# block 1

**Block 1: pin placement**

Drawn at 1.5 px/um. Pins as bars across the die edge, other pins in gray.
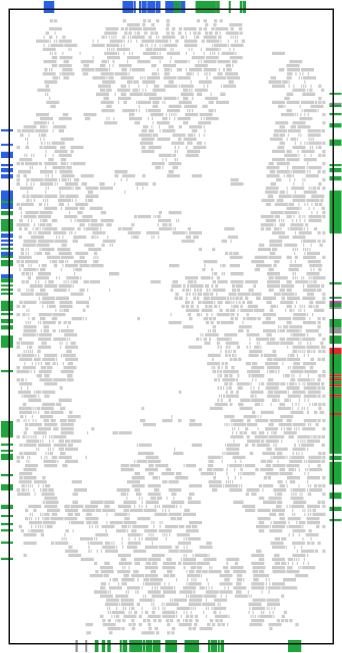
**Block 1: a small window of the routed layout**

Window x 95 to 120, y 114 to 139 um. Cells in gray, sequential cells in the stronger gray; small squares are vias.
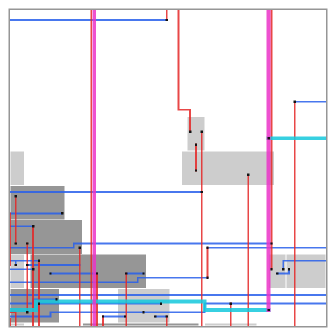
**src/rtl/nn_pkg.sv**
```systemverilog
// Shared sizes and state encoding for the neuron weight path.
package nn_pkg;

  localparam int unsigned W_WIDTH    = 8;
  localparam int unsigned NUM_HIDDEN = 8;
  localparam int unsigned NUM_INPUTS = 4;
  localparam int unsigned NUM_HW     = NUM_HIDDEN * NUM_INPUTS;
  localparam int unsigned NUM_W      = NUM_HW + NUM_HIDDEN;
  // Weight bytes plus the trailing checksum byte.
  localparam int unsigned FRAME_LEN  = NUM_W + 1;
  localparam int unsigned CNT_W      = $clog2(FRAME_LEN);

  typedef enum logic [1:0] {
    StIdle,
    StLoad,
    StCheck
  } state_e;

endpackage

```
**src/rtl/weight_loader_if.sv**
```systemverilog
// Byte-serial weight load channel between the pin driver and weight_loader.
interface weight_loader_if;
  import nn_pkg::*;

  logic               start;
  logic               strobe;
  logic [W_WIDTH-1:0] data;
  logic               ready;
  logic               busy;
  logic               done;
  logic               err;

  modport master (
    output start, strobe, data,
    input  ready, busy, done, err
  );

  modport slave (
    input  start, strobe, data,
    output ready, busy, done, err
  );

endinterface

```
**src/rtl/strobe_sync.sv**
```systemverilog
// Two-flop synchronizer with rising-edge detect for an asynchronous pin.
module strobe_sync (
  input  logic clk_i,
  input  logic rst_ni,
  input  logic pin_i,
  output logic rise_o
);

  logic meta_q;
  logic sync_q;
  logic prev_q;

  always_ff @(posedge clk_i or negedge rst_ni) begin
    if (!rst_ni) begin
      meta_q <= 1'b0;
      sync_q <= 1'b0;
      prev_q <= 1'b0;
    end else begin
      meta_q <= pin_i;
      sync_q <= meta_q;
      prev_q <= sync_q;
    end
  end

  assign rise_o = sync_q & ~prev_q;

endmodule

```
**src/rtl/weight_loader.sv**
```systemverilog
// Loads a checksummed weight frame into a shadow file and commits it atomically
// to the active weight buses only when the trailing XOR checksum matches.
module weight_loader
  import nn_pkg::*;
(
  input  logic                               clk_i,
  input  logic                               rst_i,
  weight_loader_if.slave                     bus,
  output logic [NUM_HW*W_WIDTH-1:0]          hw_o,
  output logic [NUM_HIDDEN*W_WIDTH-1:0]      ow_o,
  output logic                               weights_valid_o
);

  logic accept;

  strobe_sync u_strobe_sync (
    .clk_i  (clk_i),
    .rst_ni (rst_i),
    .pin_i  (bus.strobe),
    .rise_o (accept)
  );

  state_e             state_q, state_d;
  logic [CNT_W-1:0]   cnt_q, cnt_d;
  logic [W_WIDTH-1:0] xor_q, xor_d;
  logic               match_q, match_d;
  logic               shadow_we, commit, err_set, err_clr;
  logic               err_q, done_q, valid_q;
  logic [W_WIDTH-1:0] shadow_q [NUM_W];
  logic [W_WIDTH-1:0] active_q [NUM_W];

  always_comb begin
    state_d   = state_q;
    cnt_d     = cnt_q;
    xor_d     = xor_q;
    match_d   = match_q;
    shadow_we = 1'b0;
    commit    = 1'b0;
    err_set   = 1'b0;
    err_clr   = 1'b0;
    unique case (state_q)
      StIdle: begin
        if (bus.start) begin
          state_d = StLoad;
          cnt_d   = '0;
          xor_d   = '0;
          err_clr = 1'b1;
        end
      end
      StLoad: begin
        // start beats a coincident strobe: restart and drop the byte.
        if (bus.start) begin
          cnt_d = '0;
          xor_d = '0;
        end else if (accept) begin
          if (cnt_q == CNT_W'(NUM_W)) begin
            match_d = (bus.data == xor_q);
            state_d = StCheck;
          end else begin
            shadow_we = 1'b1;
            xor_d     = xor_q ^ bus.data;
            cnt_d     = cnt_q + 1'b1;
          end
        end
      end
      StCheck: begin
        state_d = StIdle;
        if (match_q) commit = 1'b1;
        else         err_set = 1'b1;
      end
      default: state_d = StIdle;
    endcase
  end

  always_ff @(posedge clk_i or negedge rst_i) begin
    if (!rst_i) begin
      state_q <= StIdle;
      cnt_q   <= '0;
      xor_q   <= '0;
      match_q <= 1'b0;
    end else begin
      state_q <= state_d;
      cnt_q   <= cnt_d;
      xor_q   <= xor_d;
      match_q <= match_d;
    end
  end

  always_ff @(posedge clk_i or negedge rst_i) begin
    if (!rst_i) begin
      for (int i = 0; i < NUM_W; i++) begin
        shadow_q[i] <= '0;
        active_q[i] <= '0;
      end
      err_q   <= 1'b0;
      done_q  <= 1'b0;
      valid_q <= 1'b0;
    end else begin
      if (shadow_we) shadow_q[cnt_q] <= bus.data;
      if (commit) begin
        active_q <= shadow_q;
        valid_q  <= 1'b1;
      end
      done_q <= commit;
      if (err_set)      err_q <= 1'b1;
      else if (err_clr) err_q <= 1'b0;
    end
  end

  always_comb begin
    hw_o = '0;
    ow_o = '0;
    for (int k = 0; k < NUM_HW; k++) hw_o[k*W_WIDTH +: W_WIDTH] = active_q[k];
    for (int k = 0; k < NUM_HIDDEN; k++) ow_o[k*W_WIDTH +: W_WIDTH] = active_q[NUM_HW+k];
  end

  assign bus.ready       = (state_q == StLoad);
  assign bus.busy        = (state_q != StIdle);
  assign bus.done        = done_q;
  assign bus.err         = err_q;
  assign weights_valid_o = valid_q;

endmodule
```
**src/flat_wrapper.sv**
```systemverilog
// flat-port wrapper written by rule: the top's interface ports become plain ports
module weight_loader_flat import nn_pkg::*;
  (clk_i, rst_i, hw_o, ow_o, weights_valid_o, bus_start, bus_strobe, bus_data, bus_ready, bus_busy, bus_done, bus_err);
  weight_loader_if bus_i ();
  input  logic clk_i;
  input  logic rst_i;
  output logic [NUM_HW*W_WIDTH-1:0] hw_o;
  output logic [NUM_HIDDEN*W_WIDTH-1:0] ow_o;
  output logic weights_valid_o;
  input wire logic [$bits(bus_i.start)-1:0] bus_start;
  input wire logic [$bits(bus_i.strobe)-1:0] bus_strobe;
  input wire logic [$bits(bus_i.data)-1:0] bus_data;
  output wire logic [$bits(bus_i.ready)-1:0] bus_ready;
  output wire logic [$bits(bus_i.busy)-1:0] bus_busy;
  output wire logic [$bits(bus_i.done)-1:0] bus_done;
  output wire logic [$bits(bus_i.err)-1:0] bus_err;
  assign bus_i.start = bus_start;
  assign bus_i.strobe = bus_strobe;
  assign bus_i.data = bus_data;
  assign bus_ready = bus_i.ready;
  assign bus_busy = bus_i.busy;
  assign bus_done = bus_i.done;
  assign bus_err = bus_i.err;
  weight_loader u_core (.clk_i(clk_i), .rst_i(rst_i), .bus(bus_i), .hw_o(hw_o), .ow_o(ow_o), .weights_valid_o(weights_valid_o));
endmodule
```
**config.mk**
```make
export PLATFORM = sky130hd
export DESIGN_NAME = weight_loader_flat
export DESIGN_NICKNAME = d
export VERILOG_FILES = /design/src/rtl/nn_pkg.sv /design/src/rtl/weight_loader_if.sv /design/src/rtl/strobe_sync.sv /design/src/rtl/weight_loader.sv /design/src/flat_wrapper.sv
export SDC_FILE = /design/constraint.sdc
export NUM_CORES = 1
export LEC_CHECK = 0
export CAP_MARGIN = 0
export CORE_AREA = 4 4 211 418
export DETAILED_ROUTE_END_ITERATION = 10
export DIE_AREA = 0 0 215 422
export PLACE_DENSITY = 0.56
export SETUP_SLACK_MARGIN = 0.1
export SLEW_MARGIN = 20
export SYNTH_ARGS = -nofsm -noshare
export SYNTH_HDL_FRONTEND = slang
export SYNTH_HIERARCHICAL = 1
export SYNTH_SLANG_ARGS = --single-unit
```
**constraint.sdc**
```tcl
create_clock -name clk_i -period 2.32 [get_ports clk_i]
set_clock_uncertainty 0.2 [all_clocks]
set_input_delay 0.464 -clock clk_i [delete_from_list [all_inputs] [get_ports clk_i]]
set_output_delay 0.464 -clock clk_i [all_outputs]
set_load 0.1 [all_outputs]
```
==> flow_metrics.tcl <==
# flow metrics
set metrics [dict create \
    grt_util_met1 0.198 \
    grt_max_degree 124 \
    critical_path_cell_count 3 \
    yosys.area_share.simple 0.169 \
    status "completed" \
    drc_errors 0 \
    hold_path_end "u_core/u_strobe_sync/sync_q" \
    sh_seq_area 0.511 \
    clk_pin_slew_ns 0.07 \
    dpl.hpwl_mm 49.7 \
    r2r_cells 8 \
    numClockSinks 663 \
    first_pass_iters 7 \
    critical_path_buf_inv_count 2 \
    required_ns 1.66 \
    cp_cell_sequence "buf_6 > or2_4 > buf_12" \
    met2_usage 0.287 \
    num_rows 151 \
    fin_crit_ns 2.25 \
    p_switching_w 0.00520 \
    placed_area_um2 30100 \
]
About 'pin placement' of block 1:
| color | port | pins | direction | edge |
|---|---|---|---|---|
| blue | ow_o | 64 | output | 38 top, 26 left |
| magenta | bus_strobe | 1 | input | right |
| green | hw_o | 256 | output | 109 right, 64 bottom, 60 left, 23 top |
| red | bus_data | 8 | input | right |
all pins by edge: 123 right, 86 left, 66 bottom, 62 top
die width: 215 um
die height: 422 um
Port-buffer cells: 336

About 'a small window of the routed layout' of block 1:
| color | layer |
|---|---|
| cyan | met3 |
| magenta | met4 |
| blue | met1 |
| red | met2 |
cells with their middle in the window: 6
sequential cells in the window: 2
netlist names of flops here include: u_core/shadow_q (2)
most frequent: nand2_1 (2), dfrtp_1 (2)


# block 2

**Block 2: gate families picked out**

Drawn at 4 px/um.
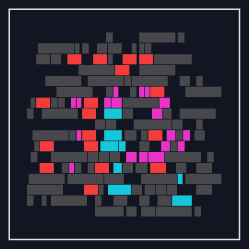
**Block 2: congestion heat map**

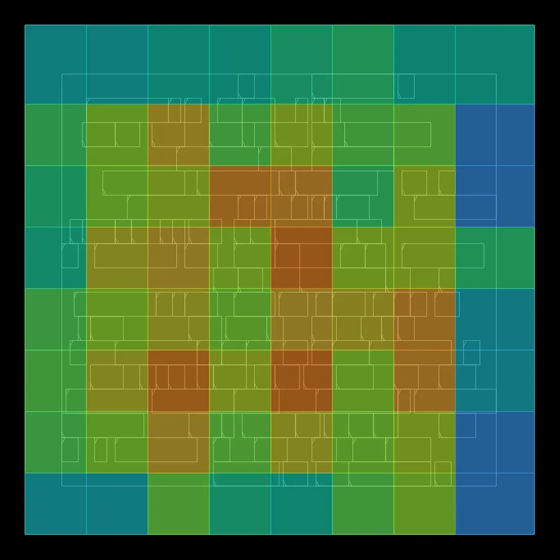
**Block 2: pin placement**

Drawn at 8 px/um. Pins as bars across the die edge, other pins in gray.
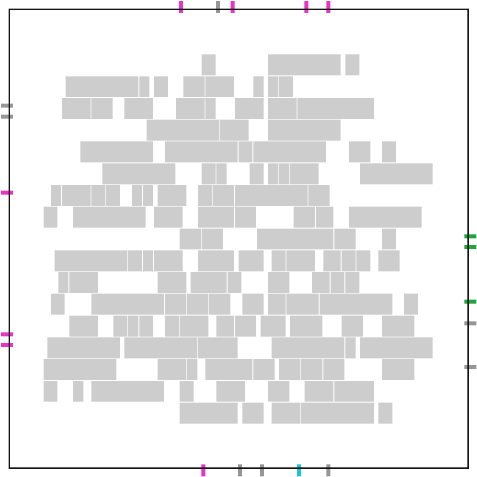
### config.mk
export PLATFORM = sky130hd
export DESIGN_NAME = demux_1to8_seq
export DESIGN_NICKNAME = d
export VERILOG_FILES = /design/src/rtl/demux_1to8_seq.sv
export SDC_FILE = /design/constraint.sdc
export NUM_CORES = 1
export LEC_CHECK = 0
export CORE_MARGIN = 4
export CORE_UTILIZATION = 45
export CTS_CLUSTER_DIAMETER = 40
export CTS_CLUSTER_SIZE = 28
export DETAILED_ROUTE_END_ITERATION = 12
export PLACE_DENSITY = 0.73
export SETUP_SLACK_MARGIN = 0.1
export SLEW_MARGIN = 5
export SYNTH_ARGS = -nofsm -noshare
export SYNTH_HDL_FRONTEND = slang
export SYNTH_SLANG_ARGS = --single-unit
### constraint.sdc
create_clock -name i_clk -period 1.5 [get_ports i_clk]
set_input_delay 0.375 -clock i_clk [delete_from_list [all_inputs] [get_ports i_clk]]
set_output_delay 0.375 -clock i_clk [all_outputs]
set_load 0.02 [all_outputs]
### src/rtl/demux_1to8_seq.sv
// Sequential 1-to-8 demultiplexer: assembles a serial bit stream into bytes
// using a 3-bit slot counter, and presents each finished byte on a holding
// register with a valid/ready handshake and a sticky overrun flag.
module demux_1to8_seq #(
    parameter bit MSB_FIRST = 1'b0
) (
    input  logic       i_clk,
    input  logic       i_rst_n,
    input  logic       i_din,
    input  logic       i_din_valid,
    input  logic       i_start,
    output logic [7:0] o_dout,
    output logic       o_dout_valid,
    input  logic       i_dout_ready,
    output logic [2:0] o_sel,
    output logic       o_busy,
    output logic       o_overrun
);

    typedef enum logic [0:0] {StIdle, StCollect} state_e;

    state_e     r_state;
    logic [2:0] r_sel;
    logic [7:0] r_slot;
    logic [7:0] r_dout;
    logic       r_dout_valid;
    logic       r_overrun;

    logic [2:0] w_pos;
    logic [7:0] w_slot_merged;
    logic [7:0] w_slot_first;
    logic       w_complete;
    logic       w_free;
    logic       w_load;
    logic       w_drop;
    logic       w_consume;

    // Bit position of the current slot and the slot register with this bit merged in
    always_comb begin
        w_pos                = MSB_FIRST ? (3'd7 - r_sel) : r_sel;
        w_slot_merged        = r_slot;
        w_slot_merged[w_pos] = i_din;
        // On start, the accompanying bit (if any) becomes slot 0 of a fresh frame
        w_slot_first         = MSB_FIRST ? {i_din, 7'b0} : {7'b0, i_din};
    end

    // Frame completion and holding-register handshake decisions
    always_comb begin
        // A completion coinciding with start is cancelled
        w_complete = i_din_valid && !i_start && (r_sel == 3'd7);
        w_free     = !r_dout_valid || i_dout_ready;
        w_load     = w_complete && w_free;
        w_drop     = w_complete && !w_free;
        w_consume  = r_dout_valid && i_dout_ready;
    end

    // Single FSM block: slot collection, holding register and overrun flag
    always_ff @(posedge i_clk or negedge i_rst_n) begin
        if (!i_rst_n) begin
            r_state      <= StIdle;
            r_sel        <= 3'd0;
            r_slot       <= 8'h00;
            r_dout       <= 8'h00;
            r_dout_valid <= 1'b0;
            r_overrun    <= 1'b0;
        end else begin
            if (i_start) begin
                if (i_din_valid) begin
                    r_slot  <= w_slot_first;
                    r_sel   <= 3'd1;
                    r_state <= StCollect;
                end else begin
                    r_slot  <= 8'h00;
                    r_sel   <= 3'd0;
                    r_state <= StIdle;
                end
            end else if (i_din_valid) begin
                case (r_state)
                    StIdle: begin
                        r_slot  <= w_slot_merged;
                        r_sel   <= 3'd1;
                        r_state <= StCollect;
                    end
                    StCollect: begin
                        if (r_sel == 3'd7) begin
                            r_slot  <= 8'h00;
                            r_sel   <= 3'd0;
                            r_state <= StIdle;
                        end else begin
                            r_slot  <= w_slot_merged;
                            r_sel   <= r_sel + 3'd1;
                            r_state <= StCollect;
                        end
                    end
                    default: begin
                        r_slot  <= 8'h00;
                        r_sel   <= 3'd0;
                        r_state <= StIdle;
                    end
                endcase
            end

            if (w_load) begin
                r_dout <= w_slot_merged;
            end

            if (w_load) begin
                r_dout_valid <= 1'b1;
            end else if (w_consume) begin
                r_dout_valid <= 1'b0;
            end

            // Set wins over the start-driven clear
            if (w_drop) begin
                r_overrun <= 1'b1;
            end else if (i_start) begin
                r_overrun <= 1'b0;
            end
        end
    end

    assign o_dout       = r_dout;
    assign o_dout_valid = r_dout_valid;
    assign o_sel        = r_sel;
    assign o_busy       = (r_state == StCollect);
    assign o_overrun    = r_overrun;

endmodule
==> flow_metrics.tcl <==
# flow metrics
set metrics [dict create \
    ant_nets 0 \
    r2r_end "r_slot[6]" \
    worstPathMaxFanout 8 \
    r2r_slack_ns 0.12 \
    top_area_frac 0.506 \
    edf_count 0 \
    drc_errors 0 \
    vias 759 \
    rsz0062_at_grt "true" \
    status "completed" \
    syn_avg_cell_area_um2 11.1 \
    drive_gt1_frac 0.374 \
    min_path_type "primary input to asynchronous set/reset pin" \
    fin_area_um2 1420 \
    power_clock_w 0.000319 \
    first_pass_iters 4 \
    largestClassByArea "flip-flops and latches" \
    slew_violations 0 \
    die_area_um2 3270 \
    grt_pass1_vias 775 \
    globalRouteOverflowTotal 0 \
    placed_area_um2 1440 \
    dp_cells 154 \
    worst_skew_pair.late_latency_ns 0.30 \
    required_ns 1.72 \
    fin_crit_ns 1.38 \
    rr_startpoint "o_sel[0]" \
]
Notes on 'gate families picked out' of block 2 above:
| color | family | cells |
|---|---|---|
| cyan | NOR gates | 8 |
| red | multiplexers | 17 |
| magenta | NAND gates | 18 |
Commonest Layout Cell: dfrtp_1
multi-input combinational area share: 0.354
fin cells: 159

Notes on 'congestion heat map' of block 2 above:
global-route met3 utilization: 0.0271
busiest grt layer: met2
Final Util: 0.632
met2 Usage GRT: 0.230

Notes on 'pin placement' of block 2 above:
| color | port | pins | direction | edge |
|---|---|---|---|---|
| green | o_sel | 3 | output | right |
| magenta | o_dout | 8 | output | 4 top, 3 left, 1 bottom |
| cyan | i_dout_ready | 1 | input | bottom |
all pins by edge: 5 left, 5 top, 5 bottom, 5 right
Port-buffer cells: 19
die width: 57.2 um
die height: 57.2 um


# block 3

===== src/rtl/execute_stage_mc.sv =====
// -----------------------------------------------------------------------------
// execute_stage_mc
//
// Execute stage of the pipelined MIPS CPU. It contains:
//   - operand forwarding muxes (register file / EX/MEM aluout / wb_data)
//   - the ALU and its decode from ALUOp and funct
//   - a multi-cycle multiply that holds the front end with ex_stall
//   - the registered EX/MEM pipeline register with a valid bit
//
// Ports
//   clk, reset         rising-edge clock; asynchronous active-low reset
//   in_valid           ID/EX holds a real instruction
//   RegDst .. Branch   decoded single-bit controls
//   ALUOp              ALU operation class
//   npc                PC+4
//   rdata1, rdata2     register-file operands
//   s_extend           sign-extended immediate, [5:0] doubles as funct
//   rt, rd             destination candidates
//   fwd_a, fwd_b       operand source (00/11 regfile, 01 aluout, 10 wb_data)
//   wb_data            write-back-stage result
//   flush              kill the instruction in EX (synchronous)
//   ex_stall           hold PC, IF/ID and ID/EX this cycle (combinational)
//   out_valid          EX/MEM holds a real instruction
//   ctlwb_out          {RegWrite, MemtoReg}
//   ctlm_out           {Branch, MemRead, MemWrite}
//   branch_target      npc + (s_extend << 2)
//   aluout, aluzero    result and result == 0
//   store_data         forwarded B operand, before the ALUSrc mux
//   dest_reg           rd if RegDst, else rt
// -----------------------------------------------------------------------------
module execute_stage_mc #(
  parameter int DATA_W     = 32,
  parameter int REG_AW     = 5,
  parameter int MUL_CYCLES = 4
) (
  input  logic              clk,
  input  logic              reset,
  input  logic              in_valid,
  input  logic              RegDst,
  input  logic              ALUSrc,
  input  logic              MemtoReg,
  input  logic              RegWrite,
  input  logic              MemRead,
  input  logic              MemWrite,
  input  logic              Branch,
  input  logic [1:0]        ALUOp,
  input  logic [DATA_W-1:0] npc,
  input  logic [DATA_W-1:0] rdata1,
  input  logic [DATA_W-1:0] rdata2,
  input  logic [DATA_W-1:0] s_extend,
  input  logic [REG_AW-1:0] rt,
  input  logic [REG_AW-1:0] rd,
  input  logic [1:0]        fwd_a,
  input  logic [1:0]        fwd_b,
  input  logic [DATA_W-1:0] wb_data,
  input  logic              flush,
  output logic              ex_stall,
  output logic              out_valid,
  output logic [1:0]        ctlwb_out,
  output logic [2:0]        ctlm_out,
  output logic [DATA_W-1:0] branch_target,
  output logic [DATA_W-1:0] aluout,
  output logic              aluzero,
  output logic [DATA_W-1:0] store_data,
  output logic [REG_AW-1:0] dest_reg
);

  // Counter only has to hold MUL_CYCLES-2.
  localparam int CNT_W = (MUL_CYCLES > 2) ? $clog2(MUL_CYCLES - 1) : 1;
  localparam logic [CNT_W-1:0] CNT_INIT = CNT_W'(MUL_CYCLES - 2);

  typedef enum logic {S_IDLE, S_BUSY} state_t;

  typedef enum logic [2:0] {
    ALU_ADD, ALU_SUB, ALU_AND, ALU_OR, ALU_SLT, ALU_MUL
  } alu_fn_t;

  state_t             state;
  logic [CNT_W-1:0]   cnt;
  logic [DATA_W-1:0]  mul_a;
  logic [DATA_W-1:0]  mul_b;

  logic [DATA_W-1:0]  op_a;
  logic [DATA_W-1:0]  op_b_raw;
  logic [DATA_W-1:0]  op_b;
  logic [5:0]         funct;
  alu_fn_t            alu_fn;
  logic [DATA_W-1:0]  alu_result;
  logic [DATA_W-1:0]  product;
  logic [DATA_W-1:0]  result_d;
  logic               is_mult;
  logic               complete_mul;
  logic               load_ex;

  assign funct = s_extend[5:0];

  // ---------------------------------------------------------------------------
  // Forwarding. Selection 01 takes the registered EX/MEM result.
  // ---------------------------------------------------------------------------
  always_comb begin
    unique case (fwd_a)
      2'b01:   op_a = aluout;
      2'b10:   op_a = wb_data;
      default: op_a = rdata1;
    endcase
    unique case (fwd_b)
      2'b01:   op_b_raw = aluout;
      2'b10:   op_b_raw = wb_data;
      default: op_b_raw = rdata2;
    endcase
  end

  assign op_b = ALUSrc ? s_extend : op_b_raw;

  // ---------------------------------------------------------------------------
  // ALU decode and datapath
  // ---------------------------------------------------------------------------
  always_comb begin
    // NOTE: default assigned first so no path through the case leaves alu_fn
    // unassigned, which would otherwise infer a latch.
    alu_fn = ALU_ADD;
    case (ALUOp)
      2'b01: alu_fn = ALU_SUB;
      2'b11: alu_fn = ALU_OR;
      2'b10: begin
        case (funct)
          6'h22:   alu_fn = ALU_SUB;
          6'h24:   alu_fn = ALU_AND;
          6'h25:   alu_fn = ALU_OR;
          6'h2A:   alu_fn = ALU_SLT;
          6'h18:   alu_fn = ALU_MUL;
          default: alu_fn = ALU_ADD;
        endcase
      end
      default: alu_fn = ALU_ADD;
    endcase
  end

  always_comb begin
    alu_result = op_a + op_b;
    case (alu_fn)
      ALU_SUB: alu_result = op_a - op_b;
      ALU_AND: alu_result = op_a & op_b;
      ALU_OR:  alu_result = op_a | op_b;
      ALU_SLT: alu_result = DATA_W'($signed(op_a) < $signed(op_b));
      default: alu_result = op_a + op_b;
    endcase
  end

  // Product of the operands captured when the multiply entered EX; the
  // forwarded sources may have moved on while the stall drains.
  assign product = mul_a * mul_b;

  // ---------------------------------------------------------------------------
  // Handshake
  // ---------------------------------------------------------------------------
  assign is_mult      = in_valid && (alu_fn == ALU_MUL);
  assign complete_mul = (state == S_BUSY) && (cnt == '0);
  assign ex_stall     = !flush &&
                        (((state == S_IDLE) && is_mult) ||
                         ((state == S_BUSY) && (cnt != '0)));
  assign load_ex      = !flush &&
                        (((state == S_IDLE) && in_valid && !is_mult) ||
                         complete_mul);
  assign result_d     = complete_mul ? product : alu_result;

  // ---------------------------------------------------------------------------
  // Multiply FSM and EX/MEM register
  // ---------------------------------------------------------------------------
  always_ff @(posedge clk or negedge reset) begin
    if (!reset) begin
      state         <= S_IDLE;
      cnt           <= '0;
      // NOTE: the operand capture registers are reset with the rest; they are
      // a handful of flops, not a RAM, so there is no cost to a known value.
      mul_a         <= '0;
      mul_b         <= '0;
      out_valid     <= 1'b0;
      ctlwb_out     <= '0;
      ctlm_out      <= '0;
      branch_target <= '0;
      aluout        <= '0;
      aluzero       <= 1'b0;
      store_data    <= '0;
      dest_reg      <= '0;
    end else begin
      // NOTE: non-blocking assignments so every register samples the values
      // from before this edge, regardless of statement order.
      out_valid <= load_ex;

      // Data fields hold when nothing completes (bubble, stall, flush).
      if (load_ex) begin
        ctlwb_out     <= {RegWrite, MemtoReg};
        ctlm_out      <= {Branch, MemRead, MemWrite};
        branch_target <= npc + (s_extend << 2);
        aluout        <= result_d;
        aluzero       <= (result_d == '0);
        store_data    <= op_b_raw;
        dest_reg      <= RegDst ? rd : rt;
      end

      if (flush) begin
        state <= S_IDLE;
        cnt   <= '0;
      end else begin
        case (state)
          S_IDLE: begin
            if (is_mult) begin
              mul_a <= op_a;
              mul_b <= op_b;
              cnt   <= CNT_INIT;
              state <= S_BUSY;
            end
          end
          S_BUSY: begin
            if (cnt != '0) cnt <= cnt - CNT_W'(1);
            else           state <= S_IDLE;
          end
          default: state <= S_IDLE;
        endcase
      end
    end
  end

endmodule


===== config.mk =====
export PLATFORM = sky130hd
export DESIGN_NAME = execute_stage_mc
export DESIGN_NICKNAME = d
export VERILOG_FILES = /design/src/rtl/execute_stage_mc.sv
export SDC_FILE = /design/constraint.sdc
export NUM_CORES = 2
export LEC_CHECK = 0
export ABC_AREA = 1
export ABC_CLOCK_PERIOD_IN_PS = 8200
export CAP_MARGIN = 20
export CORE_MARGIN = 3
export CORE_UTILIZATION = 45
export CTS_CLUSTER_SIZE = 30
export DETAILED_ROUTE_END_ITERATION = 7
export HOLD_SLACK_MARGIN = 0.03
export MAX_ROUTING_LAYER = met4
export PLACE_DENSITY = 0.61
export SYNTH_ARGS = -nofsm -noshare
export SYNTH_HDL_FRONTEND = slang
export SYNTH_SLANG_ARGS = --single-unit

===== constraint.sdc =====
create_clock -name clk -period 8.2 [get_ports clk]
set_input_delay 1.23 -clock clk [delete_from_list [all_inputs] [get_ports clk]]
set_output_delay 1.23 -clock clk [all_outputs]
set_load 0.03 [all_outputs]

**Block 3: congestion heat map**

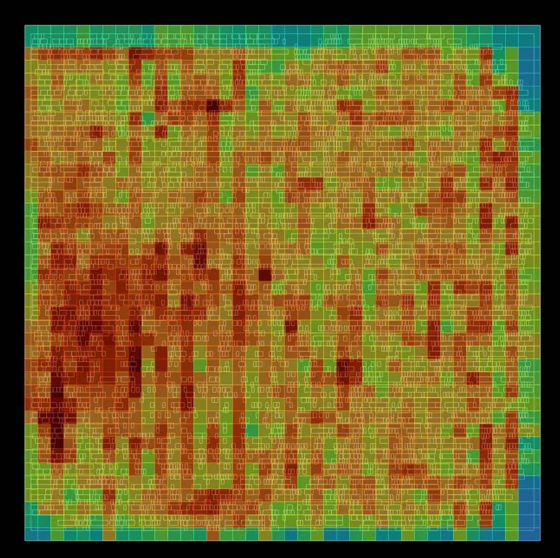
drt wl/cell: 22.4 um
Tot GR Track Use: 0.366
Final Util: 0.533
met2 Usage GRT: 0.571

**Block 3: a small window of the routed layout**

Window x 124 to 149, y 70 to 95 um. Cells in gray, sequential cells in the stronger gray; small squares are vias.
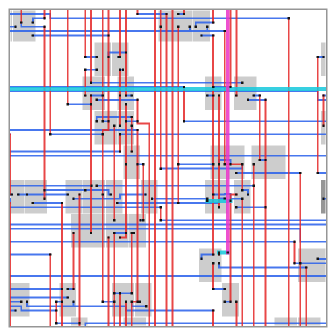
| color | layer |
|---|---|
| magenta | met4 |
| cyan | met3 |
| red | met2 |
| blue | met1 |
sequential cells in the window: 0
most frequent: nor2_1 (9), inv_1 (6), nand3_1 (6)
cells with their middle in the window: 33

==> flow_metrics.tcl <==
# flow metrics
set metrics [dict create \
    status "completed" \
    cts_buffers 17 \
    top_power_group "combinational cells" \
    p_comb_frac 0.541 \
    critPathMaxStageDelay_ns 0.80 \
    fill_cells 6995 \
    syn_avg_cell_area_um2 6.94 \
    p_sw_frac 0.503 \
    yosys_cells 4647 \
    clk_pin_slew_ns 0.09 \
    grt_use_met3 0.0542 \
    ys_seq_frac 0.136 \
    common_cells "nand2_1 (1336), inv_1 (1009), fa_1 (411)" \
    die_width_um 274 \
    fin_setup_tns_ns 0 \
    design.portCount 296 \
    p_leak_nw 21.3 \
    timing.fmax_mhz 130 \
    fin_ws_ns 0.533 \
    r2r_slack_ns 0.53 \
    skew_ns 0.0256 \
    dp_slack_ns 0.574 \
    cts_root_buffer "clkbuf_16" \
    clk_share 0.0174 \
    dr_wl_met2_mm 60.2 \
    setup_violations 0 \
    powerDensity_nw_per_um2 123 \
]

# block 4

`config.mk`:
```
export PLATFORM = sky130hd
export DESIGN_NAME = bitrev_reorder
export DESIGN_NICKNAME = d
export VERILOG_FILES = /design/src/rtl/bitrev_pkg.sv /design/src/rtl/bitrev_index.sv /design/src/rtl/bitrev_reorder.sv
export SDC_FILE = /design/constraint.sdc
export NUM_CORES = 1
export LEC_CHECK = 0
export CORE_ASPECT_RATIO = 0.5
export CORE_MARGIN = 2
export CORE_UTILIZATION = 50
export DETAILED_ROUTE_END_ITERATION = 10
export PLACE_DENSITY = 0.63
export SLEW_MARGIN = 10
export SYNTH_ARGS = -nofsm -noshare
export SYNTH_HDL_FRONTEND = slang
export SYNTH_HIERARCHICAL = 1
export SYNTH_SLANG_ARGS = --single-unit
```
`constraint.sdc`:
```
create_clock -name clk -period 3.15 [get_ports clk]
set_clock_uncertainty 0.2 [all_clocks]
set_input_delay 0.315 -clock clk [delete_from_list [all_inputs] [get_ports clk]]
set_output_delay 0.315 -clock clk [all_outputs]
set_load 0.02 [all_outputs]
```
`src/rtl/bitrev_pkg.sv`:
```
// Shared definitions for the bit-reverse frame reorderer.
package bitrev_pkg;

  localparam int DEFAULT_DATA_WIDTH = 16;
  localparam int DEFAULT_LOG2_N     = 4;
  localparam int N                  = 1 << DEFAULT_LOG2_N;

  // Life cycle of one frame bank, derived from the full flag and the pointers.
  typedef enum logic [1:0] {
    EMPTY,
    FILLING,
    FULL,
    DRAINING
  } bank_state_e;

  // Reverses the low 'width' bits of idx: bit k moves to bit width-1-k.
  function automatic logic [31:0] bitrev(input logic [31:0] idx, input int width);
    logic [31:0] r;
    r = '0;
    for (int k = 0; k < width; k++) begin
      r[width-1-k] = idx[k];
    end
    return r;
  endfunction

endpackage

```
`src/rtl/bitrev_index.sv`:
```
// Combinational index reversal used as the read address of the frame memory.
module bitrev_index #(
  parameter int WIDTH = 4
) (
  input  logic [WIDTH-1:0] idx,
  output logic [WIDTH-1:0] rev
);

  // Pure wiring: output bit i takes input bit WIDTH-1-i.
  for (genvar i = 0; i < WIDTH; i++) begin : g_swap
    assign rev[i] = idx[WIDTH-1-i];
  end

endmodule

```
`src/rtl/bitrev_reorder.sv`:
```
// Ping-pong frame buffer that writes samples in natural order and reads them
// back in bit-reversed order, between two valid/ready streams.
module bitrev_reorder
  import bitrev_pkg::*;
#(
  parameter int DATA_WIDTH = DEFAULT_DATA_WIDTH,
  parameter int LOG2_N     = DEFAULT_LOG2_N
) (
  input  logic                  clk,
  input  logic                  reset,
  input  logic [DATA_WIDTH-1:0] din,
  input  logic                  din_valid,
  output logic                  din_ready,
  output logic [DATA_WIDTH-1:0] dout,
  output logic                  dout_valid,
  input  logic                  dout_ready,
  output logic                  frame_done
);

  localparam int NUM = 1 << LOG2_N;
  localparam logic [LOG2_N-1:0] LAST = LOG2_N'(NUM - 1);

  logic [DATA_WIDTH-1:0] mem [2][NUM];
  logic [1:0]            full;
  logic                  wr_bank;
  logic                  rd_bank;
  logic [LOG2_N-1:0]     wr_cnt;
  logic [LOG2_N-1:0]     rd_cnt;
  logic [LOG2_N-1:0]     rd_addr;
  logic                  wr_fire;
  logic                  rd_fire;
  logic                  wr_last;
  logic                  rd_last;
  bank_state_e           bank_state [2];

  // Handshakes depend only on registered flags, never on the partner's valid/ready.
  assign din_ready  = !full[wr_bank];
  assign dout_valid = full[rd_bank];
  assign wr_fire    = din_valid && din_ready;
  assign rd_fire    = dout_valid && dout_ready;
  assign wr_last    = wr_fire && (wr_cnt == LAST);
  assign rd_last    = rd_fire && (rd_cnt == LAST);

  bitrev_index #(
    .WIDTH(LOG2_N)
  ) u_rd_index (
    .idx(rd_cnt),
    .rev(rd_addr)
  );

  // Stale memory contents are hidden whenever no frame is available.
  assign dout = dout_valid ? mem[rd_bank][rd_addr] : '0;

  // Write pointer: advance per accepted sample, hop banks after the last one.
  always_ff @(posedge clk or posedge reset) begin
    if (reset) begin
      wr_bank <= 1'b0;
      wr_cnt  <= '0;
    end else if (wr_fire) begin
      if (wr_last) begin
        wr_cnt  <= '0;
        wr_bank <= !wr_bank;
      end else begin
        wr_cnt <= wr_cnt + 1'b1;
      end
    end
  end

  // Read pointer: advance per delivered sample, hop banks and flag frame end.
  always_ff @(posedge clk or posedge reset) begin
    if (reset) begin
      rd_bank    <= 1'b0;
      rd_cnt     <= '0;
      frame_done <= 1'b0;
    end else begin
      frame_done <= rd_last;
      if (rd_fire) begin
        if (rd_last) begin
          rd_cnt  <= '0;
          rd_bank <= !rd_bank;
        end else begin
          rd_cnt <= rd_cnt + 1'b1;
        end
      end
    end
  end

  // Bank occupancy: set on the last write, cleared on the last read; both may happen together.
  always_ff @(posedge clk or posedge reset) begin
    if (reset) begin
      full <= '0;
    end else begin
      if (wr_last) begin
        full[wr_bank] <= 1'b1;
      end
      if (rd_last) begin
        full[rd_bank] <= 1'b0;
      end
    end
  end

  // Sample storage has no reset; its contents are only observable through a full bank.
  always_ff @(posedge clk) begin
    if (wr_fire) begin
      mem[wr_bank][wr_cnt] <= din;
    end
  end

  // Per-bank life-cycle state, used by the consistency assertions below.
  always_comb begin
    for (int b = 0; b < 2; b++) begin
      bank_state[b] = EMPTY;
      if (full[b]) begin
        bank_state[b] = ((rd_bank == 1'(b)) && (rd_cnt != '0)) ? DRAINING : FULL;
      end else if (wr_bank == 1'(b)) begin
        bank_state[b] = FILLING;
      end
    end
  end

  a_write_into_filling : assert property (@(posedge clk) disable iff (reset)
    wr_fire |-> bank_state[wr_bank] == FILLING);

  a_read_from_loaded : assert property (@(posedge clk) disable iff (reset)
    rd_fire |-> (bank_state[rd_bank] inside {FULL, DRAINING}));

  a_no_set_clear_same_bank : assert property (@(posedge clk) disable iff (reset)
    !(wr_last && rd_last && (wr_bank == rd_bank)));

  a_read_index_reversed : assert property (@(posedge clk) disable iff (reset)
    rd_addr == LOG2_N'(bitrev(32'(rd_cnt), LOG2_N)));

endmodule

```
**Block 4: a small window of the routed layout**

Window x 132 to 157, y 31 to 56 um. Cells in gray, sequential cells in the stronger gray; small squares are vias.
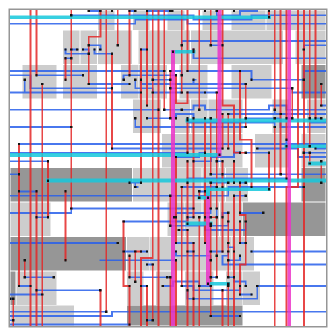
| color | layer |
|---|---|
| magenta | met4 |
| red | met2 |
| blue | met1 |
| cyan | met3 |
netlist names of flops here include: wr_cnt (2)
cells with their middle in the window: 48
most frequent: nand2_1 (10), o21ai_0 (6), buf_4 (6)
sequential cells in the window: 4

==> flow_metrics.tcl <==
# flow metrics
set metrics [dict create \
    critPathMaxStageDelay_ns 0.54 \
    post-route-util 0.592 \
    fin_setup_tns_ns -0.419 \
    violations "negative setup slack" \
    status "finished with violations" \
    globalRouteOverflowTotal 0 \
    n_sequential_cell 525 \
    ff_type "edfxtp_1" \
    biggestRegsByFlops "mem x512, rd_cnt x4, wr_cnt x4" \
    core_util_floorplan 0.505 \
    fin_ws_ns -0.0855 \
    setup_violations 10 \
    die_area_um2 42400 \
    first_pass_iters 5 \
    die_width_um 289 \
    critical_path_cell_count 7 \
    die_h_um 147 \
    crit_start "rd_cnt[3]" \
    ys_async_sr_fraction 0.0248 \
    final_nets 1100 \
    dpl.hpwl_mm 27.0 \
    dp_slack_ns -0.0673 \
    cts_tree "done" \
]

# block 5

--- config.mk ---
export PLATFORM = sky130hd
export DESIGN_NAME = flag_gen_flat
export DESIGN_NICKNAME = d
export VERILOG_FILES = /design/src/rtl/flag_gen_if.sv /design/src/rtl/flag_gen.sv /design/src/flat_wrapper.sv
export SDC_FILE = /design/constraint.sdc
export NUM_CORES = 1
export LEC_CHECK = 0
export CAP_MARGIN = 20
export CORE_MARGIN = 10
export CORE_UTILIZATION = 50
export CTS_BUF_LIST = sky130_fd_sc_hd__clkbuf_8 sky130_fd_sc_hd__clkbuf_16
export DETAILED_ROUTE_END_ITERATION = 6
export GPL_ROUTABILITY_DRIVEN = 0
export GPL_TIMING_DRIVEN = 0
export MAX_ROUTING_LAYER = met4
export PLACE_DENSITY = 0.89
export SYNTH_ARGS = -nofsm -noshare
export SYNTH_HDL_FRONTEND = slang
export SYNTH_SLANG_ARGS = --single-unit
--- constraint.sdc ---
create_clock -name clk -period 15.3 [get_ports clk]
set_input_delay 2.295 -clock clk [delete_from_list [all_inputs] [get_ports clk]]
set_output_delay 2.295 -clock clk [all_outputs]
set_load 0.01 [all_outputs]
--- src/rtl/flag_gen_if.sv ---
// rtl/flag_gen_if.sv - op, control and flag signal bundle for flag_gen
interface flag_gen_if;
    logic        op_valid;
    logic [2:0]  op;
    logic [31:0] a;
    logic [31:0] b;
    logic [31:0] res;
    logic        shift_c;
    logic        stall;
    logic        flush;
    logic        msr_we;
    logic [3:0]  msr_data;
    logic        N;
    logic        Z;
    logic        C;
    logic        V;
    logic [3:0]  fwd_nzcv;
    logic        pend;

    modport master (
        output op_valid, op, a, b, res, shift_c, stall, flush, msr_we, msr_data,
        input  N, Z, C, V, fwd_nzcv, pend
    );

    modport slave (
        input  op_valid, op, a, b, res, shift_c, stall, flush, msr_we, msr_data,
        output N, Z, C, V, fwd_nzcv, pend
    );
endinterface

--- src/rtl/flag_gen.sv ---
// rtl/flag_gen.sv - NZCV flag generation with one-stage pending/commit pipeline
module flag_gen (
    input  logic          clk,
    input  logic          rst_n,
    flag_gen_if.slave     bus
);
    typedef enum logic {
        IDLE    = 1'b0,
        PENDING = 1'b1
    } state_t;

    localparam logic [2:0] OP_ADD   = 3'b000;
    localparam logic [2:0] OP_ADC   = 3'b001;
    localparam logic [2:0] OP_SUB   = 3'b010;
    localparam logic [2:0] OP_SBC   = 3'b011;
    localparam logic [2:0] OP_LOGIC = 3'b100;
    localparam logic [2:0] OP_MUL   = 3'b101;

    state_t      state, state_nx;
    logic [3:0]  pend_flags, pend_flags_nx;
    logic [3:0]  nzcv, nzcv_nx;
    logic [3:0]  fwd;
    logic [3:0]  new_flags;
    logic        op_known;
    logic        cin;
    logic [31:0] b_eff;
    logic [32:0] sum;

    // Forwarded view: in-flight flags win over committed ones, so chained ops see the latest result
    always_comb begin
        fwd = (state == PENDING) ? pend_flags : nzcv;
    end

    // Flag computation for the op presented this cycle; carry-in and held bits come from the forwarded view
    always_comb begin
        op_known  = 1'b1;
        cin       = 1'b0;
        b_eff     = bus.b;
        new_flags = fwd;
        case (bus.op)
            OP_ADD: begin cin = 1'b0;   b_eff = bus.b;  end
            OP_ADC: begin cin = fwd[1]; b_eff = bus.b;  end
            OP_SUB: begin cin = 1'b1;   b_eff = ~bus.b; end
            OP_SBC: begin cin = fwd[1]; b_eff = ~bus.b; end
            OP_LOGIC, OP_MUL: ;
            default: op_known = 1'b0;
        endcase
        sum = {1'b0, bus.a} + {1'b0, b_eff} + {32'd0, cin};
        case (bus.op)
            OP_ADD, OP_ADC, OP_SUB, OP_SBC:
                new_flags = {sum[31], (sum[31:0] == 32'd0), sum[32],
                             (bus.a[31] == b_eff[31]) & (sum[31] != bus.a[31])};
            OP_LOGIC:
                new_flags = {bus.res[31], (bus.res == 32'd0), bus.shift_c, fwd[0]};
            OP_MUL:
                new_flags = {bus.res[31], (bus.res == 32'd0), fwd[1], fwd[0]};
            default:
                new_flags = fwd;
        endcase
    end

    // Next-state: flush, then direct write, then stall, then commit/capture
    always_comb begin
        state_nx      = state;
        pend_flags_nx = pend_flags;
        nzcv_nx       = nzcv;
        if (bus.flush) begin
            state_nx      = IDLE;
            pend_flags_nx = 4'd0;
        end else if (bus.msr_we) begin
            state_nx      = IDLE;
            pend_flags_nx = 4'd0;
            nzcv_nx       = bus.msr_data;
        end else if (!bus.stall) begin
            if (state == PENDING) begin
                nzcv_nx  = pend_flags;
                state_nx = IDLE;
            end
            if (bus.op_valid && op_known) begin
                pend_flags_nx = new_flags;
                state_nx      = PENDING;
            end
        end
    end

    // State, pending and committed flag registers
    always_ff @(posedge clk) begin
        if (!rst_n) begin
            state      <= IDLE;
            pend_flags <= 4'd0;
            nzcv       <= 4'd0;
        end else begin
            state      <= state_nx;
            pend_flags <= pend_flags_nx;
            nzcv       <= nzcv_nx;
        end
    end

    assign bus.N        = nzcv[3];
    assign bus.Z        = nzcv[2];
    assign bus.C        = nzcv[1];
    assign bus.V        = nzcv[0];
    assign bus.fwd_nzcv = fwd;
    assign bus.pend     = (state == PENDING);
endmodule

--- src/flat_wrapper.sv ---
// flat-port wrapper written by rule: the top's interface ports become plain ports
module flag_gen_flat 
  (clk, rst_n, bus_op_valid, bus_op, bus_a, bus_b, bus_res, bus_shift_c, bus_stall, bus_flush, bus_msr_we, bus_msr_data, bus_N, bus_Z, bus_C, bus_V, bus_fwd_nzcv, bus_pend);
  flag_gen_if bus_i ();
  input  logic clk;
  input  logic rst_n;
  input wire logic [$bits(bus_i.op_valid)-1:0] bus_op_valid;
  input wire logic [$bits(bus_i.op)-1:0] bus_op;
  input wire logic [$bits(bus_i.a)-1:0] bus_a;
  input wire logic [$bits(bus_i.b)-1:0] bus_b;
  input wire logic [$bits(bus_i.res)-1:0] bus_res;
  input wire logic [$bits(bus_i.shift_c)-1:0] bus_shift_c;
  input wire logic [$bits(bus_i.stall)-1:0] bus_stall;
  input wire logic [$bits(bus_i.flush)-1:0] bus_flush;
  input wire logic [$bits(bus_i.msr_we)-1:0] bus_msr_we;
  input wire logic [$bits(bus_i.msr_data)-1:0] bus_msr_data;
  output wire logic [$bits(bus_i.N)-1:0] bus_N;
  output wire logic [$bits(bus_i.Z)-1:0] bus_Z;
  output wire logic [$bits(bus_i.C)-1:0] bus_C;
  output wire logic [$bits(bus_i.V)-1:0] bus_V;
  output wire logic [$bits(bus_i.fwd_nzcv)-1:0] bus_fwd_nzcv;
  output wire logic [$bits(bus_i.pend)-1:0] bus_pend;
  assign bus_i.op_valid = bus_op_valid;
  assign bus_i.op = bus_op;
  assign bus_i.a = bus_a;
  assign bus_i.b = bus_b;
  assign bus_i.res = bus_res;
  assign bus_i.shift_c = bus_shift_c;
  assign bus_i.stall = bus_stall;
  assign bus_i.flush = bus_flush;
  assign bus_i.msr_we = bus_msr_we;
  assign bus_i.msr_data = bus_msr_data;
  assign bus_N = bus_i.N;
  assign bus_Z = bus_i.Z;
  assign bus_C = bus_i.C;
  assign bus_V = bus_i.V;
  assign bus_fwd_nzcv = bus_i.fwd_nzcv;
  assign bus_pend = bus_i.pend;
  flag_gen u_core (.clk(clk), .rst_n(rst_n), .bus(bus_i));
endmodule
**Block 5: a small window of the routed layout**

Window x 37 to 62, y 17 to 42 um. Cells in gray, sequential cells in the stronger gray; small squares are vias.
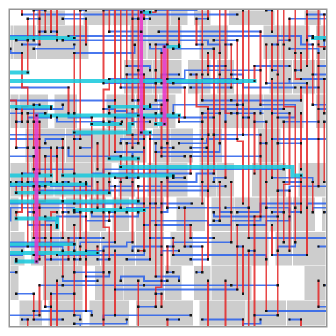
| color | layer |
|---|---|
| red | met2 |
| cyan | met3 |
| blue | met1 |
| magenta | met4 |
cells with their middle in the window: 71
most frequent: nand2_1 (10), a21oi_1 (8)
sequential cells in the window: 0

**Block 5: cells colored by class**

Drawn at 4 px/um.
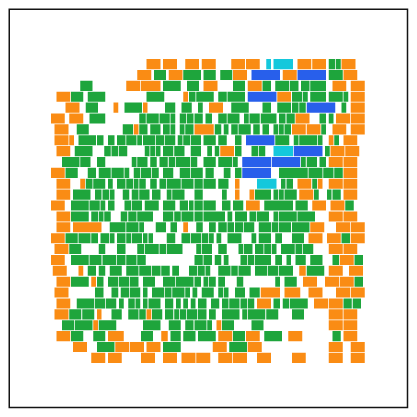
| color | class | cells |
|---|---|---|
| orange | other buffers and delay cells | 143 |
| cyan | clock drivers and dummy loads | 4 |
| blue | flops | 9 |
| green | all other logic | 402 |
Final Util: 0.742
Design Area, Final: 4450 um^2
FP Rows: 28
Seq/total area: 0.0405

==> flow_metrics.tcl <==
# flow metrics
set metrics [dict create \
    tap_cells 75 \
    largestClassByArea "logic gates" \
    p_comb_frac 0.792 \
    flop_area_um2 180 \
    finalPower_w 0.000248 \
    placed_area_um2 4400 \
    numClockSinks 9 \
    critPathMaxStageDelay_ns 0.66 \
    critical_path_buf_inv_count 3 \
    via_per_inst 6.21 \
    grt_usage 0.209 \
    xor_share 0.112 \
    ys_async_sr_fraction 0 \
    met2_usage 0.365 \
    nonClkBufAreaFrac 0.300 \
    timing.fmax_mhz 140 \
    die_h_um 99.2 \
    antenna_found_initial 0 \
    status "completed" \
    grt_pass1_wl_mm 17.3 \
    lay_top_count "clkdlybuf4s50_1" \
    floorplan.nets 581 \
    ys_types 65 \
    yosys.area_share.simple 0.247 \
    slew_violations 0 \
    p_sw_frac 0.455 \
]

# block 6

**Block 6: gate families picked out**

Drawn at 2 px/um.
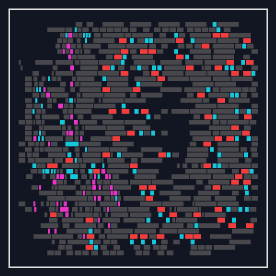
File: src/rtl/seq_pkg.sv
// Shared types and constants for the seq_v2 datapath.
//   INSTR_W / ADDR_W : instruction and address widths
//   PC_INC           : byte stride between sequential instructions
//   RESET_PC_DEFAULT : default PC after reset
//   fetch_entry_t    : {pc, instr} pair carried from fetch to decode
//   align_pc()       : clears the byte-offset bits of an address
package seq_pkg;
  localparam int INSTR_W = 32;
  localparam int ADDR_W  = 32;

  localparam logic [ADDR_W-1:0] PC_INC           = 32'd4;
  localparam logic [ADDR_W-1:0] RESET_PC_DEFAULT = 32'h0000_0000;

  typedef struct packed {
    logic [ADDR_W-1:0]  pc;
    logic [INSTR_W-1:0] instr;
  } fetch_entry_t;

  function automatic logic [ADDR_W-1:0] align_pc(input logic [ADDR_W-1:0] a);
    return a & ~(ADDR_W'(3));
  endfunction
endpackage

File: src/rtl/instr_fetch_if.sv
// Fetch-stage bus: CodeMem address/data, execute-stage redirect, and the
// valid/ready instruction stream toward decode.
//   master : the fetch stage (drives pc_o and the out_* stream)
//   slave  : the environment (CodeMem, execute, decode)
interface instr_fetch_if;
  logic [seq_pkg::ADDR_W-1:0]  pc_o;
  logic [seq_pkg::INSTR_W-1:0] instr_i;
  logic                        redirect_valid;
  logic [seq_pkg::ADDR_W-1:0]  redirect_pc;
  logic                        out_valid;
  logic                        out_ready;
  logic [seq_pkg::INSTR_W-1:0] out_instr;
  logic [seq_pkg::ADDR_W-1:0]  out_pc;

  modport master (
    output pc_o, out_valid, out_instr, out_pc,
    input  instr_i, redirect_valid, redirect_pc, out_ready
  );

  modport slave (
    input  pc_o, out_valid, out_instr, out_pc,
    output instr_i, redirect_valid, redirect_pc, out_ready
  );
endinterface

File: src/rtl/fetch_queue.sv
// Small synchronous FIFO of fetch entries with a single-cycle flush.
//   clk, rst_n : clock, async active-low reset (pointers/count only)
//   push, pop  : write din at tail / advance head
//   flush      : empty the queue; overrides push and pop
//   din, dout  : entry in / raw head entry out (undefined when empty)
//   count      : occupancy, 0..DEPTH
//   empty,full : occupancy flags
module fetch_queue import seq_pkg::*; #(
  parameter int  DEPTH = 2,
  localparam int PTR_W = $clog2(DEPTH),
  localparam int CNT_W = PTR_W + 1
) (
  input  logic             clk,
  input  logic             rst_n,
  input  logic             push,
  input  logic             pop,
  input  logic             flush,
  input  fetch_entry_t     din,
  output fetch_entry_t     dout,
  output logic [CNT_W-1:0] count,
  output logic             empty,
  output logic             full
);
  fetch_entry_t     mem [DEPTH];
  logic [PTR_W-1:0] head_q, head_d, tail_q, tail_d;
  logic [CNT_W-1:0] count_q, count_d;
  logic             pop_ok, push_ok;

  assign empty = (count_q == '0);
  assign full  = (count_q == CNT_W'(DEPTH));
  assign count = count_q;
  assign dout  = mem[head_q];

  // A push into a full queue is legal only when the head leaves that cycle.
  assign pop_ok  = pop && !empty;
  assign push_ok = push && (!full || pop_ok);

  always_comb begin
    head_d  = head_q;
    tail_d  = tail_q;
    count_d = count_q;
    if (flush) begin
      head_d  = '0;
      tail_d  = '0;
      count_d = '0;
    end else begin
      if (push_ok) tail_d = tail_q + 1'b1;
      if (pop_ok)  head_d = head_q + 1'b1;
      count_d = count_q + CNT_W'(push_ok) - CNT_W'(pop_ok);
    end
  end

  always_ff @(posedge clk or negedge rst_n) begin
    if (!rst_n) begin
      head_q  <= '0;
      tail_q  <= '0;
      count_q <= '0;
    end else begin
      head_q  <= head_d;
      tail_q  <= tail_d;
      count_q <= count_d;
    end
  end

  // Storage is deliberately not reset; readers gate it with empty.
  always_ff @(posedge clk) begin
    if (push_ok && !flush) mem[tail_q] <= din;
  end
endmodule

File: src/rtl/instr_fetch.sv
// Fetch stage: owns the PC, addresses CodeMem combinationally and queues
// {pc, instr} pairs for decode. Redirects from execute flush the queue and
// reload the PC (word aligned).
//   clk, rst_n : clock, async active-low reset
//   bus        : instr_fetch_if.master (pc_o/instr_i, redirect, out stream)
module instr_fetch import seq_pkg::*; #(
  parameter logic [ADDR_W-1:0] RESET_PC    = RESET_PC_DEFAULT,
  parameter int                QUEUE_DEPTH = 2
) (
  input  logic            clk,
  input  logic            rst_n,
  instr_fetch_if.master   bus
);
  localparam int CNT_W = $clog2(QUEUE_DEPTH) + 1;

  logic [ADDR_W-1:0] pc_q, pc_d;
  logic              deq, enq;
  fetch_entry_t      q_din, q_dout;
  logic [CNT_W-1:0]  q_count;
  logic              q_empty, q_full;

  assign bus.pc_o = pc_q;

  assign deq = bus.out_valid && bus.out_ready;
  // A full queue may still accept when its head is leaving this cycle.
  assign enq = !bus.redirect_valid && (!q_full || deq);

  assign q_din = '{pc: pc_q, instr: bus.instr_i};

  always_comb begin
    pc_d = pc_q;
    if (bus.redirect_valid) pc_d = align_pc(bus.redirect_pc);
    else if (enq)           pc_d = pc_q + PC_INC;  // wraps modulo 2^32
  end

  always_ff @(posedge clk or negedge rst_n) begin
    if (!rst_n) pc_q <= RESET_PC;
    else        pc_q <= pc_d;
  end

  fetch_queue #(.DEPTH(QUEUE_DEPTH)) u_queue (
    .clk   (clk),
    .rst_n (rst_n),
    .push  (enq),
    .pop   (deq),
    .flush (bus.redirect_valid),
    .din   (q_din),
    .dout  (q_dout),
    .count (q_count),
    .empty (q_empty),
    .full  (q_full)
  );

  // Head storage is unreset, so force zeros whenever nothing is queued.
  assign bus.out_valid = (q_count != '0);
  assign bus.out_instr = q_empty ? '0 : q_dout.instr;
  assign bus.out_pc    = q_empty ? '0 : q_dout.pc;
endmodule

File: src/flat_wrapper.sv
// flat-port wrapper written by rule: the top's interface ports become plain ports
module instr_fetch_flat import seq_pkg::*;
#(
  parameter logic [ADDR_W-1:0] RESET_PC    = RESET_PC_DEFAULT,
  parameter int                QUEUE_DEPTH = 2
)
  (clk, rst_n, bus_pc_o, bus_out_valid, bus_out_instr, bus_out_pc, bus_instr_i, bus_redirect_valid, bus_redirect_pc, bus_out_ready);
  instr_fetch_if bus_i ();
  input  logic clk;
  input  logic rst_n;
  output wire logic [$bits(bus_i.pc_o)-1:0] bus_pc_o;
  output wire logic [$bits(bus_i.out_valid)-1:0] bus_out_valid;
  output wire logic [$bits(bus_i.out_instr)-1:0] bus_out_instr;
  output wire logic [$bits(bus_i.out_pc)-1:0] bus_out_pc;
  input wire logic [$bits(bus_i.instr_i)-1:0] bus_instr_i;
  input wire logic [$bits(bus_i.redirect_valid)-1:0] bus_redirect_valid;
  input wire logic [$bits(bus_i.redirect_pc)-1:0] bus_redirect_pc;
  input wire logic [$bits(bus_i.out_ready)-1:0] bus_out_ready;
  assign bus_pc_o = bus_i.pc_o;
  assign bus_out_valid = bus_i.out_valid;
  assign bus_out_instr = bus_i.out_instr;
  assign bus_out_pc = bus_i.out_pc;
  assign bus_i.instr_i = bus_instr_i;
  assign bus_i.redirect_valid = bus_redirect_valid;
  assign bus_i.redirect_pc = bus_redirect_pc;
  assign bus_i.out_ready = bus_out_ready;
  instr_fetch #(.RESET_PC(RESET_PC), .QUEUE_DEPTH(QUEUE_DEPTH)) u_core (.clk(clk), .rst_n(rst_n), .bus(bus_i));
endmodule
File: config.mk
export PLATFORM = sky130hd
export DESIGN_NAME = instr_fetch_flat
export DESIGN_NICKNAME = d
export VERILOG_FILES = /design/src/rtl/seq_pkg.sv /design/src/rtl/instr_fetch_if.sv /design/src/rtl/fetch_queue.sv /design/src/rtl/instr_fetch.sv /design/src/flat_wrapper.sv
export SDC_FILE = /design/constraint.sdc
export NUM_CORES = 1
export LEC_CHECK = 0
export ABC_CLOCK_PERIOD_IN_PS = 7600
export CAP_MARGIN = 0
export CORE_MARGIN = 4
export CORE_UTILIZATION = 50
export CTS_CLUSTER_DIAMETER = 80
export CTS_CLUSTER_SIZE = 40
export DETAILED_ROUTE_END_ITERATION = 12
export PLACE_DENSITY = 0.8
export SLEW_MARGIN = 0
export SYNTH_ARGS = -nofsm -noshare
export SYNTH_HDL_FRONTEND = slang
export SYNTH_HIERARCHICAL = 1
export SYNTH_SLANG_ARGS = --single-unit
File: constraint.sdc
create_clock -name clk -period 7.6 [get_ports clk]
set_input_delay 1.52 -clock clk [delete_from_list [all_inputs] [get_ports clk]]
set_output_delay 1.52 -clock clk [all_outputs]
set_load 0.01 [all_outputs]
==> flow_metrics.tcl <==
# flow metrics
set metrics [dict create \
    cts_tree "done" \
    yosys.area.top_type "edfxtp_1" \
    n_sequential_cell 162 \
    power_clock_w 0.000779 \
    fin_area_um2 9500 \
    sh_comb_area 0.249 \
    worstPathMaxFanout 48 \
    status "completed" \
    drc_errors 0 \
    p_switching_w 0.000774 \
    ff_type "edfxtp_1" \
    grt_pass1_wl_mm 24.6 \
    ys_seq_frac 0.650 \
    top_register "u_core/u_queue/mem" \
    hold_path_end "u_core/u_queue/mem[1][59]" \
    top_area_frac 0.532 \
    mux_area_frac 0.106 \
    xor_share 0.0133 \
    lay_top_count "clkdlybuf4s50_1" \
    sh_seq_area 0.494 \
    met2_usage 0.313 \
    dp_cells 842 \
    grt_busiest_layer "met2" \
    dpl.hpwl_mm 10.3 \
    min_path_type "register to register" \
    worst_pin_slew_ns 1.11 \
]
## Picture notes: 'gate families picked out' of block 6
| color | family | cells |
|---|---|---|
| magenta | NAND gates | 47 |
| cyan | NOR gates | 97 |
| red | multiplexers | 68 |


# block 7

**Block 7: pin placement**

Drawn at 2 px/um. Pins as bars across the die edge, other pins in gray.
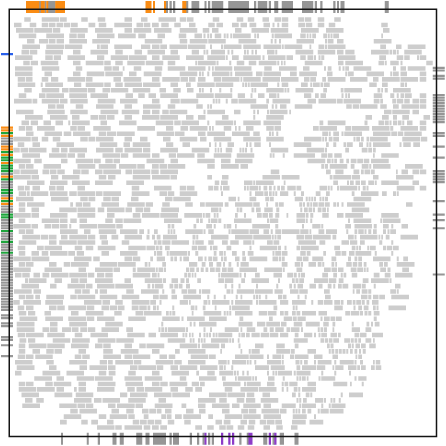
**Block 7: congestion heat map**

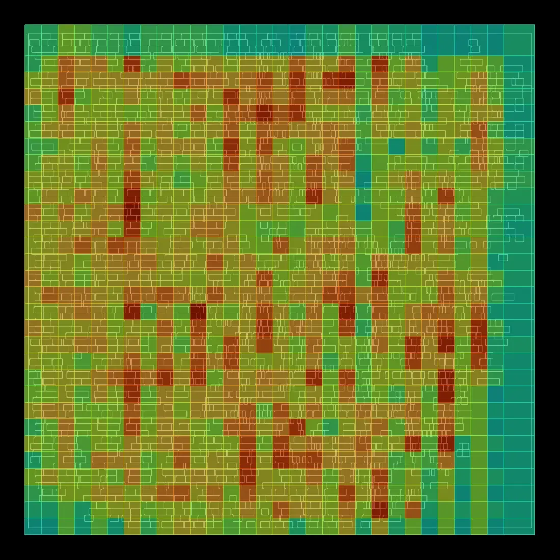
**Block 7: a small window of the routed layout**

Window x 94 to 119, y 51 to 76 um. Cells in gray, sequential cells in the stronger gray; small squares are vias.
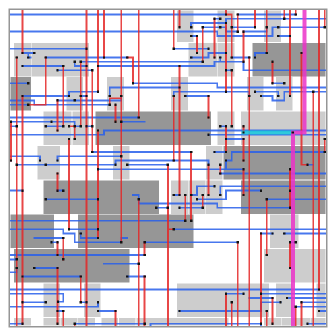
`src/rtl/blvds_pkg.sv`:
```
// Shared types and constants for the BLVDS frame receiver.
// Latency: n/a (declarations only).
// Backpressure: n/a.
package blvds_pkg;

  typedef enum logic [1:0] {
    ST_IDLE = 2'd0,
    ST_HDR  = 2'd1,
    ST_PAY  = 2'd2,
    ST_CHK  = 2'd3
  } rxState_e;

  localparam logic [2:0] ERR_NONE      = 3'd0;
  localparam logic [2:0] ERR_CHECKSUM  = 3'd1;
  localparam logic [2:0] ERR_EARLY_SOF = 3'd2;
  localparam logic [2:0] ERR_LENGTH    = 3'd3;
  localparam logic [2:0] ERR_TIMEOUT   = 3'd4;

  localparam int HDR_WORDS = 8;
  localparam int VALID_BIT = 17;
  localparam int SOF_BIT   = 16;

  // Saturating increment for the readback counters
  function automatic logic [15:0] satInc(input logic [15:0] v);
    return (v == 16'hFFFF) ? v : v + 16'd1;
  endfunction

endpackage

```
`src/rtl/blvds_idle_timer.sv`:
```
// Idle-gap counter: measures cycles without a valid word while a frame is open.
// Latency: oExpire is combinational on the idle cycle that makes the gap exceed TIMEOUT.
// Backpressure: none; the count just follows the input stream.
module blvds_idle_timer #(
  parameter logic [15:0] TIMEOUT = 16'd1000
) (
  input  logic iclk,
  input  logic ireset,
  input  logic iRun,
  input  logic iStart,
  input  logic iKick,
  output logic oExpire
);

  logic [15:0] gapCnt;

  // Restart on every accepted word; hold at TIMEOUT so the count never wraps
  always_ff @(posedge iclk or posedge ireset) begin
    if (ireset) begin
      gapCnt <= '0;
    end else if (!iRun || iStart || iKick) begin
      gapCnt <= '0;
    end else if (gapCnt != TIMEOUT) begin
      gapCnt <= gapCnt + 16'd1;
    end
  end

  // TIMEOUT idle cycles are tolerated; the next idle cycle is one too many
  assign oExpire = iRun && !iStart && !iKick && (gapCnt == TIMEOUT);

endmodule

```
`src/rtl/blvds_frame_rx.sv`:
```
// Parses the 18-bit BLVDS word stream into header fields and 32-bit samples, checks length and checksum.
// Latency: every output is registered one cycle after the word (or idle cycle) that decides it.
// Backpressure: none; a valid word is accepted every cycle, words with the valid flag clear are skipped.
module blvds_frame_rx
  import blvds_pkg::*;
#(
  parameter logic [15:0] MAX_SAMPLES = 16'd4096,
  parameter logic [15:0] TIMEOUT     = 16'd1000
) (
  input  logic        iclk,
  input  logic        ireset,
  input  logic [17:0] iDATA_BLVDS,
  output logic [7:0]  oNUM_PACK,
  output logic [7:0]  oSIZE_PACK,
  output logic [15:0] oNUM_OI,
  output logic [15:0] oNUM_TIR,
  output logic [15:0] oBCUR,
  output logic [15:0] oICUR,
  output logic [31:0] oLPPS,
  output logic [31:0] oARUSH,
  output logic        oHDR_VAL,
  output logic [31:0] oSAMPLE,
  output logic        oSAMPLE_VAL,
  output logic        oFRAME_DONE,
  output logic        oFRAME_ERR,
  output logic [2:0]  oERR_CODE,
  output logic [15:0] oFRAME_CNT,
  output logic [15:0] oERR_CNT
);

  logic        wordVld;
  logic        sofWord;
  logic [15:0] wordDat;

  assign wordVld = iDATA_BLVDS[VALID_BIT];
  assign sofWord = wordVld & iDATA_BLVDS[SOF_BIT];
  assign wordDat = iDATA_BLVDS[15:0];

  rxState_e    state;
  rxState_e    stateNext;

  logic [2:0]  hdrIdx;
  logic [7:0]  numPackSh;
  logic [7:0]  sizePackSh;
  logic [15:0] numOiSh;
  logic [15:0] numTirSh;
  logic [15:0] bcurSh;
  logic [31:0] lppsSh;
  logic [31:0] arushSh;
  logic [15:0] runSum;
  logic [15:0] firstHalf;
  logic [16:0] payCnt;

  logic [15:0] nProd;
  logic [16:0] payLast;
  logic        timeoutHit;

  logic        hdrDone;
  logic        payWord;
  logic        sampleDone;
  logic        frameOk;
  logic        abort;
  logic [2:0]  abortCode;

  // Sample count from the shadowed w0; stable from w0 until the next SOF
  assign nProd   = 16'(numPackSh) * 16'(sizePackSh);
  assign payLast = {nProd, 1'b0} - 17'd1;

  blvds_idle_timer #(
    .TIMEOUT (TIMEOUT)
  ) uIdleTimer (
    .iclk    (iclk),
    .ireset  (ireset),
    .iRun    (state != ST_IDLE),
    .iStart  (sofWord),
    .iKick   (wordVld),
    .oExpire (timeoutHit)
  );

  // State register
  always_ff @(posedge iclk or posedge ireset) begin
    if (ireset) begin
      state <= ST_IDLE;
    end else begin
      state <= stateNext;
    end
  end

  // Next state and per-word decisions; SOF takes priority so an early SOF restarts a frame
  always_comb begin
    stateNext  = state;
    hdrDone    = 1'b0;
    payWord    = 1'b0;
    sampleDone = 1'b0;
    frameOk    = 1'b0;
    abort      = 1'b0;
    abortCode  = ERR_NONE;
    if (state == ST_IDLE) begin
      if (sofWord) begin
        stateNext = ST_HDR;
      end
    end else if (sofWord) begin
      abort     = 1'b1;
      abortCode = ERR_EARLY_SOF;
      stateNext = ST_HDR;
    end else if (timeoutHit) begin
      abort     = 1'b1;
      abortCode = ERR_TIMEOUT;
      stateNext = ST_IDLE;
    end else if (wordVld) begin
      case (state)
        ST_HDR: begin
          if (hdrIdx == 3'(HDR_WORDS - 1)) begin
            hdrDone = 1'b1;
            if ((nProd == 16'd0) || (nProd > MAX_SAMPLES)) begin
              abort     = 1'b1;
              abortCode = ERR_LENGTH;
              stateNext = ST_IDLE;
            end else begin
              stateNext = ST_PAY;
            end
          end
        end
        ST_PAY: begin
          payWord    = 1'b1;
          sampleDone = payCnt[0];
          if (payCnt == payLast) begin
            stateNext = ST_CHK;
          end
        end
        ST_CHK: begin
          if (wordDat == runSum) begin
            frameOk = 1'b1;
          end else begin
            abort     = 1'b1;
            abortCode = ERR_CHECKSUM;
          end
          stateNext = ST_IDLE;
        end
        default: stateNext = ST_IDLE;
      endcase
    end
  end

  // Header shadows, running checksum and payload word bookkeeping
  always_ff @(posedge iclk or posedge ireset) begin
    if (ireset) begin
      hdrIdx     <= '0;
      numPackSh  <= '0;
      sizePackSh <= '0;
      numOiSh    <= '0;
      numTirSh   <= '0;
      bcurSh     <= '0;
      lppsSh     <= '0;
      arushSh    <= '0;
      runSum     <= '0;
      firstHalf  <= '0;
      payCnt     <= '0;
    end else if (sofWord) begin
      numPackSh  <= wordDat[15:8];
      sizePackSh <= wordDat[7:0];
      runSum     <= wordDat;
      hdrIdx     <= '0;
      payCnt     <= '0;
    end else if (wordVld && (state == ST_HDR)) begin
      runSum <= runSum + wordDat;
      hdrIdx <= hdrIdx + 3'd1;
      case (hdrIdx)
        3'd0:    numOiSh        <= wordDat;
        3'd1:    numTirSh       <= wordDat;
        3'd2:    lppsSh[31:16]  <= wordDat;
        3'd3:    lppsSh[15:0]   <= wordDat;
        3'd4:    arushSh[31:16] <= wordDat;
        3'd5:    arushSh[15:0]  <= wordDat;
        3'd6:    bcurSh         <= wordDat;
        default: ;
      endcase
    end else if (payWord) begin
      runSum <= runSum + wordDat;
      payCnt <= payCnt + 17'd1;
      if (!payCnt[0]) begin
        firstHalf <= wordDat;
      end
    end
  end

  // Registered outputs; header fields only change on a completed header
  always_ff @(posedge iclk or posedge ireset) begin
    if (ireset) begin
      oNUM_PACK   <= '0;
      oSIZE_PACK  <= '0;
      oNUM_OI     <= '0;
      oNUM_TIR    <= '0;
      oBCUR       <= '0;
      oICUR       <= '0;
      oLPPS       <= '0;
      oARUSH      <= '0;
      oHDR_VAL    <= 1'b0;
      oSAMPLE     <= '0;
      oSAMPLE_VAL <= 1'b0;
      oFRAME_DONE <= 1'b0;
      oFRAME_ERR  <= 1'b0;
      oERR_CODE   <= ERR_NONE;
      oFRAME_CNT  <= '0;
      oERR_CNT    <= '0;
    end else begin
      oHDR_VAL    <= hdrDone;
      oSAMPLE_VAL <= sampleDone;
      oFRAME_DONE <= frameOk;
      oFRAME_ERR  <= abort;
      if (hdrDone) begin
        oNUM_PACK  <= numPackSh;
        oSIZE_PACK <= sizePackSh;
        oNUM_OI    <= numOiSh;
        oNUM_TIR   <= numTirSh;
        oLPPS      <= lppsSh;
        oARUSH     <= arushSh;
        oBCUR      <= bcurSh;
        oICUR      <= wordDat;
      end
      if (sampleDone) begin
        oSAMPLE <= {firstHalf, wordDat};
      end
      if (frameOk) begin
        oFRAME_CNT <= satInc(oFRAME_CNT);
      end
      if (abort) begin
        oERR_CODE <= abortCode;
        oERR_CNT  <= satInc(oERR_CNT);
      end
    end
  end

endmodule
```
`config.mk`:
```
export PLATFORM = sky130hd
export DESIGN_NAME = blvds_frame_rx
export DESIGN_NICKNAME = d
export VERILOG_FILES = /design/src/rtl/blvds_pkg.sv /design/src/rtl/blvds_idle_timer.sv /design/src/rtl/blvds_frame_rx.sv
export SDC_FILE = /design/constraint.sdc
export NUM_CORES = 1
export LEC_CHECK = 0
export CORE_UTILIZATION = 45
export CTS_CLUSTER_DIAMETER = 200
export DETAILED_ROUTE_END_ITERATION = 12
export PLACE_DENSITY = 0.62
export SETUP_SLACK_MARGIN = 0.4
export SLEW_MARGIN = 20
export SYNTH_ARGS = -nofsm -noshare
export SYNTH_HDL_FRONTEND = slang
export SYNTH_HIERARCHICAL = 1
export SYNTH_SLANG_ARGS = --single-unit
export TNS_END_PERCENT = 100
```
`constraint.sdc`:
```
create_clock -name iclk -period 27.9 [get_ports iclk]
set_clock_uncertainty 0.1 [all_clocks]
set_input_delay 5.58 -clock iclk [delete_from_list [all_inputs] [get_ports iclk]]
set_output_delay 5.58 -clock iclk [all_outputs]
set_load 0.03 [all_outputs]
```
==> flow_metrics.tcl <==
# flow metrics
set metrics [dict create \
    aoi_share 0.0470 \
    globalRouteOverflowTotal 0 \
    h-tree-depth 2 \
    clock_power_share 0.304 \
    yosys.area.top_type "dfrtp_1" \
    cts_buffers 45 \
    sh_comb_area 0.370 \
    ys_sh_adder 0.0789 \
    drv_cap 0 \
    fill_cells 3773 \
    rr_startpoint "sizePackSh[7]" \
    cp.arrival_ns 10.45 \
    yosys_cells 1726 \
    fin_setup_tns_ns 0 \
    status "completed" \
    cts_tree "done" \
    synthCells 1726 \
    clk_pin_slew_ns 0.06 \
    wl_met1_mm 21.3 \
    final_nets 2066 \
    post-route-period-util 0.362 \
    core-area_um2 43500 \
    antennaDiodeCount 0 \
    post-cts-setup-buffer-count 0 \
    timing.fmax_mhz 99.0 \
    numClockSinks 413 \
    num_rows 76 \
    p_sw_frac 0.322 \
]
## Picture notes: 'pin placement' of block 7
| color | port | pins | direction | edge |
|---|---|---|---|---|
| blue | iclk | 1 | input | left |
| green | oBCUR | 16 | output | left |
| orange | oARUSH | 32 | output | 22 top, 10 left |
| purple | oSIZE_PACK | 8 | output | bottom |
all pins by edge: 84 top, 77 left, 45 bottom, 29 right
die width: 213 um
Port-buffer cells: 234
die height: 213 um

## Picture notes: 'congestion heat map' of block 7
Tot GR Track Use: 0.222
drt wl/cell: 19.1 um

## Picture notes: 'a small window of the routed layout' of block 7
| color | layer |
|---|---|
| blue | met1 |
| magenta | met4 |
| red | met2 |
| cyan | met3 |
cells with their middle in the window: 35
netlist names of flops here include: sizePackSh (4), numPackSh (2)
sequential cells in the window: 7
most frequent: nand2_1 (17), dfrtp_1 (7)


# block 8

==> config.mk <==
export PLATFORM = sky130hd
export DESIGN_NAME = sar_scan_ctrl
export DESIGN_NICKNAME = d
export VERILOG_FILES = /design/src/rtl/sar_scan_ctrl.sv
export SDC_FILE = /design/constraint.sdc
export NUM_CORES = 1
export LEC_CHECK = 0
export ABC_AREA = 1
export CORE_AREA = 2 2 80 67
export CTS_CLUSTER_DIAMETER = 200
export DETAILED_ROUTE_END_ITERATION = 10
export DIE_AREA = 0 0 82 69
export PLACE_DENSITY = 0.65
export SLEW_MARGIN = 30
export SYNTH_ARGS = -nofsm -noshare
export SYNTH_HDL_FRONTEND = slang
export SYNTH_SLANG_ARGS = --single-unit
export TNS_END_PERCENT = 5
==> constraint.sdc <==
create_clock -name clk -period 3.1 [get_ports clk]
set_input_delay 0.465 -clock clk [delete_from_list [all_inputs] [get_ports clk]]
set_output_delay 0.465 -clock clk [all_outputs]
set_load 0.1 [all_outputs]
==> src/rtl/sar_scan_ctrl.sv <==
// sar_scan_ctrl
// -------------
// Multi-channel successive-approximation scan controller. On an accepted
// start it walks the enabled channels of ch_mask from lowest to highest. For
// each channel it runs a sample phase, then a WIDTH-step binary search
// against the selected comparator, and then a one-cycle store of the result.
// In continuous mode the mask is sampled again when each scan completes, and
// the next scan begins at once unless the new mask is empty.
//
// Ports
//   clk        single clock; all state changes on the rising edge
//   rst        synchronous active-high reset
//   start      scan request; only looked at in IDLE
//   abort      cancel the running scan; looked at in every state
//   mode       0 = single scan, 1 = continuous; captured with start
//   ch_mask    channel enable mask; captured with start and at each wrap
//   cmp_sel    0 = cmp_int, 1 = cmp_ext; captured with start
//   cmp_int    internal comparator, 1 means Vin >= DAC
//   cmp_ext    external comparator, same polarity
//   dac_code   DAC trial code
//   sample     high during the sample phase
//   ch_sel     analog mux select
//   busy       high whenever the FSM is not in IDLE
//   res_valid  one-cycle strobe qualifying res_data / res_ch
//   res_data   conversion result, held between strobes
//   res_ch     channel of res_data, held between strobes
//   eos        end-of-scan strobe, coincident with the last res_valid
//   state_dbg  current FSM state (0 IDLE, 1 SAMPLE, 2 CONV, 3 STORE)
//
// Handshake: there is no back-pressure. start is a level request that is
// consumed by the first edge that sees it in IDLE with a nonzero mask and no
// abort. res_valid/eos are single-cycle strobes that the consumer must take
// in the cycle they appear, and abort wins over every other transition.

module sar_scan_ctrl #(
  parameter int WIDTH      = 8,
  parameter int NCH        = 4,
  parameter int SAMPLE_CYC = 2,
  localparam int CW        = (NCH > 1) ? $clog2(NCH) : 1
) (
  input  logic             clk,
  input  logic             rst,
  input  logic             start,
  input  logic             abort,
  input  logic             mode,
  input  logic [NCH-1:0]   ch_mask,
  input  logic             cmp_sel,
  input  logic             cmp_int,
  input  logic             cmp_ext,
  output logic [WIDTH-1:0] dac_code,
  output logic             sample,
  output logic [CW-1:0]    ch_sel,
  output logic             busy,
  output logic             res_valid,
  output logic [WIDTH-1:0] res_data,
  output logic [CW-1:0]    res_ch,
  output logic             eos,
  output logic [1:0]       state_dbg
);

  // Bit-position counter width; WIDTH >= 4 keeps this at 2 or more.
  localparam int BW = $clog2(WIDTH);

  typedef enum logic [1:0] {
    S_IDLE   = 2'd0,
    S_SAMPLE = 2'd1,
    S_CONV   = 2'd2,
    S_STORE  = 2'd3
  } state_t;

  state_t state;
  state_t state_nxt;

  // Values captured when a scan is accepted.
  logic             mode_q;
  logic             cmp_sel_q;
  logic [NCH-1:0]   mask_q;

  // Phase counters and the decided bits of the running conversion.
  logic [3:0]       samp_cnt;
  logic [BW-1:0]    bit_idx;
  logic [WIDTH-1:0] code_q;

  // Index of the lowest set bit of m. Scanning from the top down lets the
  // lowest hit overwrite the others.
  function automatic logic [CW-1:0] lowest_set(input logic [NCH-1:0] m);
    logic [CW-1:0] idx;
    idx = '0;
    for (int i = NCH - 1; i >= 0; i--) begin
      if (m[i]) idx = CW'(i);
    end
    return idx;
  endfunction

  // {found, index} of the lowest set bit of m strictly above cur.
  function automatic logic [CW:0] next_set(input logic [NCH-1:0] m,
                                           input logic [CW-1:0]  cur);
    logic          found;
    logic [CW-1:0] idx;
    found = 1'b0;
    idx   = cur;
    for (int i = NCH - 1; i >= 0; i--) begin
      if (m[i] && (i > int'(cur))) begin
        found = 1'b1;
        idx   = CW'(i);
      end
    end
    return {found, idx};
  endfunction

  logic             cmp_bit;
  logic [WIDTH-1:0] trial_bit;
  logic [WIDTH-1:0] trial_code;
  logic [CW:0]      nxt_info;
  logic             has_next;
  logic [CW-1:0]    next_ch;
  logic             accept;
  logic             samp_done;
  logic             conv_done;
  logic             wrap_ok;

  // The comparator choice is the one captured at start, so toggling cmp_sel
  // during a scan has no effect.
  assign cmp_bit    = cmp_sel_q ? cmp_ext : cmp_int;
  assign trial_bit  = WIDTH'(1) << bit_idx;
  assign trial_code = code_q | trial_bit;

  assign nxt_info   = next_set(mask_q, ch_sel);
  assign has_next   = nxt_info[CW];
  assign next_ch    = nxt_info[CW-1:0];

  // abort outranks start, even in IDLE.
  assign accept     = start && (|ch_mask) && !abort;
  assign samp_done  = (samp_cnt == 4'(SAMPLE_CYC - 1));
  assign conv_done  = (bit_idx == '0);
  // Continuous wrap uses the live mask, which is captured on this same edge.
  assign wrap_ok    = mode_q && (|ch_mask);

  // State register.
  always_ff @(posedge clk) begin
    if (rst) begin
      state <= S_IDLE;
    end else begin
      state <= state_nxt;
    end
  end

  // Next-state logic.
  always_comb begin
    state_nxt = state;
    case (state)
      S_IDLE: begin
        if (accept) state_nxt = S_SAMPLE;
      end
      S_SAMPLE: begin
        if (abort)          state_nxt = S_IDLE;
        else if (samp_done) state_nxt = S_CONV;
      end
      S_CONV: begin
        if (abort)          state_nxt = S_IDLE;
        else if (conv_done) state_nxt = S_STORE;
      end
      S_STORE: begin
        if (abort)                    state_nxt = S_IDLE;
        else if (has_next || wrap_ok) state_nxt = S_SAMPLE;
        else                          state_nxt = S_IDLE;
      end
      default: state_nxt = S_IDLE;
    endcase
  end

  // State-decoded outputs.
  always_comb begin
    dac_code  = '0;
    sample    = 1'b0;
    res_valid = 1'b0;
    eos       = 1'b0;
    case (state)
      S_SAMPLE: begin
        sample   = 1'b1;
        dac_code = {1'b1, {(WIDTH-1){1'b0}}};
      end
      S_CONV: begin
        dac_code = trial_code;
      end
      S_STORE: begin
        res_valid = 1'b1;
        eos       = !has_next;
      end
      default: ;
    endcase
  end

  assign busy      = (state != S_IDLE);
  assign state_dbg = state;

  // Datapath registers.
  always_ff @(posedge clk) begin
    if (rst) begin
      mode_q    <= 1'b0;
      cmp_sel_q <= 1'b0;
      mask_q    <= '0;
      ch_sel    <= '0;
      samp_cnt  <= '0;
      bit_idx   <= '0;
      code_q    <= '0;
      res_data  <= '0;
      res_ch    <= '0;
    end else begin
      case (state)
        S_IDLE: begin
          if (accept) begin
            mode_q    <= mode;
            cmp_sel_q <= cmp_sel;
            mask_q    <= ch_mask;
            ch_sel    <= lowest_set(ch_mask);
            samp_cnt  <= '0;
          end
        end
        S_SAMPLE: begin
          // Prime the search so the first CONV cycle tries the MSB alone.
          samp_cnt <= samp_cnt + 4'd1;
          code_q   <= '0;
          bit_idx  <= BW'(WIDTH - 1);
        end
        S_CONV: begin
          if (!abort) begin
            if (cmp_bit) code_q <= trial_code;
            bit_idx <= bit_idx - BW'(1);
            // The final decision is folded straight into the result so that
            // res_data is already correct in the STORE cycle.
            if (conv_done) begin
              res_data <= cmp_bit ? trial_code : code_q;
              res_ch   <= ch_sel;
            end
          end
        end
        S_STORE: begin
          if (!abort) begin
            samp_cnt <= '0;
            if (has_next) begin
              ch_sel <= next_ch;
            end else if (mode_q) begin
              mask_q <= ch_mask;
              if (|ch_mask) ch_sel <= lowest_set(ch_mask);
            end
          end
        end
        default: ;
      endcase
    end
  end

endmodule

**Block 8: sequential cells grouped by signal name**

Drawn at 3 px/um. Other sequential cells in the stronger gray, the rest of the logic in the fainter gray.
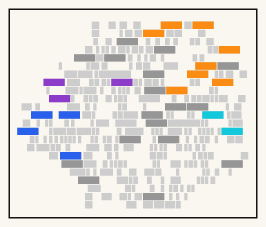
| color | signal | flops |
|---|---|---|
| purple | bit_idx | 3 |
| orange | res_data | 8 |
| blue | samp_cnt | 4 |
| cyan | ch_sel | 2 |
Seq/total area: 0.287
seq pwr: 0.000624 W
Storage cell area: 681 um^2

**Block 8: a small window of the routed layout**

Window x 28 to 53, y 8 to 33 um. Cells in gray, sequential cells in the stronger gray; small squares are vias.
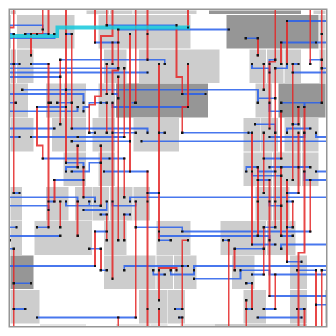
| color | layer |
|---|---|
| blue | met1 |
| cyan | met3 |
| red | met2 |
cells with their middle in the window: 51
netlist names of flops here include: mask_q (2), code_q (1)
most frequent: nand2_1 (11), inv_1 (8), nor2_1 (5)
sequential cells in the window: 3

==> flow_metrics.tcl <==
# flow metrics
set metrics [dict create \
    status "completed" \
    synthToLayoutAreaGrowth_pct 26.5 \
    layout_top_cells "nand2_1 (48), inv_1 (38), dfxtp_1 (34)" \
    place.gp.congestion 0.833 \
    p_sw_frac 0.540 \
    synth_warnings 0 \
    dp_slack_ns 1.11 \
    grt_util_met1 0.226 \
    ys_area_um2 1880 \
    drtIter0Drc 101 \
    required_ns 2.63 \
    final_cells 363 \
    highest_layer "met4" \
    die_h_um 69 \
    vias 1756 \
    warnings 36 \
    hold_start "mask_q[2]" \
    slew_violations 0 \
    post-cts-setup-buffer-count 0 \
    die_area_um2 5660 \
    fin_crit_ns 2.20 \
    syn_avg_cell_area_um2 7.19 \
    antennaDiodeCount 0 \
    top_area_frac 0.363 \
    ant_nets 0 \
    clock_power_share 0.184 \
    design.portCount 38 \
    clockBufferDepth 2 \
    wl_per_cell_um 11.6 \
    h-tree-depth 2 \
]

# block 9

--- src/rtl/mips_multicycle_ctrl.sv ---
// ---------------------------------------------------------------------------
// mips_multicycle_ctrl
//   Moore main controller for the multicycle MIPS datapath. Sequences
//   FETCH/DECODE and the per-opcode execute, memory and write-back steps for
//   R-type, LW, SW, BEQ, BNE, ADDI, ORI and J, and drives the datapath mux
//   selects and write enables for each step.
//
// Ports
//   clk, rst_n          clock, asynchronous active-low reset (-> FETCH)
//   Opcode[OPW-1:0]     IR[31:26], stable after FETCH
//   mem_ready           memory access complete (only with MEM_STALL_EN)
//   MemtoReg, RegDst, IorD, ALUSrcA        datapath mux selects
//   IRWrite, MemWrite, PCWrite, RegWrite   write enables
//   Branch, BranchNe    conditional PC write on Zero / !Zero
//   ImmZext             1 = zero-extend immediate
//   ALUSrcB[1:0]        00 reg B, 01 const 4, 10 imm, 11 imm<<2
//   ALUOp[1:0]          00 add, 01 sub, 10 funct, 11 or
//   PCSrc[1:0]          00 ALU result, 01 ALUOut, 10 jump target
//   illegal_op          unknown opcode seen in DECODE
//   instr_done          last cycle of an instruction
//   state_o[3:0]        current state code, for debug
//
// Build option
//   MEM_STALL_EN        when defined, FETCH, MEMRD and MEMWR wait for
//                       mem_ready; otherwise mem_ready is ignored.
// ---------------------------------------------------------------------------
module mips_multicycle_ctrl #(
    parameter int             OPW      = 6,
    parameter logic [OPW-1:0] OP_RTYPE = 6'h00,
    parameter logic [OPW-1:0] OP_J     = 6'h02,
    parameter logic [OPW-1:0] OP_BEQ   = 6'h04,
    parameter logic [OPW-1:0] OP_BNE   = 6'h05,
    parameter logic [OPW-1:0] OP_ADDI  = 6'h08,
    parameter logic [OPW-1:0] OP_ORI   = 6'h0D,
    parameter logic [OPW-1:0] OP_LW    = 6'h23,
    parameter logic [OPW-1:0] OP_SW    = 6'h2B
) (
    input  logic           clk,
    input  logic           rst_n,
    input  logic [OPW-1:0] Opcode,
    input  logic           mem_ready,
    output logic           MemtoReg,
    output logic           RegDst,
    output logic           IorD,
    output logic           ALUSrcA,
    output logic           IRWrite,
    output logic           MemWrite,
    output logic           PCWrite,
    output logic           RegWrite,
    output logic           Branch,
    output logic           BranchNe,
    output logic           ImmZext,
    output logic [1:0]     ALUSrcB,
    output logic [1:0]     ALUOp,
    output logic [1:0]     PCSrc,
    output logic           illegal_op,
    output logic           instr_done,
    output logic [3:0]     state_o
);

    typedef enum logic [3:0] {
        S_FETCH  = 4'd0,
        S_DECODE = 4'd1,
        S_MEMADR = 4'd2,
        S_MEMRD  = 4'd3,
        S_MEMWB  = 4'd4,
        S_MEMWR  = 4'd5,
        S_EXEC   = 4'd6,
        S_ALUWB  = 4'd7,
        S_BEQEX  = 4'd8,
        S_ADDIEX = 4'd9,
        S_IMMWB  = 4'd10,
        S_JUMP   = 4'd11,
        S_ORIEX  = 4'd12,
        S_BNEEX  = 4'd13
    } state_t;

    state_t state, state_next;

`ifdef MEM_STALL_EN
    localparam logic STALL_EN = 1'b1;
`else
    localparam logic STALL_EN = 1'b0;
`endif

    // High while a memory-facing state must wait for the memory.
    logic hold;
    assign hold = STALL_EN & ~mem_ready;

    // NOTE: sequential state uses non-blocking assignment so every flop
    // samples the pre-edge value of its inputs.
    always_ff @(posedge clk or negedge rst_n) begin
        if (!rst_n) state <= S_FETCH;
        else        state <= state_next;
    end

    // NOTE: every output and state_next gets a default before the case, so
    // no path leaves a variable unassigned and no latch is inferred.
    always_comb begin
        state_next = S_FETCH;
        MemtoReg   = 1'b0;
        RegDst     = 1'b0;
        IorD       = 1'b0;
        ALUSrcA    = 1'b0;
        IRWrite    = 1'b0;
        MemWrite   = 1'b0;
        PCWrite    = 1'b0;
        RegWrite   = 1'b0;
        Branch     = 1'b0;
        BranchNe   = 1'b0;
        ImmZext    = 1'b0;
        ALUSrcB    = 2'b00;
        ALUOp      = 2'b00;
        PCSrc      = 2'b00;
        illegal_op = 1'b0;
        instr_done = 1'b0;

        case (state)
            S_FETCH: begin
                IRWrite    = ~hold;
                PCWrite    = ~hold;
                ALUSrcB    = 2'b01;
                state_next = hold ? S_FETCH : S_DECODE;
            end
            S_DECODE: begin
                ALUSrcB = 2'b11;
                case (Opcode)
                    OP_RTYPE:     state_next = S_EXEC;
                    OP_LW, OP_SW: state_next = S_MEMADR;
                    OP_BEQ:       state_next = S_BEQEX;
                    OP_BNE:       state_next = S_BNEEX;
                    OP_ADDI:      state_next = S_ADDIEX;
                    OP_ORI:       state_next = S_ORIEX;
                    OP_J:         state_next = S_JUMP;
                    default: begin
                        illegal_op = 1'b1;
                        state_next = S_FETCH;
                    end
                endcase
            end
            S_MEMADR: begin
                ALUSrcA    = 1'b1;
                ALUSrcB    = 2'b10;
                // Only LW/SW reach here; anything but SW is treated as a load.
                state_next = (Opcode == OP_SW) ? S_MEMWR : S_MEMRD;
            end
            S_MEMRD: begin
                IorD       = 1'b1;
                state_next = hold ? S_MEMRD : S_MEMWB;
            end
            S_MEMWB: begin
                RegWrite   = 1'b1;
                MemtoReg   = 1'b1;
                instr_done = 1'b1;
            end
            S_MEMWR: begin
                // The write stays asserted for the whole stall.
                IorD       = 1'b1;
                MemWrite   = 1'b1;
                instr_done = ~hold;
                state_next = hold ? S_MEMWR : S_FETCH;
            end
            S_EXEC: begin
                ALUSrcA    = 1'b1;
                ALUOp      = 2'b10;
                state_next = S_ALUWB;
            end
            S_ALUWB: begin
                RegDst     = 1'b1;
                RegWrite   = 1'b1;
                instr_done = 1'b1;
            end
            S_BEQEX: begin
                ALUSrcA    = 1'b1;
                ALUOp      = 2'b01;
                PCSrc      = 2'b01;
                Branch     = 1'b1;
                instr_done = 1'b1;
            end
            S_BNEEX: begin
                ALUSrcA    = 1'b1;
                ALUOp      = 2'b01;
                PCSrc      = 2'b01;
                BranchNe   = 1'b1;
                instr_done = 1'b1;
            end
            S_ADDIEX: begin
                ALUSrcA    = 1'b1;
                ALUSrcB    = 2'b10;
                state_next = S_IMMWB;
            end
            S_ORIEX: begin
                ALUSrcA    = 1'b1;
                ALUSrcB    = 2'b10;
                ALUOp      = 2'b11;
                ImmZext    = 1'b1;
                state_next = S_IMMWB;
            end
            S_IMMWB: begin
                RegWrite   = 1'b1;
                instr_done = 1'b1;
            end
            S_JUMP: begin
                PCWrite    = 1'b1;
                PCSrc      = 2'b10;
                instr_done = 1'b1;
            end
            default: state_next = S_FETCH;  // unused codes 14, 15
        endcase
    end

    assign state_o = state;

endmodule
--- config.mk ---
export PLATFORM = sky130hd
export DESIGN_NAME = mips_multicycle_ctrl
export DESIGN_NICKNAME = d
export VERILOG_FILES = /design/src/rtl/mips_multicycle_ctrl.sv
export SDC_FILE = /design/constraint.sdc
export NUM_CORES = 1
export LEC_CHECK = 0
export CORE_UTILIZATION = 30
export CTS_CLUSTER_DIAMETER = 50
export CTS_CLUSTER_SIZE = 20
export DETAILED_ROUTE_END_ITERATION = 8
export PLACE_DENSITY = 0.73
export SYNTH_ARGS = -nofsm -noshare
export SYNTH_HDL_FRONTEND = slang
export SYNTH_SLANG_ARGS = --single-unit
export TNS_END_PERCENT = 100
--- constraint.sdc ---
create_clock -name clk -period 1.7 [get_ports clk]
set_clock_uncertainty 0.2 [all_clocks]
set_input_delay 0.255 -clock clk [delete_from_list [all_inputs] [get_ports clk]]
set_output_delay 0.255 -clock clk [all_outputs]
set_load 0.005 [all_outputs]
**Block 9: cells colored by class**

Drawn at 8 px/um.
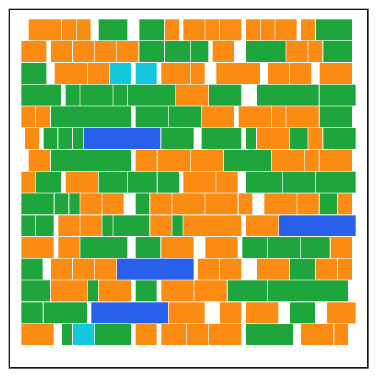
| color | class | cells |
|---|---|---|
| green | all other logic | 66 |
| orange | other buffers and delay cells | 90 |
| cyan | cells driving clock nets | 3 |
| blue | flops | 4 |
Final Util: 0.945
Design Area, Final: 1610 um^2
Seq/total area: 0.0651

**Block 9: a small window of the routed layout**

Window x 10 to 35, y 1 to 26 um. Cells in gray, sequential cells in the stronger gray; small squares are vias.
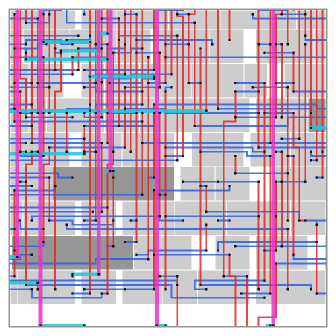
| color | layer |
|---|---|
| blue | met1 |
| red | met2 |
| magenta | met4 |
| cyan | met3 |
cells with their middle in the window: 54
netlist names of flops here include: state_o (2)
sequential cells in the window: 2
most frequent: buf_6 (16), buf_4 (13), nor2_1 (3)

==> flow_metrics.tcl <==
# flow metrics
set metrics [dict create \
    placed_area_um2 1130 \
    path_class "register to primary output" \
    yosys_cells 77 \
    ys_area_um2 546 \
    nonClkBufAreaFrac 0.478 \
    setup_violations 19 \
    p_switching_w 0.000969 \
    violations "negative setup slack" \
    logic_gate_count 64 \
    critPathCapture "illegal_op" \
    status "finished with violations" \
    wirelength_mm 3.99 \
    comb_area_um2 676 \
    critical_path_buf_inv_count 2 \
    first_pass_iters 4 \
    final_nets 174 \
    antennaDiodeCount 0 \
    cp_cell_sequence "buf_6 > nor3_4 > o311ai_2 > nor3b_1 > buf_2" \
    fin_ws_ns -0.278 \
    largest_reg_flops 4 \
    ant_nets 0 \
    rsz0062_at_grt "true" \
    worstPathMaxFanout 4 \
    drtIter0Drc 54 \
    n_all_buffers 90 \
]
**Block 9: gate families picked out**

Drawn at 6 px/um.
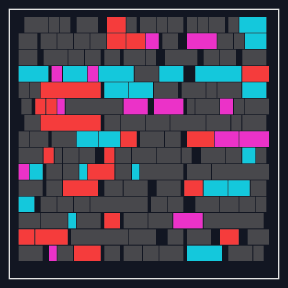
| color | family | cells |
|---|---|---|
| cyan | NOR gates | 21 |
| red | inverting AOI/OAI gates | 20 |
| magenta | NAND gates | 13 |
fin cells: 188
Commonest Layout Cell: buf_4
multi-input combinational area share: 0.419


# block 10

**Block 10: a small window of the routed layout**

Window x 166 to 191, y 96 to 121 um. Cells in gray, sequential cells in the stronger gray; small squares are vias.
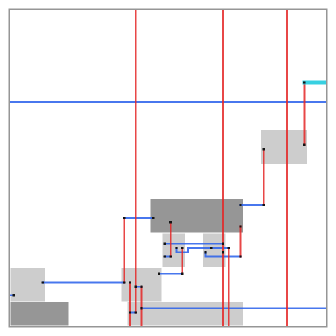
**Block 10: congestion heat map**

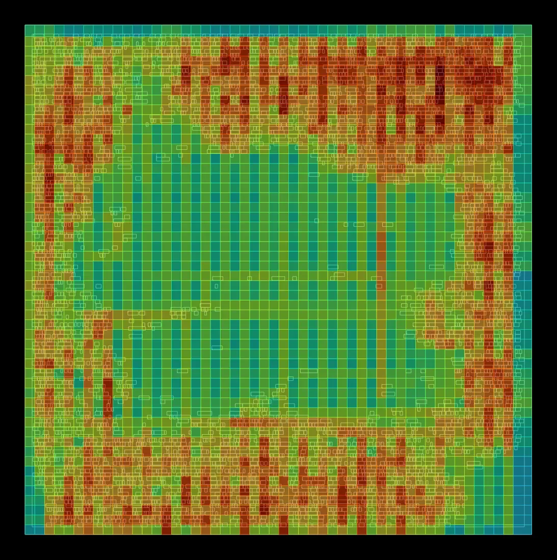
--- src/rtl/aes_cbc_ctrl_pkg.sv ---
// Shared types and constants for the AES stream front-end: core command/response
// records, func codes, controller state encoding and latched configuration.
package aes_cbc_ctrl_pkg;

  localparam int unsigned AES_NB     = 4;
  localparam int unsigned AES_NK     = 4;
  localparam int unsigned AES_DATA_W = 32 * AES_NB;
  localparam int unsigned AES_KEY_W  = 32 * AES_NK;

  localparam logic [1:0] AES_FUNC_KEY = 2'd1;
  localparam logic [1:0] AES_FUNC_ENC = 2'd2;
  localparam logic [1:0] AES_FUNC_DEC = 2'd3;

  typedef struct packed {
    logic [AES_KEY_W-1:0]  key;
    logic [AES_DATA_W-1:0] data;
    logic [1:0]            func;
    logic                  enable;
  } aes_in_type;

  typedef struct packed {
    logic                  ready;
    logic [AES_DATA_W-1:0] result;
  } aes_out_type;

  typedef enum logic [2:0] {
    IDLE,
    KEY,
    GAP,
    ISSUE,
    WAIT,
    OUT
  } cbc_state_t;

  typedef struct packed {
    logic [AES_KEY_W-1:0]  key;
    logic [AES_DATA_W-1:0] iv;
    logic                  dec;
    logic                  cbc;
  } aes_cbc_cfg_type;

  // Chaining XOR: applied to the core input (CBC encrypt) or output (CBC decrypt).
  function automatic logic [AES_DATA_W-1:0] chain_mix(input logic en,
                                                      input logic [AES_DATA_W-1:0] a,
                                                      input logic [AES_DATA_W-1:0] b);
    return en ? (a ^ b) : a;
  endfunction

endpackage

--- src/rtl/aes_cbc_ctrl_if.sv ---
// Block stream bus: input (s_*) and output (m_*) valid/ready channels.
interface aes_cbc_ctrl_if #(
  parameter int unsigned DATA_W = 128
);
  logic              s_valid;
  logic              s_ready;
  logic [DATA_W-1:0] s_data;
  logic              m_valid;
  logic              m_ready;
  logic [DATA_W-1:0] m_data;

  modport master (
    output s_valid, s_data, m_ready,
    input  s_ready, m_valid, m_data
  );

  modport slave (
    input  s_valid, s_data, m_ready,
    output s_ready, m_valid, m_data
  );
endinterface

--- src/rtl/aes_cbc_ctrl.sv ---
// Stream front-end for the aes core: key expansion, ECB/CBC chaining and a
// one-entry output buffer; the only driver of aes_in.
module aes_cbc_ctrl
  import aes_cbc_ctrl_pkg::*;
#(
  parameter int unsigned DATA_W  = AES_DATA_W,
  parameter int unsigned KEY_W   = AES_KEY_W,
  parameter int unsigned KEY_GAP = 1
) (
  input  logic              clk,
  input  logic              rst,
  input  logic              cfg_load,
  input  logic [KEY_W-1:0]  cfg_key,
  input  logic [DATA_W-1:0] cfg_iv,
  input  logic              cfg_dec,
  input  logic              cfg_cbc,
  output logic              cfg_err,
  aes_cbc_ctrl_if.slave     bus,
  output logic              busy,
  output aes_in_type        aes_in,
  input  aes_out_type       aes_out
);

  localparam int unsigned GAP_LAST = (KEY_GAP > 0) ? KEY_GAP - 1 : 0;
  localparam int unsigned GAP_W    = (GAP_LAST > 0) ? $clog2(GAP_LAST + 1) : 1;

  cbc_state_t        state;
  aes_cbc_cfg_type   cfg;
  logic              keyed;
  logic [DATA_W-1:0] blk;
  logic [DATA_W-1:0] chain;
  logic [GAP_W-1:0]  gap_cnt;
  logic              m_valid_q;
  logic [DATA_W-1:0] m_data_q;
  logic              s_hs;

  // A cfg_load in the same cycle wins, so s_ready drops to keep the block from being lost.
  assign bus.s_ready = (state == IDLE) & keyed & ~m_valid_q & ~cfg_load;
  assign s_hs        = bus.s_valid & bus.s_ready;
  assign bus.m_valid = m_valid_q;
  assign bus.m_data  = m_data_q;
  assign busy        = (state != IDLE) | m_valid_q;

  always_ff @(posedge clk) begin
    if (!rst) begin
      state     <= IDLE;
      cfg       <= '0;
      keyed     <= 1'b0;
      blk       <= '0;
      chain     <= '0;
      gap_cnt   <= '0;
      m_valid_q <= 1'b0;
      m_data_q  <= '0;
      cfg_err   <= 1'b0;
    end else begin
      cfg_err <= cfg_load & (state != IDLE);
      unique case (state)
        IDLE: begin
          if (cfg_load) begin
            cfg   <= '{key: cfg_key, iv: cfg_iv, dec: cfg_dec, cbc: cfg_cbc};
            state <= KEY;
          end else if (s_hs) begin
            blk   <= bus.s_data;
            state <= ISSUE;
          end
        end
        KEY: begin
          // Chain is re-seeded here from the IV latched on the previous edge.
          chain   <= cfg.iv;
          keyed   <= 1'b1;
          gap_cnt <= '0;
          state   <= GAP;
        end
        GAP: begin
          if (gap_cnt == GAP_W'(GAP_LAST)) state <= IDLE;
          else                             gap_cnt <= gap_cnt + GAP_W'(1);
        end
        ISSUE: state <= WAIT;
        WAIT: begin
          if (aes_out.ready) begin
            m_data_q  <= chain_mix(cfg.cbc & cfg.dec, aes_out.result, chain);
            m_valid_q <= 1'b1;
            if (cfg.cbc) chain <= cfg.dec ? blk : aes_out.result;
            state     <= OUT;
          end
        end
        OUT: begin
          if (bus.m_ready) begin
            m_valid_q <= 1'b0;
            state     <= IDLE;
          end
        end
        default: state <= IDLE;
      endcase
    end
  end

  always_comb begin
    aes_in = '0;
    unique case (state)
      KEY: begin
        aes_in.enable = 1'b1;
        aes_in.func   = AES_FUNC_KEY;
        aes_in.key    = cfg.key;
      end
      ISSUE: begin
        aes_in.enable = 1'b1;
        aes_in.func   = cfg.dec ? AES_FUNC_DEC : AES_FUNC_ENC;
        aes_in.data   = chain_mix(cfg.cbc & ~cfg.dec, blk, chain);
      end
      default: aes_in = '0;
    endcase
  end

endmodule

--- src/flat_wrapper.sv ---
// flat-port wrapper written by rule: the top's interface ports become plain ports
module aes_cbc_ctrl_flat import aes_cbc_ctrl_pkg::*;
#(
  parameter int unsigned DATA_W  = AES_DATA_W,
  parameter int unsigned KEY_W   = AES_KEY_W,
  parameter int unsigned KEY_GAP = 1
)
  (clk, rst, cfg_load, cfg_key, cfg_iv, cfg_dec, cfg_cbc, cfg_err, busy, aes_in, aes_out, bus_s_valid, bus_s_data, bus_m_ready, bus_s_ready, bus_m_valid, bus_m_data);
  aes_cbc_ctrl_if #(.DATA_W(DATA_W)) bus_i ();
  input  logic clk;
  input  logic rst;
  input  logic cfg_load;
  input  logic [KEY_W-1:0] cfg_key;
  input  logic [DATA_W-1:0] cfg_iv;
  input  logic cfg_dec;
  input  logic cfg_cbc;
  output logic cfg_err;
  output logic busy;
  output aes_in_type aes_in;
  input  aes_out_type aes_out;
  input wire logic [$bits(bus_i.s_valid)-1:0] bus_s_valid;
  input wire logic [$bits(bus_i.s_data)-1:0] bus_s_data;
  input wire logic [$bits(bus_i.m_ready)-1:0] bus_m_ready;
  output wire logic [$bits(bus_i.s_ready)-1:0] bus_s_ready;
  output wire logic [$bits(bus_i.m_valid)-1:0] bus_m_valid;
  output wire logic [$bits(bus_i.m_data)-1:0] bus_m_data;
  assign bus_i.s_valid = bus_s_valid;
  assign bus_i.s_data = bus_s_data;
  assign bus_i.m_ready = bus_m_ready;
  assign bus_s_ready = bus_i.s_ready;
  assign bus_m_valid = bus_i.m_valid;
  assign bus_m_data = bus_i.m_data;
  aes_cbc_ctrl #(.DATA_W(DATA_W), .KEY_W(KEY_W), .KEY_GAP(KEY_GAP)) u_core (.clk(clk), .rst(rst), .cfg_load(cfg_load), .cfg_key(cfg_key), .cfg_iv(cfg_iv), .cfg_dec(cfg_dec), .cfg_cbc(cfg_cbc), .cfg_err(cfg_err), .bus(bus_i), .busy(busy), .aes_in(aes_in), .aes_out(aes_out));
endmodule
--- config.mk ---
export PLATFORM = sky130hd
export DESIGN_NAME = aes_cbc_ctrl_flat
export DESIGN_NICKNAME = d
export VERILOG_FILES = /design/src/rtl/aes_cbc_ctrl_pkg.sv /design/src/rtl/aes_cbc_ctrl_if.sv /design/src/rtl/aes_cbc_ctrl.sv /design/src/flat_wrapper.sv
export SDC_FILE = /design/constraint.sdc
export NUM_CORES = 2
export LEC_CHECK = 0
export ABC_CLOCK_PERIOD_IN_PS = 2700
export CAP_MARGIN = 25
export CORE_AREA = 5 5 353 355
export CTS_CLUSTER_DIAMETER = 150
export DETAILED_ROUTE_END_ITERATION = 8
export DIE_AREA = 0 0 358 360
export SYNTH_ARGS = -nofsm -noshare
export SYNTH_HDL_FRONTEND = slang
export SYNTH_SLANG_ARGS = --single-unit
--- constraint.sdc ---
create_clock -name clk -period 2.7 [get_ports clk]
set_input_delay 0.405 -clock clk [delete_from_list [all_inputs] [get_ports clk]]
set_output_delay 0.405 -clock clk [all_outputs]
set_load 0.005 [all_outputs]
==> flow_metrics.tcl <==
# flow metrics
set metrics [dict create \
    die_h_um 360 \
    critical_path_cell_count 6 \
    min_path_type "primary input to register" \
    finalPower_w 0.0288 \
    cts_buffers 81 \
    r2r_cells 9 \
    timing.fmax_mhz 354 \
    met3_length_mm 11.5 \
    ctsResizeCount 335 \
    wl_met1_mm 61.9 \
    place.gp.congestion 0.877 \
    grt_max_degree 129 \
    cp_cell_sequence "buf_12 > buf_16 > nand3b_1 > xor2_1 > nor2_2 > clkdlybuf4s50_1" \
    status "finished with violations" \
    fin_ws_ns -0.126 \
    setup_violations 11 \
    logic_gate_count 2603 \
    violations "negative setup slack" \
]
## Picture notes: 'a small window of the routed layout' of block 10
| color | layer |
|---|---|
| red | met2 |
| blue | met1 |
| cyan | met3 |
netlist names of flops here include: u_core.bus.m_data (1), u_core.chain (1)
most frequent: dfxtp_1 (2)
cells with their middle in the window: 7
sequential cells in the window: 2

## Picture notes: 'congestion heat map' of block 10
Tot GR Track Use: 0.214
Final Util: 0.378
drt wl/cell: 24.3 um
global-route met3 utilization: 0.0512


# block 11

### src/rtl/cc_pkg.sv
// Shared types for the measurement-result writeback path.
package cc_pkg;

  typedef enum logic [1:0] {
    IDLE,
    WAIT,
    RESP
  } meas_state_t;

  localparam logic [31:0] MEAS_ERR_DATA = 32'hFFFF_FFFF;

endpackage

### src/rtl/meas_slot_array.sv
// Per-qubit result slots: write port, consume-clear port and same-cycle bypass to the reader.
module meas_slot_array
  import cc_pkg::*;
#(
  parameter int NUM_QUBITS = 8,
  parameter int QIDX_W     = 3
) (
  input  logic              clk,
  input  logic              rst,
  input  logic              wr_en,
  input  logic [QIDX_W-1:0] wr_qidx,
  input  logic              wr_bit,
  input  logic [QIDX_W-1:0] rd_qidx,
  input  logic              consume,
  output logic              rd_in_range,
  output logic              avail,
  output logic              rd_bit,
  output logic              overrun
);

  // Storage covers the full index space so no index can fall outside the vectors.
  localparam int SLOTS = 1 << QIDX_W;

  logic [SLOTS-1:0] bits;
  logic [SLOTS-1:0] vld;
  logic             wr_ok;
  logic             bypass;
  logic             same_slot_consume;

  assign rd_in_range       = 32'(rd_qidx) < NUM_QUBITS;
  assign wr_ok             = wr_en && (32'(wr_qidx) < NUM_QUBITS);
  assign bypass            = wr_ok && rd_in_range && (wr_qidx == rd_qidx);
  assign avail             = (rd_in_range && vld[rd_qidx]) || bypass;
  assign rd_bit            = bypass ? wr_bit : bits[rd_qidx];
  assign same_slot_consume = consume && (wr_qidx == rd_qidx);
  assign overrun           = wr_ok && vld[wr_qidx] && !same_slot_consume;

  always_ff @(posedge clk) begin
    if (rst) begin
      bits <= '0;
      vld  <= '0;
    end else begin
      // A result consumed in its arrival cycle is handed straight to the reader.
      if (wr_ok && !same_slot_consume) begin
        bits[wr_qidx] <= wr_bit;
        vld[wr_qidx]  <= 1'b1;
      end
      if (consume) begin
        vld[rd_qidx] <= 1'b0;
      end
    end
  end

endmodule

### src/rtl/meas_result_buf.sv
// Captures readout results and answers fetch-measurement-result requests, stalling the
// pipeline until the requested result arrives or the wait times out.
module meas_result_buf
  import cc_pkg::*;
#(
  parameter int NUM_QUBITS     = 8,
  parameter int QIDX_W         = 3,
  parameter int TIMEOUT_CYCLES = 4096
) (
  input  logic              clk,
  input  logic              rst,
  input  logic              i_mr_valid,
  input  logic [QIDX_W-1:0] i_mr_qidx,
  input  logic              i_mr_bit,
  input  logic              i_fmr_req,
  input  logic [QIDX_W-1:0] i_fmr_qidx,
  input  logic              i_flush,
  output logic [31:0]       o_meas_data,
  output logic              o_fmr_done,
  output logic              o_stall,
  output logic              o_timeout_err,
  output logic              o_overrun
);

  localparam int CNT_W = (TIMEOUT_CYCLES > 1) ? $clog2(TIMEOUT_CYCLES) : 1;
  localparam logic [CNT_W-1:0] CNT_LAST = CNT_W'(TIMEOUT_CYCLES - 1);

  meas_state_t      state, state_nxt;
  logic [CNT_W-1:0] cnt, cnt_nxt;
  logic [31:0]      data_nxt;
  logic             terr_set;
  logic             consume;
  logic             rd_in_range;
  logic             avail;
  logic             rd_bit;
  logic             overrun_evt;

  meas_slot_array #(
    .NUM_QUBITS (NUM_QUBITS),
    .QIDX_W     (QIDX_W)
  ) u_slots (
    .clk         (clk),
    .rst         (rst),
    .wr_en       (i_mr_valid),
    .wr_qidx     (i_mr_qidx),
    .wr_bit      (i_mr_bit),
    .rd_qidx     (i_fmr_qidx),
    .consume     (consume),
    .rd_in_range (rd_in_range),
    .avail       (avail),
    .rd_bit      (rd_bit),
    .overrun     (overrun_evt)
  );

  always_comb begin
    state_nxt = state;
    cnt_nxt   = cnt;
    data_nxt  = o_meas_data;
    terr_set  = 1'b0;
    consume   = 1'b0;
    unique case (state)
      IDLE: begin
        if (i_fmr_req && !i_flush) begin
          if (!rd_in_range) begin
            state_nxt = RESP;
            data_nxt  = MEAS_ERR_DATA;
            terr_set  = 1'b1;
          end else if (avail) begin
            state_nxt = RESP;
            data_nxt  = {31'b0, rd_bit};
            consume   = 1'b1;
          end else begin
            state_nxt = WAIT;
            cnt_nxt   = '0;
          end
        end
      end
      WAIT: begin
        if (i_flush) begin
          state_nxt = IDLE;
        end else if (avail) begin
          state_nxt = RESP;
          data_nxt  = {31'b0, rd_bit};
          consume   = 1'b1;
        end else if (cnt == CNT_LAST) begin
          state_nxt = RESP;
          data_nxt  = MEAS_ERR_DATA;
          terr_set  = 1'b1;
        end else begin
          cnt_nxt = cnt + 1'b1;
        end
      end
      RESP: begin
        state_nxt = IDLE;
      end
      default: begin
        state_nxt = IDLE;
      end
    endcase
  end

  always_ff @(posedge clk) begin
    if (rst) begin
      state         <= IDLE;
      cnt           <= '0;
      o_meas_data   <= '0;
      o_timeout_err <= 1'b0;
      o_overrun     <= 1'b0;
    end else begin
      state         <= state_nxt;
      cnt           <= cnt_nxt;
      o_meas_data   <= data_nxt;
      o_timeout_err <= o_timeout_err | terr_set;
      o_overrun     <= o_overrun | overrun_evt;
    end
  end

  // Stall is combinational so it already covers the cycle the request is raised.
  assign o_stall    = i_fmr_req && (state != RESP) && !i_flush;
  assign o_fmr_done = (state == RESP);

endmodule

### config.mk
export PLATFORM = sky130hd
export DESIGN_NAME = meas_result_buf
export DESIGN_NICKNAME = d
export VERILOG_FILES = /design/src/rtl/cc_pkg.sv /design/src/rtl/meas_slot_array.sv /design/src/rtl/meas_result_buf.sv
export SDC_FILE = /design/constraint.sdc
export NUM_CORES = 1
export LEC_CHECK = 0
export CORE_MARGIN = 2
export CORE_UTILIZATION = 50
export CTS_CLUSTER_SIZE = 14
export DETAILED_ROUTE_END_ITERATION = 10
export DONT_BUFFER_PORTS = 1
export HOLD_SLACK_MARGIN = 0.12
export PLACE_DENSITY = 0.66
export RECOVER_POWER = 100
export SYNTH_ARGS = -nofsm -noshare
export SYNTH_HDL_FRONTEND = slang
export SYNTH_SLANG_ARGS = --single-unit
### constraint.sdc
create_clock -name clk -period 3.1 [get_ports clk]
set_input_delay 0.31 -clock clk [delete_from_list [all_inputs] [get_ports clk]]
set_output_delay 0.31 -clock clk [all_outputs]
set_load 0.005 [all_outputs]
**Block 11: pin placement**

Drawn at 6 px/um. Pins as bars across the die edge, other pins in gray.
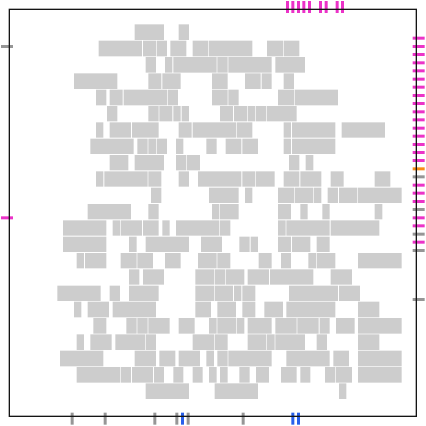
| color | port | pins | direction | edge |
|---|---|---|---|---|
| magenta | o_meas_data | 32 | output | 22 right, 9 top, 1 left |
| blue | i_mr_qidx | 3 | input | bottom |
| orange | o_stall | 1 | output | right |

**Block 11: gate families picked out**

Drawn at 4 px/um.
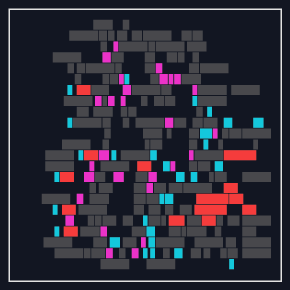
| color | family | cells |
|---|---|---|
| cyan | NOR gates | 29 |
| magenta | NAND gates | 28 |
| red | multiplexers | 14 |
fin cells: 254
multi-input combinational area share: 0.524
Commonest Layout Cell: dfxtp_1

==> flow_metrics.tcl <==
# flow metrics
set metrics [dict create \
    drc_errors 0 \
    via_per_inst 6.01 \
    flop_area_um2 681 \
    slew_violations 2 \
    status "finished with violations" \
    comb_area_um2 1020 \
    dpl.hpwl_mm 2.74 \
    sh_seq_area 0.351 \
    grt_use_met3 0.0667 \
    cp_top_family "AND-OR/OR-AND gates" \
    violations "max-capacitance violations, max-slew violations" \
    drv_cap 1 \
    post-route-util 0.493 \
    r2r_end "u_slots.vld[7]" \
    grt_busiest_layer "met2" \
]

# block 12

File: config.mk
export PLATFORM = sky130hd
export DESIGN_NAME = pc_sequencer
export DESIGN_NICKNAME = d
export VERILOG_FILES = /design/src/rtl/cpu_pkg.sv /design/src/rtl/pc_incr4.sv /design/src/rtl/pc_sequencer.sv
export SDC_FILE = /design/constraint.sdc
export NUM_CORES = 1
export LEC_CHECK = 0
export ABC_AREA = 1
export CAP_MARGIN = 30
export CORE_ASPECT_RATIO = 1.5
export CORE_MARGIN = 1
export CORE_UTILIZATION = 47
export CTS_CLUSTER_SIZE = 20
export DETAILED_ROUTE_END_ITERATION = 8
export PLACE_DENSITY = 0.81
export SYNTH_ARGS = -nofsm -noshare
export SYNTH_HDL_FRONTEND = slang
export SYNTH_SLANG_ARGS = --single-unit
File: constraint.sdc
create_clock -name Clk -period 2.09 [get_ports Clk]
set_clock_uncertainty 0.1 [all_clocks]
set_input_delay 0.209 -clock Clk [delete_from_list [all_inputs] [get_ports Clk]]
set_output_delay 0.209 -clock Clk [all_outputs]
set_load 0.02 [all_outputs]
File: src/rtl/cpu_pkg.sv
// Shared definitions for the fetch front end: reset/exception defaults,
// sequencer states and redirect-source priority ranks.
package cpu_pkg;

  localparam logic [31:0] RESET_PC_DEF = 32'h0000_0000;
  localparam logic [31:0] EXC_VEC_DEF  = 32'h0000_0180;

  typedef enum logic [1:0] {
    BOOT = 2'd0,
    REQ  = 2'd1,
    HOLD = 2'd2
  } pc_state_e;

  // Higher value wins when a held redirect meets a new one.
  localparam logic [1:0] PRI_NONE = 2'd0;
  localparam logic [1:0] PRI_BR   = 2'd1;
  localparam logic [1:0] PRI_JMP  = 2'd2;
  localparam logic [1:0] PRI_EXC  = 2'd3;

  function automatic logic [31:0] align_word(input logic [31:0] addr);
    return {addr[31:2], 2'b00};
  endfunction

endpackage

File: src/rtl/pc_incr4.sv
// Combinational PC + 4 incrementer; wraps modulo 2^32 with no carry out.
module pc_incr4 (
  input  logic [31:0] pc,
  output logic [31:0] pc_plus4
);

  assign pc_plus4 = pc + 32'd4;

endmodule

File: src/rtl/pc_sequencer.sv
// Program-counter owner: issues one fetch per PC under req/ack, honours stalls
// and applies or holds exception/jump/branch redirects by priority.
module pc_sequencer
  import cpu_pkg::*;
#(
  parameter logic [31:0] RESET_PC = RESET_PC_DEF,
  parameter logic [31:0] EXC_VEC  = EXC_VEC_DEF
) (
  input  logic        Clk,
  input  logic        Rst_n,
  input  logic        Stall,
  input  logic        Br_Taken,
  input  logic [31:0] Br_Target,
  input  logic        Jmp,
  input  logic [31:0] Jmp_Target,
  input  logic        Exc,
  input  logic        Fetch_Ack,
  output logic        Fetch_Req,
  output logic [31:0] Fetch_Addr,
  output logic [31:0] PC_Plus4,
  output logic        Pend
);

  pc_state_e   state_r;
  pc_state_e   state_nxt_s;
  logic [31:0] pc_r;
  logic        fetch_req_r;
  logic        pend_r;
  logic [31:0] pend_tgt_r;
  logic [1:0]  pend_pri_r;

  logic        adv_s;
  logic        redir_s;
  logic [31:0] redir_tgt_s;
  logic [1:0]  redir_pri_s;
  logic [31:0] pc_plus4_s;
  logic [31:0] next_pc_s;

  pc_incr4 u_incr4 (
    .pc       (pc_r),
    .pc_plus4 (pc_plus4_s)
  );

  // Select the highest-priority redirect presented this cycle.
  always_comb begin
    redir_s     = 1'b0;
    redir_tgt_s = 32'h0000_0000;
    redir_pri_s = PRI_NONE;
    if (Exc) begin
      redir_s     = 1'b1;
      redir_tgt_s = align_word(EXC_VEC);
      redir_pri_s = PRI_EXC;
    end else if (Jmp) begin
      redir_s     = 1'b1;
      redir_tgt_s = align_word(Jmp_Target);
      redir_pri_s = PRI_JMP;
    end else if (Br_Taken) begin
      redir_s     = 1'b1;
      redir_tgt_s = align_word(Br_Target);
      redir_pri_s = PRI_BR;
    end else begin
      redir_s     = 1'b0;
      redir_tgt_s = 32'h0000_0000;
      redir_pri_s = PRI_NONE;
    end
  end

  // Next PC: a fresh redirect beats a held one, which beats sequential flow.
  always_comb begin
    next_pc_s = pc_plus4_s;
    if (redir_s) begin
      next_pc_s = redir_tgt_s;
    end else if (pend_r) begin
      next_pc_s = pend_tgt_r;
    end else begin
      next_pc_s = pc_plus4_s;
    end
  end

  // Fetch FSM: an acked PC is never re-requested; HOLD waits out the stall.
  always_comb begin
    state_nxt_s = state_r;
    adv_s       = 1'b0;
    case (state_r)
      BOOT: begin
        state_nxt_s = REQ;
      end
      REQ: begin
        if (Fetch_Ack && !Stall) begin
          adv_s       = 1'b1;
          state_nxt_s = REQ;
        end else if (Fetch_Ack) begin
          state_nxt_s = HOLD;
        end else begin
          state_nxt_s = REQ;
        end
      end
      HOLD: begin
        if (!Stall) begin
          adv_s       = 1'b1;
          state_nxt_s = REQ;
        end else begin
          state_nxt_s = HOLD;
        end
      end
      default: begin
        state_nxt_s = BOOT;
      end
    endcase
  end

  // State, PC and held-redirect registers.
  always_ff @(posedge Clk) begin
    if (!Rst_n) begin
      state_r     <= BOOT;
      pc_r        <= RESET_PC;
      fetch_req_r <= 1'b0;
      pend_r      <= 1'b0;
      pend_tgt_r  <= 32'h0000_0000;
      pend_pri_r  <= PRI_NONE;
    end else begin
      state_r     <= state_nxt_s;
      fetch_req_r <= (state_nxt_s == REQ);
      if (adv_s) begin
        pc_r       <= next_pc_s;
        pend_r     <= 1'b0;
        pend_tgt_r <= 32'h0000_0000;
        pend_pri_r <= PRI_NONE;
      end else if (redir_s && (!pend_r || (redir_pri_s >= pend_pri_r))) begin
        // Equal rank overwrites so the most recent same-source redirect wins.
        pend_r     <= 1'b1;
        pend_tgt_r <= redir_tgt_s;
        pend_pri_r <= redir_pri_s;
      end else begin
        pend_r     <= pend_r;
        pend_tgt_r <= pend_tgt_r;
        pend_pri_r <= pend_pri_r;
      end
    end
  end

  assign Fetch_Req  = fetch_req_r;
  assign Fetch_Addr = pc_r;
  assign PC_Plus4   = pc_plus4_s;
  assign Pend       = pend_r;

endmodule

==> flow_metrics.tcl <==
# flow metrics
set metrics [dict create \
    grt_usage 0.310 \
    common_cells "nand2_1 (187), nor2_1 (117), dfxtp_1 (66)" \
    end_kind "primary output" \
    path_class "register to primary output" \
    irDropWorstVdd_mv 0.483 \
    n_clock_buffer 13 \
    r2r_cells 9 \
    violations "negative setup slack" \
    fin_ws_ns -0.000773 \
    setup_violations 1 \
    clock_power_share 0.410 \
    edf_count 0 \
    ys_sh_adder 0.0201 \
    n_all_buffers 207 \
    status "finished with violations" \
    numClockSinks 66 \
    highest_layer "met4" \
    seq_power_share 0.372 \
    powerDensity_nw_per_um2 573 \
    cts_tree "done" \
    postCtsHoldBufs 0 \
    sh_comb_area 0.414 \
    yosys_cells 699 \
    ant_nets 0 \
]
**Block 12: pin placement**

Drawn at 4 px/um. Pins as bars across the die edge, other pins in gray.
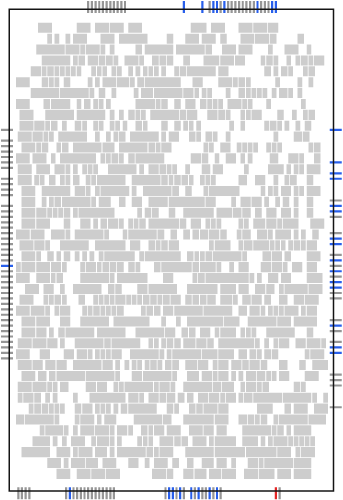
| color | port | pins | direction | edge |
|---|---|---|---|---|
| blue | PC_Plus4 | 32 | output | 15 right, 8 bottom, 8 top, 1 left |
| red | Fetch_Ack | 1 | input | bottom |
die height: 120 um
Port-buffer cells: 128
die width: 80.7 um

**Block 12: congestion heat map**

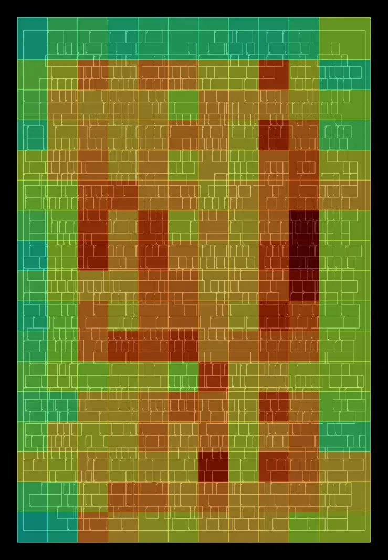
met1 Use GR: 0.392
drt wl/cell: 14.7 um
global-route met3 utilization: 0.0494
busiest grt layer: met2

**Block 12: sequential cells grouped by signal name**

Drawn at 2 px/um. Other sequential cells in the stronger gray, the rest of the logic in the fainter gray.
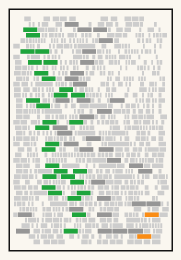
| color | signal | flops |
|---|---|---|
| green | pend_tgt_r | 30 |
| orange | state_r | 2 |
not colored: 34
Storage cell area: 1340 um^2
Final Util: 0.730
seq pwr: 0.00139 W


# block 13

## config.mk

```make
export PLATFORM = sky130hd
export DESIGN_NAME = alu_op_driver
export DESIGN_NICKNAME = d
export VERILOG_FILES = /design/src/rtl/alu_op_driver.sv
export SDC_FILE = /design/constraint.sdc
export NUM_CORES = 1
export LEC_CHECK = 0
export ABC_AREA = 1
export CAP_MARGIN = 10
export CELL_PAD_IN_SITES_DETAIL_PLACEMENT = 1
export CELL_PAD_IN_SITES_GLOBAL_PLACEMENT = 1
export CORE_ASPECT_RATIO = 0.5
export CORE_UTILIZATION = 41
export DETAILED_ROUTE_END_ITERATION = 12
export PLACE_DENSITY = 0.86
export RECOVER_POWER = 25
export SLEW_MARGIN = 20
export SYNTH_ARGS = -nofsm -noshare
export SYNTH_HDL_FRONTEND = slang
export SYNTH_SLANG_ARGS = --single-unit
```

## constraint.sdc

```tcl
create_clock -name clk -period 1.93 [get_ports clk]
set_input_delay 0.2895 -clock clk [delete_from_list [all_inputs] [get_ports clk]]
set_output_delay 0.2895 -clock clk [all_outputs]
set_load 0.05 [all_outputs]
```

## src/rtl/alu_op_driver.sv

```systemverilog
`default_nettype none
// ============================================================================
// Module   : alu_op_driver
// Brief    : Command FIFO and output register feeding an ALU push/stop port,
//            result FIFO with backpressure, in-flight tracking.
// Revision : 1.0  initial release
// ============================================================================
module alu_op_driver #(
    parameter int DW        = 8,
    parameter int CMD_DEPTH = 4,
    parameter int RES_DEPTH = 4,
    parameter int MAX_OUT   = 8
) (
    input  logic                         clk,
    input  logic                         rst,
    input  logic                         cmd_valid,
    output logic                         cmd_ready,
    input  logic [1:0]                   cmd_ctl,
    input  logic [DW-1:0]                cmd_a,
    input  logic [DW-1:0]                cmd_b,
    input  logic                         cmd_ci,
    output logic                         pushin,
    input  logic                         stopout,
    output logic [1:0]                   ctl,
    output logic [DW-1:0]                a,
    output logic [DW-1:0]                b,
    output logic                         ci,
    input  logic                         pushout,
    output logic                         stopin,
    input  logic [DW-1:0]                z,
    input  logic                         cout,
    output logic                         res_valid,
    input  logic                         res_ready,
    output logic [DW-1:0]                res_z,
    output logic                         res_cout,
    output logic [$clog2(MAX_OUT+1)-1:0] outstanding,
    output logic                         err_unexp
);

    localparam int c_CW  = 2 * DW + 3;
    localparam int c_RW  = DW + 1;
    localparam int c_CPW = $clog2(CMD_DEPTH);
    localparam int c_CCW = $clog2(CMD_DEPTH + 1);
    localparam int c_RPW = $clog2(RES_DEPTH);
    localparam int c_RCW = $clog2(RES_DEPTH + 1);
    localparam int c_OW  = $clog2(MAX_OUT + 1);

    localparam logic [c_CPW-1:0] c_CPTR_ONE = c_CPW'(1);
    localparam logic [c_CCW-1:0] c_CCNT_ONE = c_CCW'(1);
    localparam logic [c_CCW-1:0] c_CMD_FULL = c_CCW'(CMD_DEPTH);
    localparam logic [c_RPW-1:0] c_RPTR_ONE = c_RPW'(1);
    localparam logic [c_RCW-1:0] c_RCNT_ONE = c_RCW'(1);
    localparam logic [c_RCW-1:0] c_RES_FULL = c_RCW'(RES_DEPTH);
    localparam logic [c_OW-1:0]  c_OUT_ONE  = c_OW'(1);
    localparam logic [c_OW-1:0]  c_OUT_MAX  = c_OW'(MAX_OUT);

    typedef enum logic [0:0] {
        S_IDLE  = 1'b0,
        S_DRIVE = 1'b1
    } state_t;

    state_t            r_state;
    state_t            w_state_nxt;
    logic              w_load;
    logic              w_can_load;
    logic              w_cmd_push;
    logic              w_res_push;
    logic              w_res_pop;

    logic [c_CW-1:0]   r_cmd_mem [CMD_DEPTH];
    logic [c_CPW-1:0]  r_cmd_wp;
    logic [c_CPW-1:0]  r_cmd_rp;
    logic [c_CCW-1:0]  r_cmd_cnt;
    logic [c_CW-1:0]   w_cmd_head;

    logic [c_RW-1:0]   r_res_mem [RES_DEPTH];
    logic [c_RPW-1:0]  r_res_wp;
    logic [c_RPW-1:0]  r_res_rp;
    logic [c_RCW-1:0]  r_res_cnt;
    logic [c_RW-1:0]   w_res_head;

    logic [1:0]        r_ctl;
    logic [DW-1:0]     r_a;
    logic [DW-1:0]     r_b;
    logic              r_ci;
    logic [c_OW-1:0]   r_out;
    logic              r_err;

    // Ready flags come from registered counts only, so a same-cycle pop never frees a slot early.
    assign cmd_ready  = (r_cmd_cnt < c_CMD_FULL);
    assign stopin     = (r_res_cnt == c_RES_FULL);
    assign res_valid  = (r_res_cnt != '0);
    assign w_cmd_push = cmd_valid && cmd_ready;
    assign w_res_push = pushout && !stopin;
    assign w_res_pop  = res_valid && res_ready;
    assign w_can_load = (r_cmd_cnt != '0) && (r_out < c_OUT_MAX);
    assign w_cmd_head = r_cmd_mem[r_cmd_rp];
    assign w_res_head = r_res_mem[r_res_rp];

    // ---------------- command FIFO ----------------
    always_ff @(posedge clk or negedge rst) begin
        if (!rst) begin
            r_cmd_wp  <= '0;
            r_cmd_rp  <= '0;
            r_cmd_cnt <= '0;
        end else begin
            if (w_cmd_push) r_cmd_wp <= r_cmd_wp + c_CPTR_ONE;
            if (w_load)     r_cmd_rp <= r_cmd_rp + c_CPTR_ONE;
            case ({w_cmd_push, w_load})
                2'b10:   r_cmd_cnt <= r_cmd_cnt + c_CCNT_ONE;
                2'b01:   r_cmd_cnt <= r_cmd_cnt - c_CCNT_ONE;
                default: r_cmd_cnt <= r_cmd_cnt;
            endcase
        end
    end

    always_ff @(posedge clk) begin
        if (w_cmd_push) r_cmd_mem[r_cmd_wp] <= {cmd_ctl, cmd_a, cmd_b, cmd_ci};
    end

    // ---------------- ALU-side output FSM ----------------
    always_ff @(posedge clk or negedge rst) begin
        if (!rst) r_state <= S_IDLE;
        else      r_state <= w_state_nxt;
    end

    always_comb begin
        w_state_nxt = r_state;
        w_load      = 1'b0;
        case (r_state)
            S_IDLE: begin
                if (w_can_load) begin
                    w_load      = 1'b1;
                    w_state_nxt = S_DRIVE;
                end
            end
            S_DRIVE: begin
                // Operands stay frozen until the ALU takes them.
                if (!stopout) begin
                    if (w_can_load) w_load      = 1'b1;
                    else            w_state_nxt = S_IDLE;
                end
            end
            default: w_state_nxt = S_IDLE;
        endcase
    end

    always_ff @(posedge clk or negedge rst) begin
        if (!rst) begin
            r_ctl <= '0;
            r_a   <= '0;
            r_b   <= '0;
            r_ci  <= 1'b0;
        end else if (w_load) begin
            {r_ctl, r_a, r_b, r_ci} <= w_cmd_head;
        end
    end

    assign pushin = (r_state == S_DRIVE);
    assign ctl    = r_ctl;
    assign a      = r_a;
    assign b      = r_b;
    assign ci     = r_ci;

    // ---------------- in-flight tracking ----------------
    always_ff @(posedge clk or negedge rst) begin
        if (!rst) begin
            r_out <= '0;
            r_err <= 1'b0;
        end else begin
            if (w_res_push && (r_out == '0)) r_err <= 1'b1;
            if (w_load && !w_res_push)
                r_out <= r_out + c_OUT_ONE;
            else if (!w_load && w_res_push && (r_out != '0))
                r_out <= r_out - c_OUT_ONE;
        end
    end

    assign outstanding = r_out;
    assign err_unexp   = r_err;

    // ---------------- result FIFO ----------------
    always_ff @(posedge clk or negedge rst) begin
        if (!rst) begin
            r_res_wp  <= '0;
            r_res_rp  <= '0;
            r_res_cnt <= '0;
        end else begin
            if (w_res_push) r_res_wp <= r_res_wp + c_RPTR_ONE;
            if (w_res_pop)  r_res_rp <= r_res_rp + c_RPTR_ONE;
            case ({w_res_push, w_res_pop})
                2'b10:   r_res_cnt <= r_res_cnt + c_RCNT_ONE;
                2'b01:   r_res_cnt <= r_res_cnt - c_RCNT_ONE;
                default: r_res_cnt <= r_res_cnt;
            endcase
        end
    end

    always_ff @(posedge clk) begin
        if (w_res_push) r_res_mem[r_res_wp] <= {cout, z};
    end

    // Gate the head with valid so an empty FIFO presents zeros.
    assign res_z    = res_valid ? w_res_head[DW-1:0] : '0;
    assign res_cout = res_valid ? w_res_head[DW]     : 1'b0;

endmodule
`default_nettype wire

```

==> flow_metrics.tcl <==
# flow metrics
set metrics [dict create \
    synthCells 502 \
    ys_types 31 \
    io_buffers 70 \
    top_power_group "combinational cells" \
    synthToLayoutAreaGrowth_pct 32.9 \
    final_nets 658 \
    postCtsHoldBufs 1 \
    cp.arrival_ns 1.63 \
    flop_area_um2 4340 \
    r2r_slack_ns 0.10 \
    cts_root_buffer "clkbuf_16" \
    ff_type "edfxtp_1" \
    finalPower_w 0.0155 \
    yosys.area.top_type "edfxtp_1" \
    ys_async_sr_fraction 0.258 \
    slew_violations 0 \
    wl_per_cell_um 18.5 \
    fill_cells 1473 \
    status "completed" \
    nonClkBufAreaFrac 0.137 \
    rr_startpoint "r_res_cnt[1]" \
    synth_warnings 0 \
    grt_busiest_layer "met2" \
    synthesis.area_um2 6170 \
    comb_area_um2 1750 \
    vias 4157 \
]
**Block 13: congestion heat map**

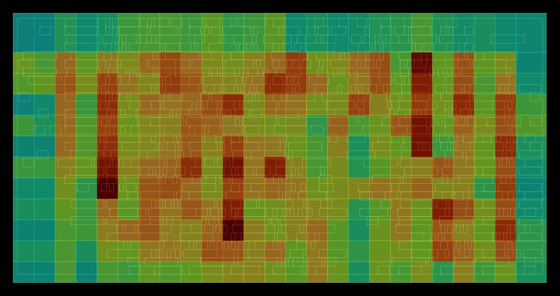
met1 Use GR: 0.233
global-route met3 utilization: 0.0507
Tot GR Track Use: 0.208
Final Util: 0.563
met2 Usage GRT: 0.387

**Block 13: pin placement**

Drawn at 4 px/um. Pins as bars across the die edge, other pins in gray.
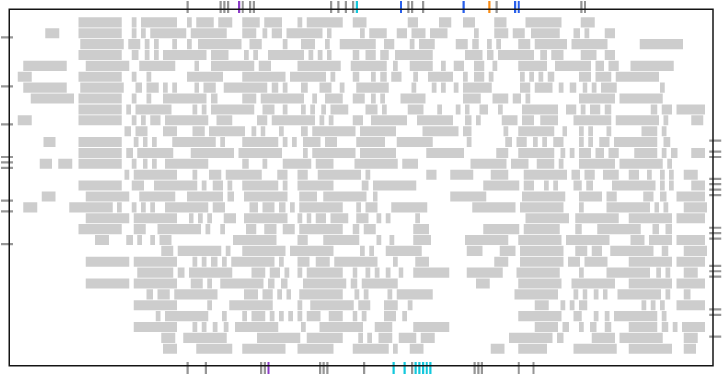
| color | port | pins | direction | edge |
|---|---|---|---|---|
| cyan | b | 8 | output | 7 bottom, 1 top |
| blue | outstanding | 4 | output | top |
| purple | cmd_ctl | 2 | input | 1 top, 1 bottom |
| orange | pushout | 1 | input | top |
all pins by edge: 24 top, 22 bottom, 16 right, 9 left


# block 14

**Block 14: sequential cells grouped by signal name**

Drawn at 3 px/um. Other sequential cells in the stronger gray, the rest of the logic in the fainter gray.
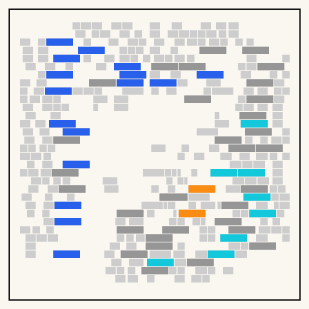
**Block 14: a small window of the routed layout**

Window x 36 to 61, y 16 to 41 um. Cells in gray, sequential cells in the stronger gray; small squares are vias.
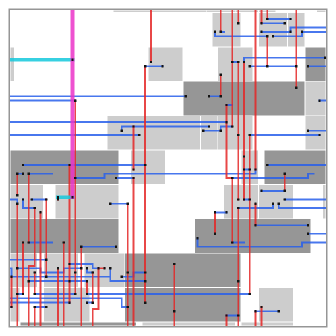
**Block 14: congestion heat map**

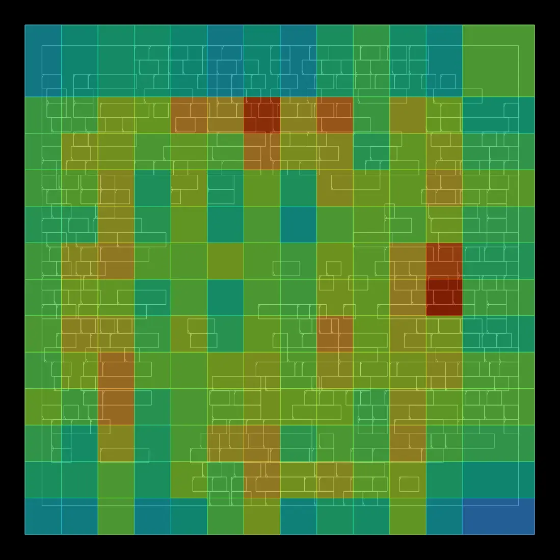
**config.mk**
```make
export PLATFORM = sky130hd
export DESIGN_NAME = data_mem_arbiter
export DESIGN_NICKNAME = d
export VERILOG_FILES = /design/src/rtl/data_mem_arb_pkg.sv /design/src/rtl/data_mem_arbiter_rr_arb2.sv /design/src/rtl/data_mem_arbiter.sv
export SDC_FILE = /design/constraint.sdc
export NUM_CORES = 1
export LEC_CHECK = 0
export ABC_CLOCK_PERIOD_IN_PS = 1600
export CAP_MARGIN = 5
export CELL_PAD_IN_SITES_DETAIL_PLACEMENT = 0
export CELL_PAD_IN_SITES_GLOBAL_PLACEMENT = 1
export CORE_MARGIN = 3
export CORE_UTILIZATION = 29
export DETAILED_ROUTE_END_ITERATION = 10
export PLACE_DENSITY = 0.9
export SYNTH_ARGS = -nofsm -noshare
export SYNTH_HDL_FRONTEND = slang
export SYNTH_SLANG_ARGS = --single-unit
```
**constraint.sdc**
```tcl
create_clock -name clk -period 1.6 [get_ports clk]
set_input_delay 0.32 -clock clk [delete_from_list [all_inputs] [get_ports clk]]
set_output_delay 0.32 -clock clk [all_outputs]
set_load 0.05 [all_outputs]
```
**src/rtl/data_mem_arb_pkg.sv**
```systemverilog
// Shared types and default widths for the data memory arbiter.
// Build option: DATA_MEM_ARB_FIXED_PRIO_EN (see rr_arb2).
package data_mem_arb_pkg;

  localparam int DEF_ADDR_W  = 16;
  localparam int DEF_WDATA_W = 16;
  localparam int DEF_RDATA_W = 8;

  typedef enum logic [1:0] {
    ST_IDLE   = 2'd0,
    ST_ACCESS = 2'd1,
    ST_RDWAIT = 2'd2
  } state_e;

  localparam logic PORT0 = 1'b0;
  localparam logic PORT1 = 1'b1;

endpackage

```
**src/rtl/data_mem_arbiter_rr_arb2.sv**
```systemverilog
// Two-way winner select with a last-winner pointer, updated when adv is high.
// Build option DATA_MEM_ARB_FIXED_PRIO_EN: requester 0 always wins a tie.
module rr_arb2
  import data_mem_arb_pkg::*;
(
  input  logic clk,
  input  logic rst_n,
  input  logic req0,
  input  logic req1,
  input  logic adv,
  output logic vld,
  output logic win
);

  logic last_winner_q;
  logic last_winner_d;
  logic tie_win;

`ifdef DATA_MEM_ARB_FIXED_PRIO_EN
  assign tie_win = PORT0;
`else
  assign tie_win = ~last_winner_q;
`endif

  always_comb begin
    vld = req0 | req1;
    if (req0 && req1) begin
      win = tie_win;
    end else if (req1) begin
      win = PORT1;
    end else begin
      win = PORT0;
    end
  end

  always_comb begin
    last_winner_d = last_winner_q;
    if (adv && vld) begin
      last_winner_d = win;
    end
  end

  // Reset to 1 so that requester 0 takes the first tie.
  always_ff @(posedge clk or negedge rst_n) begin
    if (!rst_n) begin
      last_winner_q <= PORT1;
    end else begin
      last_winner_q <= last_winner_d;
    end
  end

endmodule

```
**src/rtl/data_mem_arbiter.sv**
```systemverilog
// Two-requester arbiter/sequencer for the single-port data memory; one access in flight.
// Build option DATA_MEM_ARB_FIXED_PRIO_EN selects fixed priority instead of round-robin.
module data_mem_arbiter
  import data_mem_arb_pkg::*;
#(
  parameter int ADDR_W  = DEF_ADDR_W,
  parameter int WDATA_W = DEF_WDATA_W,
  parameter int RDATA_W = DEF_RDATA_W
) (
  input  logic               clk,
  input  logic               rst_n,
  input  logic               req0,
  input  logic               we0,
  input  logic [ADDR_W-1:0]  addr0,
  input  logic [WDATA_W-1:0] wdata0,
  input  logic               req1,
  input  logic               we1,
  input  logic [ADDR_W-1:0]  addr1,
  input  logic [WDATA_W-1:0] wdata1,
  output logic               gnt0,
  output logic               gnt1,
  output logic               rvalid0,
  output logic               rvalid1,
  output logic [RDATA_W-1:0] rdata0,
  output logic [RDATA_W-1:0] rdata1,
  output logic               mem_we,
  output logic [ADDR_W-1:0]  mem_addr,
  output logic [WDATA_W-1:0] mem_wdata,
  input  logic [RDATA_W-1:0] mem_rdata
);

  state_e state_q, state_d;

  logic               mem_we_q, mem_we_d;
  logic [ADDR_W-1:0]  mem_addr_q, mem_addr_d;
  logic [WDATA_W-1:0] mem_wdata_q, mem_wdata_d;
  logic               gnt0_q, gnt0_d;
  logic               gnt1_q, gnt1_d;
  logic               rvalid0_q, rvalid0_d;
  logic               rvalid1_q, rvalid1_d;
  logic [RDATA_W-1:0] rdata0_q, rdata0_d;
  logic [RDATA_W-1:0] rdata1_q, rdata1_d;
  logic               win_q, win_d;

  logic arb_vld;
  logic arb_win;
  logic arb_adv;

  rr_arb2 u_arb (
    .clk   (clk),
    .rst_n (rst_n),
    .req0  (req0),
    .req1  (req1),
    .adv   (arb_adv),
    .vld   (arb_vld),
    .win   (arb_win)
  );

  always_ff @(posedge clk or negedge rst_n) begin
    if (!rst_n) begin
      state_q <= ST_IDLE;
    end else begin
      state_q <= state_d;
    end
  end

  always_comb begin
    state_d = state_q;
    case (state_q)
      ST_IDLE:   if (arb_vld) state_d = ST_ACCESS;
      ST_ACCESS: state_d = mem_we_q ? ST_IDLE : ST_RDWAIT;
      ST_RDWAIT: state_d = ST_IDLE;
      default:   state_d = ST_IDLE;
    endcase
  end

  always_comb begin
    arb_adv     = 1'b0;
    mem_we_d    = 1'b0;
    mem_addr_d  = mem_addr_q;
    mem_wdata_d = mem_wdata_q;
    gnt0_d      = 1'b0;
    gnt1_d      = 1'b0;
    rvalid0_d   = 1'b0;
    rvalid1_d   = 1'b0;
    rdata0_d    = rdata0_q;
    rdata1_d    = rdata1_q;
    win_d       = win_q;
    case (state_q)
      ST_IDLE: begin
        if (arb_vld) begin
          // The winner's command is captured here, so it may change once gnt is seen.
          arb_adv     = 1'b1;
          win_d       = arb_win;
          mem_we_d    = arb_win ? we1 : we0;
          mem_addr_d  = arb_win ? addr1 : addr0;
          mem_wdata_d = arb_win ? wdata1 : wdata0;
          gnt0_d      = (arb_win == PORT0);
          gnt1_d      = (arb_win == PORT1);
        end
      end
      ST_RDWAIT: begin
        if (win_q == PORT1) begin
          rvalid1_d = 1'b1;
          rdata1_d  = mem_rdata;
        end else begin
          rvalid0_d = 1'b1;
          rdata0_d  = mem_rdata;
        end
      end
      default: begin
      end
    endcase
  end

  always_ff @(posedge clk or negedge rst_n) begin
    if (!rst_n) begin
      mem_we_q    <= 1'b0;
      mem_addr_q  <= '0;
      mem_wdata_q <= '0;
      gnt0_q      <= 1'b0;
      gnt1_q      <= 1'b0;
      rvalid0_q   <= 1'b0;
      rvalid1_q   <= 1'b0;
      rdata0_q    <= '0;
      rdata1_q    <= '0;
      win_q       <= PORT0;
    end else begin
      mem_we_q    <= mem_we_d;
      mem_addr_q  <= mem_addr_d;
      mem_wdata_q <= mem_wdata_d;
      gnt0_q      <= gnt0_d;
      gnt1_q      <= gnt1_d;
      rvalid0_q   <= rvalid0_d;
      rvalid1_q   <= rvalid1_d;
      rdata0_q    <= rdata0_d;
      rdata1_q    <= rdata1_d;
      win_q       <= win_d;
    end
  end

  assign mem_we    = mem_we_q;
  assign mem_addr  = mem_addr_q;
  assign mem_wdata = mem_wdata_q;
  assign gnt0      = gnt0_q;
  assign gnt1      = gnt1_q;
  assign rvalid0   = rvalid0_q;
  assign rvalid1   = rvalid1_q;
  assign rdata0    = rdata0_q;
  assign rdata1    = rdata1_q;

endmodule

```
==> flow_metrics.tcl <==
# flow metrics
set metrics [dict create \
    numClockSinks 57 \
    lay_top_count "clkdlybuf4s50_1" \
    cp_cell_sequence "or2_1 > buf_4 > o21a_1 > a221o_1" \
    post-route-period-util 0.941 \
    drtIter0Drc 37 \
    p_leak_nw 1.75 \
    status "completed" \
    ys_area_um2 2370 \
    cp_slowest_cell "dfrtp_1" \
    design.portCount 131 \
    hold_path_end "state_q[1]" \
    top_area_frac 0.591 \
    postCtsHoldBufs 1 \
    powerDensity_nw_per_um2 2330 \
    synthToLayoutAreaGrowth_pct 66.2 \
    r2r_end "mem_wdata[14]" \
    hold_start "mem_we" \
    start_kind "register" \
    flop_area_um2 1430 \
    floorplan.nets 246 \
    intPower_w 0.00488 \
    critPathCapture "mem_wdata[14]" \
    yosys_cells 168 \
    p_switching_w 0.00428 \
    ys_seq_elements 57 \
    vias 2004 \
    yosys.area_share.simple 0.0259 \
    rsz0062_at_grt "false" \
    critPathMaxStageDelay_ns 0.41 \
]
Notes on 'sequential cells grouped by signal name' of block 14 above:
| color | signal | flops |
|---|---|---|
| orange | state_q | 2 |
| blue | mem_addr | 16 |
| cyan | rdata1 | 8 |

Notes on 'a small window of the routed layout' of block 14 above:
| color | layer |
|---|---|
| magenta | met4 |
| red | met2 |
| blue | met1 |
| cyan | met3 |
most frequent: dfrtp_1 (6), buf_4 (5), o21a_1 (4)
sequential cells in the window: 7
cells with their middle in the window: 27

Notes on 'congestion heat map' of block 14 above:
Tot GR Track Use: 0.144
met2 Usage GRT: 0.242
drt wl/cell: 15.9 um
busiest grt layer: met2
met1 Use GR: 0.167


# block 15

[config.mk]
export PLATFORM = sky130hd
export DESIGN_NAME = reg_file_wr_arbiter
export DESIGN_NICKNAME = d
export VERILOG_FILES = /design/src/rtl/rf_ctrl_pkg.sv /design/src/rtl/rr_arb2.sv /design/src/rtl/reg_file_wr_arbiter.sv
export SDC_FILE = /design/constraint.sdc
export NUM_CORES = 1
export LEC_CHECK = 0
export CAP_MARGIN = 20
export CORE_MARGIN = 2
export CORE_UTILIZATION = 32
export CTS_CLUSTER_SIZE = 10
export DETAILED_ROUTE_END_ITERATION = 12
export GPL_TIMING_DRIVEN = 0
export HOLD_SLACK_MARGIN = 0.03
export PLACE_DENSITY = 0.82
export SLEW_MARGIN = 10
export SYNTH_ARGS = -nofsm -noshare
export SYNTH_HDL_FRONTEND = slang
export SYNTH_HIERARCHICAL = 1
export SYNTH_SLANG_ARGS = --single-unit
export TNS_END_PERCENT = 5
[constraint.sdc]
create_clock -name clk -period 2.2 [get_ports clk]
set_clock_uncertainty 0.1 [all_clocks]
set_input_delay 0.44 -clock clk [delete_from_list [all_inputs] [get_ports clk]]
set_output_delay 0.44 -clock clk [all_outputs]
set_load 0.01 [all_outputs]
[src/rtl/rf_ctrl_pkg.sv]
// Shared constants and types for the register-file write-port controller.
// Requester indices double as the bit positions in the arbiter's req/gnt vectors.
package rf_ctrl_pkg;

  localparam int unsigned RF_ADDR_W = 5;
  localparam int unsigned RF_DATA_W = 32;
  localparam logic [RF_ADDR_W-1:0] RF_ZERO_ADDR = '0;

  localparam int unsigned REQ_EXE = 0;
  localparam int unsigned REQ_LSU = 1;

  typedef enum logic {
    PRIO_EXE = 1'b0,
    PRIO_LSU = 1'b1
  } prio_e;

endpackage

[src/rtl/rr_arb2.sv]
// Two-way round-robin arbiter: combinational grant, priority flips to the loser
// of each grant so neither requester waits more than one cycle behind the other.
module rr_arb2
  import rf_ctrl_pkg::*;
(
  input  logic       clk,
  input  logic       reset,
  input  logic [1:0] req,
  output logic [1:0] gnt
);

  prio_e prio_q, prio_d;

  always_ff @(posedge clk or posedge reset) begin
    if (reset) begin
      prio_q <= PRIO_EXE;
    end else begin
      prio_q <= prio_d;
    end
  end

  // Grants are held off while reset is high so no handshake completes into a dropped write.
  always_comb begin
    gnt    = '0;
    prio_d = prio_q;
    if (!reset) begin
      if (req == 2'b11) begin
        gnt = (prio_q == PRIO_EXE) ? 2'b01 : 2'b10;
      end else begin
        gnt = req;
      end
      if (gnt[REQ_EXE]) begin
        prio_d = PRIO_LSU;
      end else if (gnt[REQ_LSU]) begin
        prio_d = PRIO_EXE;
      end
    end
  end

endmodule

[src/rtl/reg_file_wr_arbiter.sv]
// Shares the single reg_file write port between execute and load writeback,
// registers the winning write (x0 suppressed) and forwards it onto both read ports.
module reg_file_wr_arbiter
  import rf_ctrl_pkg::*;
#(
  parameter int unsigned W = RF_ADDR_W,
  parameter int unsigned B = RF_DATA_W
) (
  input  logic         clk,
  input  logic         reset,
  input  logic         req0,
  input  logic [W-1:0] addr0,
  input  logic [B-1:0] data0,
  output logic         gnt0,
  input  logic         req1,
  input  logic [W-1:0] addr1,
  input  logic [B-1:0] data1,
  output logic         gnt1,
  output logic         rf_wr_en,
  output logic [W-1:0] rf_w_addr,
  output logic [B-1:0] rf_w_data,
  input  logic [W-1:0] r_addr_A,
  input  logic [W-1:0] r_addr_B,
  input  logic [B-1:0] rf_r_data_A,
  input  logic [B-1:0] rf_r_data_B,
  output logic [B-1:0] r_data_A,
  output logic [B-1:0] r_data_B
);

  logic [1:0]   gnt;
  logic         grant_any;
  logic [W-1:0] g_addr;
  logic [B-1:0] g_data;

  logic         wr_en_q, wr_en_d;
  logic [W-1:0] w_addr_q, w_addr_d;
  logic [B-1:0] w_data_q, w_data_d;

  rr_arb2 u_arb (
    .clk   (clk),
    .reset (reset),
    .req   ({req1, req0}),
    .gnt   (gnt)
  );

  always_comb begin
    gnt0      = gnt[REQ_EXE];
    gnt1      = gnt[REQ_LSU];
    grant_any = |gnt;
    g_addr    = gnt[REQ_LSU] ? addr1 : addr0;
    g_data    = gnt[REQ_LSU] ? data1 : data0;
  end

  // A grant to x0 still completes the handshake; only the write enable is suppressed.
  always_comb begin
    wr_en_d  = 1'b0;
    w_addr_d = w_addr_q;
    w_data_d = w_data_q;
    if (grant_any) begin
      wr_en_d  = (g_addr != '0);
      w_addr_d = g_addr;
      w_data_d = g_data;
    end
  end

  always_ff @(posedge clk or posedge reset) begin
    if (reset) begin
      wr_en_q  <= 1'b0;
      w_addr_q <= '0;
      w_data_q <= '0;
    end else begin
      wr_en_q  <= wr_en_d;
      w_addr_q <= w_addr_d;
      w_data_q <= w_data_d;
    end
  end

  always_comb begin
    rf_wr_en  = wr_en_q;
    rf_w_addr = w_addr_q;
    rf_w_data = w_data_q;
  end

  // Covers only the cycle between registering a write and reg_file committing it.
  always_comb begin
    r_data_A = rf_r_data_A;
    r_data_B = rf_r_data_B;
    if (wr_en_q && (w_addr_q == r_addr_A) && (r_addr_A != '0)) begin
      r_data_A = w_data_q;
    end
    if (wr_en_q && (w_addr_q == r_addr_B) && (r_addr_B != '0)) begin
      r_data_B = w_data_q;
    end
  end

endmodule
**Block 15: congestion heat map**

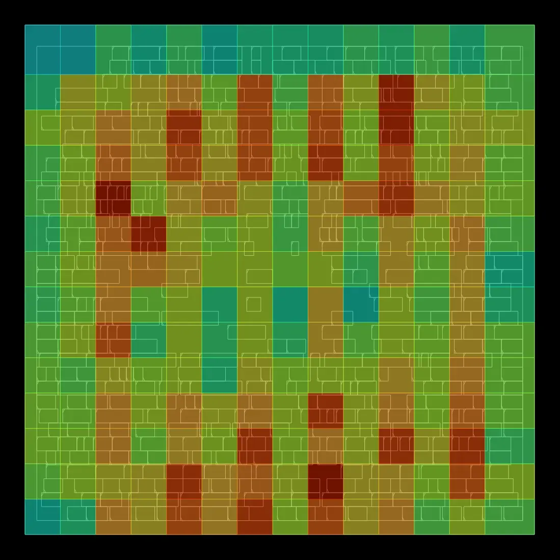
met2 Usage GRT: 0.443
met1 Use GR: 0.287
Final Util: 0.719

**Block 15: gate families picked out**

Drawn at 3 px/um.
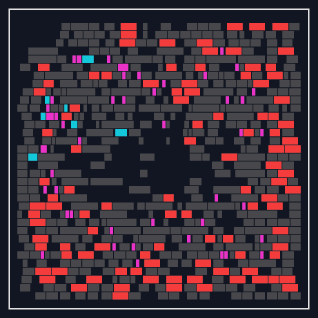
| color | family | cells |
|---|---|---|
| red | multiplexers | 103 |
| magenta | NAND gates | 45 |
| cyan | NOR gates | 7 |

==> flow_metrics.tcl <==
# flow metrics
set metrics [dict create \
    finalPower_w 0.00312 \
    fill_cells 611 \
    drive_gt1_frac 0.337 \
    grt_pass1_wl_mm 18.7 \
    ys_seq_elements 39 \
    cp_top_family "buffers and inverters" \
    cp_slowest_cell "o41ai_4" \
    comb_area_um2 1980 \
    yosys.area_share.simple 0.0735 \
    fin_ws_ns -0.566 \
    core-area_um2 8760 \
    xor_share 0.0241 \
    status "finished with violations" \
    die_area_um2 9870 \
    fin_area_um2 6300 \
    violations "negative setup slack" \
    flop_area_um2 981 \
    drv_cap 0 \
    setup_violations 65 \
    sh_comb_area 0.313 \
    largest_reg_flops 32 \
    mux_area_frac 0.421 \
    post-route-period-util 1.26 \
    postCtsHoldBufs 0 \
    yosys.area.top_type "dfrtp_1" \
    dp_cells 633 \
    met3_length_um 786 \
]

# block 16

--- src/rtl/ifft_output_conjugate_scaler.sv ---
// ifft_output_conjugate_scaler
//
// Post-processor for the output of the SDF FFT. Together with the conjugate on
// the input side it implements IFFT(x) = conj(FFT(conj(x))) / N.
//
// Per-frame mode:
//   mode = 0 : FFT passthrough. The data is registered twice and not changed.
//   mode = 1 : IFFT. Stage 1 conjugates each sample (saturating negate of the
//              imaginary part). Stage 2 scales by 1/N with round-half-up.
// The latency is 2 cycles in both modes, so downstream timing does not depend
// on the mode.
//
// Ports:
//   clk        : system clock, rising edge
//   rst        : asynchronous active-high reset
//   mode_in    : 0 = FFT, 1 = IFFT; sampled on the first valid sample of a frame
//   valid_in   : data_in_r / data_in_i valid this cycle
//   data_in_r  : signed real part from the FFT
//   data_in_i  : signed imaginary part from the FFT
//   valid_out  : output sample valid
//   data_out_r : signed real result (holds its value when valid_out = 0)
//   data_out_i : signed imaginary result (holds its value when valid_out = 0)
//   sop_out    : high with valid_out on sample index 0 of a frame
//   eop_out    : high with valid_out on sample index N_POINTS-1
//   mode_out   : mode applied to the current output frame
module ifft_output_conjugate_scaler #(
    parameter int DATA_WIDTH = 32,
    parameter int N_POINTS   = 64,
    parameter int LOG2_N     = 6
) (
    input  logic                         clk,
    input  logic                         rst,
    input  logic                         mode_in,
    input  logic                         valid_in,
    input  logic signed [DATA_WIDTH-1:0] data_in_r,
    input  logic signed [DATA_WIDTH-1:0] data_in_i,
    output logic                         valid_out,
    output logic signed [DATA_WIDTH-1:0] data_out_r,
    output logic signed [DATA_WIDTH-1:0] data_out_i,
    output logic                         sop_out,
    output logic                         eop_out,
    output logic                         mode_out
);

    localparam logic [LOG2_N-1:0] LAST_IDX = LOG2_N'(N_POINTS - 1);
    localparam logic signed [DATA_WIDTH-1:0] MIN_VAL =
        {1'b1, {(DATA_WIDTH-1){1'b0}}};
    localparam logic signed [DATA_WIDTH-1:0] MAX_VAL =
        {1'b0, {(DATA_WIDTH-1){1'b1}}};
    // Rounding offset 2^(LOG2_N-1), held in the widened arithmetic width.
    localparam logic signed [DATA_WIDTH:0] ROUND_OFS =
        (DATA_WIDTH+1)'(1) <<< (LOG2_N - 1);

    // ------------------------------------------------------------------
    // Sample counter and per-frame mode latch
    // ------------------------------------------------------------------
    logic [LOG2_N-1:0] count_reg, count_next;
    logic              mode_latch_reg, mode_latch_next;
    logic              frame_start;
    logic              eff_mode;

    assign frame_start = (count_reg == '0);
    // The first sample of a frame uses mode_in directly. The latched copy is
    // only visible from the second sample onward.
    assign eff_mode = frame_start ? mode_in : mode_latch_reg;

    always_comb begin
        count_next      = count_reg;
        mode_latch_next = mode_latch_reg;
        if (valid_in) begin
            count_next = (count_reg == LAST_IDX) ? '0 : count_reg + 1'b1;
            if (frame_start) begin
                mode_latch_next = mode_in;
            end
        end
    end

    always_ff @(posedge clk or posedge rst) begin
        if (rst) begin
            count_reg      <= '0;
            mode_latch_reg <= 1'b0;
        end else begin
            count_reg      <= count_next;
            mode_latch_reg <= mode_latch_next;
        end
    end

    // ------------------------------------------------------------------
    // Stage 1: conjugate (IFFT) or pass (FFT); register index flags + mode
    // ------------------------------------------------------------------
    logic signed [DATA_WIDTH-1:0] s1_data_reg [2];   // [0] real, [1] imag
    logic signed [DATA_WIDTH-1:0] s1_data_next [2];
    logic                         s1_valid_reg;
    logic                         s1_sop_reg;
    logic                         s1_eop_reg;
    logic                         s1_mode_reg;

    always_comb begin
        s1_data_next[0] = data_in_r;
        s1_data_next[1] = data_in_i;
        if (eff_mode) begin
            // Negating the most negative value would wrap, so it is clamped
            // to the largest positive value.
            s1_data_next[1] = (data_in_i == MIN_VAL) ? MAX_VAL : -data_in_i;
        end
    end

    always_ff @(posedge clk or posedge rst) begin
        if (rst) begin
            s1_valid_reg   <= 1'b0;
            s1_sop_reg     <= 1'b0;
            s1_eop_reg     <= 1'b0;
            s1_mode_reg    <= 1'b0;
            s1_data_reg[0] <= '0;
            s1_data_reg[1] <= '0;
        end else begin
            s1_valid_reg   <= valid_in;
            s1_sop_reg     <= frame_start;
            s1_eop_reg     <= (count_reg == LAST_IDX);
            s1_mode_reg    <= eff_mode;
            s1_data_reg[0] <= s1_data_next[0];
            s1_data_reg[1] <= s1_data_next[1];
        end
    end

    // ------------------------------------------------------------------
    // Stage 2: scale by 1/N with round-half-up (IFFT) or pass (FFT)
    // ------------------------------------------------------------------
    logic signed [DATA_WIDTH-1:0] s2_data_next [2];

    generate
        for (genvar gi = 0; gi < 2; gi++) begin : g_scale
            logic signed [DATA_WIDTH:0] widened;
            logic signed [DATA_WIDTH:0] shifted;
            // One extra bit absorbs the rounding offset without overflow.
            // The arithmetic shift then floors, which gives round-half-up.
            assign widened = {s1_data_reg[gi][DATA_WIDTH-1], s1_data_reg[gi]} + ROUND_OFS;
            assign shifted = widened >>> LOG2_N;
            assign s2_data_next[gi] = s1_mode_reg ? DATA_WIDTH'(shifted) : s1_data_reg[gi];
        end
    endgenerate

    always_ff @(posedge clk or posedge rst) begin
        if (rst) begin
            valid_out  <= 1'b0;
            sop_out    <= 1'b0;
            eop_out    <= 1'b0;
            mode_out   <= 1'b0;
            data_out_r <= '0;
            data_out_i <= '0;
        end else begin
            valid_out <= s1_valid_reg;
            sop_out   <= s1_valid_reg & s1_sop_reg;
            eop_out   <= s1_valid_reg & s1_eop_reg;
            // Data and mode hold their last values between valid samples.
            if (s1_valid_reg) begin
                mode_out   <= s1_mode_reg;
                data_out_r <= s2_data_next[0];
                data_out_i <= s2_data_next[1];
            end
        end
    end

endmodule

--- config.mk ---
export PLATFORM = sky130hd
export DESIGN_NAME = ifft_output_conjugate_scaler
export DESIGN_NICKNAME = d
export VERILOG_FILES = /design/src/rtl/ifft_output_conjugate_scaler.sv
export SDC_FILE = /design/constraint.sdc
export NUM_CORES = 1
export LEC_CHECK = 0
export CELL_PAD_IN_SITES_DETAIL_PLACEMENT = 1
export CELL_PAD_IN_SITES_GLOBAL_PLACEMENT = 1
export CORE_MARGIN = 5
export CORE_UTILIZATION = 36
export CTS_CLUSTER_SIZE = 20
export DETAILED_ROUTE_END_ITERATION = 8
export PLACE_DENSITY_LB_ADDON = 0.08
export SKIP_CTS_REPAIR_TIMING = 1
export SLEW_MARGIN = 20
export SYNTH_ARGS = -nofsm -noshare
export SYNTH_HDL_FRONTEND = slang
export SYNTH_SLANG_ARGS = --single-unit
--- constraint.sdc ---
create_clock -name clk -period 4.35 [get_ports clk]
set_input_delay 0.435 -clock clk [delete_from_list [all_inputs] [get_ports clk]]
set_output_delay 0.435 -clock clk [all_outputs]
set_load 0.01 [all_outputs]
**Block 16: pin placement**

Drawn at 3 px/um. Pins as bars across the die edge, other pins in gray.
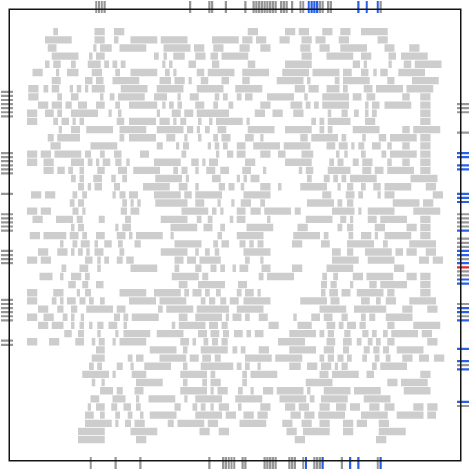
| color | port | pins | direction | edge |
|---|---|---|---|---|
| red | mode_out | 1 | output | right |
| blue | data_out_r | 32 | output | 20 right, 7 top, 5 bottom |
Port-buffer cells: 135
die width: 150 um
die height: 150 um

==> flow_metrics.tcl <==
# flow metrics
set metrics [dict create \
    top_area_frac 0.507 \
    clk_pin_slew_ns 0.06 \
    placed_area_um2 8670 \
    grt_busiest_layer "met2" \
    fill_cells 2162 \
    p_comb_frac 0.323 \
    grt_util_met1 0.255 \
    syn_avg_cell_area_um2 10.1 \
    grt_usage 0.197 \
    worst_skew_pair.late_latency_ns 0.43 \
    largest_reg_flops 64 \
    p_seq_w 0.00218 \
    sh_seq_area 0.385 \
    top_cell "dfrtp_1" \
    nonClkBufAreaFrac 0.153 \
    cp_common_cell "inv_1" \
    xor_share 0.0484 \
    tap_cells 265 \
    core-area_um2 19400 \
    met2_usage 0.339 \
    cts_tree "done" \
    synth_warnings 0 \
    status "completed" \
    worstPathMaxFanout 32 \
    fin_crit_ns 2.76 \
    final_nets 896 \
    post-route-period-util 0.634 \
]

# block 17

**Block 17: congestion heat map**

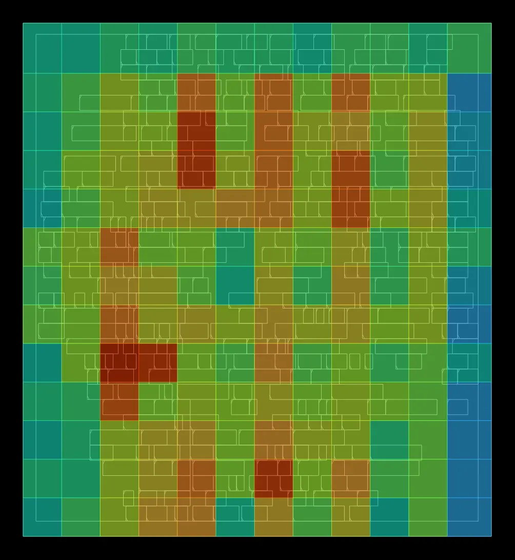
[src/rtl/mips16_pkg.sv]
// Shared types for the 16-bit five-stage pipeline.
// The lane encoding is common to MEM, WB and the register file.
package mips16_pkg;

  localparam int WORD_W = 16;

  localparam logic [1:0] WEN_NONE = 2'b00;
  localparam logic [1:0] WEN_LO   = 2'b01;
  localparam logic [1:0] WEN_HI   = 2'b10;
  localparam logic [1:0] WEN_WORD = 2'b11;

  typedef enum logic {
    IDLE,
    WAIT_LD
  } wb_state_t;

endpackage

[src/rtl/wb_align.sv]
// Write-back byte-lane alignment.
// Optional byte swap, then zero the lanes that are not enabled.
module wb_align
  import mips16_pkg::*;
(
  input  logic [WORD_W-1:0] x_i,
  input  logic              swap_i,
  input  logic [1:0]        wen_i,
  output logic [WORD_W-1:0] y_o
);

  logic [WORD_W-1:0] sw;

  assign sw  = swap_i ? {x_i[7:0], x_i[15:8]} : x_i;
  assign y_o = sw & {{8{wen_i[1]}}, {8{wen_i[0]}}};

endmodule

[src/rtl/wb_stage.sv]
// Write-back stage: retires ALU results, waits for load data,
// drives the register file write port and the forwarding bus.
module wb_stage
  import mips16_pkg::*;
#(
  parameter int DW      = 16,
  parameter int TIMEOUT = 15,
  parameter int CNT_W   = 16
) (
  input  logic             clk,
  input  logic             rst_n,
  input  logic             mem_valid,
  output logic             mem_ready,
  input  logic [2:0]       mem_dest,
  input  logic [DW-1:0]    mem_alu,
  input  logic             mem_is_load,
  input  logic [1:0]       mem_wen,
  input  logic             mem_swap,
  input  logic             dmem_rvalid,
  input  logic [DW-1:0]    dmem_rdata,
  output logic [2:0]       rf_d,
  output logic [DW-1:0]    rf_wr,
  output logic [1:0]       rf_wen,
  output logic             fwd_valid,
  output logic [2:0]       fwd_d,
  output logic [DW-1:0]    fwd_data,
  output logic [1:0]       fwd_wen,
  output logic             err_timeout,
  output logic [CNT_W-1:0] retire_cnt
);

  localparam int TW = $clog2(TIMEOUT + 1);
  localparam logic [TW-1:0] TLAST = TW'(TIMEOUT - 1);

  wb_state_t state_q, state_d;
  logic [TW-1:0] cnt_q, cnt_d;
  logic [2:0] ld_dest_q, ld_dest_d;
  logic [1:0] ld_wen_q, ld_wen_d;
  logic ld_swap_q, ld_swap_d;
  logic [2:0] rf_d_q, rf_d_d;
  logic [DW-1:0] rf_wr_q, rf_wr_d;
  logic [1:0] rf_wen_q, rf_wen_d;
  logic err_q, err_d;
  logic [CNT_W-1:0] ret_q, ret_d;

  logic xfer;
  logic idle;
  logic [DW-1:0] al_x, al_y;
  logic al_swap;
  logic [1:0] al_wen;

  assign idle = (state_q == IDLE);
  assign xfer = mem_valid & idle;

  // One aligner serves both paths; the FSM state picks the source.
  assign al_x    = idle ? mem_alu  : dmem_rdata;
  assign al_swap = idle ? mem_swap : ld_swap_q;
  assign al_wen  = idle ? mem_wen  : ld_wen_q;

  wb_align u_align (
    .x_i   (al_x),
    .swap_i(al_swap),
    .wen_i (al_wen),
    .y_o   (al_y)
  );

  always_comb begin
    state_d   = state_q;
    cnt_d     = cnt_q;
    ld_dest_d = ld_dest_q;
    ld_wen_d  = ld_wen_q;
    ld_swap_d = ld_swap_q;
    rf_d_d    = rf_d_q;
    rf_wr_d   = rf_wr_q;
    rf_wen_d  = WEN_NONE;
    err_d     = 1'b0;
    ret_d     = ret_q;
    if (xfer) begin
      ret_d = ret_q + {{(CNT_W-1){1'b0}}, 1'b1};
    end
    unique case (state_q)
      IDLE: begin
        if (mem_valid) begin
          if (mem_is_load) begin
            ld_dest_d = mem_dest;
            ld_wen_d  = mem_wen;
            ld_swap_d = mem_swap;
            cnt_d     = '0;
            state_d   = WAIT_LD;
          end else begin
            rf_wen_d = mem_wen;
            rf_d_d   = mem_dest;
            rf_wr_d  = al_y;
          end
        end
      end
      WAIT_LD: begin
        if (dmem_rvalid) begin
          rf_wen_d = ld_wen_q;
          rf_d_d   = ld_dest_q;
          rf_wr_d  = al_y;
          state_d  = IDLE;
        end else if (cnt_q == TLAST) begin
          err_d   = 1'b1;
          state_d = IDLE;
        end else begin
          cnt_d = cnt_q + {{(TW-1){1'b0}}, 1'b1};
        end
      end
    endcase
  end

  always_ff @(posedge clk or negedge rst_n) begin
    if (!rst_n) begin
      state_q   <= IDLE;
      cnt_q     <= '0;
      ld_dest_q <= '0;
      ld_wen_q  <= WEN_NONE;
      ld_swap_q <= 1'b0;
      rf_d_q    <= '0;
      rf_wr_q   <= '0;
      rf_wen_q  <= WEN_NONE;
      err_q     <= 1'b0;
      ret_q     <= '0;
    end else begin
      state_q   <= state_d;
      cnt_q     <= cnt_d;
      ld_dest_q <= ld_dest_d;
      ld_wen_q  <= ld_wen_d;
      ld_swap_q <= ld_swap_d;
      rf_d_q    <= rf_d_d;
      rf_wr_q   <= rf_wr_d;
      rf_wen_q  <= rf_wen_d;
      err_q     <= err_d;
      ret_q     <= ret_d;
    end
  end

  assign mem_ready   = idle;
  assign rf_d        = rf_d_q;
  assign rf_wr       = rf_wr_q;
  assign rf_wen      = rf_wen_q;
  assign fwd_valid   = |rf_wen_q;
  assign fwd_d       = rf_d_q;
  assign fwd_data    = rf_wr_q;
  assign fwd_wen     = rf_wen_q;
  assign err_timeout = err_q;
  assign retire_cnt  = ret_q;

endmodule

[config.mk]
export PLATFORM = sky130hd
export DESIGN_NAME = wb_stage
export DESIGN_NICKNAME = d
export VERILOG_FILES = /design/src/rtl/mips16_pkg.sv /design/src/rtl/wb_align.sv /design/src/rtl/wb_stage.sv
export SDC_FILE = /design/constraint.sdc
export NUM_CORES = 1
export LEC_CHECK = 0
export ABC_CLOCK_PERIOD_IN_PS = 1600
export CAP_MARGIN = 20
export CORE_ASPECT_RATIO = 1.1
export CORE_MARGIN = 2
export CORE_UTILIZATION = 40
export CTS_CLUSTER_DIAMETER = 40
export DETAILED_ROUTE_END_ITERATION = 16
export GPL_TIMING_DRIVEN = 0
export PLACE_DENSITY = 0.76
export SLEW_MARGIN = 20
export SYNTH_ARGS = -nofsm -noshare
export SYNTH_HDL_FRONTEND = slang
export SYNTH_HIERARCHICAL = 1
export SYNTH_SLANG_ARGS = --single-unit
[constraint.sdc]
create_clock -name clk -period 1.6 [get_ports clk]
set_input_delay 0.16 -clock clk [delete_from_list [all_inputs] [get_ports clk]]
set_output_delay 0.16 -clock clk [all_outputs]
set_load 0.02 [all_outputs]
==> flow_metrics.tcl <==
# flow metrics
set metrics [dict create \
    status "finished with violations" \
    violations "negative setup slack" \
    fin_ws_ns -0.0543 \
    p_seq_w 0.00178 \
    clk_share 0.0278 \
    fill_cells 571 \
    io_buffers 103 \
    grt_pass1_wl_mm 10.3 \
    hold_viol 0 \
    common_cells "dfrtp_1 (49), mux2_2 (26), buf_4 (23)" \
    synthTopLogicFamily "multiplexers" \
    synth_warnings 6 \
    post-route-period-util 1.03 \
    antennaDiodeCount 0 \
    ys_area_um2 2800 \
    setup_violations 13 \
    drc_errors 0 \
    r2r_end "fwd_data[7]" \
    grt_use_met3 0.0342 \
    critPathCapture "fwd_data[7]" \
    lay_top_count "clkdlybuf4s50_1" \
    ys_types 30 \
]
About 'congestion heat map' of block 17:
Tot GR Track Use: 0.166
busiest grt layer: met2
Final Util: 0.608


# block 18

**Block 18: a small window of the routed layout**

Window x 203 to 228, y 85 to 110 um. Cells in gray, sequential cells in the stronger gray; small squares are vias.
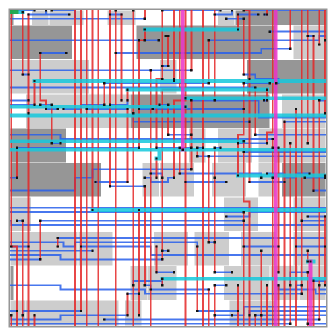
<file path="config.mk">
export PLATFORM = sky130hd
export DESIGN_NAME = scandoubler_gen_flat
export DESIGN_NICKNAME = d
export VERILOG_FILES = /design/src/rtl/scandoubler_gen_pkg.sv /design/src/rtl/scandoubler_gen_if.sv /design/src/rtl/scandoubler_gen_linebuf.sv /design/src/rtl/scandoubler_gen.sv /design/src/flat_wrapper.sv
export SDC_FILE = /design/constraint.sdc
export NUM_CORES = 2
export LEC_CHECK = 0
export CORE_ASPECT_RATIO = 0.75
export CORE_MARGIN = 3
export CORE_UTILIZATION = 35
export CTS_CLUSTER_DIAMETER = 60
export DETAILED_ROUTE_END_ITERATION = 8
export GPL_TIMING_DRIVEN = 1
export SETUP_SLACK_MARGIN = 0.1
export SYNTH_ARGS = -nofsm -noshare
export SYNTH_HDL_FRONTEND = slang
export SYNTH_SLANG_ARGS = --single-unit
</file>
<file path="constraint.sdc">
create_clock -name clk -period 2.93 [get_ports clk]
set_input_delay 0.586 -clock clk [delete_from_list [all_inputs] [get_ports clk]]
set_output_delay 0.586 -clock clk [all_outputs]
set_load 0.02 [all_outputs]
</file>
<file path="src/rtl/scandoubler_gen_pkg.sv">
// Shared timing defaults, counter widths and the pixel-pipeline control word
// used by the scandoubler_gen block.
package scandoubler_pkg;

  localparam int CNT_W  = 10;
  localparam int SYNC_W = 8;

  localparam int LINE_LEN_DEF   = 414;
  localparam int VSYNC_LEN_DEF  = 90;
  localparam int HS_END_DEF     = 384;
  localparam int H_DE_START_DEF = 64;
  localparam int H_DE_END_DEF   = 376;
  localparam int V_DE_START_DEF = 17;
  localparam int V_DE_END_DEF   = 296;

  typedef logic [CNT_W-1:0]  cnt_t;
  typedef logic [SYNC_W-1:0] sync_t;

  localparam cnt_t  CNT_MAX  = '1;
  localparam sync_t SYNC_MAX = '1;

  // Column/line qualifiers captured alongside the buffer read so they meet the data.
  typedef struct packed {
    logic hs;
    logic h_de;
    logic v_de;
    logic oob;
    logic dark;
  } pix_ctl_t;

  function automatic cnt_t cnt_sat_inc(input cnt_t v);
    return (v == CNT_MAX) ? v : v + 1'b1;
  endfunction

endpackage

</file>
<file path="src/rtl/scandoubler_gen_if.sv">
// Video-side bundle of the scandoubler: 15 kHz source in, doubled stream out.
interface scandoubler_gen_if #(
  parameter int PIX_W = 1
);
  logic             ce_2pix;
  logic             scanlines;
  logic             csync;
  logic [PIX_W-1:0] v_in;
  logic             hs_out;
  logic             vs_out;
  logic             de_out;
  logic [PIX_W-1:0] v_out;
  logic             frame_start;

  modport master (
    output ce_2pix, scanlines, csync, v_in,
    input  hs_out, vs_out, de_out, v_out, frame_start
  );

  modport slave (
    input  ce_2pix, scanlines, csync, v_in,
    output hs_out, vs_out, de_out, v_out, frame_start
  );
endinterface

</file>
<file path="src/rtl/scandoubler_gen_linebuf.sv">
// Two-half line buffer: simple dual-port RAM with one write port and a
// registered read port.
module scandoubler_linebuf #(
  parameter int PIX_W = 1,
  parameter int AW    = 10
) (
  input  logic             clk,
  input  logic             we,
  input  logic [AW-1:0]    waddr,
  input  logic [PIX_W-1:0] wdata,
  input  logic             re,
  input  logic [AW-1:0]    raddr,
  output logic [PIX_W-1:0] rdata
);

  logic [PIX_W-1:0] mem [2**AW];
  logic [PIX_W-1:0] rd_data_q;

  // No reset on the array or read register so this maps onto block RAM.
  always_ff @(posedge clk) begin
    if (we) mem[waddr] <= wdata;
    if (re) rd_data_q <= mem[raddr];
  end

  assign rdata = rd_data_q;

endmodule

</file>
<file path="src/rtl/scandoubler_gen.sv">
// Composite-sync 15 kHz to line-doubled scandoubler with separate hs/vs/DE.
// Optional macro SCANLINE_DIM_EN: dark scanlines show half intensity instead of black.
module scandoubler_gen
  import scandoubler_pkg::*;
#(
  parameter int PIX_W      = 1,
  parameter int LINE_LEN   = LINE_LEN_DEF,
  parameter int BUF_AW     = 9,
  parameter int VSYNC_LEN  = VSYNC_LEN_DEF,
  parameter int HS_END     = HS_END_DEF,
  parameter int H_DE_START = H_DE_START_DEF,
  parameter int H_DE_END   = H_DE_END_DEF,
  parameter int V_DE_START = V_DE_START_DEF,
  parameter int V_DE_END   = V_DE_END_DEF
) (
  input logic              clk,
  input logic              rst_n,
  scandoubler_gen_if.slave vid
);

  localparam int    ZX_W       = BUF_AW + 2;
  localparam cnt_t  LINE_LAST  = cnt_t'(LINE_LEN - 1);
  localparam cnt_t  BUF_COLS   = cnt_t'(2**BUF_AW);
  localparam cnt_t  HS_END_C   = cnt_t'(HS_END);
  localparam cnt_t  HDE_START  = cnt_t'(H_DE_START);
  localparam cnt_t  HDE_END    = cnt_t'(H_DE_END);
  localparam cnt_t  VDE_START  = cnt_t'(V_DE_START);
  localparam cnt_t  VDE_END    = cnt_t'(V_DE_END);
  localparam sync_t VSYNC_THR  = sync_t'(VSYNC_LEN);

  logic             ce;
  logic             csync_prev_q, csync_prev_d;
  sync_t            sync_len_q, sync_len_d;
  cnt_t             line_cnt_q, line_cnt_d;
  cnt_t             sd_col_q, sd_col_d;
  logic [ZX_W-1:0]  zx_col_q, zx_col_d;
  logic             scanline_q, scanline_d;
  logic             toggle_q, toggle_d;
  logic             vs_q, vs_d;
  logic             fs_q, fs_d;
  pix_ctl_t         ctl_q, ctl_d;
  logic             hs_q, hs_d;
  logic             de_q, de_d;
  logic [PIX_W-1:0] v_q, v_d;

  logic             line_edge, hsync_edge, vsync_det, col_wrap;
  logic             buf_we;
  logic [BUF_AW-1:0] wcol;
  logic [PIX_W-1:0] rd_data;

  assign ce         = vid.ce_2pix;
  assign line_edge  = vid.csync && !csync_prev_q;
  assign hsync_edge = line_edge && (sync_len_q < VSYNC_THR);
  assign vsync_det  = !vid.csync && (sync_len_q == VSYNC_THR);
  assign col_wrap   = (sd_col_q == LINE_LAST);

  // Writes stop once the column runs past the half; the address parks on the last entry.
  assign buf_we = ce && zx_col_q[0] && !zx_col_q[ZX_W-1];
  assign wcol   = zx_col_q[ZX_W-1] ? '1 : zx_col_q[BUF_AW:1];

  scandoubler_linebuf #(
    .PIX_W (PIX_W),
    .AW    (BUF_AW + 1)
  ) u_linebuf (
    .clk   (clk),
    .we    (buf_we),
    .waddr ({toggle_q, wcol}),
    .wdata (vid.v_in),
    .re    (ce),
    .raddr ({~toggle_q, sd_col_q[BUF_AW-1:0]}),
    .rdata (rd_data)
  );

  always_comb begin
    csync_prev_d = csync_prev_q;
    sync_len_d   = sync_len_q;
    line_cnt_d   = line_cnt_q;
    sd_col_d     = sd_col_q;
    zx_col_d     = zx_col_q;
    scanline_d   = scanline_q;
    toggle_d     = toggle_q;
    vs_d         = vs_q;
    fs_d         = fs_q;
    ctl_d        = ctl_q;
    hs_d         = hs_q;
    de_d         = de_q;
    v_d          = v_q;

    if (ce) begin
      csync_prev_d = vid.csync;
      sync_len_d   = vid.csync ? '0 : ((sync_len_q == SYNC_MAX) ? sync_len_q : sync_len_q + 1'b1);
      vs_d         = vid.csync ? 1'b0 : (vsync_det || vs_q);
      fs_d         = vsync_det;
      toggle_d     = toggle_q ^ line_edge;

      if (vsync_det)      line_cnt_d = '0;
      else if (line_edge) line_cnt_d = cnt_sat_inc(line_cnt_q);

      // An hsync edge landing on the wrap tick restarts the line once and flips scanline once.
      sd_col_d = (hsync_edge || col_wrap) ? '0 : sd_col_q + 1'b1;
      zx_col_d = hsync_edge ? '0 : ((&zx_col_q) ? zx_col_q : zx_col_q + 1'b1);

      if (vsync_det)                   scanline_d = 1'b0;
      else if (hsync_edge || col_wrap) scanline_d = ~scanline_q;

      ctl_d.hs   = (sd_col_q < HS_END_C);
      ctl_d.h_de = (sd_col_q >= HDE_START) && (sd_col_q < HDE_END);
      ctl_d.v_de = (line_cnt_q >= VDE_START) && (line_cnt_q < VDE_END);
      ctl_d.oob  = (sd_col_q >= BUF_COLS);
      ctl_d.dark = vid.scanlines && scanline_q;

      hs_d = ctl_q.hs;
      de_d = ctl_q.h_de && ctl_q.v_de;
      if (!de_d || ctl_q.oob) begin
        v_d = '0;
      end else if (ctl_q.dark) begin
`ifdef SCANLINE_DIM_EN
        v_d = rd_data >> 1;
`else
        v_d = '0;
`endif
      end else begin
        v_d = rd_data;
      end
    end
  end

  // Idle csync level is high so leaving reset never fakes a line edge.
  always_ff @(posedge clk or negedge rst_n) begin
    if (!rst_n) begin
      csync_prev_q <= 1'b1;
      sync_len_q   <= '0;
      line_cnt_q   <= '0;
      sd_col_q     <= '0;
      zx_col_q     <= '0;
      scanline_q   <= 1'b0;
      toggle_q     <= 1'b0;
      vs_q         <= 1'b0;
      fs_q         <= 1'b0;
      ctl_q        <= '0;
      hs_q         <= 1'b0;
      de_q         <= 1'b0;
      v_q          <= '0;
    end else begin
      csync_prev_q <= csync_prev_d;
      sync_len_q   <= sync_len_d;
      line_cnt_q   <= line_cnt_d;
      sd_col_q     <= sd_col_d;
      zx_col_q     <= zx_col_d;
      scanline_q   <= scanline_d;
      toggle_q     <= toggle_d;
      vs_q         <= vs_d;
      fs_q         <= fs_d;
      ctl_q        <= ctl_d;
      hs_q         <= hs_d;
      de_q         <= de_d;
      v_q          <= v_d;
    end
  end

  assign vid.hs_out      = hs_q;
  assign vid.vs_out      = vs_q;
  assign vid.de_out      = de_q;
  assign vid.v_out       = v_q;
  assign vid.frame_start = fs_q;

endmodule

</file>
<file path="src/flat_wrapper.sv">
// flat-port wrapper written by rule: the top's interface ports become plain ports
module scandoubler_gen_flat import scandoubler_pkg::*;
#(
  parameter int PIX_W      = 1,
  parameter int LINE_LEN   = LINE_LEN_DEF,
  parameter int BUF_AW     = 9,
  parameter int VSYNC_LEN  = VSYNC_LEN_DEF,
  parameter int HS_END     = HS_END_DEF,
  parameter int H_DE_START = H_DE_START_DEF,
  parameter int H_DE_END   = H_DE_END_DEF,
  parameter int V_DE_START = V_DE_START_DEF,
  parameter int V_DE_END   = V_DE_END_DEF
)
  (clk, rst_n, vid_ce_2pix, vid_scanlines, vid_csync, vid_v_in, vid_hs_out, vid_vs_out, vid_de_out, vid_v_out, vid_frame_start);
  scandoubler_gen_if #(.PIX_W(PIX_W)) vid_i ();
  input logic clk;
  input logic rst_n;
  input wire logic [$bits(vid_i.ce_2pix)-1:0] vid_ce_2pix;
  input wire logic [$bits(vid_i.scanlines)-1:0] vid_scanlines;
  input wire logic [$bits(vid_i.csync)-1:0] vid_csync;
  input wire logic [$bits(vid_i.v_in)-1:0] vid_v_in;
  output wire logic [$bits(vid_i.hs_out)-1:0] vid_hs_out;
  output wire logic [$bits(vid_i.vs_out)-1:0] vid_vs_out;
  output wire logic [$bits(vid_i.de_out)-1:0] vid_de_out;
  output wire logic [$bits(vid_i.v_out)-1:0] vid_v_out;
  output wire logic [$bits(vid_i.frame_start)-1:0] vid_frame_start;
  assign vid_i.ce_2pix = vid_ce_2pix;
  assign vid_i.scanlines = vid_scanlines;
  assign vid_i.csync = vid_csync;
  assign vid_i.v_in = vid_v_in;
  assign vid_hs_out = vid_i.hs_out;
  assign vid_vs_out = vid_i.vs_out;
  assign vid_de_out = vid_i.de_out;
  assign vid_v_out = vid_i.v_out;
  assign vid_frame_start = vid_i.frame_start;
  scandoubler_gen #(.PIX_W(PIX_W), .LINE_LEN(LINE_LEN), .BUF_AW(BUF_AW), .VSYNC_LEN(VSYNC_LEN), .HS_END(HS_END), .H_DE_START(H_DE_START), .H_DE_END(H_DE_END), .V_DE_START(V_DE_START), .V_DE_END(V_DE_END)) u_core (.clk(clk), .rst_n(rst_n), .vid(vid_i));
endmodule
</file>
==> flow_metrics.tcl <==
# flow metrics
set metrics [dict create \
    status "finished with violations" \
    violations "negative setup slack" \
    setup_violations 1 \
    edf_count 1025 \
    fin_ws_ns -0.101 \
    largestClassByArea "flip-flops and latches" \
    p_comb_frac 0.177 \
    top_cell "nor2_1" \
    clk_share 0.0574 \
    floorplan.nets 3371 \
    die_width_um 430 \
    warnings 38 \
    irDropWorstVdd_mv 0.422 \
    powerDensity_nw_per_um2 664 \
    synthCells 3356 \
    grt_busiest_layer "met1" \
    cts_tree "done" \
    grt_usage 0.201 \
]
About 'a small window of the routed layout' of block 18:
| color | layer |
|---|---|
| red | met2 |
| blue | met1 |
| cyan | met3 |
| magenta | met4 |
| green | met5 |
cells with their middle in the window: 31
netlist names of flops here include: u_core.u_linebuf.mem (4)
most frequent: buf_4 (10), nor2_1 (4), edfxtp_1 (4)
sequential cells in the window: 4


# block 19

**Block 19: pin placement**

Drawn at 1 px/um. Pins as bars across the die edge, other pins in gray.
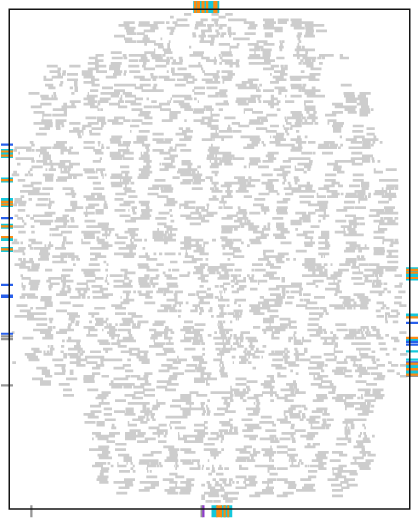
===== src/rtl/funrv32_pkg.sv =====
// Shared constants and types for the funRV32 register file and the
// decode/writeback stages that talk to it.
package funrv32_pkg;

  localparam int XLEN_DEF  = 32;
  localparam int NREGS_DEF = 32;
  localparam int REG_X0    = 0;

  // Clear sequencer states: CLEAR zeroes one entry per cycle, RUN is normal operation.
  typedef enum logic {
    ST_CLEAR = 1'b0,
    ST_RUN   = 1'b1
  } clr_state_e;

endpackage


===== src/rtl/funrv32_regfile_if.sv =====
// Register file bus: writeback write port, decode read addresses, read data and ready.
interface funrv32_regfile_if
  import funrv32_pkg::*;
#(
  parameter int XLEN  = XLEN_DEF,
  parameter int AW    = 5,
  parameter int NREAD = 2
) ();

  logic                    ready;
  logic                    we;
  logic [AW-1:0]           ad;
  logic [XLEN-1:0]         rd;
  logic [NREAD*AW-1:0]     a;
  logic [NREAD*XLEN-1:0]   r;

  modport master (input ready, input r, output we, output ad, output rd, output a);
  modport slave  (output ready, output r, input we, input ad, input rd, input a);

endinterface


===== src/rtl/funrv32_regfile_rdport.sv =====
// One read port: applies the zero / range / bypass rules and the optional
// output register.
module funrv32_regfile_rdport
  import funrv32_pkg::*;
#(
  parameter int XLEN      = XLEN_DEF,
  parameter int NREGS     = NREGS_DEF,
  parameter int AW        = 5,
  parameter int ZERO_X0   = 1,
  parameter int BYPASS    = 1,
  parameter int SYNC_READ = 0
) (
  input  logic            i_clk,
  input  logic            i_reset,
  input  logic            i_ready,
  input  logic [AW-1:0]   i_addr,
  input  logic [XLEN-1:0] i_mem_data,
  input  logic            i_we_eff,
  input  logic [AW-1:0]   i_wad,
  input  logic [XLEN-1:0] i_wdata,
  output logic [XLEN-1:0] o_data
);

  localparam logic [AW:0] NREGS_W = (AW+1)'(NREGS);

  logic            w_in_range;
  logic            w_is_x0;
  logic            w_hit;
  logic [XLEN-1:0] w_val;
  logic [XLEN-1:0] r_data;

  // Resolve the port value: zero beats bypass, bypass beats storage.
  always_comb begin
    w_in_range = ({1'b0, i_addr} < NREGS_W);
    w_is_x0    = (ZERO_X0 != 0) && (i_addr == AW'(REG_X0));
    w_hit      = (BYPASS != 0) && i_we_eff && (i_wad == i_addr);
    if (!i_ready || !w_in_range || w_is_x0) begin
      w_val = '0;
    end else if (w_hit) begin
      w_val = i_wdata;
    end else begin
      w_val = i_mem_data;
    end
  end

  // Registered copy of the port value, forced to zero while reset is held.
  always_ff @(posedge i_clk) begin
    if (i_reset) begin
      r_data <= '0;
    end else begin
      r_data <= w_val;
    end
  end

  assign o_data = (SYNC_READ != 0) ? r_data : w_val;

endmodule


===== src/rtl/funrv32_regfile.sv =====
// funRV32 integer register file: NREAD read ports, one write port, optional
// hardwired x0 and bypass. Storage has no reset; a clear sequencer zeroes it
// after every reset and raises ready when done.
module funrv32_regfile
  import funrv32_pkg::*;
#(
  parameter int XLEN      = XLEN_DEF,
  parameter int NREGS     = NREGS_DEF,
  parameter int NREAD     = 2,
  parameter int ZERO_X0   = 1,
  parameter int BYPASS    = 1,
  parameter int SYNC_READ = 0,
  localparam int AW       = $clog2(NREGS)
) (
  input logic              i_clk,
  input logic              i_reset,
  funrv32_regfile_if.slave bus
);

  localparam logic [AW:0]   NREGS_W = (AW+1)'(NREGS);
  localparam logic [AW-1:0] LAST    = AW'(NREGS - 1);

  clr_state_e      r_state;
  logic [AW-1:0]   r_cnt;
  logic            r_ready;
  logic [XLEN-1:0] r_mem [NREGS];
  logic            w_we_eff;
  logic            w_clr_we;
  logic [XLEN-1:0] w_rdata [NREAD];

  // Qualify the external write and the sequencer's clearing write.
  always_comb begin
    w_we_eff = bus.we & r_ready & ({1'b0, bus.ad} < NREGS_W)
             & ~((ZERO_X0 != 0) & (bus.ad == AW'(REG_X0)));
    w_clr_we = (r_state == ST_CLEAR) & ~i_reset;
  end

  // Clear sequencer: walk cnt over every entry, then hold RUN until reset.
  always_ff @(posedge i_clk) begin
    if (i_reset) begin
      r_state <= ST_CLEAR;
      r_cnt   <= '0;
      r_ready <= 1'b0;
    end else begin
      case (r_state)
        ST_CLEAR: begin
          if (r_cnt == LAST) begin
            r_state <= ST_RUN;
            r_ready <= 1'b1;
            r_cnt   <= '0;
          end else begin
            r_cnt   <= r_cnt + AW'(1);
          end
        end
        ST_RUN: begin
          r_ready <= 1'b1;
        end
        default: begin
          r_state <= ST_CLEAR;
          r_cnt   <= '0;
          r_ready <= 1'b0;
        end
      endcase
    end
  end

  // Storage write: the clear sequencer owns the array until ready.
  always_ff @(posedge i_clk) begin
    if (w_clr_we) begin
      r_mem[r_cnt] <= '0;
    end else if (w_we_eff) begin
      r_mem[bus.ad] <= bus.rd;
    end
  end

  for (genvar i = 0; i < NREAD; i++) begin : g_rd
    logic [AW-1:0]   w_a;
    logic [XLEN-1:0] w_mem_q;
    assign w_a     = bus.a[i*AW +: AW];
    assign w_mem_q = ({1'b0, w_a} < NREGS_W) ? r_mem[w_a] : '0;

    funrv32_regfile_rdport #(
      .XLEN(XLEN), .NREGS(NREGS), .AW(AW),
      .ZERO_X0(ZERO_X0), .BYPASS(BYPASS), .SYNC_READ(SYNC_READ)
    ) u_rdport (
      .i_clk      (i_clk),
      .i_reset    (i_reset),
      .i_ready    (r_ready),
      .i_addr     (w_a),
      .i_mem_data (w_mem_q),
      .i_we_eff   (w_we_eff),
      .i_wad      (bus.ad),
      .i_wdata    (bus.rd),
      .o_data     (w_rdata[i])
    );
  end

  // Pack the per-port results onto the bus.
  always_comb begin
    bus.r = '0;
    for (int i = 0; i < NREAD; i++) begin
      bus.r[i*XLEN +: XLEN] = w_rdata[i];
    end
  end

  assign bus.ready = r_ready;

endmodule

===== src/flat_wrapper.sv =====
// flat-port wrapper written by rule: the top's interface ports become plain ports
module funrv32_regfile_flat import funrv32_pkg::*;
#(
  parameter int XLEN      = XLEN_DEF,
  parameter int NREGS     = NREGS_DEF,
  parameter int NREAD     = 2,
  parameter int ZERO_X0   = 1,
  parameter int BYPASS    = 1,
  parameter int SYNC_READ = 0,
  localparam int AW       = $clog2(NREGS)
)
  (i_clk, i_reset, bus_ready, bus_r, bus_we, bus_ad, bus_rd, bus_a);
  funrv32_regfile_if #(.XLEN(XLEN), .NREAD(NREAD)) bus_i ();
  input logic i_clk;
  input logic i_reset;
  output wire logic [$bits(bus_i.ready)-1:0] bus_ready;
  output wire logic [$bits(bus_i.r)-1:0] bus_r;
  input wire logic [$bits(bus_i.we)-1:0] bus_we;
  input wire logic [$bits(bus_i.ad)-1:0] bus_ad;
  input wire logic [$bits(bus_i.rd)-1:0] bus_rd;
  input wire logic [$bits(bus_i.a)-1:0] bus_a;
  assign bus_ready = bus_i.ready;
  assign bus_r = bus_i.r;
  assign bus_i.we = bus_we;
  assign bus_i.ad = bus_ad;
  assign bus_i.rd = bus_rd;
  assign bus_i.a = bus_a;
  funrv32_regfile #(.XLEN(XLEN), .NREGS(NREGS), .NREAD(NREAD), .ZERO_X0(ZERO_X0), .BYPASS(BYPASS), .SYNC_READ(SYNC_READ)) u_core (.i_clk(i_clk), .i_reset(i_reset), .bus(bus_i));
endmodule

===== config.mk =====
export PLATFORM = sky130hd
export DESIGN_NAME = funrv32_regfile_flat
export DESIGN_NICKNAME = d
export VERILOG_FILES = /design/src/rtl/funrv32_pkg.sv /design/src/rtl/funrv32_regfile_if.sv /design/src/rtl/funrv32_regfile_rdport.sv /design/src/rtl/funrv32_regfile.sv /design/src/flat_wrapper.sv
export SDC_FILE = /design/constraint.sdc
export NUM_CORES = 1
export LEC_CHECK = 0
export CAP_MARGIN = 20
export CORE_ASPECT_RATIO = 1.25
export CORE_MARGIN = 1.5
export CORE_UTILIZATION = 25
export CTS_CLUSTER_DIAMETER = 100
export DETAILED_ROUTE_END_ITERATION = 16
export MAX_ROUTING_LAYER = met4
export PLACE_DENSITY_LB_ADDON = 0.05
export SETUP_SLACK_MARGIN = 0.3
export SLEW_MARGIN = 0
export SYNTH_ARGS = -nofsm -noshare
export SYNTH_HDL_FRONTEND = slang
export SYNTH_SLANG_ARGS = --single-unit

===== constraint.sdc =====
create_clock -name i_clk -period 4.5 [get_ports i_clk]
set_input_delay 0.675 -clock i_clk [delete_from_list [all_inputs] [get_ports i_clk]]
set_output_delay 0.675 -clock i_clk [all_outputs]
set_load 0.05 [all_outputs]

==> flow_metrics.tcl <==
# flow metrics
set metrics [dict create \
    path_class "primary input to primary output" \
    power_clock_w 0.00959 \
    final_cells 5633 \
    status "completed" \
    num_rows 181 \
    fin_ws_ns 0.261 \
    grt_pass1_vias 31900 \
    hold_start "u_core.r_cnt[2]" \
    min_path_type "register to register" \
    worst_pin_slew_ns 0.922 \
    r2r_end "u_core.r_mem[10][17]" \
    aoi_share 0.0890 \
    synthTopLogicFamily "multiplexers" \
    n_all_buffers 342 \
    edf_count 1024 \
    post-route-util 0.306 \
    largest_reg_flops 1024 \
    fill_cells 18900 \
    end_kind "primary output" \
    vias 29500 \
    wl_met1_mm 82.5 \
    antenna_found_initial 19 \
    n_clock_buffer 140 \
    clk_pin_slew_ns 0.06 \
    irDropWorstVdd_mv 0.322 \
    sh_comb_area 0.288 \
    inverters 8 \
    grt_util_met1 0.252 \
    start_kind "primary input" \
    met2_usage 0.344 \
]
## Picture notes: 'pin placement' of block 19
| color | port | pins | direction | edge |
|---|---|---|---|---|
| cyan | bus_r | 64 | output | 18 top, 16 right, 16 left, 14 bottom |
| purple | i_reset | 1 | input | bottom |
| orange | bus_rd | 32 | input | 9 top, 8 right, 8 left, 7 bottom |
| blue | bus_a | 10 | input | 6 left, 4 right |
all pins by edge: 33 left, 31 right, 27 top, 24 bottom
die width: 399 um
Port-buffer cells: 114


# block 20

**Block 20: pin placement**

Drawn at 1 px/um. Pins as bars across the die edge, other pins in gray.
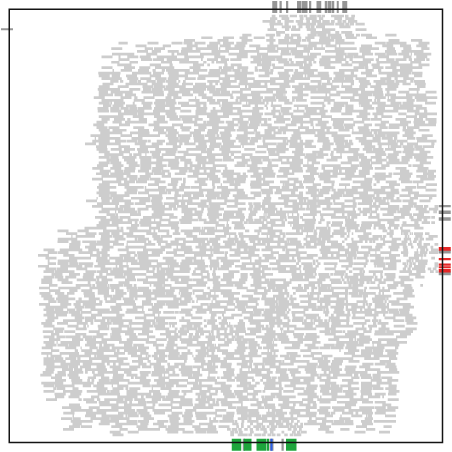
**Block 20: a small window of the routed layout**

Window x 203 to 228, y 117 to 142 um. Cells in gray, sequential cells in the stronger gray; small squares are vias.
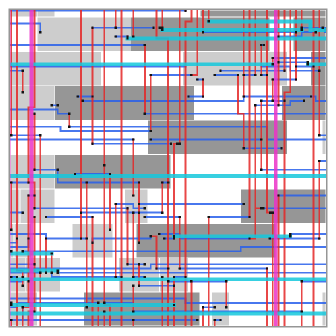
**Block 20: congestion heat map**

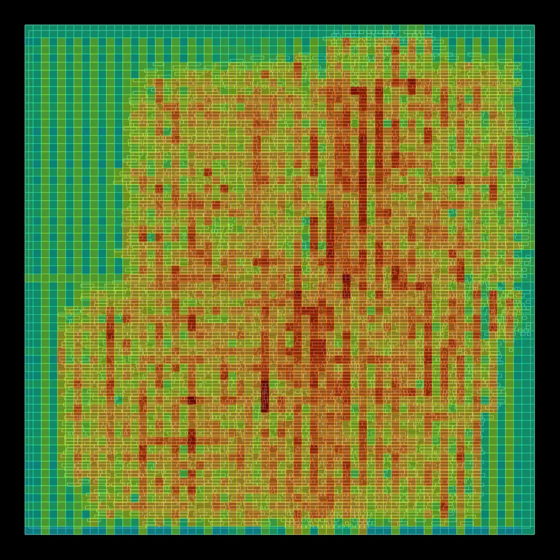
==> src/rtl/shared_channel_pkg.sv <==
// shared_channel_pkg: FSM state type and depth helper for the PS-PL shared channel
package shared_channel_pkg;
  typedef enum logic {ST_INIT = 1'b0, ST_RUN = 1'b1} state_e;
  function automatic int depth_of(input int addr_width);
    return 1 << addr_width;
  endfunction
endpackage

==> src/rtl/sdp_bram.sv <==
// sdp_bram: simple-dual-port RAM, registered read, no array reset so it maps to block RAM
module sdp_bram #(
  parameter int DATA_WIDTH = 32,
  parameter int ADDR_WIDTH = 6
) (
  input  logic                  clk,
  input  logic                  we,
  input  logic [ADDR_WIDTH-1:0] waddr,
  input  logic [DATA_WIDTH-1:0] wdata,
  input  logic                  re,
  input  logic [ADDR_WIDTH-1:0] raddr,
  output logic [DATA_WIDTH-1:0] rdata
);
  logic [DATA_WIDTH-1:0] mem [2**ADDR_WIDTH];
  always_ff @(posedge clk) begin
    if (we) mem[waddr] <= wdata;
    if (re) rdata <= mem[raddr];
  end
endmodule

==> src/rtl/shared_ring_buffer.sv <==
// shared_ring_buffer: scrubbed BRAM ring buffer with FWFT read side, occupancy and sticky overflow
module shared_ring_buffer
  import shared_channel_pkg::*;
#(
  parameter int          DATA_WIDTH   = 32,
  parameter int          ADDR_WIDTH   = 6,
  parameter logic [31:0] FILL_VALUE   = 32'hAAAAAAAA,
  parameter int          AFULL_THRESH = depth_of(ADDR_WIDTH) - 4
) (
  input  logic                  clk,
  input  logic                  rst_n,
  input  logic                  wr_valid,
  output logic                  wr_ready,
  input  logic [DATA_WIDTH-1:0] wr_data,
  output logic                  rd_valid,
  input  logic                  rd_ready,
  output logic [DATA_WIDTH-1:0] rd_data,
  output logic [ADDR_WIDTH:0]   count,
  output logic                  almost_full,
  output logic                  overflow,
  input  logic                  clr_overflow,
  output logic                  init_done
);
  localparam int DEPTH = depth_of(ADDR_WIDTH);
  localparam logic [ADDR_WIDTH:0] FULL = (ADDR_WIDTH+1)'(DEPTH);
  localparam logic [ADDR_WIDTH:0] AFULL = (ADDR_WIDTH+1)'(AFULL_THRESH);
  state_e state_q, state_d;
  logic [ADDR_WIDTH-1:0] wr_ptr_q, wr_ptr_d, rd_ptr_q, rd_ptr_d;
  logic [ADDR_WIDTH:0] count_q, count_d, ram_cnt;
  logic pend_q, pend_d, out_valid_q, out_valid_d, afull_q, ovf_q, ovf_d;
  logic [DATA_WIDTH-1:0] out_data_q, out_data_d, ram_rdata, ram_wdata;
  logic run, push, pop, adv, re, we;
  assign run = state_q == ST_RUN;
  assign wr_ready = run && (count_q < FULL);
  assign push = wr_valid && wr_ready;
  assign pop = out_valid_q && rd_ready;
  // pend_q marks a word sitting in the RAM output register, one stage behind the head register
  assign adv = pend_q && (!out_valid_q || pop);
  assign ram_cnt = count_q - {{ADDR_WIDTH{1'b0}}, pend_q} - {{ADDR_WIDTH{1'b0}}, out_valid_q};
  assign re = (ram_cnt != '0) && (!pend_q || adv);
  // the write pointer doubles as the scrub address and wraps back to 0 when INIT ends
  assign we = !run || push;
  assign ram_wdata = run ? wr_data : DATA_WIDTH'(FILL_VALUE);
  always_comb begin
    state_d = (!run && wr_ptr_q == '1) ? ST_RUN : state_q;
    wr_ptr_d = we ? wr_ptr_q + 1'b1 : wr_ptr_q;
    rd_ptr_d = re ? rd_ptr_q + 1'b1 : rd_ptr_q;
    count_d = count_q + {{ADDR_WIDTH{1'b0}}, push} - {{ADDR_WIDTH{1'b0}}, pop};
    pend_d = re ? 1'b1 : (adv ? 1'b0 : pend_q);
    out_valid_d = adv ? 1'b1 : (pop ? 1'b0 : out_valid_q);
    out_data_d = adv ? ram_rdata : out_data_q;
    ovf_d = (run && wr_valid && !wr_ready) ? 1'b1 : (clr_overflow ? 1'b0 : ovf_q);
  end
  always_ff @(posedge clk or negedge rst_n) begin
    if (!rst_n) begin
      state_q <= ST_INIT;
      wr_ptr_q <= '0;
      rd_ptr_q <= '0;
      count_q <= '0;
      pend_q <= 1'b0;
      out_valid_q <= 1'b0;
      out_data_q <= '0;
      afull_q <= 1'b0;
      ovf_q <= 1'b0;
    end else begin
      state_q <= state_d;
      wr_ptr_q <= wr_ptr_d;
      rd_ptr_q <= rd_ptr_d;
      count_q <= count_d;
      pend_q <= pend_d;
      out_valid_q <= out_valid_d;
      out_data_q <= out_data_d;
      afull_q <= count_d >= AFULL;
      ovf_q <= ovf_d;
    end
  end
  sdp_bram #(.DATA_WIDTH(DATA_WIDTH), .ADDR_WIDTH(ADDR_WIDTH)) u_ram (
    .clk(clk),
    .we(we),
    .waddr(wr_ptr_q),
    .wdata(ram_wdata),
    .re(re),
    .raddr(rd_ptr_q),
    .rdata(ram_rdata)
  );
  assign rd_valid = out_valid_q;
  assign rd_data = out_data_q;
  assign count = count_q;
  assign almost_full = afull_q;
  assign overflow = ovf_q;
  assign init_done = run;
endmodule

==> config.mk <==
export PLATFORM = sky130hd
export DESIGN_NAME = shared_ring_buffer
export DESIGN_NICKNAME = d
export VERILOG_FILES = /design/src/rtl/shared_channel_pkg.sv /design/src/rtl/sdp_bram.sv /design/src/rtl/shared_ring_buffer.sv
export SDC_FILE = /design/constraint.sdc
export NUM_CORES = 2
export LEC_CHECK = 0
export CAP_MARGIN = 20
export CORE_MARGIN = 3
export CORE_UTILIZATION = 45
export CTS_CLUSTER_SIZE = 25
export DETAILED_ROUTE_END_ITERATION = 7
export PLACE_DENSITY = 0.61
export SYNTH_ARGS = -nofsm -noshare
export SYNTH_HDL_FRONTEND = slang
export SYNTH_SLANG_ARGS = --single-unit
==> constraint.sdc <==
create_clock -name clk -period 4.3 [get_ports clk]
set_input_delay 1.29 -clock clk [delete_from_list [all_inputs] [get_ports clk]]
set_output_delay 1.29 -clock clk [all_outputs]
set_load 0.1 [all_outputs]
==> flow_metrics.tcl <==
# flow metrics
set metrics [dict create \
    cts_root_buffer "clkbuf_16" \
    p_sw_frac 0.310 \
    cp_slowest_cell "clkdlybuf4s50_1" \
    antenna_found_initial 8 \
    status "completed" \
    warnings 31 \
    vias 39300 \
    layout_top_cells "edfxtp_1 (2080), mux4_2 (472), clkbuf_16 (213)" \
    wl_met1_mm 84.6 \
    sh_comb_area 0.180 \
    grt_pass1_wl_mm 292 \
    ys_area_um2 81500 \
    rsz0062_at_grt "false" \
    grt_util_met1 0.318 \
    drtIter0Drc 4750 \
    n_all_buffers 364 \
    synthToLayoutAreaGrowth_pct 16.3 \
    cts_buffers 208 \
    final_cells 6513 \
    post-cts-setup-buffer-count 0 \
    max_slew_margin 0.148 \
    fin_setup_tns_ns 0 \
]
About 'pin placement' of block 20:
| color | port | pins | direction | edge |
|---|---|---|---|---|
| blue | wr_valid | 1 | input | bottom |
| green | wr_data | 32 | input | bottom |
| red | count | 7 | output | right |

About 'a small window of the routed layout' of block 20:
| color | layer |
|---|---|
| blue | met1 |
| cyan | met3 |
| red | met2 |
| magenta | met4 |
netlist names of flops here include: u_ram.mem (5), wr_ptr_q (2)
most frequent: edfxtp_1 (5), nand2_1 (3), dfrtp_1 (2)
sequential cells in the window: 7
cells with their middle in the window: 20

About 'congestion heat map' of block 20:
Tot GR Track Use: 0.221
global-route met3 utilization: 0.0373
busiest grt layer: met2
drt wl/cell: 31.4 um
met2 Usage GRT: 0.344


# block 21

**Block 21: congestion heat map**

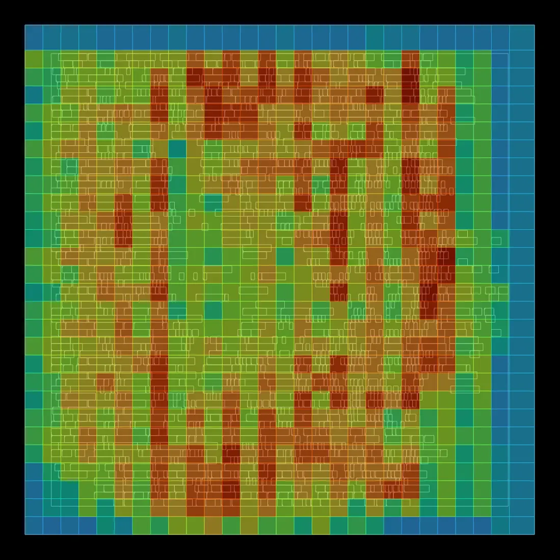
**Block 21: a small window of the routed layout**

Window x 85 to 110, y 46 to 71 um. Cells in gray, sequential cells in the stronger gray; small squares are vias.
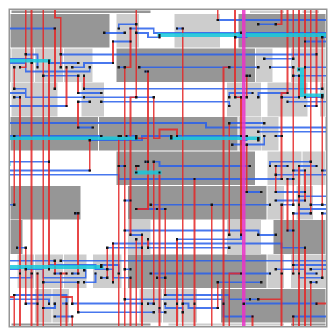
===== config.mk =====
export PLATFORM = sky130hd
export DESIGN_NAME = sum_seq_ctrl_flat
export DESIGN_NICKNAME = d
export VERILOG_FILES = /design/src/rtl/sum_pkg.sv /design/src/rtl/sum_seq_ctrl_if.sv /design/src/rtl/sum_acc_dp.sv /design/src/rtl/sum_seq_ctrl.sv /design/src/flat_wrapper.sv
export SDC_FILE = /design/constraint.sdc
export NUM_CORES = 1
export LEC_CHECK = 0
export ABC_AREA = 1
export CORE_MARGIN = 10
export CORE_UTILIZATION = 45
export CTS_CLUSTER_DIAMETER = 120
export DETAILED_ROUTE_END_ITERATION = 10
export HOLD_SLACK_MARGIN = 0.12
export PLACE_DENSITY = 0.78
export SLEW_MARGIN = 20
export SYNTH_ARGS = -nofsm -noshare
export SYNTH_HDL_FRONTEND = slang
export SYNTH_HIERARCHICAL = 1
export SYNTH_SLANG_ARGS = --single-unit

===== constraint.sdc =====
create_clock -name clk -period 11.7 [get_ports clk]
set_input_delay 2.34 -clock clk [delete_from_list [all_inputs] [get_ports clk]]
set_output_delay 2.34 -clock clk [all_outputs]
set_load 0.005 [all_outputs]

===== src/rtl/sum_pkg.sv =====
// Shared definitions for the time-multiplexed reduction controller:
// default sizes, FSM state encoding and the index-width helper.
package sum_pkg;

  localparam int LEN_DEFAULT = 32;
  localparam int N_DEFAULT   = 8;

  typedef enum logic [1:0] {
    IDLE = 2'd0,
    ACC  = 2'd1,
    DONE = 2'd2
  } state_e;

  // Bits needed to address one of n words (at least one bit).
  function automatic int idx_w(input int n);
    return (n > 1) ? $clog2(n) : 1;
  endfunction

endpackage


===== src/rtl/sum_seq_ctrl_if.sv =====
// Vector-in / sum-out handshake bundle for sum_seq_ctrl.
// Optional macro SUM_SEQ_CARRY_CNT_EN adds the carry_cnt signal.
interface sum_seq_ctrl_if
  import sum_pkg::*;
#(
  parameter int LEN = LEN_DEFAULT,
  parameter int N   = N_DEFAULT
);

  logic             in_valid;
  logic             in_ready;
  logic [N*LEN-1:0] in_data;
  logic             out_valid;
  logic             out_ready;
  logic [LEN-1:0]   out_data;
  logic             busy;
`ifdef SUM_SEQ_CARRY_CNT_EN
  logic [idx_w(N):0] carry_cnt;
`endif

`ifdef SUM_SEQ_CARRY_CNT_EN
  modport master (
    output in_valid, in_data, out_ready,
    input  in_ready, out_valid, out_data, busy, carry_cnt
  );
  modport slave (
    input  in_valid, in_data, out_ready,
    output in_ready, out_valid, out_data, busy, carry_cnt
  );
`else
  modport master (
    output in_valid, in_data, out_ready,
    input  in_ready, out_valid, out_data, busy
  );
  modport slave (
    input  in_valid, in_data, out_ready,
    output in_ready, out_valid, out_data, busy
  );
`endif

endinterface


===== src/rtl/sum_acc_dp.sv =====
// Datapath of the reduction controller: captured vector, word mux on the
// running index, and one shared LEN-bit adder feeding the accumulator.
module sum_acc_dp
  import sum_pkg::*;
#(
  parameter  int LEN   = LEN_DEFAULT,
  parameter  int N     = N_DEFAULT,
  localparam int IDX_W = idx_w(N)
) (
  input  logic             clk,
  input  logic             rst_n,
  input  logic             load_i,
  input  logic             add_en_i,
  input  logic [IDX_W-1:0] idx_i,
  input  logic [N*LEN-1:0] vec_i,
  output logic [LEN-1:0]   acc_o,
  output logic             carry_o
);

  logic [LEN-1:0] vec_q [N];
  logic [LEN-1:0] word;
  logic [LEN:0]   sum_full;
  logic [LEN-1:0] acc_q;
  logic [LEN-1:0] acc_d;

  // Capture the whole vector on accept; held untouched until the next accept.
  // NOTE: the vector store is pure data qualified by the FSM, so it has no
  // reset; a reset branch would only cost a reset net on every word.
  // NOTE: sequential state uses non-blocking (<=) so every register samples
  // pre-edge values regardless of block evaluation order.
  always_ff @(posedge clk) begin
    if (load_i) begin
      for (int i = 0; i < N; i++) begin
        vec_q[i] <= vec_i[i*LEN +: LEN];
      end
    end
  end

  // Word selected for this cycle's add.
  assign word = vec_q[idx_i];

  // Add with one extra bit; the top bit is the carry-out, the rest wraps.
  assign sum_full = {1'b0, acc_q} + {1'b0, word};
  assign carry_o  = sum_full[LEN];

  // Next accumulator: word 0 straight from the input on accept, else add.
  // NOTE: acc_d is given a default before any branch, so no latch can form.
  always_comb begin
    acc_d = acc_q;
    if (load_i) begin
      acc_d = vec_i[LEN-1:0];
    end else if (add_en_i) begin
      acc_d = sum_full[LEN-1:0];
    end
  end

  // Accumulator register.
  always_ff @(posedge clk or negedge rst_n) begin
    if (!rst_n) begin
      acc_q <= '0;
    end else begin
      acc_q <= acc_d;
    end
  end

  assign acc_o = acc_q;

endmodule


===== src/rtl/sum_seq_ctrl.sv =====
// Time-multiplexed N-word reduction: accepts a vector, sums it with one
// shared adder over N-1 cycles, then presents the result until taken.
// Optional macro SUM_SEQ_CARRY_CNT_EN adds a count of carry-outs per vector.
module sum_seq_ctrl
  import sum_pkg::*;
#(
  parameter int LEN = LEN_DEFAULT,
  parameter int N   = N_DEFAULT
) (
  input logic           clk,
  input logic           rst_n,
  sum_seq_ctrl_if.slave bus
);

  localparam int               IDX_W    = idx_w(N);
  localparam logic [IDX_W-1:0] IDX_LAST = IDX_W'(N - 1);

  state_e           state_q;
  logic [IDX_W-1:0] idx_q;
  logic             in_ready_q;
  logic             out_valid_q;
  logic             busy_q;
  logic             accept;
  logic             add_en;
  logic             carry;
  logic [LEN-1:0]   acc;

  assign accept = (state_q == IDLE) && bus.in_valid && in_ready_q;
  assign add_en = (state_q == ACC);

  sum_acc_dp #(
    .LEN (LEN),
    .N   (N)
  ) u_dp (
    .clk      (clk),
    .rst_n    (rst_n),
    .load_i   (accept),
    .add_en_i (add_en),
    .idx_i    (idx_q),
    .vec_i    (bus.in_data),
    .acc_o    (acc),
    .carry_o  (carry)
  );

  // Control FSM with registered handshake outputs and the word index.
  always_ff @(posedge clk or negedge rst_n) begin
    if (!rst_n) begin
      state_q     <= IDLE;
      idx_q       <= '0;
      in_ready_q  <= 1'b1;
      out_valid_q <= 1'b0;
      busy_q      <= 1'b0;
    end else begin
      case (state_q)
        IDLE: begin
          if (accept) begin
            state_q    <= ACC;
            idx_q      <= IDX_W'(1);
            in_ready_q <= 1'b0;
            busy_q     <= 1'b1;
          end
        end
        ACC: begin
          idx_q <= idx_q + IDX_W'(1);
          if (idx_q == IDX_LAST) begin
            state_q     <= DONE;
            idx_q       <= '0;
            out_valid_q <= 1'b1;
          end
        end
        DONE: begin
          if (bus.out_ready) begin
            state_q     <= IDLE;
            out_valid_q <= 1'b0;
            busy_q      <= 1'b0;
            in_ready_q  <= 1'b1;
          end
        end
        default: begin
          state_q     <= IDLE;
          idx_q       <= '0;
          in_ready_q  <= 1'b1;
          out_valid_q <= 1'b0;
          busy_q      <= 1'b0;
        end
      endcase
    end
  end

  assign bus.in_ready  = in_ready_q;
  assign bus.out_valid = out_valid_q;
  assign bus.busy      = busy_q;
  assign bus.out_data  = acc;

`ifdef SUM_SEQ_CARRY_CNT_EN
  logic [IDX_W:0] carry_cnt_q;

  // Count adds of the current vector that produced a carry-out.
  always_ff @(posedge clk or negedge rst_n) begin
    if (!rst_n) begin
      carry_cnt_q <= '0;
    end else if (accept) begin
      carry_cnt_q <= '0;
    end else if (add_en) begin
      carry_cnt_q <= carry_cnt_q + (IDX_W + 1)'(carry);
    end
  end

  assign bus.carry_cnt = carry_cnt_q;
`else
  logic carry_unused;
  assign carry_unused = carry;
`endif

endmodule


===== src/flat_wrapper.sv =====
// flat-port wrapper written by rule: the top's interface ports become plain ports
module sum_seq_ctrl_flat import sum_pkg::*;
#(
  parameter int LEN = LEN_DEFAULT,
  parameter int N   = N_DEFAULT
)
  (clk, rst_n, bus_in_valid, bus_in_data, bus_out_ready, bus_in_ready, bus_out_valid, bus_out_data, bus_busy);
  sum_seq_ctrl_if #(.LEN(LEN), .N(N)) bus_i ();
  input logic clk;
  input logic rst_n;
  input wire logic [$bits(bus_i.in_valid)-1:0] bus_in_valid;
  input wire logic [$bits(bus_i.in_data)-1:0] bus_in_data;
  input wire logic [$bits(bus_i.out_ready)-1:0] bus_out_ready;
  output wire logic [$bits(bus_i.in_ready)-1:0] bus_in_ready;
  output wire logic [$bits(bus_i.out_valid)-1:0] bus_out_valid;
  output wire logic [$bits(bus_i.out_data)-1:0] bus_out_data;
  output wire logic [$bits(bus_i.busy)-1:0] bus_busy;
  assign bus_i.in_valid = bus_in_valid;
  assign bus_i.in_data = bus_in_data;
  assign bus_i.out_ready = bus_out_ready;
  assign bus_in_ready = bus_i.in_ready;
  assign bus_out_valid = bus_i.out_valid;
  assign bus_out_data = bus_i.out_data;
  assign bus_busy = bus_i.busy;
  sum_seq_ctrl #(.LEN(LEN), .N(N)) u_core (.clk(clk), .rst_n(rst_n), .bus(bus_i));
endmodule

==> flow_metrics.tcl <==
# flow metrics
set metrics [dict create \
    clock_power_share 0.184 \
    status "completed" \
    syn_avg_cell_area_um2 9.98 \
    place.gp.congestion 0.922 \
    dr_wl_met2_mm 20.6 \
    n_clock_buffer 43 \
    fin_setup_tns_ns 0 \
    p_switching_w 0.00231 \
    grt_util_met1 0.277 \
    seq_power_share 0.280 \
    fin_area_um2 18200 \
    first_pass_iters 8 \
    met3_length_mm 3.52 \
    sh_comb_area 0.249 \
    holdPathStages 2 \
]
## Picture notes: 'congestion heat map' of block 21
Final Util: 0.594
drt wl/cell: 20.3 um
met2 Usage GRT: 0.354
Tot GR Track Use: 0.213

## Picture notes: 'a small window of the routed layout' of block 21
| color | layer |
|---|---|
| red | met2 |
| cyan | met3 |
| magenta | met4 |
| blue | met1 |
cells with their middle in the window: 42
netlist names of flops here include: u_core/u_dp/vec_q (9), u_core/u_dp/acc_o (1)
most frequent: nor2_1 (9), edfxtp_1 (9), o21ai_0 (7)
sequential cells in the window: 10


# block 22

File: config.mk
export PLATFORM = sky130hd
export DESIGN_NAME = pipeline_hold_ctrl
export DESIGN_NICKNAME = d
export VERILOG_FILES = /design/src/rtl/core_ctrl_pkg.sv /design/src/rtl/mem_wait_fsm.sv /design/src/rtl/pipeline_hold_ctrl.sv
export SDC_FILE = /design/constraint.sdc
export NUM_CORES = 1
export LEC_CHECK = 0
export ABC_AREA = 1
export CAP_MARGIN = 20
export CORE_MARGIN = 3
export CORE_UTILIZATION = 40
export DETAILED_ROUTE_END_ITERATION = 10
export PLACE_DENSITY = 0.73
export SLEW_MARGIN = 15
export SYNTH_ARGS = -nofsm -noshare
export SYNTH_HDL_FRONTEND = slang
export SYNTH_HIERARCHICAL = 1
export SYNTH_SLANG_ARGS = --single-unit
export TNS_END_PERCENT = 20
File: constraint.sdc
create_clock -name clk -period 5.23 [get_ports clk]
set_clock_uncertainty 0.2 [all_clocks]
set_input_delay 1.046 -clock clk [delete_from_list [all_inputs] [get_ports clk]]
set_output_delay 1.046 -clock clk [all_outputs]
set_load 0.03 [all_outputs]
File: src/rtl/core_ctrl_pkg.sv
// Shared definitions for the core pipeline control path: memory-wait FSM
// states, default timeout and the pipeline write-enable vector layout.
package core_ctrl_pkg;

  typedef enum logic {
    IDLE     = 1'b0,
    MEM_WAIT = 1'b1
  } mem_state_e;

  localparam int TIMEOUT_DEFAULT = 64;

  localparam int PC     = 0;
  localparam int IF_ID  = 1;
  localparam int ID_EX  = 2;
  localparam int EX_MEM = 3;
  localparam int MEM_WB = 4;
  localparam int NUM_EN = 5;

endpackage

File: src/rtl/mem_wait_fsm.sv
// Variable-latency data-memory wait tracker: issues dmem_req, reports when the
// pipeline must freeze, and raises a sticky error when the memory never answers.
module mem_wait_fsm
  import core_ctrl_pkg::*;
#(
  parameter int TIMEOUT = TIMEOUT_DEFAULT
) (
  input  logic clk,
  input  logic reset_n,
  input  logic mem_op,
  input  logic dmem_ready,
  output logic dmem_req,
  output logic mem_busy,
  output logic mem_err
);

  localparam logic [7:0] TIMEOUT_CNT = 8'(TIMEOUT);

  mem_state_e state_q, state_d;
  logic [7:0] wait_cnt_q, wait_cnt_d;
  logic       err_set;
  logic       req_raw;
  logic       busy_raw;

  always_ff @(posedge clk or negedge reset_n) begin
    if (!reset_n) begin
      state_q    <= IDLE;
      wait_cnt_q <= '0;
      mem_err    <= 1'b0;
    end else begin
      state_q    <= state_d;
      wait_cnt_q <= wait_cnt_d;
      if (err_set) mem_err <= 1'b1;
    end
  end

  // The wait counter includes the first request cycle issued from IDLE, so a
  // timeout forces completion on the cycle after TIMEOUT frozen cycles.
  always_comb begin
    state_d    = state_q;
    wait_cnt_d = wait_cnt_q;
    err_set    = 1'b0;
    req_raw    = 1'b0;
    busy_raw   = 1'b0;
    case (state_q)
      IDLE: begin
        if (mem_op) begin
          req_raw = 1'b1;
          if (!dmem_ready) begin
            busy_raw   = 1'b1;
            state_d    = MEM_WAIT;
            wait_cnt_d = 8'd1;
          end
        end
      end
      MEM_WAIT: begin
        req_raw = 1'b1;
        if (dmem_ready) begin
          state_d    = IDLE;
          wait_cnt_d = '0;
        end else if (wait_cnt_q >= TIMEOUT_CNT) begin
          err_set    = 1'b1;
          state_d    = IDLE;
          wait_cnt_d = '0;
        end else begin
          busy_raw   = 1'b1;
          wait_cnt_d = wait_cnt_q + 8'd1;
        end
      end
      default: begin
        state_d    = IDLE;
        wait_cnt_d = '0;
      end
    endcase
  end

  // Gating with reset_n drops the request immediately while reset is held.
  assign dmem_req = req_raw & reset_n;
  assign mem_busy = busy_raw & reset_n;

endmodule

File: src/rtl/pipeline_hold_ctrl.sv
// Pipeline stall/flush controller: resolves memory freeze, branch flush and
// load-use stall into register write enables, and counts stalled cycles.
module pipeline_hold_ctrl
  import core_ctrl_pkg::*;
#(
  parameter int TIMEOUT = TIMEOUT_DEFAULT,
  parameter int CNT_W   = 32
) (
  input  logic             clk,
  input  logic             reset_n,
  input  logic             ld_use_stall,
  input  logic             branch_taken,
  input  logic             mem_read,
  input  logic             mem_write,
  input  logic             dmem_ready,
  output logic             dmem_req,
  output logic             pc_we,
  output logic             if_id_we,
  output logic             id_ex_we,
  output logic             ex_mem_we,
  output logic             mem_wb_we,
  output logic             if_id_flush,
  output logic             id_ex_bubble,
  output logic             mem_err,
  output logic [CNT_W-1:0] stall_cnt
);

  logic              mem_busy;
  logic [NUM_EN-1:0] en;

  mem_wait_fsm #(
    .TIMEOUT(TIMEOUT)
  ) u_mem_wait_fsm (
    .clk       (clk),
    .reset_n   (reset_n),
    .mem_op    (mem_read | mem_write),
    .dmem_ready(dmem_ready),
    .dmem_req  (dmem_req),
    .mem_busy  (mem_busy),
    .mem_err   (mem_err)
  );

  // A memory freeze outranks a branch: the branch stays in the frozen EX stage
  // and flushes on the release cycle.
  always_comb begin
    en           = '1;
    if_id_flush  = 1'b0;
    id_ex_bubble = 1'b0;
    if (mem_busy) begin
      en = '0;
    end else if (branch_taken) begin
      if_id_flush  = 1'b1;
      id_ex_bubble = 1'b1;
    end else if (ld_use_stall) begin
      en[PC]       = 1'b0;
      en[IF_ID]    = 1'b0;
      id_ex_bubble = 1'b1;
    end
  end

  assign pc_we     = en[PC];
  assign if_id_we  = en[IF_ID];
  assign id_ex_we  = en[ID_EX];
  assign ex_mem_we = en[EX_MEM];
  assign mem_wb_we = en[MEM_WB];

  always_ff @(posedge clk or negedge reset_n) begin
    if (!reset_n) begin
      stall_cnt <= '0;
    end else if (!en[PC] && (stall_cnt != {CNT_W{1'b1}})) begin
      stall_cnt <= stall_cnt + 1'b1;
    end
  end

endmodule

==> flow_metrics.tcl <==
# flow metrics
set metrics [dict create \
    required_ns 3.98 \
    dp_slack_ns 0.791 \
    max_slew_margin 0.641 \
    ys_async_sr_fraction 1.00 \
    cp_top_family "buffers and inverters" \
    n_all_buffers 48 \
    r2r_cells 11 \
    hold_path_end "u_mem_wait_fsm/mem_err" \
    r2r_end "stall_cnt[16]" \
    clk_pin_slew_ns 0.08 \
    ys_seq_frac 0.387 \
    p_leak_nw 1.48 \
    tap_cells 77 \
    setup_violations 0 \
    drc_errors 0 \
    worst_pin_slew_ns 0.539 \
    edf_count 0 \
    critPathMaxStageDelay_ns 0.74 \
    p_comb_frac 0.220 \
    sh_comb_area 0.437 \
    h-tree-depth 2 \
    io_buffers 47 \
    status "completed" \
    wirelength_mm 6.77 \
]
**Block 22: pin placement**

Drawn at 6 px/um. Pins as bars across the die edge, other pins in gray.
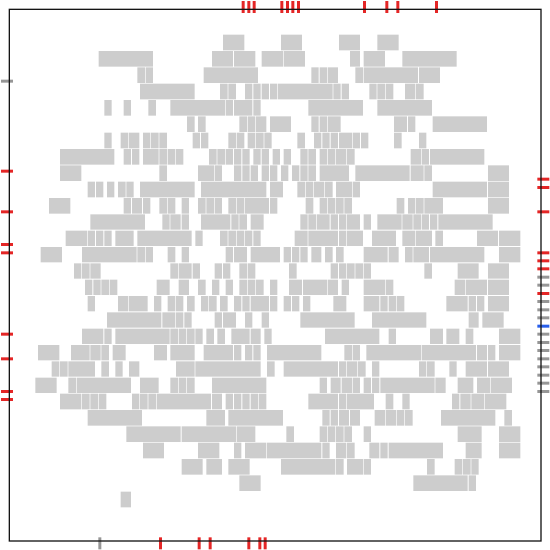
| color | port | pins | direction | edge |
|---|---|---|---|---|
| blue | ld_use_stall | 1 | input | right |
| red | stall_cnt | 32 | output | 11 top, 8 left, 7 right, 6 bottom |
all pins by edge: 21 right, 11 top, 9 left, 7 bottom

**Block 22: congestion heat map**

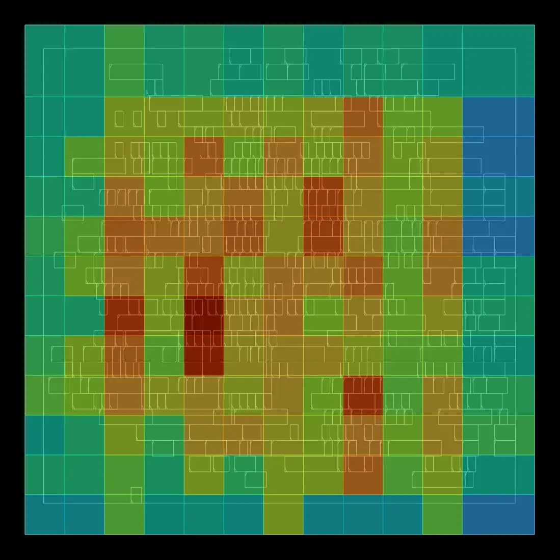
Final Util: 0.522
met2 Usage GRT: 0.309
busiest grt layer: met2
global-route met3 utilization: 0.0242
Tot GR Track Use: 0.186


# block 23

**Block 23: sequential cells grouped by signal name**

Drawn at 1.5 px/um. Other sequential cells in the stronger gray, the rest of the logic in the fainter gray.
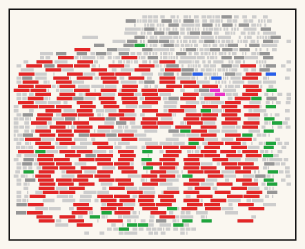
**Block 23: congestion heat map**

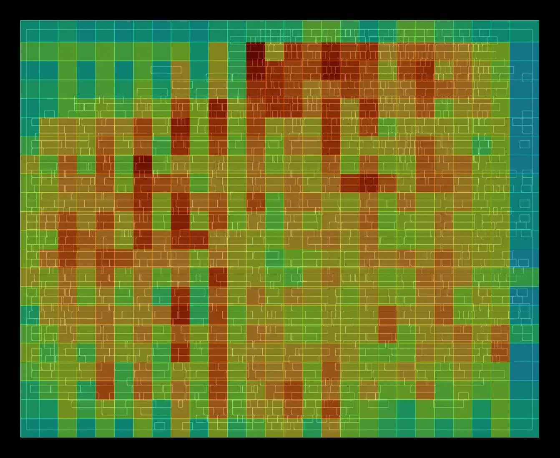
==> src/rtl/alu_pkg.sv <==
// Shared ALU types: op encodings, command bundle, drive-stage state.
// Included by alu_cmd_fifo and alu_cmd_driver.
package alu_pkg;

  localparam int ALU_DATA_W = 32;

  typedef enum logic [2:0] {
    ADD = 3'd0,
    SUB = 3'd1,
    AND = 3'd2,
    OR  = 3'd3,
    XOR = 3'd4,
    SLT = 3'd5,
    SLL = 3'd6,
    SRL = 3'd7
  } alu_op_t;

  typedef struct packed {
    logic [ALU_DATA_W-1:0] src_a;
    logic [ALU_DATA_W-1:0] src_b;
    alu_op_t               op_code;
  } alu_cmd_t;

  typedef enum logic {
    IDLE = 1'b0,
    EXEC = 1'b1
  } drv_state_t;

endpackage

==> src/rtl/alu_cmd_fifo.sv <==
// Synchronous command FIFO, DEPTH entries (power of 2).
// Pointers wrap naturally; count is one bit wider than the pointers.
module alu_cmd_fifo
  import alu_pkg::*;
#(
  parameter int  DEPTH = 4,
  parameter type T     = alu_cmd_t,
  localparam int AW    = $clog2(DEPTH),
  localparam int CW    = $clog2(DEPTH) + 1
) (
  input  logic          clock,
  input  logic          reset_n,
  input  logic          push,
  input  T              din,
  input  logic          pop,
  output T              dout,
  output logic          full,
  output logic          empty,
  output logic [CW-1:0] count
);

  T              mem [DEPTH];
  logic [AW-1:0] wr_ptr;
  logic [AW-1:0] rd_ptr;

  assign dout  = mem[rd_ptr];
  assign full  = (count == CW'(DEPTH));
  assign empty = (count == '0);

  always_ff @(posedge clock) begin
    if (push) mem[wr_ptr] <= din;
  end

  always_ff @(posedge clock) begin
    if (!reset_n) begin
      wr_ptr <= '0;
      rd_ptr <= '0;
      count  <= '0;
    end else begin
      if (push) wr_ptr <= wr_ptr + 1'b1;
      if (pop)  rd_ptr <= rd_ptr + 1'b1;
      count <= count + CW'(push) - CW'(pop);
    end
  end

endmodule

==> src/rtl/alu_cmd_driver.sv <==
// ALU feeder: command FIFO -> operand regs -> response reg.
// Optional ALU_DRV_STATS_EN adds ops_done / zero_cnt counters.
module alu_cmd_driver
  import alu_pkg::*;
#(
  parameter int DEPTH  = 4,
  parameter int DATA_W = ALU_DATA_W,
  parameter int OP_W   = 3
) (
  input  logic              clock,
  input  logic              reset_n,
  input  logic              cmd_valid,
  output logic              cmd_ready,
  input  logic [DATA_W-1:0] cmd_src_a,
  input  logic [DATA_W-1:0] cmd_src_b,
  input  logic [OP_W-1:0]   cmd_op_code,
  output logic [DATA_W-1:0] src_a,
  output logic [DATA_W-1:0] src_b,
  output logic [OP_W-1:0]   op_code,
  input  logic [DATA_W-1:0] result,
  input  logic              z_flag,
  output logic              rsp_valid,
  input  logic              rsp_ready,
  output logic [DATA_W-1:0] rsp_result,
  output logic              rsp_z_flag,
  output logic [OP_W-1:0]   rsp_op_code,
`ifdef ALU_DRV_STATS_EN
  output logic [15:0]       ops_done,
  output logic [15:0]       zero_cnt,
`endif
  output logic              busy
);

  localparam int CW = $clog2(DEPTH) + 1;

  typedef struct packed {
    logic [DATA_W-1:0] src_a;
    logic [DATA_W-1:0] src_b;
    logic [OP_W-1:0]   op_code;
  } cmd_t;

  cmd_t          fifo_din;
  cmd_t          fifo_dout;
  logic          fifo_full;
  logic          fifo_empty;
  logic [CW-1:0] fifo_count;

  drv_state_t state;
  drv_state_t state_nxt;
  logic       exec_valid;
  logic       push;
  logic       pop;
  logic       capture;

  assign fifo_din = '{src_a: cmd_src_a, src_b: cmd_src_b, op_code: cmd_op_code};

  assign cmd_ready  = !fifo_full;
  assign push       = cmd_valid && cmd_ready;
  assign exec_valid = (state == EXEC);
  assign capture    = exec_valid && (!rsp_valid || rsp_ready);
  assign pop        = !fifo_empty && (!exec_valid || capture);
  assign busy       = (fifo_count != '0) || exec_valid || rsp_valid;

  alu_cmd_fifo #(
    .DEPTH (DEPTH),
    .T     (cmd_t)
  ) u_fifo (
    .clock   (clock),
    .reset_n (reset_n),
    .push    (push),
    .din     (fifo_din),
    .pop     (pop),
    .dout    (fifo_dout),
    .full    (fifo_full),
    .empty   (fifo_empty),
    .count   (fifo_count)
  );

  always_ff @(posedge clock) begin
    if (!reset_n) state <= IDLE;
    else          state <= state_nxt;
  end

  always_comb begin
    state_nxt = state;
    unique case (state)
      IDLE: if (pop) state_nxt = EXEC;
      EXEC: if (capture && !pop) state_nxt = IDLE;
      default: state_nxt = IDLE;
    endcase
  end

  // Operands only move on pop, so a stalled op keeps the ALU output steady.
  always_ff @(posedge clock) begin
    if (!reset_n) begin
      src_a   <= '0;
      src_b   <= '0;
      op_code <= '0;
    end else if (pop) begin
      src_a   <= fifo_dout.src_a;
      src_b   <= fifo_dout.src_b;
      op_code <= fifo_dout.op_code;
    end
  end

  always_ff @(posedge clock) begin
    if (!reset_n) begin
      rsp_valid   <= 1'b0;
      rsp_result  <= '0;
      rsp_z_flag  <= 1'b0;
      rsp_op_code <= '0;
    end else if (capture) begin
      rsp_valid   <= 1'b1;
      rsp_result  <= result;
      rsp_z_flag  <= z_flag;
      rsp_op_code <= op_code;
    end else if (rsp_ready) begin
      rsp_valid   <= 1'b0;
    end
  end

`ifdef ALU_DRV_STATS_EN
  always_ff @(posedge clock) begin
    if (!reset_n) begin
      ops_done <= '0;
      zero_cnt <= '0;
    end else if (capture) begin
      if (ops_done != 16'hFFFF) ops_done <= ops_done + 16'd1;
      if (z_flag && zero_cnt != 16'hFFFF) zero_cnt <= zero_cnt + 16'd1;
    end
  end
`endif

endmodule

==> config.mk <==
export PLATFORM = sky130hd
export DESIGN_NAME = alu_cmd_driver
export DESIGN_NICKNAME = d
export VERILOG_FILES = /design/src/rtl/alu_pkg.sv /design/src/rtl/alu_cmd_fifo.sv /design/src/rtl/alu_cmd_driver.sv
export SDC_FILE = /design/constraint.sdc
export NUM_CORES = 1
export LEC_CHECK = 0
export ABC_AREA = 0
export CORE_ASPECT_RATIO = 0.8
export CORE_MARGIN = 2
export CORE_UTILIZATION = 50
export CTS_CLUSTER_DIAMETER = 30
export DETAILED_ROUTE_END_ITERATION = 10
export PLACE_DENSITY = 0.82
export RECOVER_POWER = 25
export SETUP_SLACK_MARGIN = 0.02
export SYNTH_ARGS = -nofsm -noshare
export SYNTH_HDL_FRONTEND = slang
export SYNTH_SLANG_ARGS = --single-unit
==> constraint.sdc <==
create_clock -name clock -period 3.9 [get_ports clock]
set_input_delay 0.585 -clock clock [delete_from_list [all_inputs] [get_ports clock]]
set_output_delay 0.585 -clock clock [all_outputs]
set_load 0.005 [all_outputs]
==> flow_metrics.tcl <==
# flow metrics
set metrics [dict create \
    status "completed" \
    seq_power_share 0.394 \
    ys_seq_frac 0.743 \
    grt_use_met3 0.0494 \
    io_buffers 209 \
    grt_usage 0.218 \
    core_util_floorplan 0.509 \
    setup_violations 0 \
    start_kind "register" \
    ff_type "edfxtp_1" \
    grt_util_met1 0.285 \
    synth_warnings 0 \
    edf_count 268 \
    largest_reg_flops 268 \
    worst_pin_slew_ns 1.21 \
    largestClassByArea "flip-flops and latches" \
    wl_met1_mm 12.5 \
    powerDensity_nw_per_um2 773 \
    required_ns 3.31 \
    antennaDiodeCount 7 \
    drive_gt1_frac 0.176 \
    num_rows 54 \
    whs_ns 0.460 \
    syn_avg_cell_area_um2 17.4 \
]
About 'sequential cells grouped by signal name' of block 23:
| color | signal | flops |
|---|---|---|
| blue | op_code | 3 |
| magenta | u_fifo.wr_ptr | 2 |
| red | u_fifo.mem | 268 |
| green | src_b | 32 |
not colored: 75
Storage cell area: 10300 um^2
Seq/total area: 0.559
Final Util: 0.676
seq pwr: 0.00561 W

About 'congestion heat map' of block 23:
drt wl/cell: 21.5 um
met2 Usage GRT: 0.363


# block 24

**Block 24: sequential cells grouped by signal name**

Drawn at 3 px/um. Other sequential cells in the stronger gray, the rest of the logic in the fainter gray.
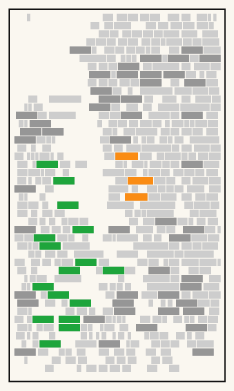
**Block 24: gate families picked out**

Drawn at 3 px/um.
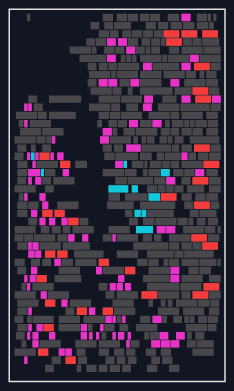
**Block 24: a small window of the routed layout**

Window x 23 to 48, y 25 to 50 um. Cells in gray, sequential cells in the stronger gray; small squares are vias.
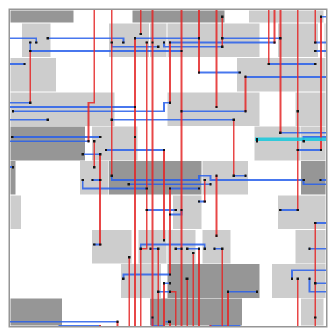
===== config.mk =====
export PLATFORM = sky130hd
export DESIGN_NAME = mmu_arbiter
export DESIGN_NICKNAME = d
export VERILOG_FILES = /design/src/rtl/mmu_arbiter.sv
export SDC_FILE = /design/constraint.sdc
export NUM_CORES = 1
export LEC_CHECK = 0
export CAP_MARGIN = 5
export CORE_ASPECT_RATIO = 1.75
export CORE_UTILIZATION = 36
export CTS_CLUSTER_SIZE = 10
export DETAILED_ROUTE_END_ITERATION = 10
export GPL_ROUTABILITY_DRIVEN = 0
export PLACE_DENSITY = 0.81
export SETUP_SLACK_MARGIN = 0.2
export SLEW_MARGIN = 10
export SYNTH_ARGS = -nofsm -noshare
export SYNTH_HDL_FRONTEND = slang
export SYNTH_SLANG_ARGS = --single-unit
export TNS_END_PERCENT = 100

===== constraint.sdc =====
create_clock -name clk -period 1.75 [get_ports clk]
set_clock_uncertainty 0.05 [all_clocks]
set_input_delay 0.2625 -clock clk [delete_from_list [all_inputs] [get_ports clk]]
set_output_delay 0.2625 -clock clk [all_outputs]
set_load 0.02 [all_outputs]

===== src/rtl/mmu_arbiter.sv =====
// mmu_arbiter: owner of the single shared 16-bit SRAM.
// Instruction fetch at the current PC is served every cycle in FETCH. MEM-stage loads and stores
// take priority. While a data access holds the bus, vmem_pause_o freezes the PC and the pipeline.
// Each data access ends with a one-cycle mem_done_o pulse, which falls in a FETCH cycle.
// Optional feature: define MMU_UART_EN to map data addresses 0xBF00/0xBF01 onto the UART.
// Without it, every address goes to the SRAM and the UART strobes are tied low.

module mmu_arbiter #(
  parameter logic [15:0] NOP_INST = 16'h0800,
  parameter int unsigned RAM_AW   = 18
) (
  input  logic              clk,
  input  logic              rst,

  // Instruction fetch port
  input  logic [15:0]       if_addr_i,
  input  logic              if_pause_i,
  output logic [15:0]       if_inst_o,

  // MEM-stage data port
  input  logic              mem_req_i,
  input  logic              mem_we_i,
  input  logic [15:0]       mem_addr_i,
  input  logic [15:0]       mem_wdata_i,
  output logic [15:0]       mem_rdata_o,
  output logic              mem_done_o,
  output logic              vmem_pause_o,

  // SRAM pins
  output logic [RAM_AW-1:0] ram_addr_o,
  output logic [15:0]       ram_data_o,
  input  logic [15:0]       ram_data_i,
  output logic              ram_data_oe,
  output logic              ram_ce_n,
  output logic              ram_oe_n,
  output logic              ram_we_n,

  // UART
  output logic              uart_rd_o,
  output logic              uart_wr_o,
  input  logic [7:0]        uart_rdata_i,
  input  logic              uart_ready_i,
  input  logic              uart_tx_idle_i
);

  typedef enum logic [2:0] {
    StFetch,
    StMemRd,
    StWrSetup,
    StWrPulse,
    StWrHold,
    StUartRd,
    StUartWr
  } state_e;

  state_e      state_q, state_d;
  logic [15:0] addr_q, addr_d;
  logic [15:0] wdata_q, wdata_d;
  logic [15:0] inst_q, inst_d;
  logic [15:0] rdata_q, rdata_d;
  logic        done_q, done_d;
  logic        accept;

  // The done cycle blocks acceptance, so a request left high across done cannot retrigger.
  assign accept       = mem_req_i & ~done_q & (state_q == StFetch);
  assign vmem_pause_o = (state_q != StFetch) | accept;

  assign if_inst_o   = inst_q;
  assign mem_rdata_o = rdata_q;
  assign mem_done_o  = done_q;

`ifdef MMU_UART_EN
  logic uart_hit;
  // 0xBF00 (data) and 0xBF01 (status) differ only in bit 0.
  assign uart_hit = (mem_addr_i[15:1] == 15'h5F80);
`else
  logic unused_uart;
  assign unused_uart = ^{uart_rdata_i, uart_ready_i, uart_tx_idle_i};
`endif

  // Next-state and register-update logic.
  always_comb begin
    state_d = state_q;
    addr_d  = addr_q;
    wdata_d = wdata_q;
    inst_d  = inst_q;
    rdata_d = rdata_q;
    done_d  = 1'b0;
    case (state_q)
      StFetch: begin
        if (accept) begin
          addr_d  = mem_addr_i;
          wdata_d = mem_wdata_i;
          state_d = mem_we_i ? StWrSetup : StMemRd;
`ifdef MMU_UART_EN
          if (uart_hit) begin
            state_d = mem_we_i ? StUartWr : StUartRd;
          end
`endif
        end else if (!if_pause_i) begin
          inst_d = ram_data_i;
        end
      end
      StMemRd: begin
        rdata_d = ram_data_i;
        done_d  = 1'b1;
        state_d = StFetch;
      end
      StWrSetup: state_d = StWrPulse;
      StWrPulse: state_d = StWrHold;
      StWrHold: begin
        done_d  = 1'b1;
        state_d = StFetch;
      end
`ifdef MMU_UART_EN
      StUartRd: begin
        // Bit 0 selects the status word instead of the receive byte.
        rdata_d = addr_q[0] ? {14'b0, uart_ready_i, uart_tx_idle_i} : {8'b0, uart_rdata_i};
        done_d  = 1'b1;
        state_d = StFetch;
      end
      StUartWr: begin
        done_d  = 1'b1;
        state_d = StFetch;
      end
`endif
      default: state_d = StFetch;
    endcase
  end

  // SRAM and UART strobes are decoded from the state.
  // Reset therefore releases we_n on the same edge that aborts an access.
  always_comb begin
    ram_addr_o  = RAM_AW'(if_addr_i);
    ram_data_o  = wdata_q;
    ram_data_oe = 1'b0;
    ram_ce_n    = 1'b0;
    ram_oe_n    = 1'b0;
    ram_we_n    = 1'b1;
    uart_rd_o   = 1'b0;
    uart_wr_o   = 1'b0;
    case (state_q)
      StFetch: ;
      StMemRd: ram_addr_o = RAM_AW'(addr_q);
      StWrSetup, StWrHold: begin
        ram_addr_o  = RAM_AW'(addr_q);
        ram_data_oe = 1'b1;
        ram_oe_n    = 1'b1;
      end
      StWrPulse: begin
        ram_addr_o  = RAM_AW'(addr_q);
        ram_data_oe = 1'b1;
        ram_oe_n    = 1'b1;
        ram_we_n    = 1'b0;
      end
`ifdef MMU_UART_EN
      StUartRd: begin
        ram_addr_o = RAM_AW'(addr_q);
        ram_ce_n   = 1'b1;
        ram_oe_n   = 1'b1;
        uart_rd_o  = ~addr_q[0];
      end
      StUartWr: begin
        // The UART shares the data bus, so the store byte is driven on ram_data_o.
        // A store to the status address only completes.
        ram_addr_o  = RAM_AW'(addr_q);
        ram_ce_n    = 1'b1;
        ram_oe_n    = 1'b1;
        ram_data_oe = ~addr_q[0];
        uart_wr_o   = ~addr_q[0];
      end
`endif
      default: ;
    endcase
  end

  // State and datapath registers; synchronous reset aborts any access in flight.
  always_ff @(posedge clk) begin
    if (rst) begin
      state_q <= StFetch;
      addr_q  <= 16'h0000;
      wdata_q <= 16'h0000;
      inst_q  <= NOP_INST;
      rdata_q <= 16'h0000;
      done_q  <= 1'b0;
    end else begin
      state_q <= state_d;
      addr_q  <= addr_d;
      wdata_q <= wdata_d;
      inst_q  <= inst_d;
      rdata_q <= rdata_d;
      done_q  <= done_d;
    end
  end

endmodule


==> flow_metrics.tcl <==
# flow metrics
set metrics [dict create \
    synthTopLogicFamily "simple AND/OR/NAND/NOR gates" \
    path_class "register to primary output" \
    n_all_buffers 172 \
    crit_start "state_q[1]" \
    globalRouteOverflowTotal 0 \
    fin_ws_ns -0.201 \
    status "finished with violations" \
    antenna_found_initial 0 \
    violations "negative setup slack" \
    synthToLayoutAreaGrowth_pct 82.5 \
    n_clock_buffer 10 \
    grt_pass1_vias 3102 \
    ys_sh_adder 0 \
    warnings 39 \
    ys_seq_frac 0.448 \
    top_area_frac 0.448 \
    tap_cells 92 \
    setup_violations 28 \
    rsz0062_at_grt "true" \
    postCtsHoldBufs 0 \
    clock_power_share 0.401 \
    start_kind "register" \
    logic_gate_count 231 \
    dp_slack_ns -0.485 \
    holdPathStages 3 \
    fin_crit_ns 1.95 \
]
About 'sequential cells grouped by signal name' of block 24:
| color | signal | flops |
|---|---|---|
| orange | state_q | 3 |
| green | if_inst_o | 16 |
Final Util: 0.672
Storage cell area: 1370 um^2
seq pwr: 0.00172 W

About 'gate families picked out' of block 24:
| color | family | cells |
|---|---|---|
| magenta | NAND gates | 97 |
| cyan | NOR gates | 10 |
| red | multiplexers | 33 |
fin cells: 580
Commonest Layout Cell: clkdlybuf4s50_1

About 'a small window of the routed layout' of block 24:
| color | layer |
|---|---|
| red | met2 |
| cyan | met3 |
| blue | met1 |
netlist names of flops here include: if_inst_o (3), mem_rdata_o (2)
cells with their middle in the window: 26
sequential cells in the window: 5
most frequent: dfxtp_1 (5), nand2b_1 (4), dlygate4sd2_1 (3)


# block 25

**Block 25: congestion heat map**

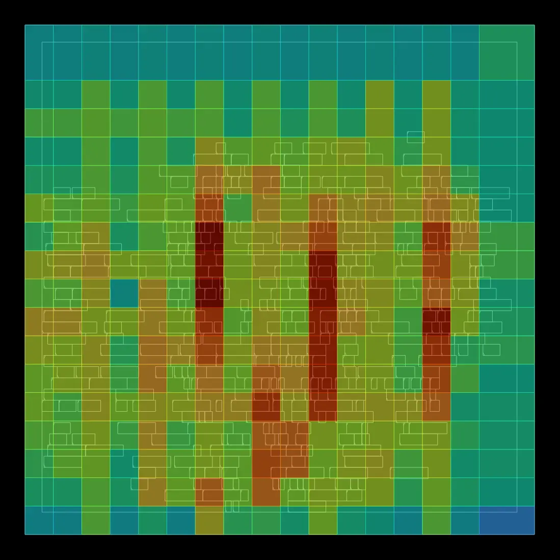
**Block 25: gate families picked out**

Drawn at 2 px/um.
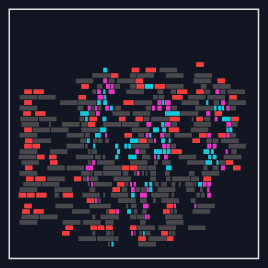
**src/rtl/voice_scheduler.sv**
```systemverilog
// Three-voice note allocator: lowest-idle allocation, optional round-robin
// stealing, per-voice tick-driven duration and stored stereo routing code.
module voice_scheduler #(
   parameter int unsigned PITCH_W = 8,
   parameter int unsigned DUR_W   = 16,
   parameter int unsigned STEAL   = 1
) (
   input  logic                   clk_in,
   input  logic                   rst_in,
   input  logic                   tick_in,
   input  logic                   req_valid_in,
   output logic                   req_ready_out,
   input  logic [PITCH_W-1:0]     req_pitch_in,
   input  logic [DUR_W-1:0]       req_dur_in,
   input  logic [1:0]             req_pan_in,
   input  logic                   stereo_mode_in,
   output logic [2:0]             voice_active_out,
   output logic [3*PITCH_W-1:0]   voice_pitch_out,
   output logic [1:0]             stereo_data_a_out,
   output logic [1:0]             stereo_data_b_out,
   output logic [1:0]             stereo_data_c_out,
   output logic                   stereo_on_out,
   output logic                   steal_out
);

   localparam logic [0:0] V_IDLE   = 1'b0;
   localparam logic [0:0] V_ACTIVE = 1'b1;
   localparam logic [1:0] PAN_L    = 2'b10;
   localparam logic [1:0] PAN_R    = 2'b01;
   localparam logic [1:0] PAN_B    = 2'b11;
   localparam logic       STEAL_EN = (STEAL != 0);

   logic [2:0]         state_q, state_d;
   logic [DUR_W-1:0]   cnt_q[3], cnt_d[3];
   logic [PITCH_W-1:0] pitch_q[3], pitch_d[3];
   logic [1:0]         pan_q[3], pan_d[3];
   logic [1:0]         auto_q, auto_d;
   logic [1:0]         steal_ptr_q, steal_ptr_d;
   logic               steal_q, steal_d;
   logic               stereo_q, stereo_d;

   logic               alloc_hit_c;
   logic [1:0]         alloc_idx_c;
   logic               accept_c;
   logic               load_c;
   logic [1:0]         pan_eff_c;

   // Ready whenever a voice is free or stealing is allowed; held low in reset.
   assign req_ready_out = ~rst_in & ((state_q != 3'b111) | STEAL_EN);
   assign accept_c      = req_valid_in & req_ready_out;
   assign load_c        = accept_c & (req_dur_in != '0);
   assign pan_eff_c     = (req_pan_in == 2'b00) ? auto_q : req_pan_in;

   // Lowest-index idle voice from registered state; otherwise the steal pointer.
   always_comb begin
      alloc_hit_c = 1'b0;
      alloc_idx_c = steal_ptr_q;
      for (int i = 2; i >= 0; i--) begin
         if (state_q[i] == V_IDLE) begin
            alloc_hit_c = 1'b1;
            alloc_idx_c = 2'(i);
         end
      end
   end

   // Next state: tick decrement/retire first, then a load overrides its voice.
   always_comb begin
      state_d     = state_q;
      cnt_d       = cnt_q;
      pitch_d     = pitch_q;
      pan_d       = pan_q;
      auto_d      = auto_q;
      steal_ptr_d = steal_ptr_q;
      steal_d     = 1'b0;
      stereo_d    = stereo_mode_in;
      for (int i = 0; i < 3; i++) begin
         if (tick_in && (state_q[i] == V_ACTIVE)) begin
            cnt_d[i] = cnt_q[i] - DUR_W'(1);
            if (cnt_q[i] == DUR_W'(1)) begin
               state_d[i] = V_IDLE;
               pan_d[i]   = 2'b00;
            end
         end
      end
      if (load_c) begin
         state_d[alloc_idx_c] = V_ACTIVE;
         cnt_d[alloc_idx_c]   = req_dur_in;
         pitch_d[alloc_idx_c] = req_pitch_in;
         pan_d[alloc_idx_c]   = pan_eff_c;
         if (req_pan_in == 2'b00) begin
            case (auto_q)
               PAN_L:   auto_d = PAN_R;
               PAN_R:   auto_d = PAN_B;
               default: auto_d = PAN_L;
            endcase
         end
         if (!alloc_hit_c) begin
            steal_d     = 1'b1;
            steal_ptr_d = (steal_ptr_q == 2'd2) ? 2'd0 : steal_ptr_q + 2'd1;
         end
      end
   end

   // State and output registers.
   always_ff @(posedge clk_in or posedge rst_in) begin
      if (rst_in) begin
         state_q     <= '0;
         auto_q      <= PAN_L;
         steal_ptr_q <= 2'd0;
         steal_q     <= 1'b0;
         stereo_q    <= 1'b0;
         for (int i = 0; i < 3; i++) begin
            cnt_q[i]   <= '0;
            pitch_q[i] <= '0;
            pan_q[i]   <= 2'b00;
         end
      end else begin
         state_q     <= state_d;
         auto_q      <= auto_d;
         steal_ptr_q <= steal_ptr_d;
         steal_q     <= steal_d;
         stereo_q    <= stereo_d;
         for (int i = 0; i < 3; i++) begin
            cnt_q[i]   <= cnt_d[i];
            pitch_q[i] <= pitch_d[i];
            pan_q[i]   <= pan_d[i];
         end
      end
   end

   assign voice_active_out  = state_q;
   assign voice_pitch_out   = {pitch_q[2], pitch_q[1], pitch_q[0]};
   assign stereo_data_a_out = pan_q[0];
   assign stereo_data_b_out = pan_q[1];
   assign stereo_data_c_out = pan_q[2];
   assign stereo_on_out     = stereo_q;
   assign steal_out         = steal_q;

endmodule

```
**config.mk**
```make
export PLATFORM = sky130hd
export DESIGN_NAME = voice_scheduler
export DESIGN_NICKNAME = d
export VERILOG_FILES = /design/src/rtl/voice_scheduler.sv
export SDC_FILE = /design/constraint.sdc
export NUM_CORES = 1
export LEC_CHECK = 0
export CORE_MARGIN = 4
export CORE_UTILIZATION = 35
export CTS_CLUSTER_DIAMETER = 200
export CTS_CLUSTER_SIZE = 10
export DETAILED_ROUTE_END_ITERATION = 8
export DONT_BUFFER_PORTS = 1
export SLEW_MARGIN = 0
export SYNTH_ARGS = -nofsm -noshare
export SYNTH_HDL_FRONTEND = slang
export SYNTH_SLANG_ARGS = --single-unit
```
**constraint.sdc**
```tcl
create_clock -name clk_in -period 5.5 [get_ports clk_in]
set_input_delay 1.1 -clock clk_in [delete_from_list [all_inputs] [get_ports clk_in]]
set_output_delay 1.1 -clock clk_in [all_outputs]
set_load 0.005 [all_outputs]
```
==> flow_metrics.tcl <==
# flow metrics
set metrics [dict create \
    status "completed" \
    wirelength_mm 11.0 \
    dr_wl_met2_mm 5.33 \
    cts_tree "done" \
    fin_setup_tns_ns 0 \
    cp_cell_sequence "nor4_2 > nand4_1 > nand2b_2 > mux2_1" \
    postCtsHoldBufs 0 \
    start_kind "primary input" \
    cp.arrival_ns 2.92 \
    highest_layer "met4" \
    r2r_slack_ns 3.12 \
    fill_cells 1272 \
    n_sequential_cell 87 \
    drive_gt1_frac 0.112 \
    drtIter0Drc 186 \
    wl_met1_mm 4.78 \
    place.gp.congestion 0.882 \
    grt_use_met3 0.0509 \
]
## Picture notes: 'congestion heat map' of block 25
met1 Use GR: 0.188
Final Util: 0.387
met2 Usage GRT: 0.254
drt wl/cell: 19.0 um

## Picture notes: 'gate families picked out' of block 25
| color | family | cells |
|---|---|---|
| cyan | NOR gates | 55 |
| red | multiplexers | 73 |
| magenta | NAND gates | 60 |


# block 26

**Block 26: congestion heat map**

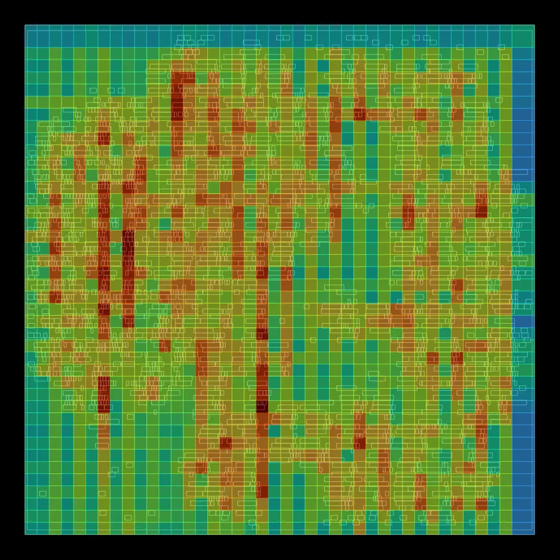
**Block 26: a small window of the routed layout**

Window x 132 to 157, y 74 to 99 um. Cells in gray, sequential cells in the stronger gray; small squares are vias.
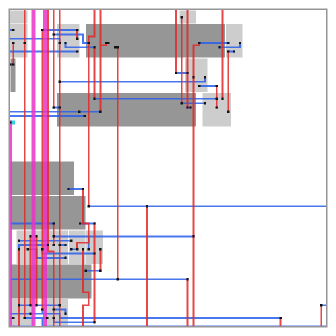
File: src/rtl/fetch_unit_pkg.sv
// Shared fetch-path types: FSM state encoding, queue entry layout and PC alignment.
package rv32i_types;

    typedef enum logic [1:0] {
        WAIT,
        FETCH,
        DRAIN
    } fetch_state_t;

    typedef struct packed {
        logic [31:0] pc;
        logic [31:0] instr;
    } iq_entry_t;

    function automatic logic [31:0] align_pc(input logic [31:0] a);
        return a & ~32'h3;
    endfunction

endpackage

File: src/rtl/fetch_unit_if.sv
// Bundle of I-cache request/response, redirect and decode-side queue signals.
interface fetch_unit_if;
    logic        mem_i_read;
    logic [31:0] mem_i_address;
    logic        mem_i_resp;
    logic [31:0] mem_i_rdata_cpu;
    logic        redirect_valid;
    logic [31:0] redirect_pc;
    logic        iq_valid;
    logic [31:0] iq_instr;
    logic [31:0] iq_pc;
    logic        iq_ready;

    modport master (
        output mem_i_read, mem_i_address, iq_valid, iq_instr, iq_pc,
        input  mem_i_resp, mem_i_rdata_cpu, redirect_valid, redirect_pc, iq_ready
    );

    modport slave (
        input  mem_i_read, mem_i_address, iq_valid, iq_instr, iq_pc,
        output mem_i_resp, mem_i_rdata_cpu, redirect_valid, redirect_pc, iq_ready
    );
endinterface

File: src/rtl/fetch_unit_queue.sv
// Circular instruction queue of {pc, instr} entries; flush overrides push and pop.
module fetch_queue
    import rv32i_types::*;
#(
    parameter int IQ_DEPTH = 8,
    localparam int CW = $clog2(IQ_DEPTH) + 1
) (
    input  logic          clk,
    input  logic          rst,
    input  logic          i_push,
    input  iq_entry_t     i_pushData,
    input  logic          i_pop,
    input  logic          i_flush,
    output logic [CW-1:0] o_count,
    output iq_entry_t     o_head
);
    localparam int PW = $clog2(IQ_DEPTH);

    iq_entry_t     r_mem [IQ_DEPTH];
    logic [PW-1:0] r_head;
    logic [PW-1:0] r_tail;
    logic [CW-1:0] r_count;
    logic          w_doPush;
    logic          w_doPop;

    assign w_doPush = i_push && (r_count != CW'(IQ_DEPTH));
    assign w_doPop  = i_pop && (r_count != '0);

    always_ff @(posedge clk) begin
        if (rst || i_flush) begin
            r_head  <= '0;
            r_tail  <= '0;
            r_count <= '0;
        end else begin
            if (w_doPush) r_tail <= r_tail + PW'(1);
            if (w_doPop)  r_head <= r_head + PW'(1);
            r_count <= r_count + CW'(w_doPush) - CW'(w_doPop);
        end
    end

    // Storage needs no reset: the count decides which slots are visible.
    always_ff @(posedge clk) begin
        if (w_doPush && !i_flush && !rst) r_mem[r_tail] <= i_pushData;
    end

    assign o_count = r_count;
    assign o_head  = r_mem[r_head];
endmodule

File: src/rtl/fetch_unit.sv
// Instruction fetch front end: sequential PC generation, one outstanding I-cache request,
// redirect/drain handling. Optional same-cycle queue bypass under FETCH_IQ_BYPASS_EN.
module fetch_unit
    import rv32i_types::*;
#(
    parameter int          IQ_DEPTH = 8,
    parameter logic [31:0] RESET_PC = 32'h0000_0060
) (
    input  logic             clk,
    input  logic             rst,
    fetch_unit_if.master     bus
);
    localparam int CW = $clog2(IQ_DEPTH) + 1;

    fetch_state_t  r_state;
    fetch_state_t  w_stateNext;
    logic [31:0]   r_addr;
    logic [31:0]   w_addrNext;
    logic [31:0]   r_pend;
    logic [31:0]   w_pendNext;
    logic [31:0]   w_redirPc;
    logic [CW-1:0] w_count;
    logic [CW-1:0] w_countNext;
    iq_entry_t     w_head;
    iq_entry_t     w_pushEntry;
    logic          w_empty;
    logic          w_resp;
    logic          w_bypass;
    logic          w_push;
    logic          w_pop;
    logic          w_space;

    assign w_redirPc = align_pc(bus.redirect_pc);
    assign w_empty   = (w_count == '0);
    assign w_resp    = bus.mem_i_resp && (r_state == FETCH) && !bus.redirect_valid;

`ifdef FETCH_IQ_BYPASS_EN
    assign w_bypass = w_resp && w_empty;
`else
    assign w_bypass = 1'b0;
`endif

    // A bypassed response consumed by decode this cycle never touches storage.
    assign w_push      = w_resp && !(w_bypass && bus.iq_ready);
    assign w_pop       = bus.iq_ready && !w_empty && !bus.redirect_valid;
    assign w_countNext = w_count + CW'(w_push) - CW'(w_pop);
    assign w_space     = (w_countNext < CW'(IQ_DEPTH));
    assign w_pushEntry = '{pc: r_addr, instr: bus.mem_i_rdata_cpu};

    fetch_queue #(.IQ_DEPTH(IQ_DEPTH)) u_queue (
        .clk        (clk),
        .rst        (rst),
        .i_push     (w_push),
        .i_pushData (w_pushEntry),
        .i_pop      (w_pop),
        .i_flush    (bus.redirect_valid),
        .o_count    (w_count),
        .o_head     (w_head)
    );

    always_ff @(posedge clk) begin
        if (rst) begin
            r_state <= WAIT;
            r_addr  <= RESET_PC;
            r_pend  <= RESET_PC;
        end else begin
            r_state <= w_stateNext;
            r_addr  <= w_addrNext;
            r_pend  <= w_pendNext;
        end
    end

    always_comb begin
        w_stateNext = r_state;
        w_addrNext  = r_addr;
        w_pendNext  = r_pend;
        case (r_state)
            WAIT: begin
                if (bus.redirect_valid) begin
                    w_addrNext  = w_redirPc;
                    w_stateNext = FETCH;
                end else if (w_space) begin
                    w_stateNext = FETCH;
                end
            end
            FETCH: begin
                if (bus.redirect_valid && bus.mem_i_resp) begin
                    w_addrNext  = w_redirPc;
                end else if (bus.redirect_valid) begin
                    w_pendNext  = w_redirPc;
                    w_stateNext = DRAIN;
                end else if (bus.mem_i_resp) begin
                    w_addrNext  = r_addr + 32'd4;
                    w_stateNext = w_space ? FETCH : WAIT;
                end
            end
            DRAIN: begin
                // The stale response only releases the bus; the newest redirect target wins.
                if (bus.mem_i_resp) begin
                    w_addrNext  = bus.redirect_valid ? w_redirPc : r_pend;
                    w_stateNext = FETCH;
                end else if (bus.redirect_valid) begin
                    w_pendNext  = w_redirPc;
                end
            end
            default: w_stateNext = WAIT;
        endcase
    end

    assign bus.mem_i_read    = (r_state != WAIT);
    assign bus.mem_i_address = r_addr;
    assign bus.iq_valid      = w_bypass || !w_empty;
    assign bus.iq_instr      = w_bypass ? bus.mem_i_rdata_cpu : (w_empty ? 32'h0 : w_head.instr);
    assign bus.iq_pc         = w_bypass ? r_addr : (w_empty ? 32'h0 : w_head.pc);
endmodule

File: src/flat_wrapper.sv
// flat-port wrapper written by rule: the top's interface ports become plain ports
module fetch_unit_flat import rv32i_types::*;
#(
    parameter int          IQ_DEPTH = 8,
    parameter logic [31:0] RESET_PC = 32'h0000_0060
)
  (clk, rst, bus_mem_i_read, bus_mem_i_address, bus_iq_valid, bus_iq_instr, bus_iq_pc, bus_mem_i_resp, bus_mem_i_rdata_cpu, bus_redirect_valid, bus_redirect_pc, bus_iq_ready);
  fetch_unit_if bus_i ();
  input  logic clk;
  input  logic rst;
  output wire logic [$bits(bus_i.mem_i_read)-1:0] bus_mem_i_read;
  output wire logic [$bits(bus_i.mem_i_address)-1:0] bus_mem_i_address;
  output wire logic [$bits(bus_i.iq_valid)-1:0] bus_iq_valid;
  output wire logic [$bits(bus_i.iq_instr)-1:0] bus_iq_instr;
  output wire logic [$bits(bus_i.iq_pc)-1:0] bus_iq_pc;
  input wire logic [$bits(bus_i.mem_i_resp)-1:0] bus_mem_i_resp;
  input wire logic [$bits(bus_i.mem_i_rdata_cpu)-1:0] bus_mem_i_rdata_cpu;
  input wire logic [$bits(bus_i.redirect_valid)-1:0] bus_redirect_valid;
  input wire logic [$bits(bus_i.redirect_pc)-1:0] bus_redirect_pc;
  input wire logic [$bits(bus_i.iq_ready)-1:0] bus_iq_ready;
  assign bus_mem_i_read = bus_i.mem_i_read;
  assign bus_mem_i_address = bus_i.mem_i_address;
  assign bus_iq_valid = bus_i.iq_valid;
  assign bus_iq_instr = bus_i.iq_instr;
  assign bus_iq_pc = bus_i.iq_pc;
  assign bus_i.mem_i_resp = bus_mem_i_resp;
  assign bus_i.mem_i_rdata_cpu = bus_mem_i_rdata_cpu;
  assign bus_i.redirect_valid = bus_redirect_valid;
  assign bus_i.redirect_pc = bus_redirect_pc;
  assign bus_i.iq_ready = bus_iq_ready;
  fetch_unit #(.IQ_DEPTH(IQ_DEPTH), .RESET_PC(RESET_PC)) u_core (.clk(clk), .rst(rst), .bus(bus_i));
endmodule
File: config.mk
export PLATFORM = sky130hd
export DESIGN_NAME = fetch_unit_flat
export DESIGN_NICKNAME = d
export VERILOG_FILES = /design/src/rtl/fetch_unit_pkg.sv /design/src/rtl/fetch_unit_if.sv /design/src/rtl/fetch_unit_queue.sv /design/src/rtl/fetch_unit.sv /design/src/flat_wrapper.sv
export SDC_FILE = /design/constraint.sdc
export NUM_CORES = 1
export LEC_CHECK = 0
export ABC_AREA = 1
export CORE_UTILIZATION = 30
export CTS_CLUSTER_SIZE = 25
export DETAILED_ROUTE_END_ITERATION = 12
export PLACE_DENSITY = 0.48
export SYNTH_ARGS = -nofsm -noshare
export SYNTH_HDL_FRONTEND = slang
export SYNTH_SLANG_ARGS = --single-unit
export TNS_END_PERCENT = 30
File: constraint.sdc
create_clock -name clk -period 8.8 [get_ports clk]
set_clock_uncertainty 0.1 [all_clocks]
set_input_delay 0.88 -clock clk [delete_from_list [all_inputs] [get_ports clk]]
set_output_delay 0.88 -clock clk [all_outputs]
set_load 0.005 [all_outputs]
==> flow_metrics.tcl <==
# flow metrics
set metrics [dict create \
    h-tree-depth 3 \
    globalRouteOverflowTotal 0 \
    xor_share 0.00391 \
    top_cell "edfxtp_1" \
    edf_count 512 \
    fin_area_um2 29400 \
    r2r_end "u_core.u_queue.r_mem[0][1]" \
    clockBufferDepth 3 \
    die_h_um 289 \
    drive_gt1_frac 0.0679 \
    worstPathMaxFanout 69 \
    dpl.hpwl_mm 36.9 \
    synth_warnings 0 \
    floorplan.nets 2303 \
    grt_pass1_wl_mm 104 \
    ys_seq_elements 591 \
    status "completed" \
    post-route-util 0.363 \
    worst_pin_slew_ns 1.07 \
]
Notes on 'congestion heat map' of block 26 above:
busiest grt layer: met2
met1 Use GR: 0.213
drt wl/cell: 20.2 um
met2 Usage GRT: 0.276
global-route met3 utilization: 0.0346

Notes on 'a small window of the routed layout' of block 26 above:
| color | layer |
|---|---|
| cyan | met3 |
| red | met2 |
| magenta | met4 |
| blue | met1 |
most frequent: nor2_1 (4), o21ai_0 (4), edfxtp_1 (4)
sequential cells in the window: 4
cells with their middle in the window: 15
netlist names of flops here include: u_core.u_queue.r_mem (4)



==> layout pictures side by side <==
A small window of the routed layout.
picture 1
Window x 28 to 53, y 24 to 49 um. Cells in gray, sequential cells in the stronger gray; small squares are vias.
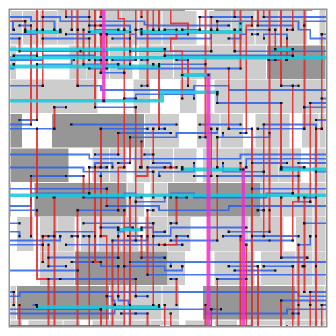
picture 2
Window x 63 to 88, y 33 to 58 um. Cells in gray, sequential cells in the stronger gray; small squares are vias.
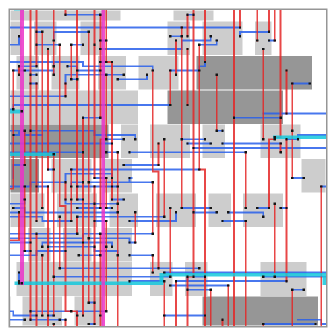
picture 3
Window x 187 to 212, y 137 to 162 um. Cells in gray, sequential cells in the stronger gray; small squares are vias.
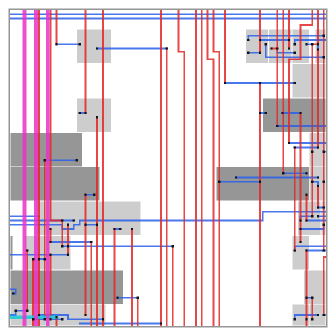
picture 4
Window x 32 to 57, y 14 to 39 um. Cells in gray, sequential cells in the stronger gray; small squares are vias.
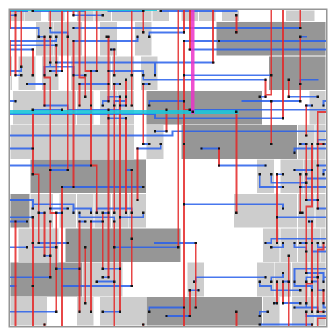
picture 5
Window x 29 to 54, y 15 to 40 um. Cells in gray, sequential cells in the stronger gray; small squares are vias.
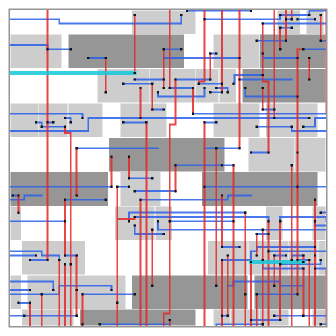
picture 6
Window x 16 to 41, y 5 to 30 um. Cells in gray, sequential cells in the stronger gray; small squares are vias.
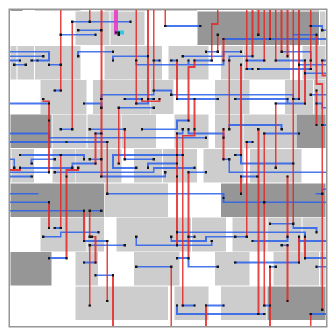
Picture 3 comes from block 19.
Picture 4 comes from block 22.
Picture 2 comes from block 16.
Picture 1 comes from block 12.
Picture 6 comes from block 2.
Picture 5 comes from block 17.


==> gallery <==
Pin placement.
shot_01.png
Drawn at 4 px/um. Pins as bars across the die edge, other pins in gray.
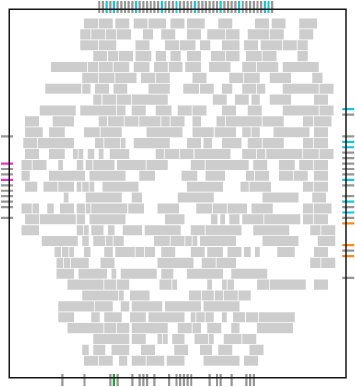
shot_02.png
Drawn at 1.5 px/um. Pins as bars across the die edge, other pins in gray.
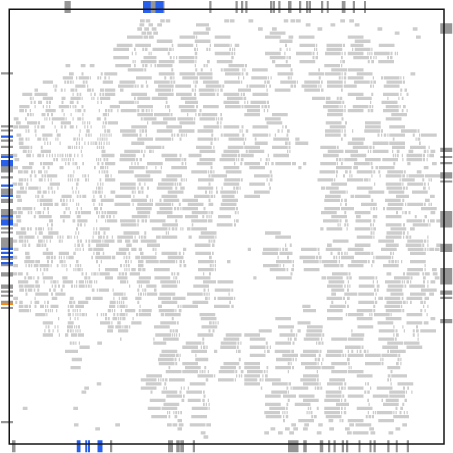
shot_03.png
Drawn at 12 px/um. Pins as bars across the die edge, other pins in gray.
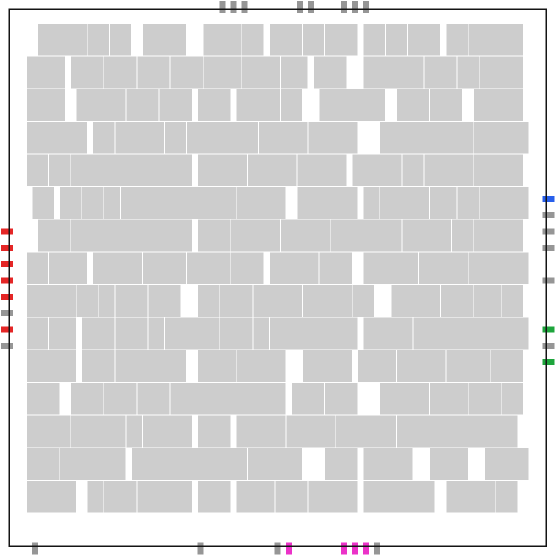
shot_04.png
Drawn at 4 px/um. Pins as bars across the die edge, other pins in gray.
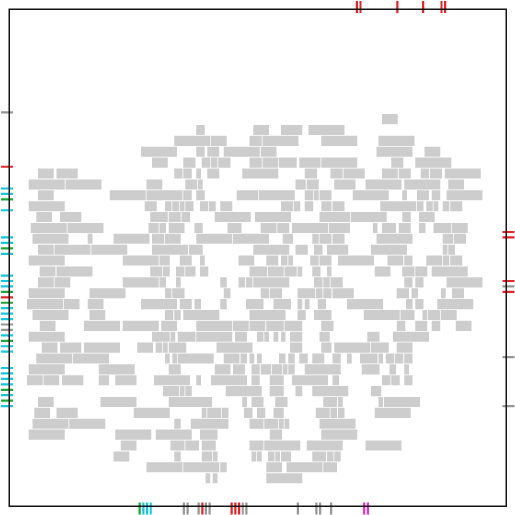
shot_05.png
Drawn at 4 px/um. Pins as bars across the die edge, other pins in gray.
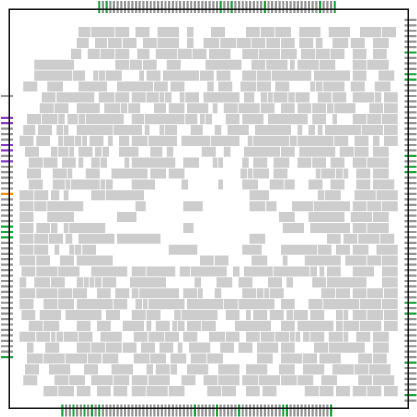
shot_06.png
Drawn at 2 px/um. Pins as bars across the die edge, other pins in gray.
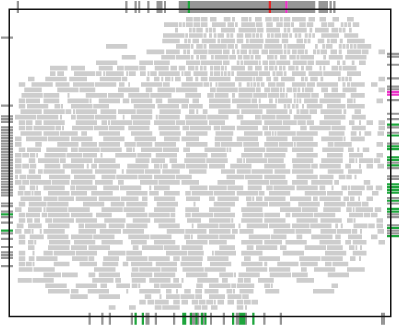
- shot_03.png = block 9
- shot_02.png = block 26
- shot_01.png = block 17
- shot_04.png = block 25
- shot_06.png = block 23
- shot_05.png = block 15
- smallest die: shot_03.png

Key to shot_06.png:
| color | port | pins | direction | edge |
|---|---|---|---|---|
| magenta | rsp_op_code | 3 | output | 2 right, 1 top |
| red | rsp_valid | 1 | output | top |
| green | src_b | 32 | output | 16 right, 13 bottom, 2 left, 1 top |
all pins by edge: 90 top, 45 left, 41 right, 34 bottom

Power figures rest on the tool's default switching activity, not on a simulated workload.
